=== block 1 ===
==> block_1/m3.png <==
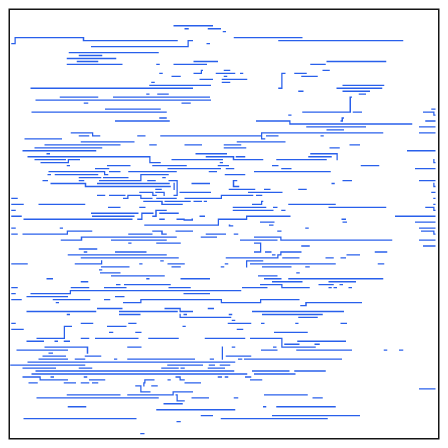

### src/rtl/read_control_v3_if.sv
`default_nettype none
// ============================================================================
// Module   : read_control_v3_if
// Brief    : Control/handshake bundle between the DRAM read sequencer, the
//            DRAM controller read port, the BRAM writer and software control.
// Revision : 1.0 - initial release
// ============================================================================
interface read_control_v3_if #(
  parameter int ADDR_W = 24
) ();
  logic              ce;
  logic              en;
  logic              rd_val;
  logic              bram_full;
  logic [ADDR_W-1:0] dram_addr;
  logic              en_read;
  logic              write_bram;
  logic [3:0]        state;
  logic [7:0]        counter;
  logic [15:0]       wrap_cnt;
  logic              timeout_err;
  logic              busy;

  // Sequencer side
  modport slave (
    input  ce, en, rd_val, bram_full,
    output dram_addr, en_read, write_bram, state, counter, wrap_cnt,
           timeout_err, busy
  );

  // Environment side (DRAM port, BRAM writer, software)
  modport master (
    output ce, en, rd_val, bram_full,
    input  dram_addr, en_read, write_bram, state, counter, wrap_cnt,
           timeout_err, busy
  );
endinterface
`default_nettype wire

### src/rtl/read_control_v3.sv
`default_nettype none
// ============================================================================
// Module   : read_control_v3
// Brief    : DRAM-to-BRAM read sequencer. Walks a wrapping DRAM address window,
//            issues one read request per burst, strobes returned beats into
//            the BRAM, stalls on BRAM full and retries on read-valid timeout.
// Revision : 1.0 - initial release
// ============================================================================
module read_control_v3 #(
  parameter int          ADDR_W    = 24,
  parameter int unsigned ADDR_BASE = 0,
  parameter int unsigned ADDR_END  = 32'd16777216,
  parameter int unsigned BURST_LEN = 1,
  parameter int unsigned REQ_HOLD  = 2,
  parameter int unsigned INIT_WAIT = 128,
  parameter int unsigned TIMEOUT   = 1024
) (
  input  wire logic          clk,
  input  wire logic          rst_n,
  read_control_v3_if.slave   bus
);

  typedef enum logic [3:0] {
    S_IDLE     = 4'd0,
    S_ARM      = 4'd1,
    S_INIT     = 4'd2,
    S_REQ      = 4'd3,
    S_WAIT_VAL = 4'd4,
    S_CHECK    = 4'd5,
    S_HOLD     = 4'd6,
    S_ADVANCE  = 4'd7
  } state_t;

  // Address math is one bit wider so ADDR_END = 2^ADDR_W compares cleanly.
  localparam logic [ADDR_W:0]   END_X     = ADDR_END[ADDR_W:0];
  localparam logic [ADDR_W:0]   INC_X     = BURST_LEN[ADDR_W:0];
  localparam logic [ADDR_W-1:0] BASE_X    = ADDR_BASE[ADDR_W-1:0];
  localparam logic [7:0]        INIT_LAST = 8'(INIT_WAIT);
  localparam logic [7:0]        BURST_X   = 8'(BURST_LEN);
  localparam logic [3:0]        HOLD_LAST = 4'(REQ_HOLD - 1);
  localparam logic [15:0]       TMO_LAST  = 16'(TIMEOUT - 1);

  state_t            state_q;
  logic [7:0]        init_cnt_q;
  logic [3:0]        hold_cnt_q;
  logic [7:0]        beat_cnt_q;
  logic [15:0]       tmo_cnt_q;
  logic [ADDR_W-1:0] addr_q;
  logic [15:0]       wrap_q;
  logic              terr_q;
  logic              init_done_q;
  logic              wb_q;

  logic [ADDR_W:0]   sum_d;
  logic              wrap_hit_d;
  logic [ADDR_W-1:0] addr_next_d;
  logic [7:0]        beat_inc_d;

  // Next burst address and the window-wrap decision used in ADVANCE.
  always_comb begin
    sum_d       = {1'b0, addr_q} + INC_X;
    wrap_hit_d  = (sum_d == END_X);
    addr_next_d = wrap_hit_d ? BASE_X : sum_d[ADDR_W-1:0];
    beat_inc_d  = beat_cnt_q + 8'd1;
  end

  // Sequencer FSM with all counters, address, flags and the beat strobe.
  always_ff @(posedge clk or negedge rst_n) begin
    if (!rst_n) begin
      state_q     <= S_IDLE;
      init_cnt_q  <= '0;
      hold_cnt_q  <= '0;
      beat_cnt_q  <= '0;
      tmo_cnt_q   <= '0;
      addr_q      <= BASE_X;
      wrap_q      <= '0;
      terr_q      <= 1'b0;
      init_done_q <= 1'b0;
      wb_q        <= 1'b0;
    end else if (bus.ce) begin
      wb_q       <= 1'b0;
      hold_cnt_q <= '0;
      case (state_q)
        S_IDLE: state_q <= S_ARM;
        S_ARM: begin
          if (bus.en) begin
            if (init_done_q) begin
              state_q <= S_REQ;
            end else begin
              state_q    <= S_INIT;
              init_cnt_q <= '0;
            end
          end
        end
        S_INIT: begin
          if (init_cnt_q == INIT_LAST) begin
            init_done_q <= 1'b1;
            state_q     <= S_REQ;
          end else begin
            init_cnt_q <= init_cnt_q + 8'd1;
          end
        end
        S_REQ: begin
          // Beat and timeout counters start every attempt from zero.
          beat_cnt_q <= '0;
          tmo_cnt_q  <= '0;
          if (hold_cnt_q == HOLD_LAST) begin
            state_q <= S_WAIT_VAL;
          end else begin
            hold_cnt_q <= hold_cnt_q + 4'd1;
          end
        end
        S_WAIT_VAL: begin
          if (bus.rd_val) begin
            wb_q       <= 1'b1;
            beat_cnt_q <= beat_inc_d;
            tmo_cnt_q  <= '0;
            if (beat_inc_d == BURST_X) begin
              state_q <= S_CHECK;
            end
          end else if (tmo_cnt_q == TMO_LAST) begin
            // Retry the same address; beats already written get rewritten.
            terr_q  <= 1'b1;
            state_q <= S_REQ;
          end else begin
            tmo_cnt_q <= tmo_cnt_q + 16'd1;
          end
        end
        S_CHECK: state_q <= bus.bram_full ? S_HOLD : S_ADVANCE;
        S_HOLD: begin
          if (!bus.bram_full) begin
            state_q <= S_ADVANCE;
          end
        end
        S_ADVANCE: begin
          addr_q <= addr_next_d;
          if (wrap_hit_d && (wrap_q != 16'hFFFF)) begin
            wrap_q <= wrap_q + 16'd1;
          end
          state_q <= bus.en ? S_REQ : S_ARM;
        end
        default: state_q <= S_IDLE;
      endcase
    end
  end

  assign bus.state       = state_q;
  assign bus.dram_addr   = addr_q;
  assign bus.en_read     = (state_q == S_REQ);
  assign bus.write_bram  = wb_q;
  assign bus.wrap_cnt    = wrap_q;
  assign bus.timeout_err = terr_q;
  assign bus.busy        = (state_q != S_IDLE) && (state_q != S_ARM);
  assign bus.counter     = (state_q == S_INIT)     ? init_cnt_q :
                           (state_q == S_WAIT_VAL) ? beat_cnt_q : 8'd0;

endmodule
`default_nettype wire
### src/flat_wrapper.sv
// flat-port wrapper written by rule: the top's interface ports become plain ports
module read_control_v3_flat 
#(
  parameter int          ADDR_W    = 24,
  parameter int unsigned ADDR_BASE = 0,
  parameter int unsigned ADDR_END  = 32'd16777216,
  parameter int unsigned BURST_LEN = 1,
  parameter int unsigned REQ_HOLD  = 2,
  parameter int unsigned INIT_WAIT = 128,
  parameter int unsigned TIMEOUT   = 1024
)
  (clk, rst_n, bus_ce, bus_en, bus_rd_val, bus_bram_full, bus_dram_addr, bus_en_read, bus_write_bram, bus_state, bus_counter, bus_wrap_cnt, bus_timeout_err, bus_busy);
  read_control_v3_if #(.ADDR_W(ADDR_W)) bus_i ();
  input  wire logic clk;
  input  wire logic rst_n;
  input wire logic [$bits(bus_i.ce)-1:0] bus_ce;
  input wire logic [$bits(bus_i.en)-1:0] bus_en;
  input wire logic [$bits(bus_i.rd_val)-1:0] bus_rd_val;
  input wire logic [$bits(bus_i.bram_full)-1:0] bus_bram_full;
  output wire logic [$bits(bus_i.dram_addr)-1:0] bus_dram_addr;
  output wire logic [$bits(bus_i.en_read)-1:0] bus_en_read;
  output wire logic [$bits(bus_i.write_bram)-1:0] bus_write_bram;
  output wire logic [$bits(bus_i.state)-1:0] bus_state;
  output wire logic [$bits(bus_i.counter)-1:0] bus_counter;
  output wire logic [$bits(bus_i.wrap_cnt)-1:0] bus_wrap_cnt;
  output wire logic [$bits(bus_i.timeout_err)-1:0] bus_timeout_err;
  output wire logic [$bits(bus_i.busy)-1:0] bus_busy;
  assign bus_i.ce = bus_ce;
  assign bus_i.en = bus_en;
  assign bus_i.rd_val = bus_rd_val;
  assign bus_i.bram_full = bus_bram_full;
  assign bus_dram_addr = bus_i.dram_addr;
  assign bus_en_read = bus_i.en_read;
  assign bus_write_bram = bus_i.write_bram;
  assign bus_state = bus_i.state;
  assign bus_counter = bus_i.counter;
  assign bus_wrap_cnt = bus_i.wrap_cnt;
  assign bus_timeout_err = bus_i.timeout_err;
  assign bus_busy = bus_i.busy;
  read_control_v3 #(.ADDR_W(ADDR_W), .ADDR_BASE(ADDR_BASE), .ADDR_END(ADDR_END), .BURST_LEN(BURST_LEN), .REQ_HOLD(REQ_HOLD), .INIT_WAIT(INIT_WAIT), .TIMEOUT(TIMEOUT)) u_core (.clk(clk), .rst_n(rst_n), .bus(bus_i));
endmodule
### config.mk
export PLATFORM = sky130hd
export DESIGN_NAME = read_control_v3_flat
export DESIGN_NICKNAME = d
export VERILOG_FILES = /design/src/rtl/read_control_v3_if.sv /design/src/rtl/read_control_v3.sv /design/src/flat_wrapper.sv
export SDC_FILE = /design/constraint.sdc
export NUM_CORES = 1
export LEC_CHECK = 0
export CORE_UTILIZATION = 50
export DETAILED_ROUTE_END_ITERATION = 12
export PLACE_DENSITY = 0.81
export SETUP_SLACK_MARGIN = 0.2
export SLEW_MARGIN = 20
export SYNTH_ARGS = -nofsm -noshare
export SYNTH_HDL_FRONTEND = slang
export SYNTH_SLANG_ARGS = --single-unit
### constraint.sdc
create_clock -name clk -period 2 [get_ports clk]
set_input_delay 0.4 -clock clk [delete_from_list [all_inputs] [get_ports clk]]
set_output_delay 0.4 -clock clk [all_outputs]
set_load 0.005 [all_outputs]
=== block 2 ===
**src/rtl/dmem_responder.sv**
```systemverilog
// Data-memory responder for the MEM stage: one load/store at a time, WAIT_STATES stall cycles.
// Optional even-parity protection per word when DMEM_PARITY_EN is defined.
module dmem_responder #(
  parameter int DEPTH       = 256,
  parameter int WAIT_STATES = 1
) (
  input  logic        i_clk,
  input  logic        i_pc_reset_n,
  input  logic        i_mem_read,
  input  logic        i_mem_write,
  input  logic [15:0] i_addr,
  input  logic [15:0] i_wdata,
  output logic [15:0] o_rdata,
  output logic        o_rdata_valid,
  output logic        o_mem_stall,
  output logic        o_parity_err
);

  localparam int AW = (DEPTH > 1) ? $clog2(DEPTH) : 1;
  localparam logic [3:0] WS_M1 = 4'(WAIT_STATES - 1);

  typedef enum logic [1:0] {S_IDLE, S_WAIT, S_DONE} state_t;

  state_t        r_state, w_state_next;
  logic [3:0]    r_cnt, w_cnt_next, w_cnt_cur;
  logic          w_req, w_is_store, w_is_load, w_commit;
  logic [AW-1:0] w_addr;
  logic [15:0]   r_rdata;
  logic          r_rdata_valid;

  logic [15:0]   r_mem [DEPTH];

  assign w_req      = i_mem_read | i_mem_write;
  assign w_is_store = i_mem_write;
  assign w_is_load  = i_mem_read & ~i_mem_write;
  assign w_addr     = i_addr[AW-1:0];

  generate
    if (AW < 16) begin : g_addr_alias
      logic w_unused_addr;
      assign w_unused_addr = ^i_addr[15:AW];
    end
  endgenerate

  // The accepting IDLE cycle is the first stall cycle, so it counts as cnt=WAIT_STATES-1.
  always_comb begin
    w_state_next = r_state;
    w_cnt_next   = r_cnt;
    w_cnt_cur    = r_cnt;
    o_mem_stall  = 1'b0;
    w_commit     = 1'b0;
    case (r_state)
      S_IDLE, S_WAIT: begin
        if (r_state == S_IDLE) w_cnt_cur = WS_M1;
        o_mem_stall = w_req;
        if (!w_req) begin
          w_state_next = S_IDLE;
          w_cnt_next   = 4'd0;
        end else if (w_cnt_cur == 4'd0) begin
          w_commit     = 1'b1;
          w_state_next = S_DONE;
          w_cnt_next   = 4'd0;
        end else begin
          w_state_next = S_WAIT;
          w_cnt_next   = w_cnt_cur - 4'd1;
        end
      end
      S_DONE: begin
        w_state_next = S_IDLE;
        w_cnt_next   = 4'd0;
      end
      default: begin
        w_state_next = S_IDLE;
        w_cnt_next   = 4'd0;
      end
    endcase
  end

  always_ff @(posedge i_clk or negedge i_pc_reset_n) begin
    if (!i_pc_reset_n) begin
      r_state       <= S_IDLE;
      r_cnt         <= 4'd0;
      r_rdata       <= 16'd0;
      r_rdata_valid <= 1'b0;
    end else begin
      r_state       <= w_state_next;
      r_cnt         <= w_cnt_next;
      r_rdata_valid <= w_commit & w_is_load;
      if (w_commit && w_is_load) r_rdata <= r_mem[w_addr];
    end
  end

  // Storage is never reset so that an aborted access leaves contents intact.
  always_ff @(posedge i_clk) begin
    if (w_commit && w_is_store) r_mem[w_addr] <= i_wdata;
  end

  assign o_rdata       = r_rdata;
  assign o_rdata_valid = r_rdata_valid;

`ifdef DMEM_PARITY_EN
  logic r_par [DEPTH];
  logic r_parity_err;

  always_ff @(posedge i_clk) begin
    if (w_commit && w_is_store) r_par[w_addr] <= ^i_wdata;
  end

  always_ff @(posedge i_clk or negedge i_pc_reset_n) begin
    if (!i_pc_reset_n) begin
      r_parity_err <= 1'b0;
    end else if (w_commit && w_is_load) begin
      r_parity_err <= r_parity_err | ((^r_mem[w_addr]) ^ r_par[w_addr]);
    end
  end

  assign o_parity_err = r_parity_err;
`else
  assign o_parity_err = 1'b0;
`endif

endmodule

```
**config.mk**
```make
export PLATFORM = sky130hd
export DESIGN_NAME = dmem_responder
export DESIGN_NICKNAME = d
export VERILOG_FILES = /design/src/rtl/dmem_responder.sv
export SDC_FILE = /design/constraint.sdc
export NUM_CORES = 2
export LEC_CHECK = 0
export CORE_AREA = 2 2 596 598
export DETAILED_ROUTE_END_ITERATION = 12
export DIE_AREA = 0 0 598 600
export PLACE_DENSITY = 0.67
export SYNTH_ARGS = -nofsm -noshare
export SYNTH_HDL_FRONTEND = slang
export SYNTH_SLANG_ARGS = --single-unit
```
**constraint.sdc**
```tcl
create_clock -name i_clk -period 5.15 [get_ports i_clk]
set_input_delay 0.515 -clock i_clk [delete_from_list [all_inputs] [get_ports i_clk]]
set_output_delay 0.515 -clock i_clk [all_outputs]
set_load 0.02 [all_outputs]
```
=== block 3 ===
### config.mk
export PLATFORM = sky130hd
export DESIGN_NAME = ram_arb
export DESIGN_NICKNAME = d
export VERILOG_FILES = /design/src/rtl/ram_arb.sv
export SDC_FILE = /design/constraint.sdc
export NUM_CORES = 1
export LEC_CHECK = 0
export ABC_AREA = 0
export CAP_MARGIN = 20
export CORE_AREA = 2 2 146 148
export CTS_BUF_LIST = sky130_fd_sc_hd__clkbuf_4 sky130_fd_sc_hd__clkbuf_8
export CTS_CLUSTER_SIZE = 28
export DETAILED_ROUTE_END_ITERATION = 7
export DIE_AREA = 0 0 148 150
export GPL_ROUTABILITY_DRIVEN = 0
export GPL_TIMING_DRIVEN = 0
export MAX_ROUTING_LAYER = met4
export PLACE_DENSITY = 0.79
export SYNTH_ARGS = -nofsm -noshare
export SYNTH_HDL_FRONTEND = slang
export SYNTH_SLANG_ARGS = --single-unit
### constraint.sdc
create_clock -name clk_i -period 3.3 [get_ports clk_i]
set_clock_uncertainty 0.15 [all_clocks]
set_input_delay 0.33 -clock clk_i [delete_from_list [all_inputs] [get_ports clk_i]]
set_output_delay 0.33 -clock clk_i [all_outputs]
set_load 0.02 [all_outputs]
### src/rtl/ram_arb.sv
// ram_arb: two-requester arbiter in front of one single-port RAM (instruction or data RAM).
//
// Requester 0 is the UART debug loader and requester 1 is the CPU load/store path. They share
// the RAM port through a req/gnt handshake. An access completes on any cycle where req & gnt.
// Read data from the RAM arrives one cycle after the address. It is returned to the requester
// that issued the read, even if ownership has changed in the meantime.
//
// Optional feature: define RAM_ARB_STATS_EN to build the saturating conflict counter on
// stat_conflict_o. When it is not defined, stat_conflict_o is tied to zero.
//
// Ports:
//   clk_i, rst_i          clock, synchronous active-high reset
//   dbg_lock_i            requester 0 gets exclusive ownership; requester 1 is never granted
//   mX_req_i / mX_we_i    requester X access request / write (1) or read (0)
//   mX_addr_i             requester X byte address
//   mX_wdata_i            requester X write data
//   mX_byte_en_i          requester X write byte enables
//   mX_gnt_o              requester X access accepted this cycle
//   mX_rvld_o/mX_rdata_o  requester X read data valid / read data (held until next rvld)
//   ram_rd_addr_o         RAM read address (holds last read address while idle)
//   ram_wr_addr_o         RAM write address (holds last write address while idle)
//   ram_wr_data_o         RAM write data (holds last write data while idle)
//   ram_wr_byte_en_o      RAM byte write enables (zero unless a write is granted)
//   ram_rd_data_i         RAM read data, valid one cycle after the read address
//   stat_conflict_o       number of cycles in which both requesters were requesting

module ram_arb #(
    parameter int unsigned XLEN      = 32,
    parameter int unsigned BURST_MAX = 16
) (
    input  logic            clk_i,
    input  logic            rst_i,
    input  logic            dbg_lock_i,

    input  logic            m0_req_i,
    input  logic            m0_we_i,
    input  logic [XLEN-1:0] m0_addr_i,
    input  logic [XLEN-1:0] m0_wdata_i,
    input  logic [3:0]      m0_byte_en_i,
    output logic            m0_gnt_o,
    output logic            m0_rvld_o,
    output logic [XLEN-1:0] m0_rdata_o,

    input  logic            m1_req_i,
    input  logic            m1_we_i,
    input  logic [XLEN-1:0] m1_addr_i,
    input  logic [XLEN-1:0] m1_wdata_i,
    input  logic [3:0]      m1_byte_en_i,
    output logic            m1_gnt_o,
    output logic            m1_rvld_o,
    output logic [XLEN-1:0] m1_rdata_o,

    output logic [XLEN-1:0] ram_rd_addr_o,
    output logic [XLEN-1:0] ram_wr_addr_o,
    output logic [XLEN-1:0] ram_wr_data_o,
    output logic [3:0]      ram_wr_byte_en_o,
    input  logic [XLEN-1:0] ram_rd_data_i,

    output logic [XLEN-1:0] stat_conflict_o
);

    typedef enum logic [1:0] {
        StIdle,
        StOwn0,
        StOwn1
    } state_e;

    // Last burst slot before a forced hand-over to a waiting requester.
    localparam logic [7:0] BurstLast = 8'(BURST_MAX - 1);

    state_e          state_q;
    logic            last_owner_q;
    logic [7:0]      burst_cnt_q;

    logic            gnt0;
    logic            gnt1;
    logic            acc_vld;
    logic            acc_we;
    logic [XLEN-1:0] acc_addr;
    logic [XLEN-1:0] acc_wdata;
    logic [3:0]      acc_byte_en;

    logic [XLEN-1:0] rd_addr_q;
    logic [XLEN-1:0] wr_addr_q;
    logic [XLEN-1:0] wr_data_q;
    logic            m0_rvld_q;
    logic            m1_rvld_q;
    logic [XLEN-1:0] m0_rdata_q;
    logic [XLEN-1:0] m1_rdata_q;

    // ------------------------------------------------------------------
    // Grants come straight from the ownership state. Masking by rst_i keeps an access from
    // completing in a reset cycle. Masking by dbg_lock_i blocks m1 in the cycle the lock rises.
    // ------------------------------------------------------------------
    assign gnt0 = (state_q == StOwn0) && m0_req_i && !rst_i;
    assign gnt1 = (state_q == StOwn1) && m1_req_i && !dbg_lock_i && !rst_i;

    assign m0_gnt_o = gnt0;
    assign m1_gnt_o = gnt1;

    // Select the granted requester's access. At most one grant is active.
    always_comb begin
        acc_vld     = 1'b0;
        acc_we      = 1'b0;
        acc_addr    = '0;
        acc_wdata   = '0;
        acc_byte_en = '0;
        if (gnt0) begin
            acc_vld     = 1'b1;
            acc_we      = m0_we_i;
            acc_addr    = m0_addr_i;
            acc_wdata   = m0_wdata_i;
            acc_byte_en = m0_byte_en_i;
        end else if (gnt1) begin
            acc_vld     = 1'b1;
            acc_we      = m1_we_i;
            acc_addr    = m1_addr_i;
            acc_wdata   = m1_wdata_i;
            acc_byte_en = m1_byte_en_i;
        end
    end

    // RAM side: pass the granted access through combinationally and hold otherwise.
    always_comb begin
        ram_rd_addr_o    = rd_addr_q;
        ram_wr_addr_o    = wr_addr_q;
        ram_wr_data_o    = wr_data_q;
        ram_wr_byte_en_o = '0;
        if (acc_vld) begin
            if (acc_we) begin
                ram_wr_addr_o    = acc_addr;
                ram_wr_data_o    = acc_wdata;
                ram_wr_byte_en_o = acc_byte_en;
            end else begin
                ram_rd_addr_o    = acc_addr;
            end
        end
    end

    // ------------------------------------------------------------------
    // Ownership FSM with round-robin tie-break and burst limiting
    // ------------------------------------------------------------------
    always_ff @(posedge clk_i) begin
        if (rst_i) begin
            state_q      <= StIdle;
            last_owner_q <= 1'b1;
            burst_cnt_q  <= '0;
        end else begin
            unique case (state_q)
                StIdle: begin
                    burst_cnt_q <= '0;
                    if (dbg_lock_i) begin
                        state_q      <= StOwn0;
                        last_owner_q <= 1'b0;
                    end else if (m0_req_i && (!m1_req_i || last_owner_q)) begin
                        state_q      <= StOwn0;
                        last_owner_q <= 1'b0;
                    end else if (m1_req_i) begin
                        state_q      <= StOwn1;
                        last_owner_q <= 1'b1;
                    end
                end
                StOwn0: begin
                    if (!m0_req_i) begin
                        state_q     <= StIdle;
                        burst_cnt_q <= '0;
                    end else if (!m1_req_i) begin
                        burst_cnt_q <= '0;
                    end else if (burst_cnt_q == BurstLast) begin
                        // Under lock m0 keeps the port and the count saturates.
                        if (!dbg_lock_i) begin
                            state_q      <= StOwn1;
                            last_owner_q <= 1'b1;
                            burst_cnt_q  <= '0;
                        end
                    end else begin
                        burst_cnt_q <= burst_cnt_q + 8'd1;
                    end
                end
                StOwn1: begin
                    if (dbg_lock_i) begin
                        state_q      <= StOwn0;
                        last_owner_q <= 1'b0;
                        burst_cnt_q  <= '0;
                    end else if (!m1_req_i) begin
                        state_q     <= StIdle;
                        burst_cnt_q <= '0;
                    end else if (!m0_req_i) begin
                        burst_cnt_q <= '0;
                    end else if (burst_cnt_q == BurstLast) begin
                        state_q      <= StOwn0;
                        last_owner_q <= 1'b0;
                        burst_cnt_q  <= '0;
                    end else begin
                        burst_cnt_q <= burst_cnt_q + 8'd1;
                    end
                end
                default: begin
                    state_q     <= StIdle;
                    burst_cnt_q <= '0;
                end
            endcase
        end
    end

    // ------------------------------------------------------------------
    // Held RAM addresses/data and read-return tracking
    // ------------------------------------------------------------------
    always_ff @(posedge clk_i) begin
        if (rst_i) begin
            rd_addr_q  <= '0;
            wr_addr_q  <= '0;
            wr_data_q  <= '0;
            m0_rvld_q  <= 1'b0;
            m1_rvld_q  <= 1'b0;
            m0_rdata_q <= '0;
            m1_rdata_q <= '0;
        end else begin
            if (acc_vld && acc_we) begin
                wr_addr_q <= acc_addr;
                wr_data_q <= acc_wdata;
            end
            if (acc_vld && !acc_we) begin
                rd_addr_q <= acc_addr;
            end
            // The tag goes with the requester that issued the read, not with the current owner.
            m0_rvld_q <= gnt0 && !m0_we_i;
            m1_rvld_q <= gnt1 && !m1_we_i;
            if (m0_rvld_q) begin
                m0_rdata_q <= ram_rd_data_i;
            end
            if (m1_rvld_q) begin
                m1_rdata_q <= ram_rd_data_i;
            end
        end
    end

    // A read-return that lines up with a reset cycle is dropped.
    assign m0_rvld_o = m0_rvld_q && !rst_i;
    assign m1_rvld_o = m1_rvld_q && !rst_i;

    // In the rvld cycle the RAM data passes straight through. Afterwards the captured copy
    // holds until the next rvld.
    assign m0_rdata_o = m0_rvld_o ? ram_rd_data_i : m0_rdata_q;
    assign m1_rdata_o = m1_rvld_o ? ram_rd_data_i : m1_rdata_q;

    // ------------------------------------------------------------------
    // Conflict statistics
    // ------------------------------------------------------------------
`ifdef RAM_ARB_STATS_EN
    logic [XLEN-1:0] stat_q;

    always_ff @(posedge clk_i) begin
        if (rst_i) begin
            stat_q <= '0;
        end else if (m0_req_i && m1_req_i && (stat_q != '1)) begin
            stat_q <= stat_q + XLEN'(1);
        end
    end

    assign stat_conflict_o = stat_q;
`else
    assign stat_conflict_o = '0;
`endif

endmodule
=== block 4 ===
===== src/rtl/prbs_ask_src_if.sv =====
// Symbol/sample bus of the PRBS 4-ASK source: enables in, symbols and upsampled samples out.
// master = the source block, slave = the consumer side that also supplies the enables.
interface prbs_ask_src_if #(
  parameter int OUT_W = 18
);
  logic                    sam_clk_en;
  logic                    sym_clk_en;
  logic [1:0]              sym_out;
  logic                    sym_valid;
  logic signed [OUT_W-1:0] samp_out;
  logic                    samp_valid;
  logic                    sync_err;

  modport master (
    input  sam_clk_en, sym_clk_en,
    output sym_out, sym_valid, samp_out, samp_valid, sync_err
  );

  modport slave (
    output sam_clk_en, sym_clk_en,
    input  sym_out, sym_valid, samp_out, samp_valid, sync_err
  );
endinterface


===== src/rtl/prbs_ask_src.sv =====
// PRBS15 -> Gray 4-ASK -> x4 upsampled 1s17 sample source with enable-alignment monitor.
// Optional macro ZOH_EN: zero-order hold on phases 1..3 instead of zero-stuffing.
module prbs_ask_src #(
  parameter logic [14:0] SEED  = 15'h0001,
  parameter int          OUT_W = 18,
  parameter int          LVL_A = 32768
) (
  input  logic          clk,
  input  logic          reset,
  prbs_ask_src_if.master bus
);

  localparam logic [14:0] SEED_EFF = (SEED == 15'd0) ? 15'h0001 : SEED;
  localparam logic signed [OUT_W-1:0] L_A  = OUT_W'(LVL_A);
  localparam logic signed [OUT_W-1:0] L_3A = OUT_W'(3 * LVL_A);
  localparam logic [1:0] PH_SYM = 2'd0;

  function automatic logic signed [OUT_W-1:0] map_level(input logic [1:0] sym);
    case (sym)
      2'b00:   map_level = -L_3A;
      2'b01:   map_level = -L_A;
      2'b11:   map_level = L_A;
      default: map_level = L_3A;
    endcase
  endfunction

  logic [14:0]             r_lfsr;
  logic [1:0]              r_phase;
  logic [1:0]              r_sym_out;
  logic                    r_sym_valid;
  logic signed [OUT_W-1:0] r_samp_out;
  logic                    r_samp_valid;
  logic                    r_sync_err;

  // Two Fibonacci steps folded into one cycle: b1 = s14^s13, then b0 = s13^s12.
  logic                    w_b1;
  logic                    w_b0;
  logic [14:0]             w_lfsr_next;
  logic signed [OUT_W-1:0] w_new_level;
  logic signed [OUT_W-1:0] w_fill_level;

  assign w_b1        = r_lfsr[14] ^ r_lfsr[13];
  assign w_b0        = r_lfsr[13] ^ r_lfsr[12];
  assign w_lfsr_next = {r_lfsr[12:0], w_b1, w_b0};
  assign w_new_level = map_level({w_b1, w_b0});

`ifdef ZOH_EN
  assign w_fill_level = map_level(r_sym_out);
`else
  assign w_fill_level = '0;
`endif

  // NOTE: sequential state uses non-blocking assignments so every register samples pre-edge values.
  always_ff @(posedge clk) begin
    if (reset) begin
      r_lfsr       <= SEED_EFF;
      r_phase      <= PH_SYM;
      r_sym_out    <= '0;
      r_sym_valid  <= 1'b0;
      r_samp_out   <= '0;
      r_samp_valid <= 1'b0;
      r_sync_err   <= 1'b0;
    end else begin
      r_sym_valid  <= 1'b0;
      r_samp_valid <= 1'b0;

      if (bus.sym_clk_en) begin
        r_lfsr      <= w_lfsr_next;
        r_sym_out   <= {w_b1, w_b0};
        r_sym_valid <= 1'b1;
      end

      if (bus.sym_clk_en && bus.sam_clk_en) begin
        r_phase      <= 2'd1;
        r_samp_out   <= w_new_level;
        r_samp_valid <= 1'b1;
      end else if (bus.sym_clk_en) begin
        // Symbol arrived between samples: it is taken, but no sample is emitted.
        r_sync_err <= 1'b1;
      end else if (bus.sam_clk_en) begin
        r_phase      <= r_phase + 2'd1;
        r_samp_valid <= 1'b1;
        if (r_phase == PH_SYM) begin
          r_sync_err <= 1'b1;
          r_samp_out <= '0;
        end else begin
          r_samp_out <= w_fill_level;
        end
      end
    end
  end

  assign bus.sym_out    = r_sym_out;
  assign bus.sym_valid  = r_sym_valid;
  assign bus.samp_out   = r_samp_out;
  assign bus.samp_valid = r_samp_valid;
  assign bus.sync_err   = r_sync_err;

endmodule


===== src/flat_wrapper.sv =====
// flat-port wrapper written by rule: the top's interface ports become plain ports
module prbs_ask_src_flat 
#(
  parameter logic [14:0] SEED  = 15'h0001,
  parameter int          OUT_W = 18,
  parameter int          LVL_A = 32768
)
  (clk, reset, bus_sam_clk_en, bus_sym_clk_en, bus_sym_out, bus_sym_valid, bus_samp_out, bus_samp_valid, bus_sync_err);
  prbs_ask_src_if #(.OUT_W(OUT_W)) bus_i ();
  input  logic clk;
  input  logic reset;
  input wire logic [$bits(bus_i.sam_clk_en)-1:0] bus_sam_clk_en;
  input wire logic [$bits(bus_i.sym_clk_en)-1:0] bus_sym_clk_en;
  output wire logic [$bits(bus_i.sym_out)-1:0] bus_sym_out;
  output wire logic [$bits(bus_i.sym_valid)-1:0] bus_sym_valid;
  output wire logic [$bits(bus_i.samp_out)-1:0] bus_samp_out;
  output wire logic [$bits(bus_i.samp_valid)-1:0] bus_samp_valid;
  output wire logic [$bits(bus_i.sync_err)-1:0] bus_sync_err;
  assign bus_i.sam_clk_en = bus_sam_clk_en;
  assign bus_i.sym_clk_en = bus_sym_clk_en;
  assign bus_sym_out = bus_i.sym_out;
  assign bus_sym_valid = bus_i.sym_valid;
  assign bus_samp_out = bus_i.samp_out;
  assign bus_samp_valid = bus_i.samp_valid;
  assign bus_sync_err = bus_i.sync_err;
  prbs_ask_src #(.SEED(SEED), .OUT_W(OUT_W), .LVL_A(LVL_A)) u_core (.clk(clk), .reset(reset), .bus(bus_i));
endmodule

===== config.mk =====
export PLATFORM = sky130hd
export DESIGN_NAME = prbs_ask_src_flat
export DESIGN_NICKNAME = d
export VERILOG_FILES = /design/src/rtl/prbs_ask_src_if.sv /design/src/rtl/prbs_ask_src.sv /design/src/flat_wrapper.sv
export SDC_FILE = /design/constraint.sdc
export NUM_CORES = 1
export LEC_CHECK = 0
export CORE_MARGIN = 2
export CORE_UTILIZATION = 47
export DETAILED_ROUTE_END_ITERATION = 8
export GPL_TIMING_DRIVEN = 0
export HOLD_SLACK_MARGIN = 0.05
export PLACE_DENSITY_LB_ADDON = 0.25
export SLEW_MARGIN = 10
export SYNTH_ARGS = -nofsm -noshare
export SYNTH_HDL_FRONTEND = slang
export SYNTH_SLANG_ARGS = --single-unit

===== constraint.sdc =====
create_clock -name clk -period 1 [get_ports clk]
set_input_delay 0.1 -clock clk [delete_from_list [all_inputs] [get_ports clk]]
set_output_delay 0.1 -clock clk [all_outputs]
set_load 0.02 [all_outputs]


==> gallery <==
M4 wires.
Supply wires on this layer in grey.
Plate I
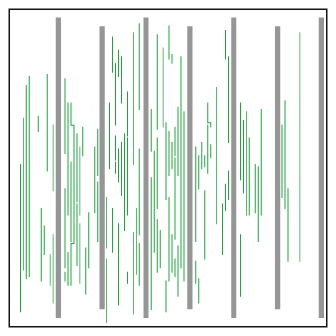
Plate II
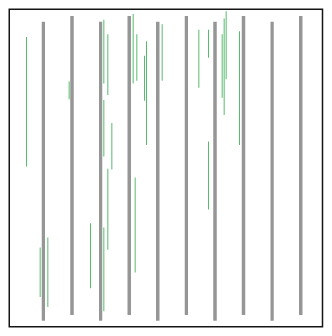
Plate III
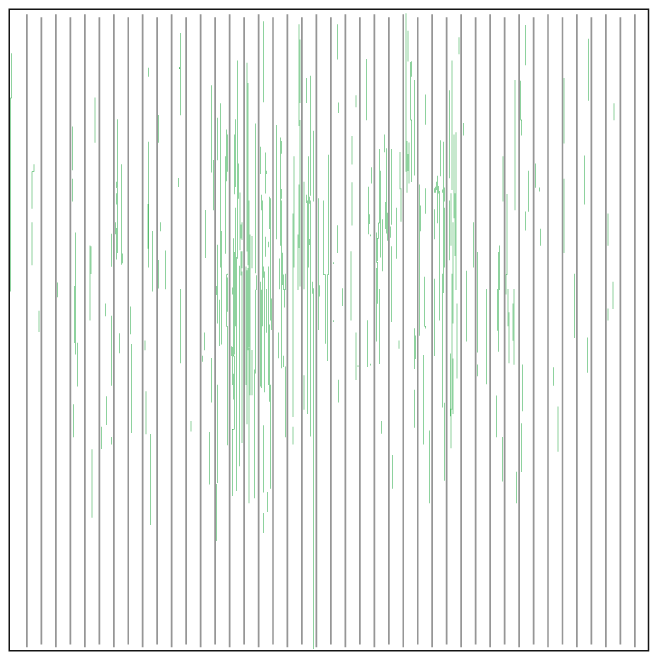
For block 1, see Plate I.
For block 3, see Plate II.
For block 2, see Plate III.

==> block_2/m2.png <==
Cells faint in the background.
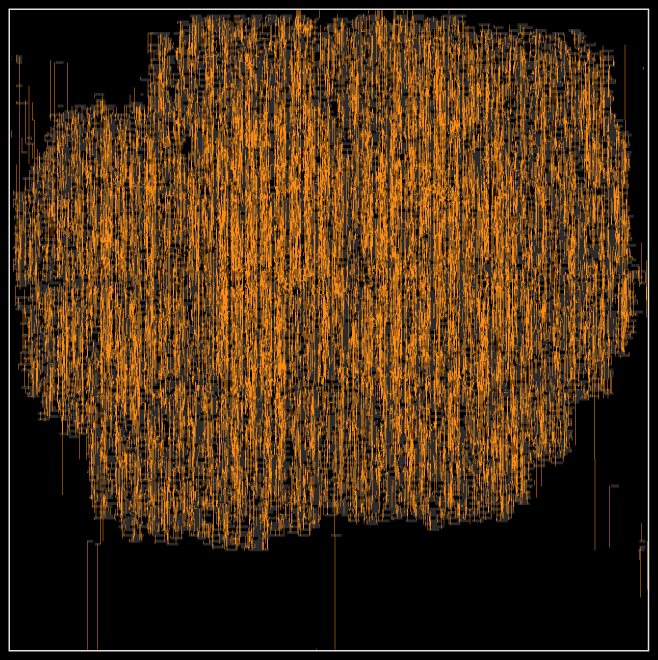
The layer carries 194 mm of wire. 6974 nets have wire on it. The layer holds 47% of the routed length. The wires run mostly vertical.
Vias: 78.3k
routed wire length: 413000 um
met2 usage: 35.4%

==> impl_metrics.csv, block 2 <==
group,metric,value,unit
job,maxCapViolCount,0,
global_route,grtUsageMet3,5.15,%
logic_synthesis,avgSynthCellArea,22.3,sq um
sta,worst_slack,1.18,ns
detailed_routing,routed_via_density,6.20,
finish,layout.cells.most_common,"edfxtp_1",
global_route,grt_pass1_wl,580000,um
logic_synthesis,most_common_cell,"edfxtp_1",
worst_hold_path,hold_path_class,"in2reg",
finish,flop_area,124000,sq um
global_route,antenna_found_initial,29,
place,postPlaceCellArea,167000,sq um
worst_setup_path,critPathKind,"in2reg",
sta,fmax,252,MHz
sta,fin_crit,3.97,ns
logic_synthesis,topCombFamilyByArea,"multiplexers",
worst_setup_path,cp-start-kind,"input port",
die,fp_util,44.8,%
sta,tns,0,ns
power_and_ir_drop,pwr-share-clk,42.0,%
power_and_ir_drop,p_seq,0.0370,W
outcome,status,"finished clean",
detailed_routing,antenna_left,0,
place,gp_congestion,0.929,
finish,insertedDiodeCount,10,
## block 2: logic make-up after synthesis
kind of cell    count (synthesis)
flops                        4119
mux                          1260
simple gates                  650
compound gates                641
buf+inv                       415
xor+xnor                        2
fa+ha+maj                       1
other cells                     1
## block 2: critical path: stages
cell and delay, ns:
buf_8 0.36, buf_12 0.30, buf_4 0.30, and2_2 0.62, buf_4 0.43, a221oi_1 0.17, o21ai_1 0.20, a31oi_1 0.33
nor4_2 0.99, buf_4 0.24, o2bb2ai_1 0.06
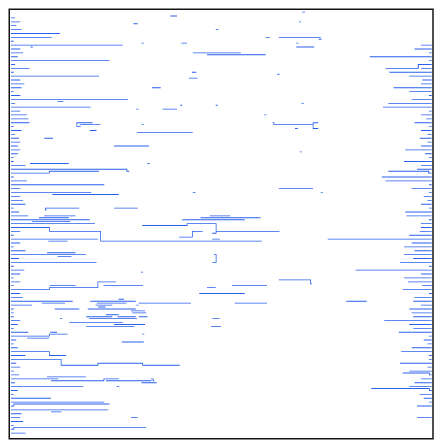
(block_3/m3.png)
267 nets have wire on it. The longest straight run is 56.4 um. The layer holds 8.1% of the routed length. The layer carries 2520 um of wire. The wires run mostly horizontal.
routed wire length: 31100 um
met3 usage: 7.26%
Vias: 8811

==> impl_metrics.csv, block 3 <==
group,metric,value,unit
logic_synthesis,yosys.area.top_type,"dfxtp_1",
worst_hold_path,hold_depth,3,
clock_tree,cts_tree,"yes",
power_and_ir_drop,power_frac_seq,39.8,%
power_and_ir_drop,clock_net_power,0.00156,W
logic_synthesis,numSynthFlops,173,
sta,maxSlewHeadroom,44.1,%
finish,dominant_cells,"logic gates",
finish,flop-count,173,
detailed_routing,wl_met3,2520,um
clock_tree,cts.path.max_buffers,2,
logic_synthesis,postSynthCellCount,967,
logic_synthesis,synthArstFlopShare,0,%
power_and_ir_drop,ir_worst_vdd,0.000256,V
place,postPlaceCellArea,12400,sq um
finish,clock_area_share,3.17,%
outcome,status,"finished clean",
finish,flop_area,3470,sq um
logic_synthesis,avgSynthCellArea,8.79,sq um
## block 3: critical path, delay by kind of cell, from the launching register on
kind | cells | cell delay (ns)
buf+inv | 5 | 0.83
compound gates | 2 | 0.58
flops | 1 | 0.37
simple gates | 2 | 0.29
fa+ha+maj | 1 | 0.19
## block 3: sequential cells by signal, summed over array words and instances (netlist names), 2 cells and up
| name | flops |
|---|---|
| burst_cnt_q | 8 |
| m0_rdata_q | 32 |
| m1_rdata_q | 32 |
| rd_addr_q | 32 |
| state_q | 2 |
| wr_addr_q | 32 |
| wr_data_q | 32 |
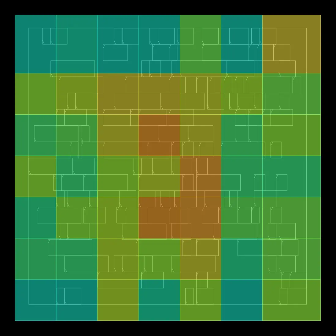
(block_4/congestion_map.png)
WL/cell: 9.54 um
post-layout utilization of the core: 57.3%
met2 usage: 21.9%
met3 usage: 4.09%

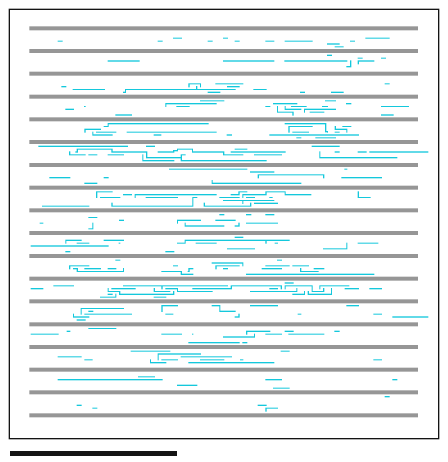
(block_4/m1.png)
Bar = 20 um. Supply wires on this layer in grey.
120 nets have wire on it. The longest straight run is 15.2 um. The wires run mostly horizontal.
met1 usage: 13.0%
Vias: 696
routed wire length: 1530 um

==> impl_metrics.csv, block 4 <==
group,metric,value,unit
worst_setup_path,cpLargestDelayFamily,"flip-flops",
worst_hold_path,hold_depth,2,
clock_tree,cts.path.max_buffers,2,
sta,drv_slew,0,
finish,multi_input_comb_cells,68,
clock_tree,clk_pin_slew,0.13,ns
outcome,status,"finished clean",
clock_tree,cts_tree,"yes",
finish,finalNonFillerCells,160,
clock_tree,root_buffer,"clkbuf_4",
place,dpl_worst_slack,-0.163,ns
power_and_ir_drop,ir_worst_vdd,0.000891,V
worst_setup_path,worstSetupStartpoint,"u_core.bus.sync_err$_SDFFE_PP0P_",
logic_synthesis,synthTopCellsByCount,"24 x dfxtp_1, 17 x buf_4, 17 x nor2_1",
global_route,antenna_found_initial,0,
finish,logic_area,433,sq um
power_and_ir_drop,p_per_area,1440,nW/um^2
worst_setup_path,critPathKind,"reg2out",
die,die_width,51.1,um
logic_synthesis,numSynthFlops,24,
finish,flop_area,484,sq um
sta,worst_slack,0.0791,ns
## block 4: layout by cell type (no fill, tap or decap), drive strengths merged
cell and n:
nor3 2, conb 15, nand3b 3, xor2 1, clkbuf 4, and3b 1, nor2 17, mux2i 14
o32ai 2, ha 1, a21oi 2, nand2b 2, buf 29, a31oi 1, xnor2 3, nor2b 2
dfxtp 24, a211oi 2, clkdlybuf4s50 2, inv 5
## block 4: metal layers
layer	wire [um]	global-route usage, %	vias to the layer above
li1	-	-	366
met3	83	4.09	4
met2	730	21.9	14
met1	674	13.0	312
met5	0	0	-
met4	38	9.46	0
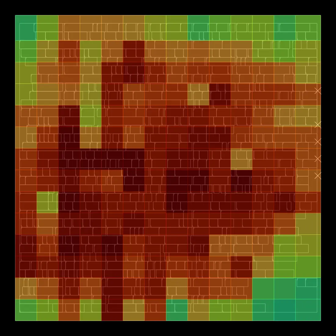
(block_1/congestion_map.png)
met3 usage: 7.09%
met1 usage: 41.5%
Most Crowded Layer GR: met2
post-layout utilization of the core: 88.1%

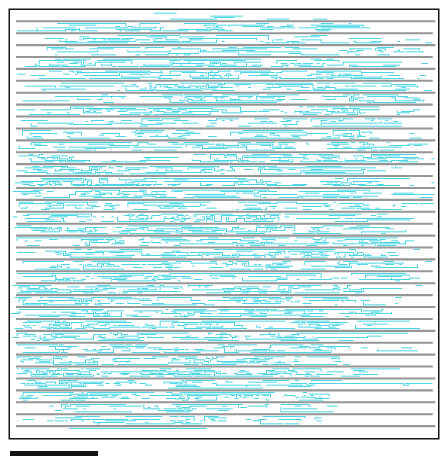
(block_1/m1.png)
Bar = 20 um. Supply wires on this layer in grey.
The layer holds 34% of the routed length. The wires run mostly horizontal.
routed wire length: 22600 um
Vias: 5658

Notes on block_1/m3.png above:
The layer carries 2560 um of wire. The layer holds 11% of the routed length.

==> impl_metrics.csv, block 1 <==
group,metric,value,unit
finish,mostFrequentLayoutCells,"104 x buf_4, 69 x dfrtp_1, 50 x buf_6",
place,dp_cells,705,
sta,worst_slack,-0.467,ns
detailed_routing,antenna_left,0,
power_and_ir_drop,power_leakage,3.72,nW
power_and_ir_drop,ir_worst_vdd,0.000906,V
finish,buffer_area_share,25.6,%
detailed_routing,drc,10,
detailed_routing,routed_via_density,7.05,
sta,hold_viol,0,
worst_hold_path,hold_path_class,"in2async",
sta,tns,-7.96,ns
worst_setup_path,worstPathCellList,"buf_6 -> buf_6 -> nand3b_1 -> buf_4 -> buf_4 -> a21oi_4 -> buf_4 -> o2111ai_2 -> o21ai_0 -> a21oi_1",
logic_synthesis,synthTopCellsByCount,"82 x dfrtp_1, 54 x nand2_1, 31 x o21ai_0",
worst_setup_path,r2r_slack,-0.47,ns
outcome,failed_checks,"DRC, setup timing",
logic_synthesis,avgSynthCellArea,9.58,sq um
outcome,status,"finished with violations",
sta,setup_viol,41,
detailed_routing,wl_met3,2560,um
clock_tree,root_buffer,"clkbuf_8",
logic_synthesis,synthArstFlopShare,100,%
logic_synthesis,top_area_share,44.7,%
sta,fin_hold_ws,0.491,ns
logic_synthesis,yosys_warnings,0,
-- block 1: flip-flops by register name, indices dropped and copies added (netlist names) --
signal / count
u_core.beat_cnt_q: 8
u_core.init_cnt_q: 8
u_core.tmo_cnt_q: 16
u_core.bus.write_bram: 1
u_core.init_done_q: 1
u_core.hold_cnt_q: 4
u_core.bus.dram_addr: 24
u_core.bus.timeout_err: 1
u_core.bus.state: 3
u_core.bus.wrap_cnt: 16
-- block 1: power breakdown --
part           internal (W)  switching, W
logic               0.00153       0.00170
clock network      0.000600      0.000754
registers           0.00183      0.000222
total               0.00396       0.00268

=== block 5 ===
<file path="config.mk">
export PLATFORM = sky130hd
export DESIGN_NAME = stg_ia
export DESIGN_NICKNAME = d
export VERILOG_FILES = /design/src/rtl/stg_ia_pkg.sv /design/src/rtl/stg_ia_btb.sv /design/src/rtl/stg_ia.sv
export SDC_FILE = /design/constraint.sdc
export NUM_CORES = 1
export LEC_CHECK = 0
export CELL_PAD_IN_SITES_DETAIL_PLACEMENT = 0
export CELL_PAD_IN_SITES_GLOBAL_PLACEMENT = 1
export CORE_ASPECT_RATIO = 1.4
export CORE_MARGIN = 2
export CORE_UTILIZATION = 31
export CTS_BUF_LIST = sky130_fd_sc_hd__clkbuf_8
export DETAILED_ROUTE_END_ITERATION = 8
export PLACE_DENSITY = 0.86
export SLEW_MARGIN = 40
export SYNTH_ARGS = -nofsm -noshare
export SYNTH_HDL_FRONTEND = slang
export SYNTH_SLANG_ARGS = --single-unit
</file>
<file path="constraint.sdc">
create_clock -name iw_clk -period 1.6 [get_ports iw_clk]
set_input_delay 0.32 -clock iw_clk [delete_from_list [all_inputs] [get_ports iw_clk]]
set_output_delay 0.32 -clock iw_clk [all_outputs]
set_load 0.01 [all_outputs]
</file>
<file path="src/rtl/stg_ia_pkg.sv">
// Shared sizes and state encoding for the diad instruction-address (IA) stage.
// Also carries the BTB geometry used when IA_BTB_EN is defined.
package stg_ia_pkg;

    localparam int IA_PC_W      = 12;
    localparam int IA_BUB_W     = 2;
    localparam int IA_BTB_DEPTH = 4;
    localparam int IA_BTB_IDX_W = 2;

    typedef enum logic [1:0] {
        IA_BOOT   = 2'd0,
        IA_RUN    = 2'd1,
        IA_BUBBLE = 2'd2,
        IA_HALT   = 2'd3
    } ia_state_t;

endpackage

</file>
<file path="src/rtl/stg_ia_btb.sv">
// 4-entry direct-mapped branch target buffer for the IA stage.
// Compiled only when IA_BTB_EN is defined; the default build leaves this file empty.
`ifdef IA_BTB_EN
module stg_ia_btb
    import stg_ia_pkg::*;
#(
    parameter int PC_W = IA_PC_W
) (
    input  logic            clk,
    input  logic            rst,
    input  logic            wr_en,
    input  logic [PC_W-1:0] wr_pc,
    input  logic [PC_W-1:0] wr_target,
    input  logic [PC_W-1:0] rd_pc,
    output logic            hit,
    output logic [PC_W-1:0] target
);

    localparam int TAG_W = PC_W - IA_BTB_IDX_W;

    logic [IA_BTB_DEPTH-1:0] vld;
    logic [TAG_W-1:0]        tag_mem [IA_BTB_DEPTH];
    logic [PC_W-1:0]         tgt_mem [IA_BTB_DEPTH];
    logic [IA_BTB_IDX_W-1:0] wr_idx;
    logic [IA_BTB_IDX_W-1:0] rd_idx;

    assign wr_idx = wr_pc[IA_BTB_IDX_W-1:0];
    assign rd_idx = rd_pc[IA_BTB_IDX_W-1:0];

    always_ff @(posedge clk or posedge rst) begin
        if (rst) begin
            vld <= '0;
        end else if (wr_en) begin
            vld[wr_idx] <= 1'b1;
        end
    end

    // NOTE: tag/target storage has no reset; the valid bits alone qualify an entry.
    always_ff @(posedge clk) begin
        if (wr_en) begin
            tag_mem[wr_idx] <= wr_pc[PC_W-1:IA_BTB_IDX_W];
            tgt_mem[wr_idx] <= wr_target;
        end
    end

    assign hit    = vld[rd_idx] && (tag_mem[rd_idx] == rd_pc[PC_W-1:IA_BTB_IDX_W]);
    assign target = tgt_mem[rd_idx];

endmodule
`endif

</file>
<file path="src/rtl/stg_ia.sv">
// Instruction-address stage: owns the fetch PC, applies EX redirects, stall and halt.
// Define IA_BTB_EN to add a small BTB that predicts the next PC in RUN.
module stg_ia
    import stg_ia_pkg::*;
#(
    parameter int              PC_W             = IA_PC_W,
    parameter logic [PC_W-1:0] RESET_PC         = '0,
    parameter int              REDIRECT_BUBBLES = 1
) (
    input  logic            iw_clk,
    input  logic            iw_rst,
    input  logic            iw_stall,
    input  logic            iw_branch_taken,
    input  logic [PC_W-1:0] iw_branch_pc,
    input  logic [PC_W-1:0] iw_branch_src_pc,
    input  logic            iw_halt,
    output logic [PC_W-1:0] ow_pc,
    output logic            ow_valid,
    output logic            ow_flush,
    output logic            ow_pred_taken
);

    localparam logic [IA_BUB_W-1:0] BUB_LOAD = IA_BUB_W'(REDIRECT_BUBBLES);
    localparam logic [IA_BUB_W-1:0] BUB_ONE  = IA_BUB_W'(1);

    ia_state_t           state;
    logic [PC_W-1:0]     r_ia_pc;
    logic                r_valid;
    logic                r_flush;
    logic                r_pred;
    logic [IA_BUB_W-1:0] bub_cnt;

    logic                btb_hit;
    logic [PC_W-1:0]     btb_target;

`ifdef IA_BTB_EN
    logic btb_wr;

    // Training follows the same gating as the redirect itself.
    assign btb_wr = iw_branch_taken && !iw_halt && (state != IA_HALT);

    stg_ia_btb #(.PC_W(PC_W)) u_btb (
        .clk       (iw_clk),
        .rst       (iw_rst),
        .wr_en     (btb_wr),
        .wr_pc     (iw_branch_src_pc),
        .wr_target (iw_branch_pc),
        .rd_pc     (r_ia_pc),
        .hit       (btb_hit),
        .target    (btb_target)
    );
`else
    logic unused_src_pc;

    assign unused_src_pc = ^iw_branch_src_pc;
    assign btb_hit       = 1'b0;
    assign btb_target    = '0;
`endif

    // NOTE: all state here is sequential, so every assignment is non-blocking.
    always_ff @(posedge iw_clk or posedge iw_rst) begin
        if (iw_rst) begin
            state   <= IA_BOOT;
            r_ia_pc <= RESET_PC;
            r_valid <= 1'b0;
            r_flush <= 1'b0;
            r_pred  <= 1'b0;
            bub_cnt <= '0;
        end else if (state == IA_HALT) begin
            r_valid <= 1'b0;
            r_flush <= 1'b0;
            r_pred  <= 1'b0;
        end else if (iw_halt) begin
            state   <= IA_HALT;
            r_valid <= 1'b0;
            r_flush <= 1'b0;
            r_pred  <= 1'b0;
        end else if (iw_branch_taken) begin
            // A redirect wins over stall and over any BTB prediction.
            r_ia_pc <= iw_branch_pc;
            r_flush <= 1'b1;
            r_pred  <= 1'b0;
            if (REDIRECT_BUBBLES > 0) begin
                state   <= IA_BUBBLE;
                bub_cnt <= BUB_LOAD;
                r_valid <= 1'b0;
            end else begin
                state   <= IA_RUN;
                r_valid <= 1'b1;
            end
        end else begin
            r_flush <= 1'b0;
            case (state)
                IA_BOOT: begin
                    state   <= IA_RUN;
                    r_valid <= 1'b1;
                end
                IA_RUN: begin
                    if (!iw_stall) begin
                        r_ia_pc <= btb_hit ? btb_target : r_ia_pc + PC_W'(1);
                        r_pred  <= btb_hit;
                        r_valid <= 1'b1;
                    end
                end
                IA_BUBBLE: begin
                    if (!iw_stall) begin
                        if (bub_cnt == BUB_ONE) begin
                            state   <= IA_RUN;
                            r_valid <= 1'b1;
                        end
                        bub_cnt <= bub_cnt - BUB_ONE;
                    end
                end
                default: begin
                end
            endcase
        end
    end

    assign ow_pc         = r_ia_pc;
    assign ow_valid      = r_valid;
    assign ow_flush      = r_flush;
    assign ow_pred_taken = r_pred;

endmodule

</file>
=== block 6 ===
<file path="src/rtl/pose_record_playback.sv">
// pose_record_playback
//   Records accelerometer poses (x,y,z) into a small pose memory at a fixed
//   sample rate. It plays them back in order, holding each pose for a fixed
//   number of cycles, and can loop back to the first entry.
//
//   Ports
//     clk, rst            clock, asynchronous active-high reset
//     enable              1 = run, 0 = freeze timers, pointers and writes
//     btn_rec             pulse: start/stop recording
//     btn_play            pulse: start/stop playback
//     btn_clear           pulse: empty the pose memory (IDLE only)
//     loop                1 = playback wraps to entry 0 after the last entry
//     accel_x/y/z         live accelerometer axes
//     mem_x/y/z           pose currently played back (holds after playback)
//     mem_valid           1 while mem_x/y/z carries a playback pose
//     count, full         stored pose count (0..DEPTH), count == DEPTH
//     state               0 IDLE, 1 REC, 2 PLAY (also serves as FSM debug view)
//
//   Handshake note: the buttons are single-cycle strobes with no ready/ack.
//   A strobe is consumed on the edge where it is high. It is ignored when the
//   current state gives it no meaning.
module pose_record_playback #(
   parameter int DATA_W      = 8,
   parameter int DEPTH       = 16,
   parameter int ADDR_W      = 4,
   parameter int SAMPLE_DIV  = 5_000_000,
   parameter int STEP_CYCLES = 50_000_000,
   parameter int NEUTRAL     = 50
) (
   input  logic              clk,
   input  logic              rst,
   input  logic              enable,
   input  logic              btn_rec,
   input  logic              btn_play,
   input  logic              btn_clear,
   input  logic              loop,
   input  logic [DATA_W-1:0] accel_x,
   input  logic [DATA_W-1:0] accel_y,
   input  logic [DATA_W-1:0] accel_z,
   output logic [DATA_W-1:0] mem_x,
   output logic [DATA_W-1:0] mem_y,
   output logic [DATA_W-1:0] mem_z,
   output logic              mem_valid,
   output logic [ADDR_W:0]   count,
   output logic              full,
   output logic [1:0]        state
);

   localparam logic [1:0] S_IDLE = 2'd0;
   localparam logic [1:0] S_REC  = 2'd1;
   localparam logic [1:0] S_PLAY = 2'd2;

   localparam int SAMPLE_W = (SAMPLE_DIV  > 2) ? $clog2(SAMPLE_DIV)  : 1;
   localparam int STEP_W   = (STEP_CYCLES > 2) ? $clog2(STEP_CYCLES) : 1;

   localparam logic [SAMPLE_W-1:0] SAMPLE_LAST = SAMPLE_W'(SAMPLE_DIV - 1);
   localparam logic [STEP_W-1:0]   STEP_LAST   = STEP_W'(STEP_CYCLES - 1);
   localparam logic [ADDR_W:0]     DEPTH_C     = (ADDR_W+1)'(DEPTH);
   localparam logic [ADDR_W:0]     ONE_C       = (ADDR_W+1)'(1);
   localparam logic [DATA_W-1:0]   NEUTRAL_C   = DATA_W'(NEUTRAL);

   logic [DATA_W-1:0]   mem_x_arr [DEPTH];
   logic [DATA_W-1:0]   mem_y_arr [DEPTH];
   logic [DATA_W-1:0]   mem_z_arr [DEPTH];

   logic [ADDR_W-1:0]   wr_ptr;
   logic [ADDR_W-1:0]   rd_ptr;
   logic [SAMPLE_W-1:0] sample_tmr;
   logic [STEP_W-1:0]   step_tmr;
   logic [ADDR_W:0]     last_idx;
   logic                wr_en;

   assign full     = (count == DEPTH_C);
   assign last_idx = count - ONE_C;

   // A stop request on the write cycle wins, so the sample is not stored.
   assign wr_en = (state == S_REC) && enable && !btn_rec && (sample_tmr == SAMPLE_LAST);

   // Pose memory is deliberately not reset; count alone marks entries valid.
   always_ff @(posedge clk) begin
      if (wr_en) begin
         mem_x_arr[wr_ptr] <= accel_x;
         mem_y_arr[wr_ptr] <= accel_y;
         mem_z_arr[wr_ptr] <= accel_z;
      end
   end

   always_ff @(posedge clk or posedge rst) begin
      if (rst) begin
         state      <= S_IDLE;
         count      <= '0;
         wr_ptr     <= '0;
         rd_ptr     <= '0;
         sample_tmr <= '0;
         step_tmr   <= '0;
         mem_x      <= NEUTRAL_C;
         mem_y      <= NEUTRAL_C;
         mem_z      <= NEUTRAL_C;
         mem_valid  <= 1'b0;
      end else begin
         case (state)
            S_IDLE: begin
               if (btn_clear) begin
                  count <= '0;
               end else if (btn_rec && !full) begin
                  state      <= S_REC;
                  sample_tmr <= '0;
                  wr_ptr     <= count[ADDR_W-1:0];
               end else if (btn_play && (count != '0)) begin
                  state    <= S_PLAY;
                  rd_ptr   <= '0;
                  step_tmr <= '0;
               end
            end
            S_REC: begin
               if (btn_rec) begin
                  state <= S_IDLE;
               end else if (enable) begin
                  if (sample_tmr == SAMPLE_LAST) begin
                     sample_tmr <= '0;
                     wr_ptr     <= wr_ptr + ADDR_W'(1);
                     count      <= count + ONE_C;
                     // The write that fills the memory also ends recording.
                     if (count == DEPTH_C - ONE_C) state <= S_IDLE;
                  end else begin
                     sample_tmr <= sample_tmr + SAMPLE_W'(1);
                  end
               end
            end
            S_PLAY: begin
               if (btn_play) begin
                  state     <= S_IDLE;
                  mem_valid <= 1'b0;
               end else if (enable) begin
                  // Registered read: outputs follow rd_ptr one cycle late.
                  mem_x     <= mem_x_arr[rd_ptr];
                  mem_y     <= mem_y_arr[rd_ptr];
                  mem_z     <= mem_z_arr[rd_ptr];
                  mem_valid <= 1'b1;
                  if (step_tmr == STEP_LAST) begin
                     step_tmr <= '0;
                     if ({1'b0, rd_ptr} != last_idx) begin
                        rd_ptr <= rd_ptr + ADDR_W'(1);
                     end else if (loop) begin
                        rd_ptr <= '0;
                     end else begin
                        state     <= S_IDLE;
                        mem_valid <= 1'b0;
                     end
                  end else begin
                     step_tmr <= step_tmr + STEP_W'(1);
                  end
               end
            end
            default: state <= S_IDLE;
         endcase
      end
   end

endmodule

</file>
<file path="config.mk">
export PLATFORM = sky130hd
export DESIGN_NAME = pose_record_playback
export DESIGN_NICKNAME = d
export VERILOG_FILES = /design/src/rtl/pose_record_playback.sv
export SDC_FILE = /design/constraint.sdc
export NUM_CORES = 1
export LEC_CHECK = 0
export CAP_MARGIN = 0
export CORE_UTILIZATION = 45
export CTS_CLUSTER_SIZE = 16
export DETAILED_ROUTE_END_ITERATION = 10
export SLEW_MARGIN = 30
export SYNTH_ARGS = -nofsm -noshare
export SYNTH_HDL_FRONTEND = slang
export SYNTH_SLANG_ARGS = --single-unit
</file>
<file path="constraint.sdc">
create_clock -name clk -period 5.2 [get_ports clk]
set_clock_uncertainty 0.1 [all_clocks]
set_input_delay 1.56 -clock clk [delete_from_list [all_inputs] [get_ports clk]]
set_output_delay 1.56 -clock clk [all_outputs]
set_load 0.05 [all_outputs]
</file>
=== block 7 ===
[src/rtl/apb_pkg.sv]
// Shared definitions for the APB requester blocks: FSM encoding, default bus
// sizes and the byte-strobe width helper.
package apb_pkg;

    typedef enum logic [1:0] {
        IDLE   = 2'b00,
        SETUP  = 2'b01,
        ACCESS = 2'b10,
        RESP   = 2'b11
    } apb_state_e;

    localparam int APB_DATA_SIZE = 32;
    localparam int APB_ADDR_SIZE = 6;

    function automatic int strb_width(input int data_size);
        return data_size / 8;
    endfunction

endpackage

[src/rtl/apb_wait_timer.sv]
// Counts ACCESS wait cycles and flags the cycle on which the wait limit is hit.
// TIMEOUT=0 disables the limit entirely.
module apb_wait_timer #(
    parameter int TIMEOUT = 16
) (
    input  logic clk,
    input  logic rst,
    input  logic clear,
    input  logic count_en,
    output logic expired
);

    localparam int CW    = (TIMEOUT < 1) ? 1 : $clog2(TIMEOUT + 1);
    localparam int LIMIT = (TIMEOUT == 0) ? 0 : TIMEOUT - 1;

    logic [CW-1:0] cnt_q;

    always_ff @(posedge clk) begin
        if (rst || clear) begin
            cnt_q <= '0;
        end else if (count_en) begin
            cnt_q <= cnt_q + CW'(1);
        end
    end

    // Fires on the wait cycle whose increment would make the count reach TIMEOUT.
    assign expired = (TIMEOUT != 0) && count_en && (cnt_q == CW'(LIMIT));

endmodule

[src/rtl/apb_master_bridge.sv]
// APB4 requester: one valid/ready command becomes one SETUP/ACCESS transfer,
// and its read data / error status comes back on a valid/ready response.
module apb_master_bridge
    import apb_pkg::*;
#(
    parameter int DATA_SIZE = APB_DATA_SIZE,
    parameter int ADDR_SIZE = APB_ADDR_SIZE,
    parameter int TIMEOUT   = 16
) (
    input  logic                               PCLK,
    input  logic                               PRESET,
    input  logic                               cmd_valid,
    output logic                               cmd_ready,
    input  logic                               cmd_write,
    input  logic [ADDR_SIZE-1:0]               cmd_addr,
    input  logic [DATA_SIZE-1:0]               cmd_wdata,
    input  logic [strb_width(DATA_SIZE)-1:0]   cmd_strobe,
    output logic                               rsp_valid,
    input  logic                               rsp_ready,
    output logic [DATA_SIZE-1:0]               rsp_rdata,
    output logic                               rsp_err,
    output logic                               rsp_timeout,
    output logic [ADDR_SIZE-1:0]               PADDR,
    output logic                               PSEL,
    output logic                               PENABLE,
    output logic                               PWRITE,
    output logic [DATA_SIZE-1:0]               PWDATA,
    output logic [strb_width(DATA_SIZE)-1:0]   PSTROBE,
    input  logic [DATA_SIZE-1:0]               PRDATA,
    input  logic                               PREADY,
    input  logic                               PSLVERR
);

    localparam int SW = strb_width(DATA_SIZE);

    apb_state_e           state_q,       state_d;
    logic                 psel_q,        psel_d;
    logic                 penable_q,     penable_d;
    logic                 pwrite_q,      pwrite_d;
    logic [ADDR_SIZE-1:0] paddr_q,       paddr_d;
    logic [DATA_SIZE-1:0] pwdata_q,      pwdata_d;
    logic [SW-1:0]        pstrobe_q,     pstrobe_d;
    logic                 rsp_valid_q,   rsp_valid_d;
    logic [DATA_SIZE-1:0] rsp_rdata_q,   rsp_rdata_d;
    logic                 rsp_err_q,     rsp_err_d;
    logic                 rsp_timeout_q, rsp_timeout_d;
    logic                 expired;

    apb_wait_timer #(.TIMEOUT(TIMEOUT)) u_timer (
        .clk      (PCLK),
        .rst      (PRESET),
        .clear    (state_q == SETUP),
        .count_en ((state_q == ACCESS) && !PREADY),
        .expired  (expired)
    );

    always_comb begin
        state_d       = state_q;
        psel_d        = psel_q;
        penable_d     = penable_q;
        pwrite_d      = pwrite_q;
        paddr_d       = paddr_q;
        pwdata_d      = pwdata_q;
        pstrobe_d     = pstrobe_q;
        rsp_valid_d   = rsp_valid_q;
        rsp_rdata_d   = rsp_rdata_q;
        rsp_err_d     = rsp_err_q;
        rsp_timeout_d = rsp_timeout_q;

        case (state_q)
            IDLE: begin
                if (cmd_valid) begin
                    paddr_d   = cmd_addr;
                    pwrite_d  = cmd_write;
                    pwdata_d  = cmd_wdata;
                    pstrobe_d = cmd_write ? cmd_strobe : '0;
                    psel_d    = 1'b1;
                    state_d   = SETUP;
                end
            end
            SETUP: begin
                penable_d = 1'b1;
                state_d   = ACCESS;
            end
            ACCESS: begin
                // A ready responder takes priority over a timeout on the same cycle.
                if (psel_q && penable_q && PREADY) begin
                    rsp_rdata_d   = pwrite_q ? '0 : PRDATA;
                    rsp_err_d     = PSLVERR;
                    rsp_timeout_d = 1'b0;
                    rsp_valid_d   = 1'b1;
                    psel_d        = 1'b0;
                    penable_d     = 1'b0;
                    state_d       = RESP;
                end else if (expired) begin
                    rsp_rdata_d   = '0;
                    rsp_err_d     = 1'b1;
                    rsp_timeout_d = 1'b1;
                    rsp_valid_d   = 1'b1;
                    psel_d        = 1'b0;
                    penable_d     = 1'b0;
                    state_d       = RESP;
                end
            end
            RESP: begin
                if (rsp_ready) begin
                    rsp_valid_d = 1'b0;
                    pwrite_d    = 1'b0;
                    state_d     = IDLE;
                end
            end
            default: state_d = IDLE;
        endcase
    end

    always_ff @(posedge PCLK) begin
        if (PRESET) begin
            state_q       <= IDLE;
            psel_q        <= 1'b0;
            penable_q     <= 1'b0;
            pwrite_q      <= 1'b0;
            paddr_q       <= '0;
            pwdata_q      <= '0;
            pstrobe_q     <= '0;
            rsp_valid_q   <= 1'b0;
            rsp_rdata_q   <= '0;
            rsp_err_q     <= 1'b0;
            rsp_timeout_q <= 1'b0;
        end else begin
            state_q       <= state_d;
            psel_q        <= psel_d;
            penable_q     <= penable_d;
            pwrite_q      <= pwrite_d;
            paddr_q       <= paddr_d;
            pwdata_q      <= pwdata_d;
            pstrobe_q     <= pstrobe_d;
            rsp_valid_q   <= rsp_valid_d;
            rsp_rdata_q   <= rsp_rdata_d;
            rsp_err_q     <= rsp_err_d;
            rsp_timeout_q <= rsp_timeout_d;
        end
    end

    assign cmd_ready   = (state_q == IDLE);
    assign PSEL        = psel_q;
    assign PENABLE     = penable_q;
    assign PWRITE      = pwrite_q;
    assign PADDR       = paddr_q;
    assign PWDATA      = pwdata_q;
    assign PSTROBE     = pstrobe_q;
    assign rsp_valid   = rsp_valid_q;
    assign rsp_rdata   = rsp_rdata_q;
    assign rsp_err     = rsp_err_q;
    assign rsp_timeout = rsp_timeout_q;

endmodule

[config.mk]
export PLATFORM = sky130hd
export DESIGN_NAME = apb_master_bridge
export DESIGN_NICKNAME = d
export VERILOG_FILES = /design/src/rtl/apb_pkg.sv /design/src/rtl/apb_wait_timer.sv /design/src/rtl/apb_master_bridge.sv
export SDC_FILE = /design/constraint.sdc
export NUM_CORES = 1
export LEC_CHECK = 0
export CAP_MARGIN = 5
export CORE_MARGIN = 1
export CORE_UTILIZATION = 39
export DETAILED_ROUTE_END_ITERATION = 10
export PLACE_DENSITY = 0.76
export SLEW_MARGIN = 20
export SYNTH_ARGS = -nofsm -noshare
export SYNTH_HDL_FRONTEND = slang
export SYNTH_SLANG_ARGS = --single-unit
[constraint.sdc]
create_clock -name PCLK -period 2.25 [get_ports PCLK]
set_input_delay 0.45 -clock PCLK [delete_from_list [all_inputs] [get_ports PCLK]]
set_output_delay 0.45 -clock PCLK [all_outputs]
set_load 0.005 [all_outputs]
=== block 8 ===
<file path="src/rtl/control_sequencer.sv">
// rtl/control_sequencer.sv - hardwired control unit: fetch/execute state sequence with Moore control strobes
// Strobes are decoded from the state register and the opcode only; Stop only steers the edge back into T0.
module control_sequencer (
   input  logic        clock,
   input  logic        clear,
   input  logic [31:0] IR,
   input  logic        Stop,
   output logic        PCout,
   output logic        ZLowout,
   output logic        MDRout,
   output logic        Cout,
   output logic        Gra,
   output logic        Grb,
   output logic        Grc,
   output logic        Rin,
   output logic        Rout,
   output logic        BAout,
   output logic        MAR_enable,
   output logic        MDR_enable,
   output logic        IR_enable,
   output logic        Y_enable,
   output logic        Z_low_enable,
   output logic        IncPC,
   output logic        Read,
   output logic        Write,
   output logic [4:0]  operation,
   output logic        Run
);

   typedef enum logic [3:0] {RST, T0, T1, T2, T3, T4, T5, T6, T7, HALT} state_t;

   state_t     state;
   logic [4:0] opcode;
   logic       is_rfmt, is_imm, is_ldi, is_ld, is_st, is_halt;
   logic       is_mem, is_addr, executes;
   logic       unused_ir_bits;

   assign opcode         = IR[31:27];
   assign unused_ir_bits = ^IR[26:0];

   assign is_rfmt  = (opcode >= 5'd3) && (opcode <= 5'd6);
   assign is_imm   = (opcode >= 5'd12) && (opcode <= 5'd14);
   assign is_ld    = (opcode == 5'd0);
   assign is_ldi   = (opcode == 5'd1);
   assign is_st    = (opcode == 5'd2);
   assign is_halt  = (opcode == 5'd27);
   assign is_mem   = is_ld | is_st;
   assign is_addr  = is_ldi | is_mem;
   assign executes = is_rfmt | is_imm | is_addr;

   // Every path back into T0 goes through the Stop check so an instruction always finishes first.
   always_ff @(posedge clock or posedge clear) begin
      if (clear) begin
         state <= RST;
      end else begin
         case (state)
            RST:     state <= T0;
            T0:      state <= T1;
            T1:      state <= T2;
            T2:      state <= T3;
            T3: begin
               if (is_halt)       state <= HALT;
               else if (executes) state <= T4;
               else               state <= Stop ? HALT : T0;
            end
            T4:      state <= T5;
            T5: begin
               if (is_mem) state <= T6;
               else        state <= Stop ? HALT : T0;
            end
            T6:      state <= T7;
            T7:      state <= Stop ? HALT : T0;
            HALT:    state <= HALT;
            default: state <= RST;
         endcase
      end
   end

   always_comb begin
      PCout        = 1'b0;
      ZLowout      = 1'b0;
      MDRout       = 1'b0;
      Cout         = 1'b0;
      Gra          = 1'b0;
      Grb          = 1'b0;
      Grc          = 1'b0;
      Rin          = 1'b0;
      Rout         = 1'b0;
      BAout        = 1'b0;
      MAR_enable   = 1'b0;
      MDR_enable   = 1'b0;
      IR_enable    = 1'b0;
      Y_enable     = 1'b0;
      Z_low_enable = 1'b0;
      IncPC        = 1'b0;
      Read         = 1'b0;
      Write        = 1'b0;
      operation    = 5'd0;
      Run          = (state != RST) && (state != HALT);
      case (state)
         T0: begin
            PCout      = 1'b1;
            MAR_enable = 1'b1;
            IncPC      = 1'b1;
         end
         T1: begin
            Read       = 1'b1;
            MDR_enable = 1'b1;
         end
         T2: begin
            MDRout    = 1'b1;
            IR_enable = 1'b1;
         end
         T3: begin
            if (is_rfmt || is_imm) begin
               Grb      = 1'b1;
               Rout     = 1'b1;
               Y_enable = 1'b1;
            end else if (is_addr) begin
               Grb      = 1'b1;
               BAout    = 1'b1;
               Y_enable = 1'b1;
            end
         end
         T4: begin
            // Immediate opcodes sit 9 above their register-format ALU codes.
            if (is_rfmt) begin
               Grc          = 1'b1;
               Rout         = 1'b1;
               Z_low_enable = 1'b1;
               operation    = opcode;
            end else if (is_imm) begin
               Cout         = 1'b1;
               Z_low_enable = 1'b1;
               operation    = opcode - 5'd9;
            end else if (is_addr) begin
               Cout         = 1'b1;
               Z_low_enable = 1'b1;
               operation    = 5'd3;
            end
         end
         T5: begin
            if (is_mem) begin
               ZLowout    = 1'b1;
               MAR_enable = 1'b1;
            end else if (is_rfmt || is_imm || is_ldi) begin
               ZLowout = 1'b1;
               Gra     = 1'b1;
               Rin     = 1'b1;
            end
         end
         T6: begin
            if (is_ld) begin
               Read       = 1'b1;
               MDR_enable = 1'b1;
            end else if (is_st) begin
               Gra        = 1'b1;
               Rout       = 1'b1;
               MDR_enable = 1'b1;
            end
         end
         T7: begin
            if (is_ld) begin
               MDRout = 1'b1;
               Gra    = 1'b1;
               Rin    = 1'b1;
            end else if (is_st) begin
               Write = 1'b1;
            end
         end
         default: ;
      endcase
   end

endmodule

</file>
<file path="config.mk">
export PLATFORM = sky130hd
export DESIGN_NAME = control_sequencer
export DESIGN_NICKNAME = d
export VERILOG_FILES = /design/src/rtl/control_sequencer.sv
export SDC_FILE = /design/constraint.sdc
export NUM_CORES = 1
export LEC_CHECK = 0
export CAP_MARGIN = 30
export CORE_UTILIZATION = 30
export CTS_CLUSTER_SIZE = 12
export DETAILED_ROUTE_END_ITERATION = 8
export PLACE_DENSITY_LB_ADDON = 0.15
export SYNTH_ARGS = -nofsm -noshare
export SYNTH_HDL_FRONTEND = slang
export SYNTH_SLANG_ARGS = --single-unit
</file>
<file path="constraint.sdc">
create_clock -name clock -period 2.15 [get_ports clock]
set_input_delay 0.5375 -clock clock [delete_from_list [all_inputs] [get_ports clock]]
set_output_delay 0.5375 -clock clock [all_outputs]
set_load 0.01 [all_outputs]
</file>
=== block 9 ===
## src/rtl/boxcar_dump.sv

```systemverilog
// boxcar_dump: strobed accumulate-and-dump decimator.
// The output is wide enough that the window sum can never overflow.
module boxcar_dump #(
    parameter int w_in  = 16,
    parameter int w_cnt = 4,
    parameter int w_out = w_in + w_cnt
) (
    input  logic             clk,
    input  logic             rst_n,
    input  logic [w_in-1:0]  in,
    input  logic             strobe_in,
    input  logic [w_cnt-1:0] len,
    input  logic             sync,
    output logic [w_out-1:0] out,
    output logic             strobe_out,
    output logic [w_cnt-1:0] phase
);
    logic [w_out-1:0] acc, sx, sum;
    logic [w_cnt-1:0] cnt, len_act;
    logic             start, last;

    // sync restarts the window, so a coincident sample is treated as a window start
    always_comb begin
        sx    = {{(w_out-w_in){in[w_in-1]}}, in};
        start = sync || cnt == '0;
        last  = start ? len == '0 : cnt == len_act;
        sum   = start ? sx : acc + sx;
    end

    always_ff @(posedge clk or negedge rst_n) begin
        if (!rst_n) begin
            acc        <= '0;
            cnt        <= '0;
            len_act    <= '0;
            out        <= '0;
            strobe_out <= 1'b0;
        end else begin
            strobe_out <= 1'b0;
            if (strobe_in) begin
                if (start) len_act <= len;
                if (last) begin
                    out        <= sum;
                    strobe_out <= 1'b1;
                    acc        <= '0;
                    cnt        <= '0;
                end else begin
                    acc <= sum;
                    cnt <= start ? w_cnt'(1) : cnt + 1'b1;
                end
            end else if (sync) begin
                acc <= '0;
                cnt <= '0;
            end
        end
    end

    assign phase = cnt;
endmodule

```

## config.mk

```make
export PLATFORM = sky130hd
export DESIGN_NAME = boxcar_dump
export DESIGN_NICKNAME = d
export VERILOG_FILES = /design/src/rtl/boxcar_dump.sv
export SDC_FILE = /design/constraint.sdc
export NUM_CORES = 1
export LEC_CHECK = 0
export CORE_UTILIZATION = 39
export DETAILED_ROUTE_END_ITERATION = 8
export GPL_TIMING_DRIVEN = 0
export PLACE_DENSITY_LB_ADDON = 0.1
export SLEW_MARGIN = 30
export SYNTH_ARGS = -nofsm -noshare
export SYNTH_HDL_FRONTEND = slang
export SYNTH_SLANG_ARGS = --single-unit
```

## constraint.sdc

```tcl
create_clock -name clk -period 5.05 [get_ports clk]
set_input_delay 0.7575 -clock clk [delete_from_list [all_inputs] [get_ports clk]]
set_output_delay 0.7575 -clock clk [all_outputs]
set_load 0.03 [all_outputs]
```

==> block_9/route_heat.png <==
18 x 18 tiles, from dark blue (low) to red (high), scaled to the fullest tile. Values are wire area over tile area, all layers added.
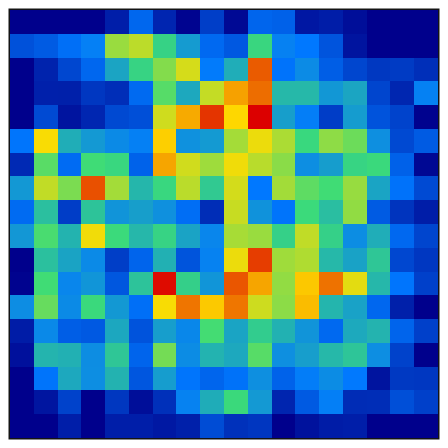
9.6% of the tiles are nearly empty. The mean over all tiles is 0.14. 21% of the tiles are over half the peak. The fullest tile reaches 0.43. The densest ninth of the die: centre.
WL/cell: 15.4 um
Vias: 2453
routed wire length: 7160 um
gr usage total: 19.9%

==> impl_metrics.csv, block 9 <==
group,metric,value,unit
outcome,status,"finished clean",
detailed_routing,drt_iter0_markers,133,
place,postPlaceCellArea,3560,sq um
die,dieHeight,88.8,um
place,gp_congestion,0.801,
power_and_ir_drop,power.share.switching,39.2,%
place,dp_hpwl,5350,um
logic_synthesis,seq_area_frac_synth,41.7,%
sta,fin_crit_sh,66.3,%
finish,insertedDiodeCount,0,
sta,tns,0,ns
finish,nNonClkBuffers,59,
finish,fin_area,3660,sq um
worst_setup_path,worstSetupStartpoint,"in[0]",
worst_setup_path,rr_startpoint,"acc[0]$_DFFE_PN0P_",
finish,area_growth,24.7,%
job,warnings,27,
detailed_routing,antenna_left,0,
die,die_width,88.8,um
logic_synthesis,ys.flop_type,"dfrtp_1",
logic_synthesis,yosys_warnings,0,
finish,fin_util,50.5,%
clock_tree,clk_pin_slew,0.10,ns
logic_synthesis,avgSynthCellArea,9.48,sq um
sta,rsz0062_at_grt,"false",
## block 9: per-layer routing
metal,up-vias,wire length (um)
met5,-,0
met4,0,66
met3,5,235
met2,40,3370
met1,1179,3490
li1,1229,-
## block 9: cell families after synthesis
group	Yosys count	share of synthesized area (%)
buf+inv	17	2.21
fa+ha+maj	22	9.62
xor+xnor	22	6.56
mux	11	4.00
flops	49	41.7
compound gates	105	23.9
simple gates	84	12.0
## block 9: state kept, by name, summed over array words and instances, names as in the netlist
name,cells
acc,20
out,20
len_act,4
phase,4
strobe_out,1
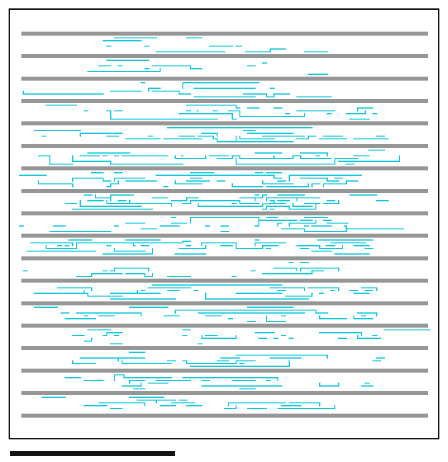
(block_8/m1.png)
Bar = 20 um. Supply wires on this layer in grey.
The longest straight run is 17.5 um. The wires run mostly horizontal. The layer holds 41% of the routed length. The layer carries 1140 um of wire.
met1 usage: 24.7%
routed wire length: 2780 um
Vias: 1038

==> impl_metrics.csv, block 8 <==
group,metric,value,unit
outcome,status,"finished with violations",
outcome,failed_checks,"setup timing",
clock_tree,cts_tree,"yes",
finish,area_growth,113,%
clock_tree,cts_made_buffers,3,
global_route,grtUsageMet2,40.0,%
sta,worst_slack,-0.241,ns
logic_synthesis,simple_gate_area_share,39.3,%
sta,setup_viol,17,
die,nWellTaps,28,
logic_synthesis,syn_area,744,sq um
logic_synthesis,ys.flop_type,"dfrtp_1",
worst_setup_path,worstPathCellList,"buf_4 -> ha_1 -> o311ai_4 -> buf_6 -> buf_6 -> and3_4 -> nor3_4 -> buf_2",
power_and_ir_drop,power_leakage,0.741,nW
die,dieArea,2680,sq um
finish,clkbuf_count,3,
clock_tree,worstSkewPairLatency,0.24,ns
## block 8: final timing paths
check | end | cells past startpoint | from | slack, ns
worst max-delay path | Grb | 8 | IR[28] | -0.24
worst min-delay path | state[0]$_DFF_PP0_ | 2 | clear | 0.47
max in group asynchronous | state[2]$_DFF_PP0_ | 2 | clear | 1.53
worst max register to register | state[3]$_DFF_PP0_ | 5 | state[2]$_DFF_PP0_ | 0.66
min in group clock | state[1]$_DFF_PP0_ | 2 | state[3]$_DFF_PP0_ | 0.60
worst min register to register | state[1]$_DFF_PP0_ | 2 | state[3]$_DFF_PP0_ | 0.60
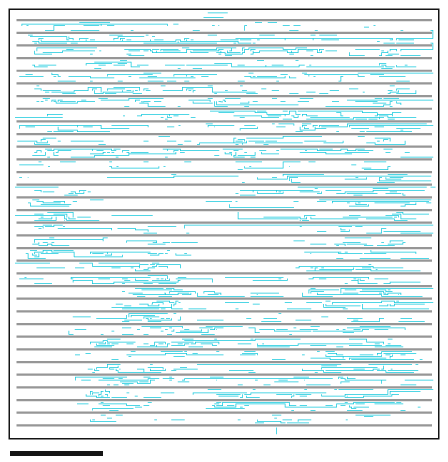
(block_7/m1.png)
Bar = 20 um. Supply wires on this layer in grey.
The wires run mostly horizontal. The layer holds 45% of the routed length.
Vias: 2955
met1 usage: 26.2%
routed wire length: 8690 um

==> impl_metrics.csv, block 7 <==
group,metric,value,unit
outcome,status,"finished clean",
die,io_pins,162,
finish,area_growth,60.3,%
finish,fin_area,5060,sq um
logic_synthesis,seq_area_frac_synth,55.2,%
power_and_ir_drop,p_per_area,811,nW/um^2
place,dp_hpwl,6090,um
sta,finClkSkew,0.00922,ns
global_route,grt_pass1_vias,2738,
worst_hold_path,hold_depth,2,
worst_setup_path,rr_startpoint,"u_timer.cnt_q[0]$_SDFFE_PP0P_",
worst_setup_path,endpoint,"rsp_rdata[16]$_SDFFE_PP0P_",
clock_tree,cts_made_buffers,9,
finish,layout.cells.most_common,"clkdlybuf4s50_1",
logic_synthesis,xor_share,0.555,%
clock_tree,worstSkewPairLatency,0.35,ns
clock_tree,post_cts_buffers,0,
finish,fin_util,65.1,%
power_and_ir_drop,pwr-share-clk,24.6,%
logic_synthesis,syn_area,3150,sq um
global_route,grt_max_degree,52,
worst_setup_path,cp_num_buf_inv,0,
detailed_routing,routed_via_density,4.93,
power_and_ir_drop,p_int,0.00284,W
detailed_routing,antenna_left,0,
detailed_routing,wl_per_cell,14.5,um
-- block 7: sequential cells by signal, summed over array words and instances (netlist names) --
register,flops
PADDR,6
PENABLE,1
PSEL,1
PSTROBE,4
PWDATA,32
PWRITE,1
rsp_err,1
rsp_rdata,32
rsp_timeout,1
rsp_valid,1
state_q,2
u_timer.cnt_q,5
-- block 7: layout make-up --
cell class / instances / share of cell area [%]
Clock buffer: 10 / 2.72
Clock inverter: 6 / 0.866
Inverter: 6 / 0.445
Multi-Input combinational cell: 220 / 25.3
Sequential cell: 87 / 34.4
Tap cell: 102 / 2.52
Timing Repair Buffer: 169 / 33.7
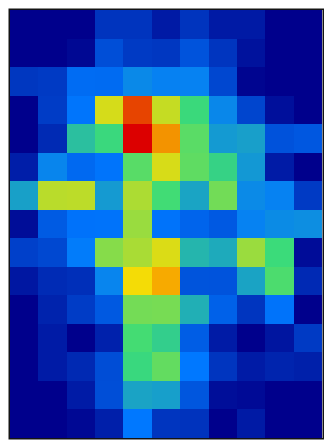
(block_5/route_heat.png)
11 x 15 tiles, from dark blue (low) to red (high), scaled to the fullest tile. Values are wire area over tile area, all layers added.
The fullest tile reaches 0.51. 16% of the tiles are over half the peak. The mean over all tiles is 0.12. The densest ninth of the die: centre. 20% of the tiles are nearly empty.
WL/cell: 13.8 um
routed wire length: 2830 um
gr usage total: 16.4%
Vias: 1100

==> impl_metrics.csv, block 5 <==
group,metric,value,unit
power_and_ir_drop,p_seq,0.000514,W
logic_synthesis,yosys.area.top_type,"dfrtp_1",
finish,drive_gt1_share,22.9,%
logic_synthesis,most_common_cell,"dfrtp_1",
detailed_routing,drc,0,
detailed_routing,dr.pass1.iters,4,
logic_synthesis,ys_area,1040,sq um
power_and_ir_drop,comb-power,0.000202,W
finish,nNonClkBuffers,50,
outcome,status,"finished clean",
detailed_routing,drt_iter0_markers,23,
detailed_routing,top_layer_used,"met4",
logic_synthesis,yosys.area_share.adder,2.40,%
clock_tree,postCtsHoldBufs,0,
logic_synthesis,synthTopCellsByCount,"18 x dfrtp_1, 17 x o21ai_0, 11 x a21oi_1",
sta,setup_viol,0,
power_and_ir_drop,p_per_area,648,nW/um^2
finish,mostFrequentLayoutCells,"28 x clkdlybuf4s50_1, 20 x buf_4, 17 x o21ai_0",
clock_tree,cts.path.max_buffers,2,
detailed_routing,routed_via_density,5.37,
clock_tree,numClockSinks,18,
finish,flop_area,454,sq um
die,die_width,53.1,um
==> block 5: through the flow <==
stage / utilization (%) / setup slack (ns) / area (sq um) / hold slack (ns)
finish: 49.7 / 0.0545 / 1580 / 0.390
global route: 49.7 / 0.0191 / 1580 / 0.448
CTS: 48.6 / 0.0118 / 1550 / 0.398
detailed placement: 47.2 / -0.183 / 1500 / 0.522
global placement: 47.2 / -0.145 / 1500 / 0.504
floorplan: - / 0.103 / 1040 / 0.259
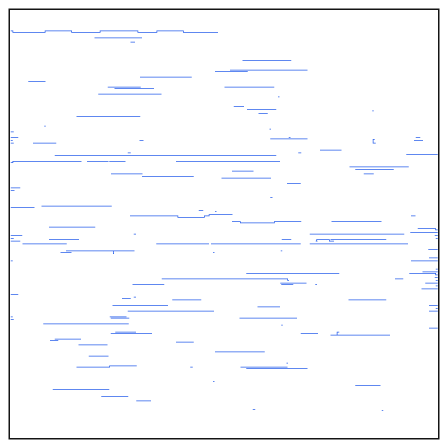
(block_6/m3.png)
The longest straight run is 107 um. The layer carries 2000 um of wire.
Vias: 9849
met3 usage: 3.39%
routed wire length: 40000 um

==> impl_metrics.csv, block 6 <==
group,metric,value,unit
worst_setup_path,worst-path-max-fanout,7,
outcome,status,"finished clean",
power_and_ir_drop,p_per_area,370,nW/um^2
finish,logic_area,5090,sq um
clock_tree,cts_tree,"yes",
place,dp_hpwl,22800,um
finish,flop_area,13800,sq um
die,rows,74,
sta,maxSlewHeadroom,37.8,%
sta,rsz0062_at_grt,"false",
worst_setup_path,cp_num_buf_inv,2,
finish,clock_area_share,7.22,%
finish,finalNonFillerCells,1734,
logic_synthesis,xor_share,1.93,%
worst_hold_path,hold_depth,2,
logic_synthesis,avgSynthCellArea,18.0,sq um
worst_setup_path,endpoint,"full",
finish,nNonClkInverters,21,
place,dpl_worst_slack,0.895,ns
block 6: layer usage:
metal / vias to the layer above / GRT usage (%) / part of all wire, %
li1: 4391 / - / -
met1: 5179 / 27.6 / 45
met2: 230 / 30.5 / 48
met3: 47 / 3.39 / 5.0
met4: 2 / 5.49 / 1.8
met5: - / 0 / 0.032
block 6: registers in the layout, summed over array words and instances (netlist names), 8 cells and up:
signal	count
step_tmr	26
mem_y	8
sample_tmr	23
mem_y_arr	128
mem_z	8
mem_z_arr	128
mem_x	8
mem_x_arr	128

==> notes/layouts.md <==
Pictures saved along the way, in no particular order.

Routing congestion map.
(a)
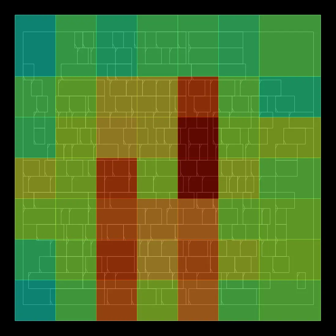
(b)
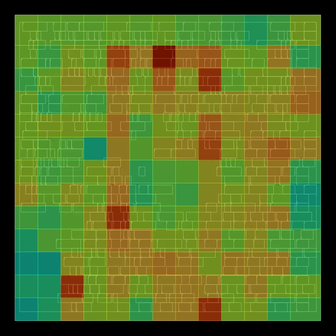
(c)
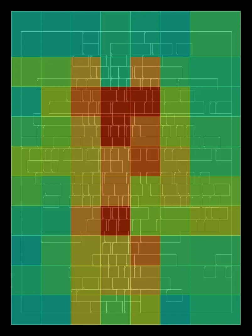
(d)
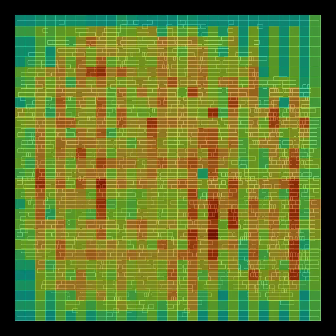
(e)
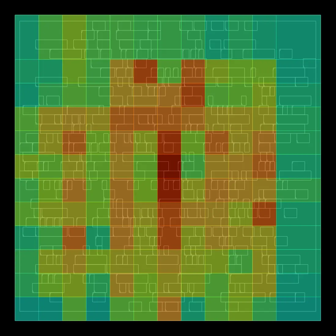
| from | picture |
|---|---|
| block 9 | (e) |
| block 8 | (a) |
| block 6 | (d) |
| block 7 | (b) |
| block 5 | (c) |
The one with the most wire per cell is (d).
The one with the lowest track usage is (c).


=== block 10 ===
==> block_10/m3.png <==
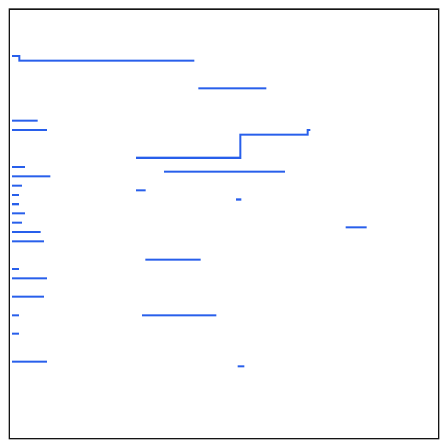

$ cat src/rtl/nr_div_arbiter.sv
// nr_div_arbiter: round-robin front end that shares one iterative unsigned
// non-restoring divider among NREQ requesters. One request is accepted at a
// time. The result is held on a valid/ready response channel until the
// consumer takes it.
module nr_div_arbiter #(
    parameter int N    = 4,
    parameter int NREQ = 2
) (
    input  logic                       clk,
    input  logic                       rst,
    input  logic [NREQ-1:0]            req_valid,
    input  logic [NREQ*N-1:0]          req_dd,
    input  logic [NREQ*N-1:0]          req_dr,
    output logic [NREQ-1:0]            req_ready,
    output logic                       rsp_valid,
    input  logic                       rsp_ready,
    output logic [$clog2(NREQ)-1:0]    rsp_id,
    output logic [N-1:0]               quotient,
    output logic [N-1:0]               remainder,
    output logic                       div_by_zero,
    output logic                       busy
);

    localparam int IDW = $clog2(NREQ);
    localparam int IW1 = IDW + 1;
    localparam int CW  = $clog2(N + 1);

    typedef enum logic [1:0] {IDLE, ITER, FIX, DONE} state_t;

    state_t                state, state_nxt;
    logic [IDW-1:0]        rr_ptr;
    logic [IDW-1:0]        grant_id;
    logic [IDW-1:0]        next_ptr;
    logic [IW1-1:0]        scan_idx;
    logic                  found;
    logic [NREQ-1:0]       grant;
    logic                  transfer;
    logic [N-1:0]          gnt_dd, gnt_dr;
    logic [CW-1:0]         cnt;
    logic signed [N:0]     accu;
    logic signed [N:0]     accu_step;
    logic signed [N:0]     accu_fix;
    logic [N-1:0]          dd, dr;

    // One non-restoring step: shift {accu,dd} left, then subtract the divisor
    // when the old partial remainder was non-negative, add it otherwise.
    function automatic logic signed [N:0] nr_step(input logic signed [N:0] a,
                                                   input logic [N-1:0]      q,
                                                   input logic [N-1:0]      d);
        logic signed [N:0] sh;
        logic signed [N:0] dext;
        sh   = {a[N-1:0], q[N-1]};
        dext = $signed({1'b0, d});
        if (a[N])
            return sh + dext;
        else
            return sh - dext;
    endfunction

    // Remainder correction: a negative final partial remainder gets the
    // divisor added back once.
    function automatic logic signed [N:0] nr_fix(input logic signed [N:0] a,
                                                  input logic [N-1:0]      d);
        logic signed [N:0] dext;
        dext = $signed({1'b0, d});
        if (a[N])
            return a + dext;
        else
            return a;
    endfunction

    assign accu_step = nr_step(accu, dd, dr);
    assign accu_fix  = nr_fix(accu, dr);

    // Round-robin scan: first valid requester at or after rr_ptr, wrapping.
    always_comb begin
        grant    = '0;
        grant_id = '0;
        found    = 1'b0;
        scan_idx = '0;
        for (int k = 0; k < NREQ; k++) begin
            scan_idx = {1'b0, rr_ptr} + IW1'(k);
            if (scan_idx >= IW1'(NREQ))
                scan_idx = scan_idx - IW1'(NREQ);
            if (!found && req_valid[scan_idx[IDW-1:0]]) begin
                found    = 1'b1;
                grant_id = scan_idx[IDW-1:0];
            end
        end
        if (found)
            grant[grant_id] = 1'b1;
    end

    // Operand select for the granted requester and the pointer that follows it.
    always_comb begin
        gnt_dd = '0;
        gnt_dr = '0;
        for (int i = 0; i < NREQ; i++) begin
            if (grant_id == IDW'(i)) begin
                gnt_dd = req_dd[i*N +: N];
                gnt_dr = req_dr[i*N +: N];
            end
        end
        next_ptr = (grant_id == IDW'(NREQ - 1)) ? '0 : grant_id + IDW'(1);
    end

    assign req_ready = (state == IDLE && !rst) ? grant : '0;
    assign transfer  = |(req_valid & req_ready);
    assign rsp_valid = (state == DONE);
    assign busy      = (state != IDLE);

    // State register.
    always_ff @(posedge clk or posedge rst) begin
        if (rst)
            state <= IDLE;
        else
            state <= state_nxt;
    end

    // Next-state logic.
    always_comb begin
        state_nxt = state;
        case (state)
            IDLE: if (transfer) state_nxt = (gnt_dr == '0) ? DONE : ITER;
            ITER: if (cnt == CW'(1)) state_nxt = FIX;
            FIX:  state_nxt = DONE;
            DONE: if (rsp_ready) state_nxt = IDLE;
            default: state_nxt = IDLE;
        endcase
    end

    // Arbitration pointer, iteration counter and response owner.
    always_ff @(posedge clk or posedge rst) begin
        if (rst) begin
            rr_ptr <= '0;
            cnt    <= '0;
            rsp_id <= '0;
        end else if (state == IDLE && transfer) begin
            rr_ptr <= next_ptr;
            cnt    <= CW'(N);
            rsp_id <= grant_id;
        end else if (state == ITER) begin
            cnt    <= cnt - CW'(1);
        end
    end

    // Divider datapath and registered result.
    always_ff @(posedge clk or posedge rst) begin
        if (rst) begin
            accu        <= '0;
            dd          <= '0;
            dr          <= '0;
            quotient    <= '0;
            remainder   <= '0;
            div_by_zero <= 1'b0;
        end else begin
            case (state)
                IDLE: begin
                    if (transfer) begin
                        dd   <= gnt_dd;
                        dr   <= gnt_dr;
                        accu <= '0;
                        if (gnt_dr == '0) begin
                            quotient    <= '1;
                            remainder   <= gnt_dd;
                            div_by_zero <= 1'b1;
                        end
                    end
                end
                ITER: begin
                    accu <= accu_step;
                    dd   <= {dd[N-2:0], ~accu_step[N]};
                end
                FIX: begin
                    accu        <= accu_fix;
                    quotient    <= dd;
                    remainder   <= accu_fix[N-1:0];
                    div_by_zero <= 1'b0;
                end
                default: ;
            endcase
        end
    end

endmodule

$ cat config.mk
export PLATFORM = sky130hd
export DESIGN_NAME = nr_div_arbiter
export DESIGN_NICKNAME = d
export VERILOG_FILES = /design/src/rtl/nr_div_arbiter.sv
export SDC_FILE = /design/constraint.sdc
export NUM_CORES = 1
export LEC_CHECK = 0
export CORE_UTILIZATION = 52
export DETAILED_ROUTE_END_ITERATION = 10
export GPL_ROUTABILITY_DRIVEN = 0
export HOLD_SLACK_MARGIN = 0.12
export PLACE_DENSITY = 0.79
export SLEW_MARGIN = 20
export SYNTH_ARGS = -nofsm -noshare
export SYNTH_HDL_FRONTEND = slang
export SYNTH_SLANG_ARGS = --single-unit
export TNS_END_PERCENT = 5
$ cat constraint.sdc
create_clock -name clk -period 3.2 [get_ports clk]
set_input_delay 0.64 -clock clk [delete_from_list [all_inputs] [get_ports clk]]
set_output_delay 0.64 -clock clk [all_outputs]
set_load 0.05 [all_outputs]
=== block 11 ===
[src/rtl/irq_timer.sv]
// Programmable interval timer: one-shot or auto-reload countdown from PRESET,
// raising a maskable interrupt when COUNT expires.
module irq_timer (
    input  logic        clk,
    input  logic        reset,
    input  logic [1:0]  addr,
    input  logic        we,
    input  logic [31:0] wd,
    output logic [31:0] rd,
    output logic        irq
);

    typedef enum logic [1:0] {
        IDLE,
        LOAD,
        CNT,
        INT
    } state_t;

    localparam logic [1:0] ADDR_CTRL   = 2'd0;
    localparam logic [1:0] ADDR_PRESET = 2'd1;
    localparam logic [1:0] ADDR_COUNT  = 2'd2;
    localparam logic [1:0] MODE_RELOAD = 2'd1;

    state_t      state, stateNext;
    logic [3:0]  ctrl, ctrlNext;
    logic [31:0] preset, presetNext;
    logic [31:0] count, countNext;
    logic        flag, flagNext;

    logic ctrlWrite;
    logic presetWrite;

    assign ctrlWrite   = we && (addr == ADDR_CTRL);
    assign presetWrite = we && (addr == ADDR_PRESET);

    // Bus writes to CTRL/PRESET win over the FSM and park it in IDLE.
    always_comb begin
        // NOTE: every output gets a default first so no path leaves it unassigned (no latches).
        stateNext  = state;
        ctrlNext   = ctrl;
        presetNext = preset;
        countNext  = count;
        flagNext   = flag;

        if (ctrlWrite || presetWrite) begin
            if (ctrlWrite)   ctrlNext   = wd[3:0];
            if (presetWrite) presetNext = wd;
            stateNext = IDLE;
            flagNext  = 1'b0;
        end else begin
            case (state)
                IDLE: begin
                    if (ctrl[0]) stateNext = LOAD;
                end
                LOAD: begin
                    countNext = preset;
                    stateNext = CNT;
                end
                CNT: begin
                    if (count > 32'd1) begin
                        countNext = count - 32'd1;
                    end else begin
                        countNext = 32'd0;
                        flagNext  = 1'b1;
                        stateNext = INT;
                    end
                end
                INT: begin
                    if (ctrl[2:1] == MODE_RELOAD) begin
                        flagNext  = 1'b0;
                        stateNext = LOAD;
                    end else begin
                        ctrlNext[0] = 1'b0;
                        stateNext   = IDLE;
                    end
                end
                default: stateNext = IDLE;
            endcase
        end
    end

    always_ff @(posedge clk) begin
        // NOTE: state registers use non-blocking assignment so all updates land together at the edge.
        if (reset) begin
            state  <= IDLE;
            ctrl   <= 4'd0;
            preset <= 32'd0;
            count  <= 32'd0;
            flag   <= 1'b0;
        end else begin
            state  <= stateNext;
            ctrl   <= ctrlNext;
            preset <= presetNext;
            count  <= countNext;
            flag   <= flagNext;
        end
    end

    always_comb begin
        rd = 32'd0;
        case (addr)
            ADDR_CTRL:   rd = {28'd0, ctrl};
            ADDR_PRESET: rd = preset;
            ADDR_COUNT:  rd = count;
            default:     rd = 32'd0;
        endcase
    end

    // Both operands are flops, so irq has no path from the bus inputs.
    assign irq = flag & ctrl[3];

endmodule
[config.mk]
export PLATFORM = sky130hd
export DESIGN_NAME = irq_timer
export DESIGN_NICKNAME = d
export VERILOG_FILES = /design/src/rtl/irq_timer.sv
export SDC_FILE = /design/constraint.sdc
export NUM_CORES = 1
export LEC_CHECK = 0
export CAP_MARGIN = 10
export CORE_MARGIN = 5
export CORE_UTILIZATION = 55
export DETAILED_ROUTE_END_ITERATION = 16
export GPL_TIMING_DRIVEN = 1
export PLACE_DENSITY_LB_ADDON = 0.1
export SKIP_CTS_REPAIR_TIMING = 1
export SYNTH_ARGS = -nofsm -noshare
export SYNTH_HDL_FRONTEND = slang
export SYNTH_SLANG_ARGS = --single-unit
[constraint.sdc]
create_clock -name clk -period 6.5 [get_ports clk]
set_input_delay 1.3 -clock clk [delete_from_list [all_inputs] [get_ports clk]]
set_output_delay 1.3 -clock clk [all_outputs]
set_load 0.03 [all_outputs]
=== block 12 ===
==> src/rtl/data_memory_loader.sv <==
// Word-addressed data memory: combinational CPU read, clocked CPU write, streaming kernel-load port, power-up clear.
// Latency: rd is combinational; writes land at the rising edge; ld_done and err pulse one cycle after their cause.
// Backpressure: ld_ready is high only in LOAD; CPU writes are dropped silently while busy (CLEAR or LOAD).
module data_memory_loader #(
    parameter int DATA_W = 24,
    parameter int DEPTH  = 27,
    parameter int ADDR_W = 24,
    parameter int LEN_W  = 8
) (
    input  logic              clk,
    input  logic              rst_n,
    input  logic              we,
    input  logic [ADDR_W-1:0] a,
    input  logic [DATA_W-1:0] wd,
    output logic [DATA_W-1:0] rd,
    input  logic              ld_start,
    input  logic [ADDR_W-1:0] ld_base,
    input  logic [LEN_W-1:0]  ld_len,
    input  logic              ld_valid,
    input  logic [DATA_W-1:0] ld_data,
    output logic              ld_ready,
    output logic              ld_done,
    output logic              busy,
    output logic              err
);

    // Pointer width covers 0..DEPTH-1; address comparisons are done at full ADDR_W width
    localparam int                PTR_W   = (DEPTH > 2) ? $clog2(DEPTH) : 1;
    localparam logic [ADDR_W-1:0] DEPTH_A = ADDR_W'(DEPTH);
    localparam logic [PTR_W-1:0]  LAST    = PTR_W'(DEPTH - 1);

    typedef enum logic [1:0] {
        ST_CLEAR = 2'd0,
        ST_IDLE  = 2'd1,
        ST_LOAD  = 2'd2
    } state_t;

    state_t             state;
    state_t             state_nxt;

    logic [PTR_W-1:0]   clr_ptr;
    logic [PTR_W-1:0]   clr_ptr_nxt;
    logic [PTR_W-1:0]   ptr;
    logic [PTR_W-1:0]   ptr_nxt;
    logic [LEN_W-1:0]   cnt;
    logic [LEN_W-1:0]   cnt_nxt;
    logic               ld_ready_nxt;
    logic               ld_done_nxt;
    logic               err_nxt;

    // Single write port into the array, shared by clear engine, CPU and load stream
    logic               mem_we;
    logic [PTR_W-1:0]   mem_wa;
    logic [DATA_W-1:0]  mem_wd;

    logic [DATA_W-1:0]  mem [DEPTH];

    logic               a_in_range;
    logic               base_in_range;
    logic               xfer;

    assign a_in_range    = (a < DEPTH_A);
    assign base_in_range = (ld_base < DEPTH_A);
    assign xfer          = ld_valid && ld_ready;

    // Out-of-range reads return zero so the array is never indexed past its end
    assign rd   = a_in_range ? mem[a[PTR_W-1:0]] : '0;
    assign busy = (state != ST_IDLE);

    // State register
    always_ff @(posedge clk or negedge rst_n) begin
        if (!rst_n) begin
            state <= ST_CLEAR;
        end else begin
            state <= state_nxt;
        end
    end

    // Next-state, datapath next values and array write selection
    always_comb begin
        state_nxt    = state;
        clr_ptr_nxt  = clr_ptr;
        ptr_nxt      = ptr;
        cnt_nxt      = cnt;
        ld_ready_nxt = ld_ready;
        ld_done_nxt  = 1'b0;
        // An out-of-range CPU write is flagged regardless of state; it never reaches the array
        err_nxt      = we && !a_in_range;
        mem_we       = 1'b0;
        mem_wa       = clr_ptr;
        mem_wd       = '0;

        case (state)
            ST_CLEAR: begin
                mem_we = 1'b1;
                mem_wa = clr_ptr;
                mem_wd = '0;
                if (clr_ptr == LAST) begin
                    clr_ptr_nxt = '0;
                    state_nxt   = ST_IDLE;
                end else begin
                    clr_ptr_nxt = clr_ptr + 1'b1;
                end
            end

            ST_IDLE: begin
                if (we && a_in_range) begin
                    mem_we = 1'b1;
                    mem_wa = a[PTR_W-1:0];
                    mem_wd = wd;
                end
                // A bad base wins over a zero length: nothing about the burst is trusted
                if (ld_start) begin
                    if (!base_in_range) begin
                        err_nxt = 1'b1;
                    end else if (ld_len == '0) begin
                        ld_done_nxt = 1'b1;
                    end else begin
                        state_nxt    = ST_LOAD;
                        ptr_nxt      = ld_base[PTR_W-1:0];
                        cnt_nxt      = ld_len;
                        ld_ready_nxt = 1'b1;
                    end
                end
            end

            ST_LOAD: begin
                if (xfer) begin
                    mem_we  = 1'b1;
                    mem_wa  = ptr;
                    mem_wd  = ld_data;
                    ptr_nxt = (ptr == LAST) ? '0 : ptr + 1'b1;
                    cnt_nxt = cnt - 1'b1;
                    if (cnt == LEN_W'(1)) begin
                        ld_ready_nxt = 1'b0;
                        ld_done_nxt  = 1'b1;
                        state_nxt    = ST_IDLE;
                    end
                end
            end

            default: begin
                state_nxt    = ST_CLEAR;
                clr_ptr_nxt  = '0;
                ld_ready_nxt = 1'b0;
            end
        endcase
    end

    // Datapath and pulse registers; reset aborts any burst without a done pulse
    always_ff @(posedge clk or negedge rst_n) begin
        if (!rst_n) begin
            clr_ptr  <= '0;
            ptr      <= '0;
            cnt      <= '0;
            ld_ready <= 1'b0;
            ld_done  <= 1'b0;
            err      <= 1'b0;
        end else begin
            clr_ptr  <= clr_ptr_nxt;
            ptr      <= ptr_nxt;
            cnt      <= cnt_nxt;
            ld_ready <= ld_ready_nxt;
            ld_done  <= ld_done_nxt;
            err      <= err_nxt;
        end
    end

    // Storage array; contents survive reset and are zeroed by the clear engine instead
    always_ff @(posedge clk) begin
        if (mem_we) begin
            mem[mem_wa] <= mem_wd;
        end
    end

endmodule
==> config.mk <==
export PLATFORM = sky130hd
export DESIGN_NAME = data_memory_loader
export DESIGN_NICKNAME = d
export VERILOG_FILES = /design/src/rtl/data_memory_loader.sv
export SDC_FILE = /design/constraint.sdc
export NUM_CORES = 1
export LEC_CHECK = 0
export CAP_MARGIN = 20
export CORE_UTILIZATION = 35
export CTS_CLUSTER_SIZE = 10
export DETAILED_ROUTE_END_ITERATION = 8
export GPL_ROUTABILITY_DRIVEN = 0
export PLACE_DENSITY = 0.49
export SYNTH_ARGS = -nofsm -noshare
export SYNTH_HDL_FRONTEND = slang
export SYNTH_SLANG_ARGS = --single-unit
==> constraint.sdc <==
create_clock -name clk -period 5.4 [get_ports clk]
set_input_delay 0.81 -clock clk [delete_from_list [all_inputs] [get_ports clk]]
set_output_delay 0.81 -clock clk [all_outputs]
set_load 0.02 [all_outputs]
=== block 13 ===
--- config.mk ---
export PLATFORM = sky130hd
export DESIGN_NAME = ti_adc_os_cal
export DESIGN_NICKNAME = d
export VERILOG_FILES = /design/src/rtl/ti_adc_cal_pkg.sv /design/src/rtl/ti_adc_os_accum.sv /design/src/rtl/ti_adc_os_cal.sv
export SDC_FILE = /design/constraint.sdc
export NUM_CORES = 1
export LEC_CHECK = 0
export CAP_MARGIN = 20
export CORE_MARGIN = 1.5
export CORE_UTILIZATION = 53
export DETAILED_ROUTE_END_ITERATION = 10
export PLACE_DENSITY = 0.81
export SYNTH_ARGS = -nofsm -noshare
export SYNTH_HDL_FRONTEND = slang
export SYNTH_SLANG_ARGS = --single-unit
--- constraint.sdc ---
create_clock -name adc_coreclk -period 11.1 [get_ports adc_coreclk]
set_input_delay 2.22 -clock adc_coreclk [delete_from_list [all_inputs] [get_ports adc_coreclk]]
set_output_delay 2.22 -clock adc_coreclk [all_outputs]
set_load 0.02 [all_outputs]
--- src/rtl/ti_adc_cal_pkg.sv ---
// Shared types and helpers for the TI-ADC foreground offset calibration.
// Covers the sequencer states, the trim decision and the offset-DAC mid/limit math.
package ti_adc_cal_pkg;

    typedef enum logic [2:0] {
        IDLE,
        SETTLE,
        ACCUM,
        DECIDE,
        NEXT,
        DONE
    } cal_state_t;

    typedef enum logic [1:0] {
        DEC_UP,
        DEC_DN,
        DEC_OK
    } cal_dec_t;

    function automatic int os_mid(input int bits);
        return 1 << (bits - 1);
    endfunction

    // Trim is symmetric around mid so vosp and vosn stay inside the DAC range.
    function automatic int trim_max(input int bits);
        return os_mid(bits) - 1;
    endfunction

endpackage

--- src/rtl/ti_adc_os_accum.sv ---
// Sample accumulator for one calibration decision.
// Also holds the comparator that sets the trim direction from the accumulated sum.
module ti_adc_os_accum
    import ti_adc_cal_pkg::*;
#(
    parameter int ADC_BITS = 9,
    parameter int AVG_LOG2 = 4,
    parameter int DEADBAND = 1
) (
    input  logic                adc_coreclk,
    input  logic                rst,
    input  logic                i_clr,
    input  logic                i_en,
    input  logic [ADC_BITS-1:0] i_data,
    output logic                o_tc,
    output cal_dec_t            o_dec
);

    localparam int SUM_W  = ADC_BITS + AVG_LOG2;
    localparam int T_I    = 1 << (ADC_BITS - 1 + AVG_LOG2);
    localparam int D_I    = DEADBAND << AVG_LOG2;
    localparam int T_HI_I = T_I + D_I;
    localparam int T_LO_I = T_I - D_I;
    localparam logic [SUM_W:0] T_HI = T_HI_I[SUM_W:0];
    localparam logic [SUM_W:0] T_LO = T_LO_I[SUM_W:0];

    logic [SUM_W-1:0]    r_sum;
    logic [AVG_LOG2-1:0] r_cnt;

    // NOTE: sequential state uses non-blocking assignments only, so every flop samples pre-edge values.
    always_ff @(posedge adc_coreclk or posedge rst) begin
        if (rst) begin
            r_sum <= '0;
            r_cnt <= '0;
        end else if (i_clr) begin
            r_sum <= '0;
            r_cnt <= '0;
        end else if (i_en) begin
            r_sum <= r_sum + {{AVG_LOG2{1'b0}}, i_data};
            r_cnt <= r_cnt + AVG_LOG2'(1);
        end
    end

    assign o_tc = i_en && (&r_cnt);

    // NOTE: o_dec gets a default first so this block can never infer a latch.
    always_comb begin
        o_dec = DEC_OK;
        if ({1'b0, r_sum} > T_HI) begin
            o_dec = DEC_DN;
        end else if ({1'b0, r_sum} < T_LO) begin
            o_dec = DEC_UP;
        end
    end

endmodule

--- src/rtl/ti_adc_os_cal.sv ---
// Foreground offset-calibration sequencer: shorts the input and walks every way.
// Each way's trim is stepped until its averaged output sits at mid-code. Way w sits at bits [w*width +: width].
module ti_adc_os_cal
    import ti_adc_cal_pkg::*;
#(
    parameter int ADC_WAYS   = 8,
    parameter int ADC_BITS   = 9,
    parameter int OSDAC_BITS = 8,
    parameter int AVG_LOG2   = 4,
    parameter int SETTLE_CYC = 4,
    parameter int DEADBAND   = 1,
    parameter int MAX_ITER   = 64
) (
    input  logic                             adc_coreclk,
    input  logic                             rst,
    input  logic                             cal_start,
    input  logic                             cal_abort,
    input  logic [ADC_WAYS*ADC_BITS-1:0]     adc_data,
    output logic [ADC_WAYS*OSDAC_BITS-1:0]   data_vosp,
    output logic [ADC_WAYS*OSDAC_BITS-1:0]   data_vosn,
    output logic                             cal_short,
    output logic                             cal_busy,
    output logic                             cal_done,
    output logic [0:ADC_WAYS-1]              cal_fail,
    output logic [$clog2(ADC_WAYS)-1:0]      cal_way
);

    localparam int WAY_W      = $clog2(ADC_WAYS);
    localparam int SET_W      = $clog2(SETTLE_CYC + 1);
    localparam int ITER_W     = $clog2(MAX_ITER + 1);
    localparam int OS_MID_I   = os_mid(OSDAC_BITS);
    localparam int TRIM_MAX_I = trim_max(OSDAC_BITS);

    localparam logic        [OSDAC_BITS-1:0] OS_MID    = OSDAC_BITS'(OS_MID_I);
    localparam logic signed [OSDAC_BITS-1:0] TRIM_HI   = OSDAC_BITS'(TRIM_MAX_I);
    localparam logic signed [OSDAC_BITS-1:0] TRIM_LO   = OSDAC_BITS'(-TRIM_MAX_I);
    localparam logic        [WAY_W-1:0]      WAY_LAST  = WAY_W'(ADC_WAYS - 1);
    localparam logic        [SET_W-1:0]      SET_LAST  = SET_W'(SETTLE_CYC - 1);
    localparam logic        [ITER_W-1:0]     ITER_LAST = ITER_W'(MAX_ITER - 1);

    cal_state_t                     r_state;
    logic [SET_W-1:0]               r_set_cnt;
    logic [ITER_W-1:0]              r_iter;
    logic [WAY_W-1:0]               r_way;
    logic                           r_busy;
    logic                           r_done;
    logic [0:ADC_WAYS-1]            r_fail;
    logic signed [OSDAC_BITS-1:0]   r_trim [ADC_WAYS];
    logic [ADC_WAYS*OSDAC_BITS-1:0] r_vosp;
    logic [ADC_WAYS*OSDAC_BITS-1:0] r_vosn;

    logic [ADC_BITS-1:0]            w_sample;
    logic                           w_tc;
    cal_dec_t                       w_dec;
    logic                           w_abort;
    logic                           w_at_limit;
    logic signed [OSDAC_BITS-1:0]   w_trim;
    logic signed [OSDAC_BITS-1:0]   w_trim_step;

    assign w_sample = adc_data[r_way*ADC_BITS +: ADC_BITS];
    assign w_abort  = cal_abort && (r_state inside {SETTLE, ACCUM, DECIDE, NEXT});

    ti_adc_os_accum #(
        .ADC_BITS (ADC_BITS),
        .AVG_LOG2 (AVG_LOG2),
        .DEADBAND (DEADBAND)
    ) u_accum (
        .adc_coreclk (adc_coreclk),
        .rst         (rst),
        .i_clr       (r_state == SETTLE),
        .i_en        (r_state == ACCUM),
        .i_data      (w_sample),
        .o_tc        (w_tc),
        .o_dec       (w_dec)
    );

    always_comb begin
        w_trim      = r_trim[r_way];
        w_trim_step = (w_dec == DEC_UP) ? w_trim + OSDAC_BITS'(1) : w_trim - OSDAC_BITS'(1);
        w_at_limit  = (w_dec == DEC_UP && w_trim == TRIM_HI) ||
                      (w_dec == DEC_DN && w_trim == TRIM_LO);
    end

    always_ff @(posedge adc_coreclk or posedge rst) begin
        if (rst) begin
            r_state   <= IDLE;
            r_set_cnt <= '0;
            r_iter    <= '0;
            r_way     <= '0;
            r_busy    <= 1'b0;
            r_done    <= 1'b0;
            r_fail    <= '0;
            r_vosp    <= {ADC_WAYS{OS_MID}};
            r_vosn    <= {ADC_WAYS{OS_MID}};
            // NOTE: the trim array is reset on purpose; the offset DACs must never see an unknown code.
            for (int w = 0; w < ADC_WAYS; w++) begin
                r_trim[w] <= '0;
            end
        end else if (w_abort) begin
            r_state <= IDLE;
            r_busy  <= 1'b0;
        end else begin
            case (r_state)
                IDLE: if (cal_start && !cal_abort) begin
                    r_state   <= SETTLE;
                    r_busy    <= 1'b1;
                    r_done    <= 1'b0;
                    r_fail    <= '0;
                    r_way     <= '0;
                    r_iter    <= '0;
                    r_set_cnt <= '0;
                end
                SETTLE: if (r_set_cnt == SET_LAST) begin
                    r_set_cnt <= '0;
                    r_state   <= ACCUM;
                end else begin
                    r_set_cnt <= r_set_cnt + SET_W'(1);
                end
                ACCUM: if (w_tc) r_state <= DECIDE;
                DECIDE: begin
                    if (w_dec == DEC_OK) begin
                        r_state <= NEXT;
                    end else if (w_at_limit) begin
                        r_fail[r_way] <= 1'b1;
                        r_state       <= NEXT;
                    end else begin
                        r_trim[r_way]                          <= w_trim_step;
                        r_vosp[r_way*OSDAC_BITS +: OSDAC_BITS] <= OS_MID + w_trim_step;
                        r_vosn[r_way*OSDAC_BITS +: OSDAC_BITS] <= OS_MID - w_trim_step;
                        // The last allowed step is still applied before the way is failed.
                        if (r_iter == ITER_LAST) begin
                            r_fail[r_way] <= 1'b1;
                            r_state       <= NEXT;
                        end else begin
                            r_iter  <= r_iter + ITER_W'(1);
                            r_state <= SETTLE;
                        end
                    end
                end
                NEXT: if (r_way == WAY_LAST) begin
                    r_state <= DONE;
                end else begin
                    r_way   <= r_way + WAY_W'(1);
                    r_iter  <= '0;
                    r_state <= SETTLE;
                end
                DONE: begin
                    r_done  <= 1'b1;
                    r_busy  <= 1'b0;
                    r_state <= IDLE;
                end
                default: r_state <= IDLE;
            endcase
        end
    end

    assign data_vosp = r_vosp;
    assign data_vosn = r_vosn;
    assign cal_busy  = r_busy;
    assign cal_short = r_busy;
    assign cal_done  = r_done;
    assign cal_fail  = r_fail;
    assign cal_way   = r_way;

endmodule

==> block_13/m2.png <==
Cells faint in the background.
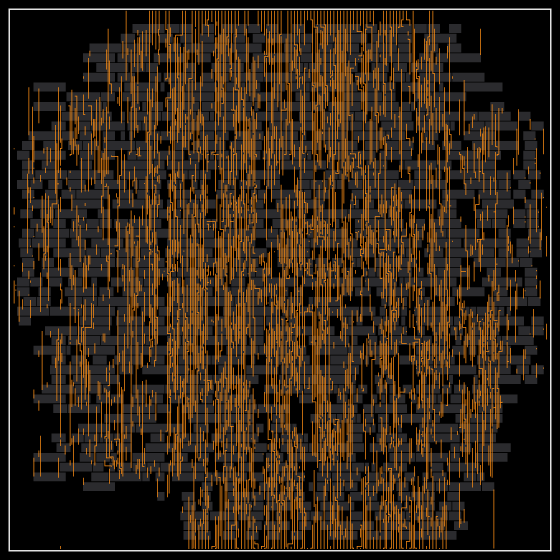
The layer holds 48% of the routed length. 1161 nets have wire on it. The longest straight run is 71.7 um.
routed wire length: 31400 um
met2 usage: 45.2%
Vias: 8633

==> impl_metrics.csv, block 13 <==
group,metric,value,unit
worst_setup_path,cp-start-kind,"flip-flop",
worst_hold_path,hold_depth,2,
worst_setup_path,critPathKind,"reg2reg",
logic_synthesis,edf_count,0,
worst_setup_path,ff2ff_path_depth,13,
finish,flop-count,227,
finish,fin_area,14600,sq um
logic_synthesis,top_area_share,45.7,%
global_route,top_usage_layer,"met2",
power_and_ir_drop,power_leader,"sequential cells",
global_route,grtUsageMet3,4.85,%
detailed_routing,drt_iter0_markers,649,
logic_synthesis,simple_gate_area_share,10.9,%
place,postPlaceCellArea,13800,sq um
logic_synthesis,synthTopCellsByCount,"211 x dfrtp_1, 170 x mux2_2, 65 x nand2_1",
die,fp.coreArea,21200,sq um
place,dp_cells,1406,
clock_tree,cts_tree,"yes",
power_and_ir_drop,power_switching,0.000393,W
finish,nNonClkInverters,26,
outcome,status,"finished clean",
power_and_ir_drop,pwr-share-clk,46.6,%
-- block 13: per-layer routing --
layer,share of wire (%),vias to the layer above
met3,6.2,64
li1,-,3883
met1,43,4362
met2,48,324
met5,0,-
met4,2.6,0
-- block 13: critical path: stages (launching register included) --
cell and delay, ns:
dfrtp_2 0.42, buf_4 0.50, mux4_1 0.65, mux2i_2 0.72, inv_2 0.26, fa_1 0.54, a21o_1 0.18, a21oi_1 0.36
o21bai_1 0.14, a21oi_1 0.27, xnor2_1 0.50, nor3_1 0.15, xnor2_1 0.86, mux2i_1 0.22
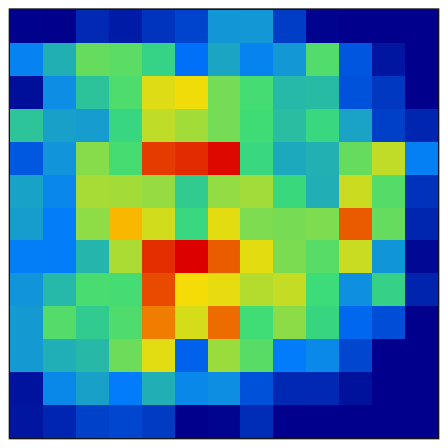
(block_10/route_heat.png)
13 x 13 tiles, from dark blue (low) to red (high), scaled to the fullest tile. Values are wire area over tile area, all layers added.
36% of the tiles are over half the peak. The mean over all tiles is 0.17. The densest ninth of the die: centre. 12% of the tiles are nearly empty. The emptiest ninth of the die: south-east.
gr usage total: 24.4%
routed wire length: 4360 um
Vias: 1622

Notes on block_10/m3.png above:
The layer holds 3.5% of the routed length. The longest straight run is 25.5 um.
met3 usage: 6.02%

==> impl_metrics.csv, block 10 <==
group,metric,value,unit
worst_setup_path,worst-path-max-fanout,8,
outcome,status,"finished clean",
sta,drv_slew,0,
power_and_ir_drop,p_per_area,1010,nW/um^2
worst_hold_path,whs_endpoint,"rsp_id$_DFFE_PP0P_",
sta,setup_viol,0,
logic_synthesis,seq_area_frac_synth,37.7,%
clock_tree,cts.path.max_buffers,2,
clock_tree,post_cts_buffers,0,
logic_synthesis,synthTopCellsByCount,"29 x dfrtp_1, 18 x nor2_1, 16 x ha_1",
finish,comb_share,46.7,%
sta,finClkSkew,0.00777,ns
sta,fin_crit,2.84,ns
place,port_buffers,34,
sta,tightestPinTransition,0.581,ns
## block 10: worst reg2reg max path, delay by kind of cell, from the launching register on
kind | cells | cell delay, ns
compound gates | 2 | 0.58
buf+inv | 3 | 0.51
simple gates | 1 | 0.43
flops | 1 | 0.40
fa+ha+maj | 1 | 0.33
mux | 1 | 0.16
## block 10: routing by layer
layer  global-route usage, %  wire length, um  part of all wire, %  up-vias
met3                    6.02              151                  3.5        4
met2                    39.4             2060                   47       34
met1                    32.4             2100                   48      779
met5                       0                0                    0        -
met4                    6.40               42                 0.96        0
li1                        -                -                    -      805
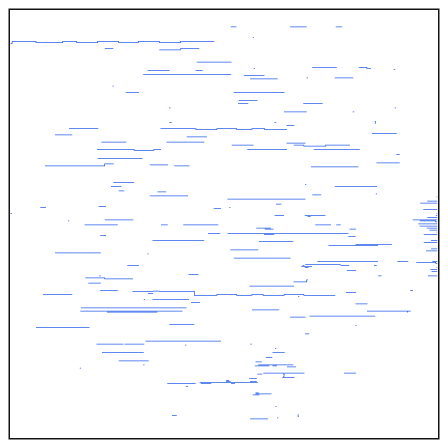
(block_12/m3.png)
The longest straight run is 79.1 um. The layer carries 2750 um of wire. The layer holds 3.9% of the routed length. The wires run mostly horizontal.
met3 usage: 3.10%
Vias: 14.2k
routed wire length: 70800 um

==> impl_metrics.csv, block 12 <==
group,metric,value,unit
die,fp_util,35.6,%
worst_setup_path,worstSetupStartpoint,"a[1]",
detailed_routing,routed_via_density,5.27,
outcome,status,"finished clean",
clock_tree,worstSkewPairLatency,0.62,ns
global_route,use_met1,25.3,%
sta,fin_crit_sh,83.4,%
finish,drive_gt1_share,23.9,%
finish,top_regs,"mem (648), cnt (8)",
finish,logic_area,6910,sq um
logic_synthesis,seq_area_frac_synth,73.7,%
die,dieArea,78800,sq um
finish,multi_input_comb_cells,639,
sta,rsz0062_at_grt,"false",
logic_synthesis,topCellsByArea,"edfxtp_1 72%, mux4_2 14%, mux2i_1 2.7%, dfrtp_1 2.1%, o21ai_0 1.4%",
power_and_ir_drop,power_leakage,10.7,nW
==> block 12: per-stage QoR <==
stage | total power (W) | hold WS (ns) | instances | area [sq um]
finish | 0.0126 | 0.477 | 2691 | 32700
detailed placement | 0.00793 | 0.515 | 2578 | 30500
global route | 0.0131 | 0.474 | 2690 | 32700
floorplan | 0.00714 | 0.465 | 1401 | 27200
CTS | 0.0127 | 0.456 | 2690 | 32700
global placement | 0.00791 | 0.489 | 2577 | 30500
==> block 12: where the power goes <==
group	switching [W]	internal (W)	total, W
Sequential	0.000136	0.00603	0.00616
Clock	0.00197	0.00281	0.00478
Combinational	0.00105	0.000590	0.00164
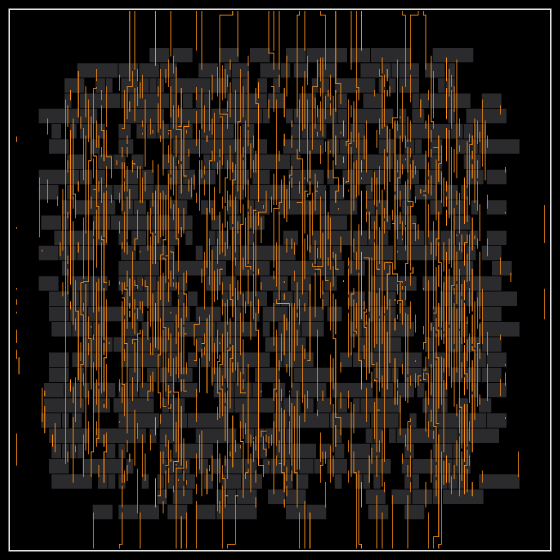
(block_11/m2.png)
Cells faint in the background.
The layer holds 49% of the routed length. The wires run mostly vertical. The layer carries 5710 um of wire. 513 nets have wire on it.
Vias: 4319
routed wire length: 11700 um
met2 usage: 43.5%

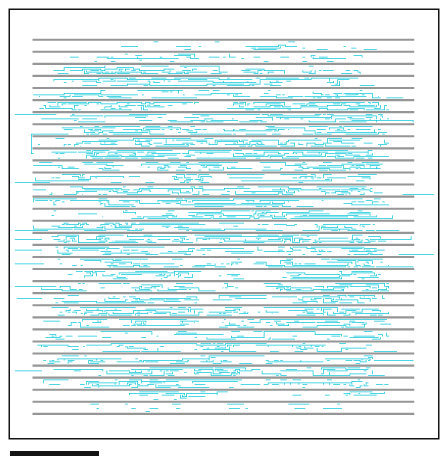
(block_11/m1.png)
Bar = 20 um. Supply wires on this layer in grey.
The longest straight run is 29.0 um. The wires run mostly horizontal.
met1 usage: 33.0%

==> impl_metrics.csv, block 11 <==
group,metric,value,unit
finish,finalNonFillerCells,674,
place,port_buffers,69,
worst_setup_path,worstPathArrival,3.87,ns
logic_synthesis,syn_area,4110,sq um
clock_tree,cts_made_buffers,9,
detailed_routing,dr_wl_met2,5710,um
logic_synthesis,simple_gate_area_share,26.4,%
power_and_ir_drop,power_frac_seq,47.3,%
clock_tree,worstSkewPairLatency,0.35,ns
worst_setup_path,r2r_slack,3.75,ns
logic_synthesis,topCombFamilyByArea,"AND-OR/OR-AND gates",
detailed_routing,antenna_left,0,
worst_hold_path,whs_endpoint,"preset[11]$_SDFFE_PP0P_",
sta,fmax,193,MHz
outcome,status,"finished clean",
logic_synthesis,synthTopCellsByCount,"94 x nand2_1, 71 x dfxtp_1, 65 x a21oi_1",
place,dp_hpwl,7500,um
worst_hold_path,hp-start,"preset[11]$_SDFFE_PP0P_",
sta,fin_crit_sh,79.6,%
detailed_routing,wl_met1,4970,um
worst_hold_path,hold_path_class,"reg2reg",
==> block 11: flip-flops by register name, indices dropped and copies added (netlist names) <==
register,cells
preset,32
flag,1
count,32
ctrl,4
state,2
==> block 11: layout make-up <==
type / count / area (sq um) / share of cell area, %
clock buffer: 12 / 165 / 3.36
inverter: 15 / 56.3 / 1.15
sequential: 71 / 1420 / 28.9
tap: 99 / 124 / 2.52
timing repair buffer: 74 / 723 / 14.7
clock inverter: 1 / 5.00 / 0.102
multi-input combinational: 402 / 2420 / 49.3

==> gallery <==
M4 wires.
Supply wires on this layer in grey.
panel A
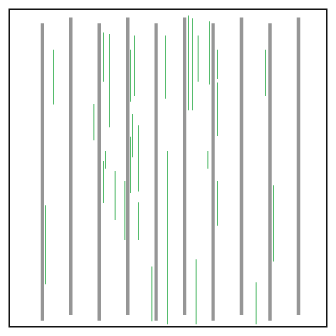
panel B
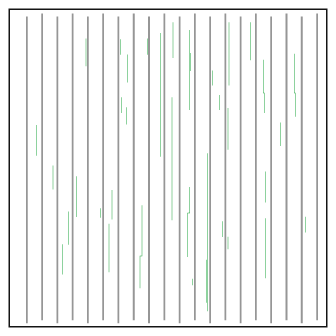
panel C
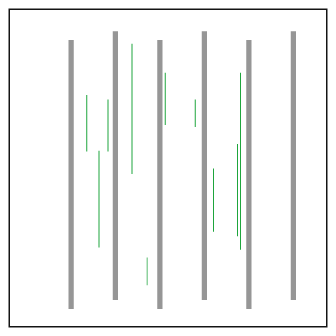
Panel A comes from block 13.
Panel B comes from block 12.
Panel C comes from block 11.

Key to panel B:
15 nets have wire on it. The layer carries 1380 um of wire. The layer holds 1.9% of the routed length.


=== block 14 ===
--- src/rtl/multi_cycle_ctrl.sv ---
// multi_cycle_ctrl: multicycle IF/ID/EXE/MEM/WB control FSM with opcode/funct
// decode, PC update requests, datapath enables and a retired-instruction counter.
module multi_cycle_ctrl #(
  parameter int CNT_W = 32
) (
  input  logic             clk,
  input  logic             rst,
  input  logic [5:0]       op,
  input  logic [5:0]       funct,
  output logic             PCWre,
  output logic             Branch,
  output logic             Jump,
  output logic             IRWre,
  output logic             RegWre,
  output logic             RegDst,
  output logic             ALUSrcB,
  output logic             ExtSel,
  output logic [2:0]       ALUOp,
  output logic             MemRd,
  output logic             MemWr,
  output logic             DBDataSrc,
  output logic [2:0]       state,
  output logic             halted,
  output logic [CNT_W-1:0] instr_cnt
);
  typedef enum logic [2:0] {
    S_IF   = 3'b000,
    S_ID   = 3'b001,
    S_EXE  = 3'b010,
    S_MEM  = 3'b011,
    S_WB   = 3'b100,
    S_HALT = 3'b111
  } state_e;
  localparam logic [5:0] OP_R    = 6'b000000;
  localparam logic [5:0] OP_ADDI = 6'b001000;
  localparam logic [5:0] OP_ORI  = 6'b001101;
  localparam logic [5:0] OP_LW   = 6'b100011;
  localparam logic [5:0] OP_SW   = 6'b101011;
  localparam logic [5:0] OP_BEQ  = 6'b000100;
  localparam logic [5:0] OP_J    = 6'b000010;
  localparam logic [5:0] OP_HALT = 6'b111111;
  state_e           state_q, state_d;
  logic [5:0]       op_q, funct_q, opc;
  logic [CNT_W-1:0] cnt_q;
  logic             is_r, is_addi, is_ori, is_lw, is_sw, is_beq, is_j, is_halt, is_nop, ex;
  logic [2:0]       alu_r, alu;
  always_ff @(posedge clk or posedge rst) begin
    if (rst) begin
      state_q <= S_IF;
      op_q    <= '0;
      funct_q <= '0;
      cnt_q   <= '0;
    end else begin
      state_q <= state_d;
      if (state_q == S_ID) begin
        op_q    <= op;
        funct_q <= funct;
      end
      if (PCWre) cnt_q <= cnt_q + CNT_W'(1);
    end
  end
  // ID decodes the live opcode; later states use the copy latched on leaving ID
  assign opc     = (state_q == S_ID) ? op : op_q;
  assign is_r    = opc == OP_R;
  assign is_addi = opc == OP_ADDI;
  assign is_ori  = opc == OP_ORI;
  assign is_lw   = opc == OP_LW;
  assign is_sw   = opc == OP_SW;
  assign is_beq  = opc == OP_BEQ;
  assign is_j    = opc == OP_J;
  assign is_halt = opc == OP_HALT;
  assign is_nop  = !(is_r | is_addi | is_ori | is_lw | is_sw | is_beq | is_j | is_halt);
  assign alu_r = (funct_q == 6'b100010) ? 3'b001 :
                 (funct_q == 6'b100100) ? 3'b010 :
                 (funct_q == 6'b100101) ? 3'b011 :
                 (funct_q == 6'b101010) ? 3'b100 : 3'b000;
  assign alu   = is_r ? alu_r : is_ori ? 3'b011 : is_beq ? 3'b001 : 3'b000;
  always_comb begin
    state_d = S_IF;
    case (state_q)
      S_IF:   state_d = S_ID;
      S_ID:   state_d = is_halt ? S_HALT : (is_j | is_nop) ? S_IF : S_EXE;
      S_EXE:  state_d = (is_lw | is_sw) ? S_MEM : is_beq ? S_IF : S_WB;
      S_MEM:  state_d = is_lw ? S_WB : S_IF;
      S_HALT: state_d = S_HALT;
      default: state_d = S_IF;
    endcase
  end
  // EXE choices stay on the datapath through MEM and WB
  assign ex        = (state_q == S_EXE) | (state_q == S_MEM) | (state_q == S_WB);
  assign IRWre     = state_q == S_IF;
  assign Jump      = (state_q == S_ID) & is_j;
  assign Branch    = (state_q == S_EXE) & is_beq;
  assign PCWre     = ((state_q == S_ID) & (is_j | is_nop)) | Branch |
                     ((state_q == S_MEM) & is_sw) | (state_q == S_WB);
  assign ALUSrcB   = ex & (is_addi | is_ori | is_lw | is_sw);
  assign ExtSel    = ex & (is_addi | is_lw | is_sw | is_beq);
  assign ALUOp     = ex ? alu : 3'b000;
  assign MemRd     = (state_q == S_MEM) & is_lw;
  assign MemWr     = (state_q == S_MEM) & is_sw;
  assign RegWre    = state_q == S_WB;
  assign RegDst    = (state_q == S_WB) & is_r;
  assign DBDataSrc = (state_q == S_WB) & is_lw;
  assign halted    = state_q == S_HALT;
  assign state     = state_q;
  assign instr_cnt = cnt_q;
endmodule

--- config.mk ---
export PLATFORM = sky130hd
export DESIGN_NAME = multi_cycle_ctrl
export DESIGN_NICKNAME = d
export VERILOG_FILES = /design/src/rtl/multi_cycle_ctrl.sv
export SDC_FILE = /design/constraint.sdc
export NUM_CORES = 1
export LEC_CHECK = 0
export CAP_MARGIN = 25
export CORE_UTILIZATION = 45
export DETAILED_ROUTE_END_ITERATION = 6
export PLACE_DENSITY = 0.74
export SLEW_MARGIN = 20
export SYNTH_ARGS = -nofsm -noshare
export SYNTH_HDL_FRONTEND = slang
export SYNTH_SLANG_ARGS = --single-unit
--- constraint.sdc ---
create_clock -name clk -period 4 [get_ports clk]
set_clock_uncertainty 0.1 [all_clocks]
set_input_delay 0.8 -clock clk [delete_from_list [all_inputs] [get_ports clk]]
set_output_delay 0.8 -clock clk [all_outputs]
set_load 0.02 [all_outputs]
=== block 15 ===
<file path="src/rtl/sync_fifo_pkg.sv">
// -----------------------------------------------------------------------------
// sync_fifo_pkg
// Shared constants and helpers for the synchronous FIFO slice.
//   DEF_*      : default parameter values used by sync_fifo and sync_fifo_mem
//   ptr_width  : pointer/count width for a given depth (address bits + wrap bit)
//   is_pow2    : elaboration-time sanity check for the depth parameter
// -----------------------------------------------------------------------------
package sync_fifo_pkg;

  localparam int DEF_DATA_W   = 8;
  localparam int DEF_DEPTH    = 16;
  localparam int DEF_AF_LEVEL = 14;
  localparam int DEF_AE_LEVEL = 2;

  // One extra bit over the address width: for pointers it is the wrap bit,
  // for the count it lets the value reach DEPTH itself.
  function automatic int ptr_width(input int depth);
    return $clog2(depth) + 1;
  endfunction

  function automatic bit is_pow2(input int value);
    return (value >= 2) && ((value & (value - 1)) == 0);
  endfunction

endpackage

</file>
<file path="src/rtl/sync_fifo_mem.sv">
// -----------------------------------------------------------------------------
// sync_fifo_mem
// Simple dual-port storage for sync_fifo: one write port, one read port with a
// registered output. Written so it maps onto inferred block RAM.
//   clk      : clock, rising edge
//   rst      : synchronous active-high reset, clears only the read register
//   wr_en    : write strobe
//   wr_addr  : write address
//   wr_data  : write word
//   rd_en    : read strobe; rd_data updates on the next edge, otherwise holds
//   rd_addr  : read address
//   rd_data  : registered read word
// -----------------------------------------------------------------------------
module sync_fifo_mem
  import sync_fifo_pkg::*;
#(
  parameter int DATA_W = DEF_DATA_W,
  parameter int ADDR_W = $clog2(DEF_DEPTH)
) (
  input  logic              clk,
  input  logic              rst,
  input  logic              wr_en,
  input  logic [ADDR_W-1:0] wr_addr,
  input  logic [DATA_W-1:0] wr_data,
  input  logic              rd_en,
  input  logic [ADDR_W-1:0] rd_addr,
  output logic [DATA_W-1:0] rd_data
);

  localparam int DEPTH = 1 << ADDR_W;

  // Array contents are deliberately not reset so the tools can use RAM.
  logic [DATA_W-1:0] mem_reg [DEPTH];
  logic [DATA_W-1:0] rd_data_reg;

  always_ff @(posedge clk) begin
    if (wr_en) begin
      mem_reg[wr_addr] <= wr_data;
    end
  end

  // Output register: reset to zero, holds its value when no read is issued.
  always_ff @(posedge clk) begin
    if (rst) begin
      rd_data_reg <= '0;
    end else if (rd_en) begin
      rd_data_reg <= mem_reg[rd_addr];
    end
  end

  assign rd_data = rd_data_reg;

endmodule

</file>
<file path="src/rtl/sync_fifo.sv">
// -----------------------------------------------------------------------------
// sync_fifo
// Single-clock FIFO with registered read data and registered status flags.
//   clk          : clock, all state updates on the rising edge
//   rst          : synchronous active-high reset, discards all contents
//   wr_en/wr_data: write request and word (ignored while full)
//   rd_en        : read request (ignored while empty)
//   rd_data      : read word, valid the cycle after an accepted read
//   rd_valid     : high exactly in the cycle after an accepted read
//   full/empty/almost_full/almost_empty : registered status flags
//   count        : number of stored words, 0..DEPTH
// Optional build macro SYNC_FIFO_ERR_EN adds:
//   err_clr      : clears the sticky error flags
//   overflow     : sticky, set by a write attempt while full
//   underflow    : sticky, set by a read attempt while empty
// -----------------------------------------------------------------------------
module sync_fifo
  import sync_fifo_pkg::*;
#(
  parameter int DATA_W   = DEF_DATA_W,
  parameter int DEPTH    = DEF_DEPTH,
  parameter int AF_LEVEL = DEF_AF_LEVEL,
  parameter int AE_LEVEL = DEF_AE_LEVEL
) (
  input  logic                        clk,
  input  logic                        rst,
  input  logic                        wr_en,
  input  logic [DATA_W-1:0]           wr_data,
  input  logic                        rd_en,
  output logic [DATA_W-1:0]           rd_data,
  output logic                        rd_valid,
  output logic                        full,
  output logic                        empty,
  output logic                        almost_full,
  output logic                        almost_empty,
  output logic [ptr_width(DEPTH)-1:0] count
`ifdef SYNC_FIFO_ERR_EN
  ,
  input  logic                        err_clr,
  output logic                        overflow,
  output logic                        underflow
`endif
);

  localparam int ADDR_W = $clog2(DEPTH);
  localparam int PTR_W  = ptr_width(DEPTH);

  localparam logic [PTR_W-1:0] AF_THRESH = PTR_W'(AF_LEVEL);
  localparam logic [PTR_W-1:0] AE_THRESH = PTR_W'(AE_LEVEL);

  // Reject configurations the pointer arithmetic cannot support.
  generate
    if (!is_pow2(DEPTH)) begin : g_bad_depth
      $error("sync_fifo: DEPTH must be a power of two and at least 2");
    end
    if (AF_LEVEL > DEPTH) begin : g_bad_af
      $error("sync_fifo: AF_LEVEL must not exceed DEPTH");
    end
    if (AE_LEVEL >= DEPTH) begin : g_bad_ae
      $error("sync_fifo: AE_LEVEL must be below DEPTH");
    end
    if (DATA_W < 1) begin : g_bad_width
      $error("sync_fifo: DATA_W must be at least 1");
    end
  endgenerate

  logic [PTR_W-1:0] wr_ptr_reg, wr_ptr_next;
  logic [PTR_W-1:0] rd_ptr_reg, rd_ptr_next;
  logic [PTR_W-1:0] count_reg, count_next;
  logic             full_reg, full_next;
  logic             empty_reg, empty_next;
  logic             almost_full_reg, almost_full_next;
  logic             almost_empty_reg, almost_empty_next;
  logic             rd_valid_reg;
  logic             wr_accept;
  logic             rd_accept;

  // Acceptance looks only at the registered flags, so a read on a full FIFO
  // never frees room for a same-cycle write, and a write on an empty FIFO is
  // never read through in the same cycle. Reset blocks both.
  always_comb begin
    wr_accept = wr_en && !full_reg  && !rst;
    rd_accept = rd_en && !empty_reg && !rst;
  end

  always_comb begin
    wr_ptr_next = wr_ptr_reg;
    rd_ptr_next = rd_ptr_reg;
    count_next  = count_reg;

    if (wr_accept) begin
      wr_ptr_next = wr_ptr_reg + PTR_W'(1);
    end
    if (rd_accept) begin
      rd_ptr_next = rd_ptr_reg + PTR_W'(1);
    end

    case ({wr_accept, rd_accept})
      2'b10:   count_next = count_reg + PTR_W'(1);
      2'b01:   count_next = count_reg - PTR_W'(1);
      default: count_next = count_reg;
    endcase

    // Flags come from next-state values so they line up with count.
    full_next  = (wr_ptr_next[PTR_W-1] != rd_ptr_next[PTR_W-1]) &&
                 (wr_ptr_next[ADDR_W-1:0] == rd_ptr_next[ADDR_W-1:0]);
    empty_next = (wr_ptr_next == rd_ptr_next);
    almost_full_next  = (count_next >= AF_THRESH);
    almost_empty_next = (count_next <= AE_THRESH);
  end

  always_ff @(posedge clk) begin
    if (rst) begin
      wr_ptr_reg       <= '0;
      rd_ptr_reg       <= '0;
      count_reg        <= '0;
      full_reg         <= 1'b0;
      empty_reg        <= 1'b1;
      almost_full_reg  <= 1'b0;
      almost_empty_reg <= 1'b1;
      rd_valid_reg     <= 1'b0;
    end else begin
      wr_ptr_reg       <= wr_ptr_next;
      rd_ptr_reg       <= rd_ptr_next;
      count_reg        <= count_next;
      full_reg         <= full_next;
      empty_reg        <= empty_next;
      almost_full_reg  <= almost_full_next;
      almost_empty_reg <= almost_empty_next;
      rd_valid_reg     <= rd_accept;
    end
  end

  // Both ports are never accepted on the same address: simultaneous accepts
  // imply 0 < count < DEPTH, so the pointers differ.
  sync_fifo_mem #(
    .DATA_W (DATA_W),
    .ADDR_W (ADDR_W)
  ) u_mem (
    .clk     (clk),
    .rst     (rst),
    .wr_en   (wr_accept),
    .wr_addr (wr_ptr_reg[ADDR_W-1:0]),
    .wr_data (wr_data),
    .rd_en   (rd_accept),
    .rd_addr (rd_ptr_reg[ADDR_W-1:0]),
    .rd_data (rd_data)
  );

  assign rd_valid     = rd_valid_reg;
  assign full         = full_reg;
  assign empty        = empty_reg;
  assign almost_full  = almost_full_reg;
  assign almost_empty = almost_empty_reg;
  assign count        = count_reg;

`ifdef SYNC_FIFO_ERR_EN
  logic overflow_reg;
  logic underflow_reg;

  // Sticky error flags; a new error event wins over a same-cycle clear.
  always_ff @(posedge clk) begin
    if (rst) begin
      overflow_reg  <= 1'b0;
      underflow_reg <= 1'b0;
    end else begin
      if (wr_en && full_reg) begin
        overflow_reg <= 1'b1;
      end else if (err_clr) begin
        overflow_reg <= 1'b0;
      end
      if (rd_en && empty_reg) begin
        underflow_reg <= 1'b1;
      end else if (err_clr) begin
        underflow_reg <= 1'b0;
      end
    end
  end

  assign overflow  = overflow_reg;
  assign underflow = underflow_reg;
`endif

endmodule

</file>
<file path="config.mk">
export PLATFORM = sky130hd
export DESIGN_NAME = sync_fifo
export DESIGN_NICKNAME = d
export VERILOG_FILES = /design/src/rtl/sync_fifo_pkg.sv /design/src/rtl/sync_fifo_mem.sv /design/src/rtl/sync_fifo.sv
export SDC_FILE = /design/constraint.sdc
export NUM_CORES = 1
export LEC_CHECK = 0
export ABC_AREA = 1
export ABC_CLOCK_PERIOD_IN_PS = 2300
export CORE_ASPECT_RATIO = 1.5
export CORE_MARGIN = 2
export CORE_UTILIZATION = 42
export CTS_CLUSTER_DIAMETER = 100
export DETAILED_ROUTE_END_ITERATION = 8
export GPL_ROUTABILITY_DRIVEN = 1
export PLACE_DENSITY = 0.66
export SLEW_MARGIN = 30
export SYNTH_ARGS = -nofsm -noshare
export SYNTH_HDL_FRONTEND = slang
export SYNTH_SLANG_ARGS = --single-unit
</file>
<file path="constraint.sdc">
create_clock -name clk -period 2.3 [get_ports clk]
set_clock_uncertainty 0.15 [all_clocks]
set_input_delay 0.46 -clock clk [delete_from_list [all_inputs] [get_ports clk]]
set_output_delay 0.46 -clock clk [all_outputs]
set_load 0.02 [all_outputs]
</file>

==> notes/layouts.md <==
Pictures saved along the way, in no particular order.

The metal 1 layer.
Bar = 20 um. Supply wires on this layer in grey.
image #1
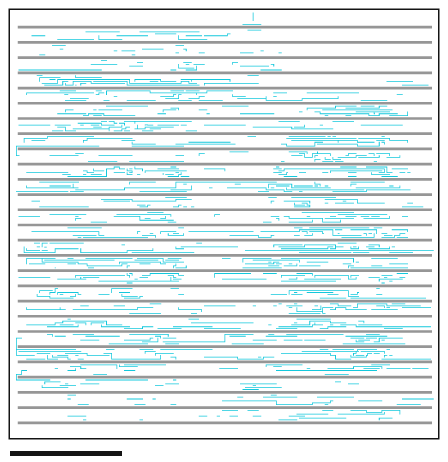
image #2
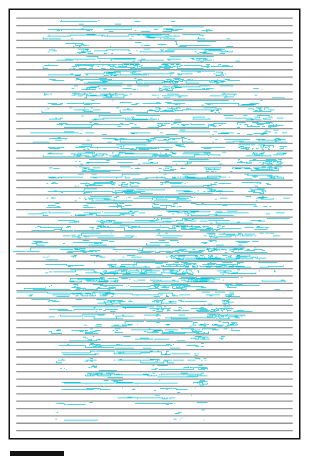
- largest die: image #2
| picture | from |
|---|---|
| image #1 | block 14 |
| image #2 | block 15 |

==> block_15/m3.png <==
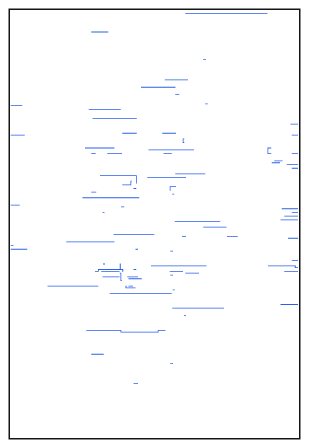
The layer carries 531 um of wire. The layer holds 3.5% of the routed length. 57 nets have wire on it.
Vias: 4796
met3 usage: 3.75%
routed wire length: 15100 um

==> impl_metrics.csv, block 15 <==
group,metric,value,unit
outcome,status,"finished clean",
die,dieHeight,158,um
worst_setup_path,cp.required,2.46,ns
worst_setup_path,cpLargestDelayFamily,"simple AND/OR/NAND/NOR gates",
logic_synthesis,avgSynthCellArea,10.5,sq um
logic_synthesis,numSynthFlops,156,
power_and_ir_drop,power_leakage,3.03,nW
logic_synthesis,synthArstFlopShare,0,%
worst_setup_path,cp_num_buf_inv,4,
place,gp_congestion,0.874,
logic_synthesis,topCellsByArea,"edfxtp_1 58%, dfxtp_1 8.4%, nand2_1 7.1%, nor2_1 6.4%, o21ai_0 4.3%",
global_route,grtUsageMet2,34.8,%
die,die_width,107,um
global_route,antenna_found_initial,0,
logic_synthesis,most_common_cell,"edfxtp_1",
worst_setup_path,cpMaxStageDelayCell,"clkdlybuf4s50_1",
detailed_routing,antenna_left,0,
## block 15: path summary, 6_finish.rpt
path	to	cells after the start
min reg2reg	u_mem.rd_data[1]$_SDFFE_PP0N_	2
max	almost_empty$_SDFF_PP1_	16
min	u_mem.rd_data[1]$_SDFFE_PP0N_	2
max reg2reg	almost_empty$_SDFF_PP1_	17
## block 15: per-layer routing
metal  share of wire (%)  wire length, um
met1                  39             5950
met2                  54             8220
met3                 3.5              530
met4                 2.6              393
met5                   0                0
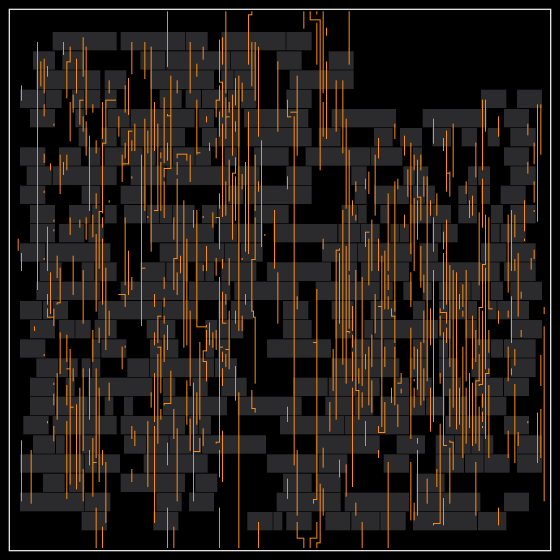
(block_14/m2.png)
Cells faint in the background.
The wires run mostly vertical. The longest straight run is 49.3 um. 282 nets have wire on it.
Vias: 2072
routed wire length: 5760 um
met2 usage: 32.9%

==> impl_metrics.csv, block 14 <==
group,metric,value,unit
worst_setup_path,cpLargestDelayFamily,"buffers and inverters",
logic_synthesis,yosys.area_share.adder,0.501,%
finish,fin_util,64.7,%
power_and_ir_drop,ir_worst_vdd,0.000375,V
power_and_ir_drop,power_frac_seq,43.1,%
power_and_ir_drop,p_seq,0.000701,W
logic_synthesis,numSynthFlops,47,
detailed_routing,dr_wl_met2,2690,um
sta,tns,0,ns
outcome,status,"finished clean",
logic_synthesis,seq_area_frac_synth,47.1,%
sta,fin_hold_ws,0.389,ns
logic_synthesis,yosys_cells,246,
logic_synthesis,ys_area,2500,sq um
logic_synthesis,postSynthCellCount,246,
clock_tree,cts.path.max_buffers,2,
finish,comb_share,37.2,%
finish,seq_share,34.7,%
[block 14: worst register-to-register path: cells and delay by family, from the launching register on]
kind            cells  cell delay, ns
simple gates        4            1.27
flops               1            0.51
buf+inv             1            0.20
xor+xnor            1            0.17
compound gates      1            0.06
[block 14: metal layers]
| metal | vias up | GRT usage, % |
|---|---|---|
| li1 | 1026 | - |
| met1 | 979 | 28.0 |
| met2 | 61 | 32.9 |
| met3 | 6 | 4.07 |
| met4 | 0 | 6.92 |
| met5 | - | 0 |
[block 14: flip-flops by register name, summed over array words and instances, names as in the netlist]
signal	flops
funct_q	6
state	3
op_q	6
instr_cnt	32

=== block 16 ===
==> block_16/m4.png <==
Supply wires on this layer in grey.
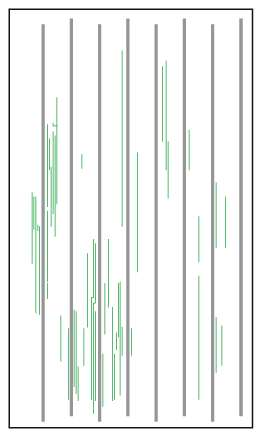

==> config.mk <==
export PLATFORM = sky130hd
export DESIGN_NAME = shared_io_bus_ctrl
export DESIGN_NICKNAME = d
export VERILOG_FILES = /design/src/rtl/shared_io_bus_ctrl.sv
export SDC_FILE = /design/constraint.sdc
export NUM_CORES = 1
export LEC_CHECK = 0
export ABC_AREA = 1
export CAP_MARGIN = 20
export CORE_ASPECT_RATIO = 1.75
export CORE_MARGIN = 2
export CORE_UTILIZATION = 46
export CTS_CLUSTER_DIAMETER = 200
export DETAILED_ROUTE_END_ITERATION = 8
export PLACE_DENSITY = 0.74
export SLEW_MARGIN = 20
export SYNTH_ARGS = -nofsm -noshare
export SYNTH_HDL_FRONTEND = slang
export SYNTH_SLANG_ARGS = --single-unit
==> constraint.sdc <==
create_clock -name clk -period 2.25 [get_ports clk]
set_clock_uncertainty 0.2 [all_clocks]
set_input_delay 0.3375 -clock clk [delete_from_list [all_inputs] [get_ports clk]]
set_output_delay 0.3375 -clock clk [all_outputs]
set_load 0.005 [all_outputs]
==> src/rtl/shared_io_bus_ctrl.sv <==
// rtl/shared_io_bus_ctrl.sv - half-duplex shared I/O bus controller with output result FIFO
module shared_io_bus_ctrl #(
    parameter int IO_DATA_WIDTH     = 16,
    parameter int OUT_FIFO_DEPTH    = 8,
    parameter int TURNAROUND_CYCLES = 1,
    parameter int MAX_BURST         = 4,
    parameter int CNT_WIDTH         = 32
) (
    input  logic                     clk,
    input  logic                     rst_in,
    input  logic [IO_DATA_WIDTH-1:0] res_data,
    input  logic                     res_valid,
    output logic                     res_ready,
    input  logic                     psum_req,
    output logic [IO_DATA_WIDTH-1:0] psum_data,
    output logic                     psum_valid,
    input  logic                     psum_ready,
    input  logic [IO_DATA_WIDTH-1:0] bus_data_i,
    output logic [IO_DATA_WIDTH-1:0] bus_data_o,
    output logic                     bus_oe,
    output logic                     bus_out_valid,
    input  logic                     bus_out_ready,
    input  logic                     bus_in_valid,
    output logic                     bus_in_ready,
    output logic [CNT_WIDTH-1:0]     words_out,
    output logic [CNT_WIDTH-1:0]     words_in
);

    localparam int PW = $clog2(OUT_FIFO_DEPTH);
    localparam int OW = PW + 1;
    localparam int BW = $clog2(MAX_BURST + 1);
    localparam logic [OW-1:0] FULL_OCC  = OW'(OUT_FIFO_DEPTH);
    localparam logic [BW-1:0] BURST_MAX = BW'(MAX_BURST);
    localparam logic [2:0]    TURN_LAST = 3'(TURNAROUND_CYCLES - 1);

    localparam logic [1:0] S_IDLE  = 2'd0;
    localparam logic [1:0] S_DRIVE = 2'd1;
    localparam logic [1:0] S_TURN  = 2'd2;
    localparam logic [1:0] S_RECV  = 2'd3;

    logic [IO_DATA_WIDTH-1:0] fifo_mem [OUT_FIFO_DEPTH];
    logic [PW-1:0]            rd_ptr, wr_ptr;
    logic [OW-1:0]            occ, occ_next;
    logic [1:0]               state, state_next, target, target_next;
    logic                     last_drive;
    logic [2:0]               turn_cnt;
    logic [BW-1:0]            burst_cnt, burst_next;
    logic                     fifo_empty, fifo_full, push, pop, oe_q;
    logic [CNT_WIDTH-1:0]     out_cnt, in_cnt;

    assign fifo_empty    = (occ == '0);
    assign fifo_full     = (occ == FULL_OCC);
    assign res_ready     = !fifo_full;
    assign push          = res_valid && !fifo_full;
    assign bus_out_valid = (state == S_DRIVE) && !fifo_empty;
    assign pop           = bus_out_valid && bus_out_ready;
    assign bus_data_o    = (state == S_DRIVE) ? fifo_mem[rd_ptr] : '0;
    assign bus_oe        = oe_q;
    assign psum_valid    = (state == S_RECV) && bus_in_valid;
    assign psum_data     = (state == S_RECV) ? bus_data_i : '0;
    assign bus_in_ready  = (state == S_RECV) && psum_ready;
    assign words_out     = out_cnt;
    assign words_in      = in_cnt;

    always_comb begin
        occ_next = occ;
        if (push && !pop)
            occ_next = occ + OW'(1);
        else if (pop && !push)
            occ_next = occ - OW'(1);
    end

    // Burst count saturates so a long burst without psum_req cannot wrap
    always_comb begin
        burst_next = burst_cnt;
        if (pop && burst_cnt != BURST_MAX)
            burst_next = burst_cnt + BW'(1);
    end

    always_comb begin
        state_next  = state;
        target_next = target;
        case (state)
            S_IDLE: begin
                if (!fifo_empty) begin
                    if (!last_drive) begin
                        state_next  = S_TURN;
                        target_next = S_DRIVE;
                    end else begin
                        state_next = S_DRIVE;
                    end
                end else if (psum_req) begin
                    if (last_drive) begin
                        state_next  = S_TURN;
                        target_next = S_RECV;
                    end else begin
                        state_next = S_RECV;
                    end
                end
            end
            S_DRIVE: begin
                if (occ_next == '0) begin
                    state_next = S_IDLE;
                end else if (psum_req && burst_next == BURST_MAX) begin
                    state_next  = S_TURN;
                    target_next = S_RECV;
                end
            end
            S_TURN: begin
                if (turn_cnt == TURN_LAST)
                    state_next = target;
            end
            S_RECV: begin
                if (!psum_req) begin
                    state_next = S_IDLE;
                end else if (fifo_full) begin
                    state_next  = S_TURN;
                    target_next = S_DRIVE;
                end
            end
            default: state_next = S_IDLE;
        endcase
    end

    always_ff @(posedge clk) begin
        if (push)
            fifo_mem[wr_ptr] <= res_data;
    end

    // bus_oe is registered from the next state so it is exactly "state == DRIVE" without glitches
    always_ff @(posedge clk) begin
        if (rst_in) begin
            state      <= S_IDLE;
            target     <= S_IDLE;
            last_drive <= 1'b0;
            turn_cnt   <= '0;
            burst_cnt  <= '0;
            rd_ptr     <= '0;
            wr_ptr     <= '0;
            occ        <= '0;
            oe_q       <= 1'b0;
            out_cnt    <= '0;
            in_cnt     <= '0;
        end else begin
            state  <= state_next;
            target <= target_next;
            oe_q   <= (state_next == S_DRIVE);
            if (state == S_DRIVE)
                last_drive <= 1'b1;
            else if (state == S_RECV)
                last_drive <= 1'b0;
            turn_cnt  <= (state == S_TURN && state_next == S_TURN) ? turn_cnt + 3'd1 : 3'd0;
            burst_cnt <= (state == S_DRIVE) ? burst_next : '0;
            if (push)
                wr_ptr <= wr_ptr + PW'(1);
            if (pop)
                rd_ptr <= rd_ptr + PW'(1);
            occ <= occ_next;
            if (pop && out_cnt != '1)
                out_cnt <= out_cnt + CNT_WIDTH'(1);
            if (bus_in_valid && bus_in_ready && in_cnt != '1)
                in_cnt <= in_cnt + CNT_WIDTH'(1);
        end
    end

endmodule

=== block 17 ===
$ cat src/rtl/controller_fsm.sv
`default_nettype none
// ============================================================================
//  Module   : controller_fsm
//  Purpose  : Sequencing half of the processor controller. Holds the state
//             register, instruction register, memory fetch handshake,
//             run/halt control, retired-instruction counter and
//             memory-timeout error detection. currstate and instruction feed
//             the external combinational output decoder.
//  Ports    : clock       - system clock, rising-edge active
//             reset       - synchronous, active-high
//             run         - 1 = execute, 0 = stop at next instruction boundary
//             mem_data    - memory read data (instruction / operand word)
//             mem_ready   - mem_data valid this cycle
//             mem_req     - memory read request (FETCH, EXEC_L)
//             currstate   - registered state code, to output decoder
//             instruction - instruction register, to output decoder
//             load_strobe - write mem_data into Rx = instruction[5:3]
//             done        - final cycle of an instruction
//             busy        - not HALT and not ERROR
//             error       - in ERROR state
//             retired     - count of completed instructions (wraps)
//  Revision : 1.0 - initial release
// ============================================================================
module controller_fsm #(
  parameter int CNT_WIDTH = 8,
  parameter int TIMEOUT   = 16
) (
  input  logic                 clock,
  input  logic                 reset,
  input  logic                 run,
  input  logic [7:0]           mem_data,
  input  logic                 mem_ready,
  output logic                 mem_req,
  output logic [3:0]           currstate,
  output logic [7:0]           instruction,
  output logic                 load_strobe,
  output logic                 done,
  output logic                 busy,
  output logic                 error,
  output logic [CNT_WIDTH-1:0] retired
);

  // State codes are shared with the output decoder and must not change.
  localparam logic [3:0] S_FETCH    = 4'b0000;
  localparam logic [3:0] S_DECODE   = 4'b0001;
  localparam logic [3:0] S_EXEC_AX1 = 4'b0010;
  localparam logic [3:0] S_EXEC_AX2 = 4'b0011;
  localparam logic [3:0] S_EXEC_AX3 = 4'b0100;
  localparam logic [3:0] S_EXEC_L   = 4'b0101;
  localparam logic [3:0] S_EXEC_M   = 4'b0110;
  localparam logic [3:0] S_HALT     = 4'b0111;
  localparam logic [3:0] S_ERROR    = 4'b1111;

  localparam logic [1:0] OP_LOAD = 2'b00;
  localparam logic [1:0] OP_MOVE = 2'b01;

  // Wait counter holds (waiting cycles so far - 1) during a stall, so the
  // TIMEOUT-th waiting cycle is the one where it equals TIMEOUT-1.
  localparam logic [7:0] WAIT_LAST = 8'(TIMEOUT - 1);

  localparam logic [CNT_WIDTH-1:0] RET_ONE = {{(CNT_WIDTH-1){1'b0}}, 1'b1};

  logic [3:0]           state_q,   state_d;
  logic [7:0]           instr_q,   instr_d;
  logic [7:0]           wait_q,    wait_d;
  logic [CNT_WIDTH-1:0] retired_q, retired_d;

  logic w_mem_phase;
  logic w_timeout;
  logic w_complete;

  assign w_mem_phase = (state_q == S_FETCH) || (state_q == S_EXEC_L);
  assign w_timeout   = w_mem_phase && !mem_ready && (wait_q == WAIT_LAST);
  assign w_complete  = (state_q == S_EXEC_AX3) || (state_q == S_EXEC_M) ||
                       ((state_q == S_EXEC_L) && mem_ready);

  // --------------------------------------------------------------------------
  // State register
  // --------------------------------------------------------------------------
  always_ff @(posedge clock) begin
    if (reset) begin
      state_q   <= S_HALT;
      instr_q   <= 8'h00;
      wait_q    <= 8'h00;
      retired_q <= '0;
    end else begin
      state_q   <= state_d;
      instr_q   <= instr_d;
      wait_q    <= wait_d;
      retired_q <= retired_d;
    end
  end

  // --------------------------------------------------------------------------
  // Next-state logic
  // --------------------------------------------------------------------------
  always_comb begin
    state_d   = state_q;
    instr_d   = instr_q;
    // The wait counter defaults to zero, which also clears it on entry to
    // FETCH/EXEC_L and on every cycle mem_ready is seen.
    wait_d    = 8'h00;
    retired_d = retired_q;

    case (state_q)
      S_HALT: begin
        if (run) state_d = S_FETCH;
      end
      S_FETCH: begin
        if (mem_ready) begin
          instr_d = mem_data;
          state_d = S_DECODE;
        end else if (w_timeout) begin
          state_d = S_ERROR;
        end else begin
          wait_d = wait_q + 8'd1;
        end
      end
      S_DECODE: begin
        case (instr_q[7:6])
          OP_LOAD: state_d = S_EXEC_L;
          OP_MOVE: state_d = S_EXEC_M;
          default: state_d = S_EXEC_AX1;
        endcase
      end
      S_EXEC_AX1: state_d = S_EXEC_AX2;
      S_EXEC_AX2: state_d = S_EXEC_AX3;
      S_EXEC_AX3,
      S_EXEC_M: begin
        state_d = run ? S_FETCH : S_HALT;
      end
      S_EXEC_L: begin
        if (mem_ready) begin
          state_d = run ? S_FETCH : S_HALT;
        end else if (w_timeout) begin
          state_d = S_ERROR;
        end else begin
          wait_d = wait_q + 8'd1;
        end
      end
      S_ERROR: state_d = S_ERROR;
      // Codes 1000-1110 are unreachable in normal operation; treat as fault.
      default: state_d = S_ERROR;
    endcase

    if (w_complete) retired_d = retired_q + RET_ONE;
  end

  // --------------------------------------------------------------------------
  // Output logic
  // --------------------------------------------------------------------------
  always_comb begin
    mem_req     = w_mem_phase;
    load_strobe = (state_q == S_EXEC_L) && mem_ready;
    done        = w_complete;
    busy        = (state_q != S_HALT) && (state_q != S_ERROR);
    error       = (state_q == S_ERROR);
  end

  assign currstate   = state_q;
  assign instruction = instr_q;
  assign retired     = retired_q;

endmodule
`default_nettype wire

$ cat config.mk
export PLATFORM = sky130hd
export DESIGN_NAME = controller_fsm
export DESIGN_NICKNAME = d
export VERILOG_FILES = /design/src/rtl/controller_fsm.sv
export SDC_FILE = /design/constraint.sdc
export NUM_CORES = 1
export LEC_CHECK = 0
export CAP_MARGIN = 10
export CORE_MARGIN = 1.5
export CORE_UTILIZATION = 45
export CTS_CLUSTER_SIZE = 28
export DETAILED_ROUTE_END_ITERATION = 7
export PLACE_DENSITY = 0.82
export SYNTH_ARGS = -nofsm -noshare
export SYNTH_HDL_FRONTEND = slang
export SYNTH_SLANG_ARGS = --single-unit
$ cat constraint.sdc
create_clock -name clock -period 1.8 [get_ports clock]
set_input_delay 0.36 -clock clock [delete_from_list [all_inputs] [get_ports clock]]
set_output_delay 0.36 -clock clock [all_outputs]
set_load 0.1 [all_outputs]
=== block 18 ===
--- src/rtl/hazard_ctrl_if.sv ---
// hazard_ctrl_if: pipeline-side hazard inputs and the controller's enable/flush/stall outputs
interface hazard_ctrl_if #(parameter int REG_W = 5);
   logic             ex_mem_read;
   logic [REG_W-1:0] ex_rd;
   logic [REG_W-1:0] id_rs;
   logic [REG_W-1:0] id_rt;
   logic             id_use_rt;
   logic             ex_br_taken;
   logic             ex_jump;
   logic             mem_req;
   logic             mem_ready;
   logic             pc_write;
   logic             ifid_write;
   logic             ifid_flush;
   logic             idex_flush;
   logic             exmem_stall;
   logic [1:0]       state;
   logic             timeout;
   modport master (
      output ex_mem_read, ex_rd, id_rs, id_rt, id_use_rt, ex_br_taken, ex_jump, mem_req, mem_ready,
      input  pc_write, ifid_write, ifid_flush, idex_flush, exmem_stall, state, timeout
   );
   modport slave (
      input  ex_mem_read, ex_rd, id_rs, id_rt, id_use_rt, ex_br_taken, ex_jump, mem_req, mem_ready,
      output pc_write, ifid_write, ifid_flush, idex_flush, exmem_stall, state, timeout
   );
endinterface

--- src/rtl/hazard_ctrl.sv ---
// hazard_ctrl: load-use bubbles, branch/jump squash and data-memory wait/timeout control
module hazard_ctrl #(
   parameter int REG_W        = 5,
   parameter int FLUSH_CYCLES = 2,
   parameter int MEM_TIMEOUT  = 15
) (
   input logic         clk,
   input logic         rst_n,
   hazard_ctrl_if.slave hz
);
   localparam int WW = ($clog2(MEM_TIMEOUT + 1) > 4) ? $clog2(MEM_TIMEOUT + 1) : 4;
   typedef enum logic [1:0] {IDLE = 2'd0, FLUSH = 2'd1, MEM_WAIT = 2'd2, ERR = 2'd3} state_t;
   state_t        st;
   logic [2:0]    fcnt;
   logic [WW-1:0] wcnt;
   logic [WW-1:0] wcnt_inc;
   logic          to;
   logic          lu, mw, rd, idle_like, frz, fl, bub;
   assign lu = hz.ex_mem_read && hz.ex_rd != REG_W'(0) &&
               (hz.ex_rd == hz.id_rs || (hz.id_use_rt && hz.ex_rd == hz.id_rt));
   assign mw = hz.mem_req && !hz.mem_ready;
   assign rd = hz.ex_br_taken || hz.ex_jump;
   // a released memory wait behaves as IDLE for that cycle, so a held redirect is serviced
   assign idle_like = st == IDLE || (st == MEM_WAIT && hz.mem_ready);
   assign frz = st == ERR || (st == MEM_WAIT && !hz.mem_ready) || mw;
   assign fl = st == FLUSH || (idle_like && !mw && rd);
   assign bub = idle_like && !mw && !rd && lu;
   assign wcnt_inc = wcnt + 1'b1;
   always_comb begin
      hz.pc_write = rst_n && !frz && !bub;
      hz.ifid_write = rst_n && !frz && !bub;
      hz.ifid_flush = !rst_n || fl;
      hz.idex_flush = !rst_n || fl || bub;
      hz.exmem_stall = rst_n && frz;
   end
   assign hz.state = st;
   assign hz.timeout = to;
   always_ff @(posedge clk or negedge rst_n) begin
      if (!rst_n) begin
         st <= IDLE;
         fcnt <= 3'd0;
         wcnt <= '0;
         to <= 1'b0;
      end else begin
         case (st)
            IDLE, MEM_WAIT: begin
               if (st == MEM_WAIT && !hz.mem_ready) begin
                  wcnt <= wcnt_inc;
                  if (wcnt_inc >= WW'(MEM_TIMEOUT)) begin
                     st <= ERR;
                     to <= 1'b1;
                  end
               end else if (mw) begin
                  st <= MEM_WAIT;
                  wcnt <= WW'(1);
               end else if (rd && FLUSH_CYCLES > 1) begin
                  st <= FLUSH;
                  fcnt <= 3'(FLUSH_CYCLES - 1);
               end else begin
                  st <= IDLE;
               end
            end
            FLUSH: begin
               if (!mw) begin
                  fcnt <= fcnt - 3'd1;
                  if (fcnt == 3'd1) st <= IDLE;
               end
            end
            default: st <= ERR;
         endcase
      end
   end
endmodule

--- src/flat_wrapper.sv ---
// flat-port wrapper written by rule: the top's interface ports become plain ports
module hazard_ctrl_flat 
#(
   parameter int REG_W        = 5,
   parameter int FLUSH_CYCLES = 2,
   parameter int MEM_TIMEOUT  = 15
)
  (clk, rst_n, hz_ex_mem_read, hz_ex_rd, hz_id_rs, hz_id_rt, hz_id_use_rt, hz_ex_br_taken, hz_ex_jump, hz_mem_req, hz_mem_ready, hz_pc_write, hz_ifid_write, hz_ifid_flush, hz_idex_flush, hz_exmem_stall, hz_state, hz_timeout);
  hazard_ctrl_if #(.REG_W(REG_W)) hz_i ();
  input logic clk;
  input logic rst_n;
  input wire logic [$bits(hz_i.ex_mem_read)-1:0] hz_ex_mem_read;
  input wire logic [$bits(hz_i.ex_rd)-1:0] hz_ex_rd;
  input wire logic [$bits(hz_i.id_rs)-1:0] hz_id_rs;
  input wire logic [$bits(hz_i.id_rt)-1:0] hz_id_rt;
  input wire logic [$bits(hz_i.id_use_rt)-1:0] hz_id_use_rt;
  input wire logic [$bits(hz_i.ex_br_taken)-1:0] hz_ex_br_taken;
  input wire logic [$bits(hz_i.ex_jump)-1:0] hz_ex_jump;
  input wire logic [$bits(hz_i.mem_req)-1:0] hz_mem_req;
  input wire logic [$bits(hz_i.mem_ready)-1:0] hz_mem_ready;
  output wire logic [$bits(hz_i.pc_write)-1:0] hz_pc_write;
  output wire logic [$bits(hz_i.ifid_write)-1:0] hz_ifid_write;
  output wire logic [$bits(hz_i.ifid_flush)-1:0] hz_ifid_flush;
  output wire logic [$bits(hz_i.idex_flush)-1:0] hz_idex_flush;
  output wire logic [$bits(hz_i.exmem_stall)-1:0] hz_exmem_stall;
  output wire logic [$bits(hz_i.state)-1:0] hz_state;
  output wire logic [$bits(hz_i.timeout)-1:0] hz_timeout;
  assign hz_i.ex_mem_read = hz_ex_mem_read;
  assign hz_i.ex_rd = hz_ex_rd;
  assign hz_i.id_rs = hz_id_rs;
  assign hz_i.id_rt = hz_id_rt;
  assign hz_i.id_use_rt = hz_id_use_rt;
  assign hz_i.ex_br_taken = hz_ex_br_taken;
  assign hz_i.ex_jump = hz_ex_jump;
  assign hz_i.mem_req = hz_mem_req;
  assign hz_i.mem_ready = hz_mem_ready;
  assign hz_pc_write = hz_i.pc_write;
  assign hz_ifid_write = hz_i.ifid_write;
  assign hz_ifid_flush = hz_i.ifid_flush;
  assign hz_idex_flush = hz_i.idex_flush;
  assign hz_exmem_stall = hz_i.exmem_stall;
  assign hz_state = hz_i.state;
  assign hz_timeout = hz_i.timeout;
  hazard_ctrl #(.REG_W(REG_W), .FLUSH_CYCLES(FLUSH_CYCLES), .MEM_TIMEOUT(MEM_TIMEOUT)) u_core (.clk(clk), .rst_n(rst_n), .hz(hz_i));
endmodule
--- config.mk ---
export PLATFORM = sky130hd
export DESIGN_NAME = hazard_ctrl_flat
export DESIGN_NICKNAME = d
export VERILOG_FILES = /design/src/rtl/hazard_ctrl_if.sv /design/src/rtl/hazard_ctrl.sv /design/src/flat_wrapper.sv
export SDC_FILE = /design/constraint.sdc
export NUM_CORES = 1
export LEC_CHECK = 0
export CAP_MARGIN = 20
export CORE_ASPECT_RATIO = 1.1
export CORE_MARGIN = 3
export CORE_UTILIZATION = 45
export DETAILED_ROUTE_END_ITERATION = 8
export PLACE_DENSITY = 0.83
export SYNTH_ARGS = -nofsm -noshare
export SYNTH_HDL_FRONTEND = slang
export SYNTH_SLANG_ARGS = --single-unit
--- constraint.sdc ---
create_clock -name clk -period 2.22 [get_ports clk]
set_input_delay 0.444 -clock clk [delete_from_list [all_inputs] [get_ports clk]]
set_output_delay 0.444 -clock clk [all_outputs]
set_load 0.02 [all_outputs]
=== block 19 ===
**src/rtl/seg7_pkg.sv**
```systemverilog
// Shared types and the hex-to-7-segment table for the 4-digit scan controller.
package seg7_pkg;

    typedef enum logic {ST_BLANK, ST_DRIVE} scan_state_t;

    localparam int unsigned NUM_DIGITS = 4;

    // Active-low cathodes, bit order gfedcba.
    localparam logic [6:0] HEX7_LUT [16] = '{
        7'h40, 7'h79, 7'h24, 7'h30, 7'h19, 7'h12, 7'h02, 7'h78,
        7'h00, 7'h10, 7'h08, 7'h03, 7'h46, 7'h21, 7'h06, 7'h0E
    };

endpackage

```
**src/rtl/hex_to_seg7.sv**
```systemverilog
// Combinational hex nibble to active-low 7-segment pattern.
module hex_to_seg7
    import seg7_pkg::*;
(
    input  logic [3:0] hex_i,
    output logic [6:0] seg_o
);

    assign seg_o = HEX7_LUT[hex_i];

endmodule

```
**src/rtl/seg7_scan_ctrl.sv**
```systemverilog
// Time-multiplexed scan controller for a 4-digit common-anode 7-seg display.
// Define SEG7_LZB_EN to enable leading-zero blanking of digits 1..3.
module seg7_scan_ctrl
    import seg7_pkg::*;
#(
    parameter int unsigned DIGIT_CYCLES = 100_000,
    parameter int unsigned BLANK_CYCLES = 1_000
) (
    input  logic        clk,
    input  logic        reset,
    input  logic [15:0] seg_data,
    input  logic        seg_en,
    output logic [3:0]  an,
    output logic [6:0]  seg,
    output logic        dp,
    output logic        frame_tick
);

    localparam int unsigned CntW = $clog2(DIGIT_CYCLES);
    localparam logic [CntW-1:0] BlankLast = CntW'(BLANK_CYCLES - 1);
    localparam logic [CntW-1:0] SlotLast  = CntW'(DIGIT_CYCLES - 1);

    if (BLANK_CYCLES < 1 || BLANK_CYCLES >= DIGIT_CYCLES) begin : g_bad_params
        $error("seg7_scan_ctrl: need 1 <= BLANK_CYCLES < DIGIT_CYCLES");
    end

    scan_state_t     state_q, state_d;
    logic [CntW-1:0] cnt_q, cnt_d;
    logic [1:0]      digit_q, digit_d;
    logic [15:0]     shadow_q, shadow_d;
    logic            started_q;
    logic [3:0]      an_d;
    logic [6:0]      seg_d;
    logic            tick_d;
    logic [3:0]      nibble;
    logic [6:0]      hex_seg;
    logic            digit_on;

    always_comb begin
        state_d = state_q;
        cnt_d   = cnt_q + CntW'(1);
        digit_d = digit_q;
        tick_d  = 1'b0;
        unique case (state_q)
            ST_BLANK: begin
                if (cnt_q == BlankLast) state_d = ST_DRIVE;
            end
            ST_DRIVE: begin
                if (cnt_q == SlotLast) begin
                    cnt_d   = '0;
                    digit_d = digit_q + 2'd1;
                    state_d = ST_BLANK;
                    tick_d  = (digit_q == 2'd3);
                end
            end
        endcase
        // Latch a new frame on the first edge after reset and on every 3->0 wrap.
        shadow_d = (!started_q || tick_d) ? seg_data : shadow_q;
    end

    assign nibble = shadow_d[{digit_d, 2'b00} +: 4];

    hex_to_seg7 u_hex (
        .hex_i (nibble),
        .seg_o (hex_seg)
    );

`ifdef SEG7_LZB_EN
    always_comb begin
        digit_on = 1'b1;
        case (digit_d)
            2'd1:    digit_on = |shadow_d[15:4];
            2'd2:    digit_on = |shadow_d[15:8];
            2'd3:    digit_on = |shadow_d[15:12];
            default: digit_on = 1'b1;
        endcase
    end
`else
    assign digit_on = 1'b1;
`endif

    // Outputs are decoded from next-state so the pins line up with the state register.
    always_comb begin
        an_d  = 4'hF;
        seg_d = 7'h7F;
        if (state_d == ST_DRIVE) begin
            seg_d = hex_seg;
            if (seg_en && digit_on) an_d[digit_d] = 1'b0;
        end
    end

    always_ff @(posedge clk or posedge reset) begin
        if (reset) begin
            state_q    <= ST_BLANK;
            cnt_q      <= '0;
            digit_q    <= 2'd0;
            shadow_q   <= 16'h0000;
            started_q  <= 1'b0;
            an         <= 4'hF;
            seg        <= 7'h7F;
            frame_tick <= 1'b0;
        end else begin
            state_q    <= state_d;
            cnt_q      <= cnt_d;
            digit_q    <= digit_d;
            shadow_q   <= shadow_d;
            started_q  <= 1'b1;
            an         <= an_d;
            seg        <= seg_d;
            frame_tick <= tick_d;
        end
    end

    assign dp = 1'b1;

endmodule

```
**config.mk**
```make
export PLATFORM = sky130hd
export DESIGN_NAME = seg7_scan_ctrl
export DESIGN_NICKNAME = d
export VERILOG_FILES = /design/src/rtl/seg7_pkg.sv /design/src/rtl/hex_to_seg7.sv /design/src/rtl/seg7_scan_ctrl.sv
export SDC_FILE = /design/constraint.sdc
export NUM_CORES = 1
export LEC_CHECK = 0
export CAP_MARGIN = 20
export CORE_MARGIN = 2
export CORE_UTILIZATION = 56
export DETAILED_ROUTE_END_ITERATION = 12
export PLACE_DENSITY = 0.87
export REMOVE_ABC_BUFFERS = 1
export SLEW_MARGIN = 10
export SYNTH_ARGS = -nofsm -noshare
export SYNTH_HDL_FRONTEND = slang
export SYNTH_HIERARCHICAL = 1
export SYNTH_SLANG_ARGS = --single-unit
```
**constraint.sdc**
```tcl
create_clock -name clk -period 3.9 [get_ports clk]
set_clock_uncertainty 0.15 [all_clocks]
set_input_delay 0.78 -clock clk [delete_from_list [all_inputs] [get_ports clk]]
set_output_delay 0.78 -clock clk [all_outputs]
set_load 0.1 [all_outputs]
```
==> block_16/m1.png <==
Bar = 20 um. Supply wires on this layer in grey.
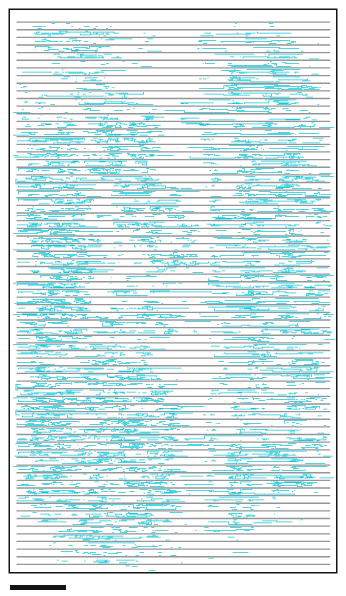
The layer carries 10100 um of wire. The wires run mostly horizontal. The longest straight run is 29.4 um. The layer holds 34% of the routed length.
routed wire length: 29800 um
Vias: 9231
met1 usage: 23.2%

About block_16/m4.png:
The wires run mostly vertical. 42 nets have wire on it. The layer carries 1550 um of wire.

==> impl_metrics.csv, block 16 <==
group,metric,value,unit
global_route,grt_overflow_total,0,
finish,insertedDiodeCount,0,
sta,setup_viol,15,
outcome,failed_checks,"setup timing",
logic_synthesis,synthArstFlopShare,0,%
die,dieArea,23200,sq um
detailed_routing,routed_via_density,5.41,
logic_synthesis,aoi_share,11.8,%
logic_synthesis,ys.flop_type,"edfxtp_1",
worst_setup_path,worstPathArrival,1.87,ns
sta,hold_viol,0,
sta,worst_slack,-0.156,ns
clock_tree,cts.path.max_buffers,3,
finish,top_register,"fifo_mem",
outcome,status,"finished with violations",
job,maxCapViolCount,0,
-- block 16: through the flow --
step	worst slack, ns	total power [W]	hold WS, ns
2_1_floorplan	-0.190	0.00533	0.212
3_3_place_gp	-0.0659	0.00601	0.227
3_5_place_dp	-0.126	0.00605	0.236
4_1_cts	-0.202	0.00955	0.207
5_1_grt	-0.282	0.00995	0.249
6_report	-0.156	0.00953	0.243
-- block 16: layout make-up --
type	instances	area [sq um]	area share, %
clock buffers	21	526	3.73
well taps	292	365	2.59
flip-flops and latches	217	5640	40.1
repair buffers	284	2770	19.6
clock inverters	16	139	0.986
inverters	121	477	3.38
multi-input cells	756	4170	29.6
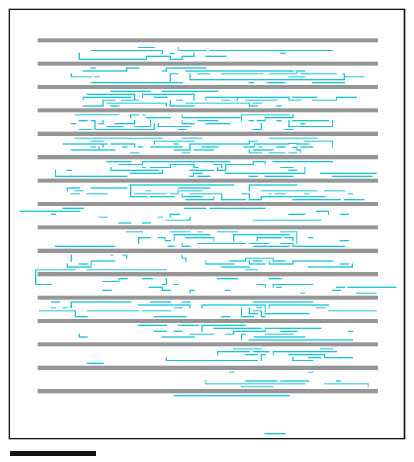
(block_18/m1.png)
Bar = 10 um. Supply wires on this layer in grey.
The wires run mostly horizontal. 144 nets have wire on it.
routed wire length: 2340 um
Vias: 881
met1 usage: 29.1%

==> impl_metrics.csv, block 18 <==
group,metric,value,unit
outcome,status,"finished clean",
logic_synthesis,ys_types,32,
finish,flop_area,250,sq um
worst_hold_path,hold_path_class,"reg2reg",
worst_setup_path,worstPathArrival,1.74,ns
logic_synthesis,yosys.area.top_type,"dfrtp_1",
finish,finalNonFillerCells,156,
power_and_ir_drop,p_comb_share,59.1,%
power_and_ir_drop,comb-power,0.000745,W
worst_setup_path,slowest_delay,0.48,ns
logic_synthesis,yosys.area_share.adder,6.39,%
logic_synthesis,ys_area,783,sq um
clock_tree,cts_tree,"yes",
place,gp_congestion,0.836,
finish,layout.cells.most_common,"clkdlybuf4s50_1",
power_and_ir_drop,power_leader,"combinational cells",
detailed_routing,dr.pass1.iters,4,
worst_setup_path,r2r_slack,0.76,ns
power_and_ir_drop,p_per_area,1010,nW/um^2
power_and_ir_drop,total_power,0.00126,W
power_and_ir_drop,power_leakage,0.605,nW
worst_setup_path,cp-start-kind,"input port",
finish,fillers,109,
global_route,grt_max_degree,9,
block 18: metal layers:
layer  vias to the layer above  GRT usage, %  share of wire [%]
met1                       430          29.1                 42
met2                        32          38.1                 50
met4                         0          7.11               0.90
li1                        417             -                  -
met5                         -             0                  0
met3                         2          3.28                7.1
block 18: cell type report:
class	count	share of cell area [%]
clock buffers	4	2.89
repair buffers	44	32.8
multi-input cells	74	40.5
well taps	17	1.70
flip-flops and latches	10	20.0
inverters	7	2.10
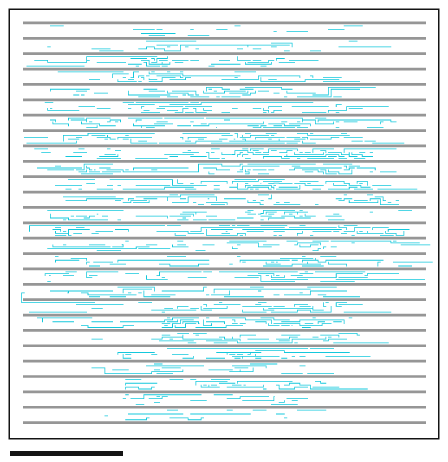
(block_19/m1.png)
Bar = 20 um. Supply wires on this layer in grey.
The longest straight run is 24.8 um. The layer holds 44% of the routed length.
routed wire length: 6490 um
met1 usage: 34.7%

==> impl_metrics.csv, block 19 <==
group,metric,value,unit
finish,flop-count,49,
worst_hold_path,hp-start,"cnt_q[14]$_DFF_PP0_",
outcome,status,"finished clean",
clock_tree,htreeDepth,2,
sta,hold_viol,0,
detailed_routing,wl_met3,437,um
clock_tree,numClockSinks,49,
logic_synthesis,ys_types,50,
power_and_ir_drop,total_power,0.00104,W
worst_setup_path,worstSetupStartpoint,"cnt_q[0]$_DFF_PP0_",
finish,buffer_area_share,12.0,%
sta,tightestPinTransition,0.975,ns
global_route,grt_pass1_wl,10600,um
finish,finalNonFillerCells,414,
logic_synthesis,ys_area,2880,sq um
logic_synthesis,yosys.area_share.adder,3.91,%
detailed_routing,wl_met1,2850,um
block 19: report_power, final:
part | total (W) | internal, W | switching, W
clock | 0.000373 | 0.000192 | 0.000181
sequential | 0.000529 | 0.000522 | 0.00000746
combinational | 0.000139 | 0.0000682 | 0.0000706
total | 0.00104 | 0.000782 | 0.000259
block 19: flip-flops by register name (all words and copies together), names as in the netlist:
name / count
cnt_q: 17
shadow_q: 16
seg: 7
an: 4
digit_q: 2
frame_tick: 1
started_q: 1
state_q: 1
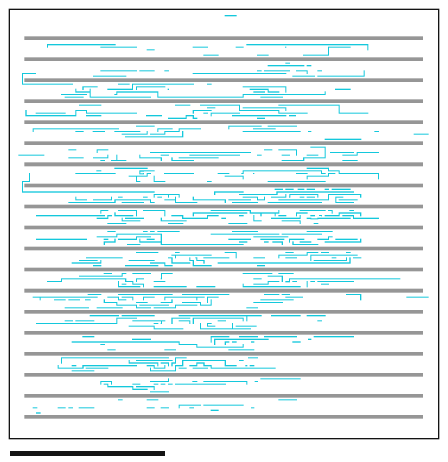
(block_17/m1.png)
Bar = 20 um. Supply wires on this layer in grey.
The wires run mostly horizontal. 170 nets have wire on it. The longest straight run is 17.0 um. The layer carries 1300 um of wire. The layer holds 39% of the routed length.
routed wire length: 3350 um
Vias: 1238
met1 usage: 25.8%

==> impl_metrics.csv, block 17 <==
group,metric,value,unit
place,port_buffers,36,
finish,mostFrequentLayoutCells,"25 x nor2_1, 25 x buf_12, 18 x dfxtp_1",
job,warnings,29,
worst_setup_path,rr_startpoint,"currstate[3]$_SDFFE_PP0P_",
place,dp_hpwl,2510,um
sta,drv_slew,0,
finish,fin_area,2010,sq um
global_route,grt_overflow_total,0,
logic_synthesis,syn-num-nets,157,
power_and_ir_drop,p_per_area,816,nW/um^2
clock_tree,numClockSinks,28,
finish,finalNonFillerCells,216,
worst_setup_path,cp.required,1.44,ns
logic_synthesis,yosys.area_share.adder,2.03,%
logic_synthesis,topCellsByArea,"dfxtp_1 46%, nor2_1 8.5%, mux2i_1 6.5%, xnor2_1 6.4%, nand3_1 3.3%",
logic_synthesis,synthArstFlopShare,0,%
outcome,status,"finished clean",
logic_synthesis,aoi_share,10.9,%
logic_synthesis,xor_share,7.83,%
worst_setup_path,critical_path_depth,4,
-- block 17: area by class of cell --
class / instances / area [sq um]
repair buffers: 43 / 666
clock buffers: 4 / 26.3
inverters: 5 / 18.8
flip-flops and latches: 28 / 583
multi-input cells: 106 / 683
well taps: 30 / 37.5
fillers: 167 / 508
-- block 17: repair_timing --
item	CTS	global route
buffers inserted	1	0
endpoints found under the setup margin	2	4
gates resized	2	4
gates cloned	0	0
pin swaps	1	0
-- block 17: state kept, by name, indices dropped and copies added (netlist names) --
signal       flops
instruction      8
wait_q           8
retired          8
currstate        4


==> notes/layouts.md <==
Pictures saved along the way, in no particular order.

M4 wires.
Supply wires on this layer in grey.
picture 1
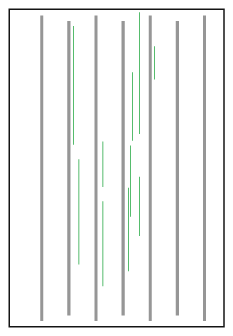
picture 2
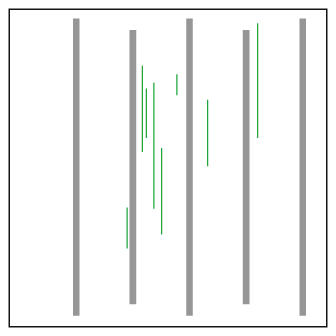
picture 3
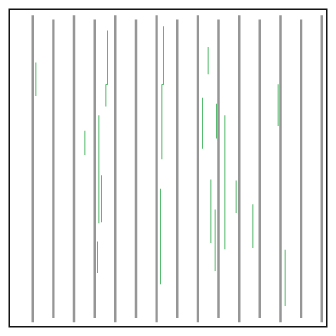
picture 4
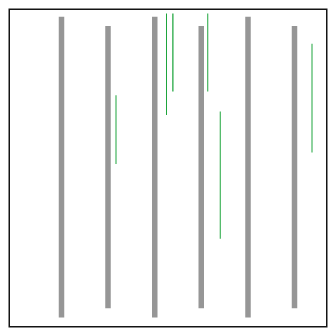
| from | picture |
|---|---|
| block 19 | picture 2 |
| block 7 | picture 4 |
| block 15 | picture 1 |
| block 6 | picture 3 |

Key to picture 1:
The layer carries 393 um of wire. The wires run mostly vertical. The longest straight run is 60.5 um. The layer holds 2.6% of the routed length. 9 nets have wire on it.


==> layout pictures side by side <==
Wiring heat map.
shot_01.png
10 x 10 tiles, from dark blue (low) to red (high), scaled to the fullest tile. Values are wire area over tile area, all layers added.
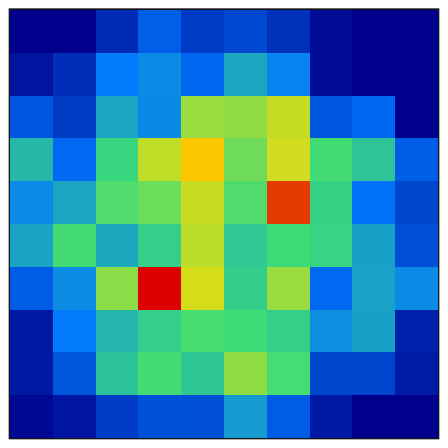
shot_02.png
15 x 15 tiles, from dark blue (low) to red (high), scaled to the fullest tile. Values are wire area over tile area, all layers added.
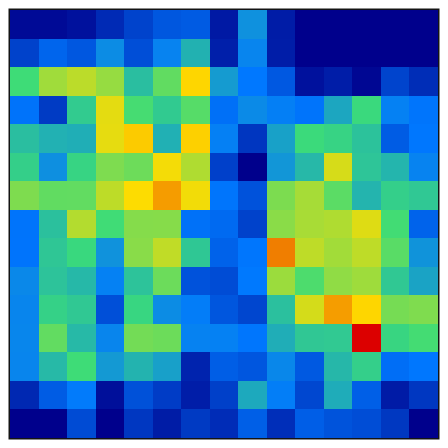
shot_03.png
9 x 10 tiles, from dark blue (low) to red (high), scaled to the fullest tile. Values are wire area over tile area, all layers added.
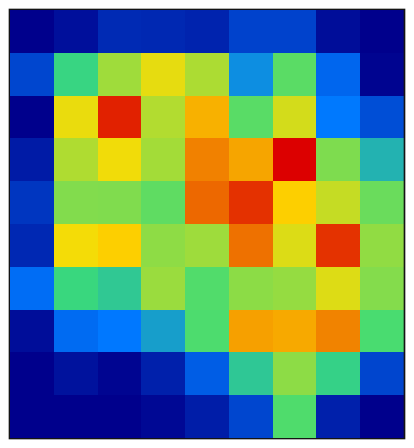
shot_04.png
11 x 11 tiles, from dark blue (low) to red (high), scaled to the fullest tile. Values are wire area over tile area, all layers added.
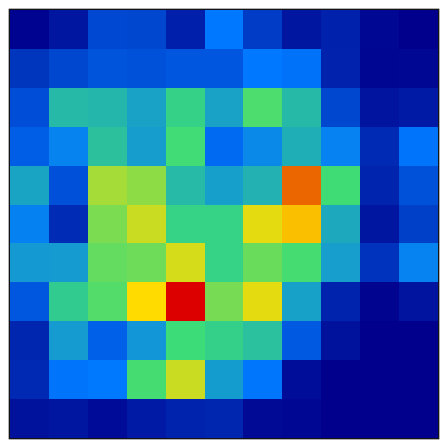
shot_05.png
10 x 10 tiles, from dark blue (low) to red (high), scaled to the fullest tile. Values are wire area over tile area, all layers added.
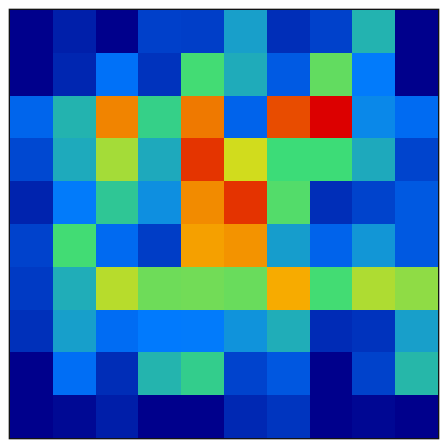
shot_04.png -> block 17
shot_03.png -> block 18
shot_01.png -> block 8
shot_02.png -> block 14
shot_05.png -> block 4

Key to shot_02.png:
The mean over all tiles is 0.16. The emptiest ninth of the die: north-east. The fullest tile reaches 0.45. 7.1% of the tiles are nearly empty.

No activity file was given, so power comes from the tool's default toggle rates.
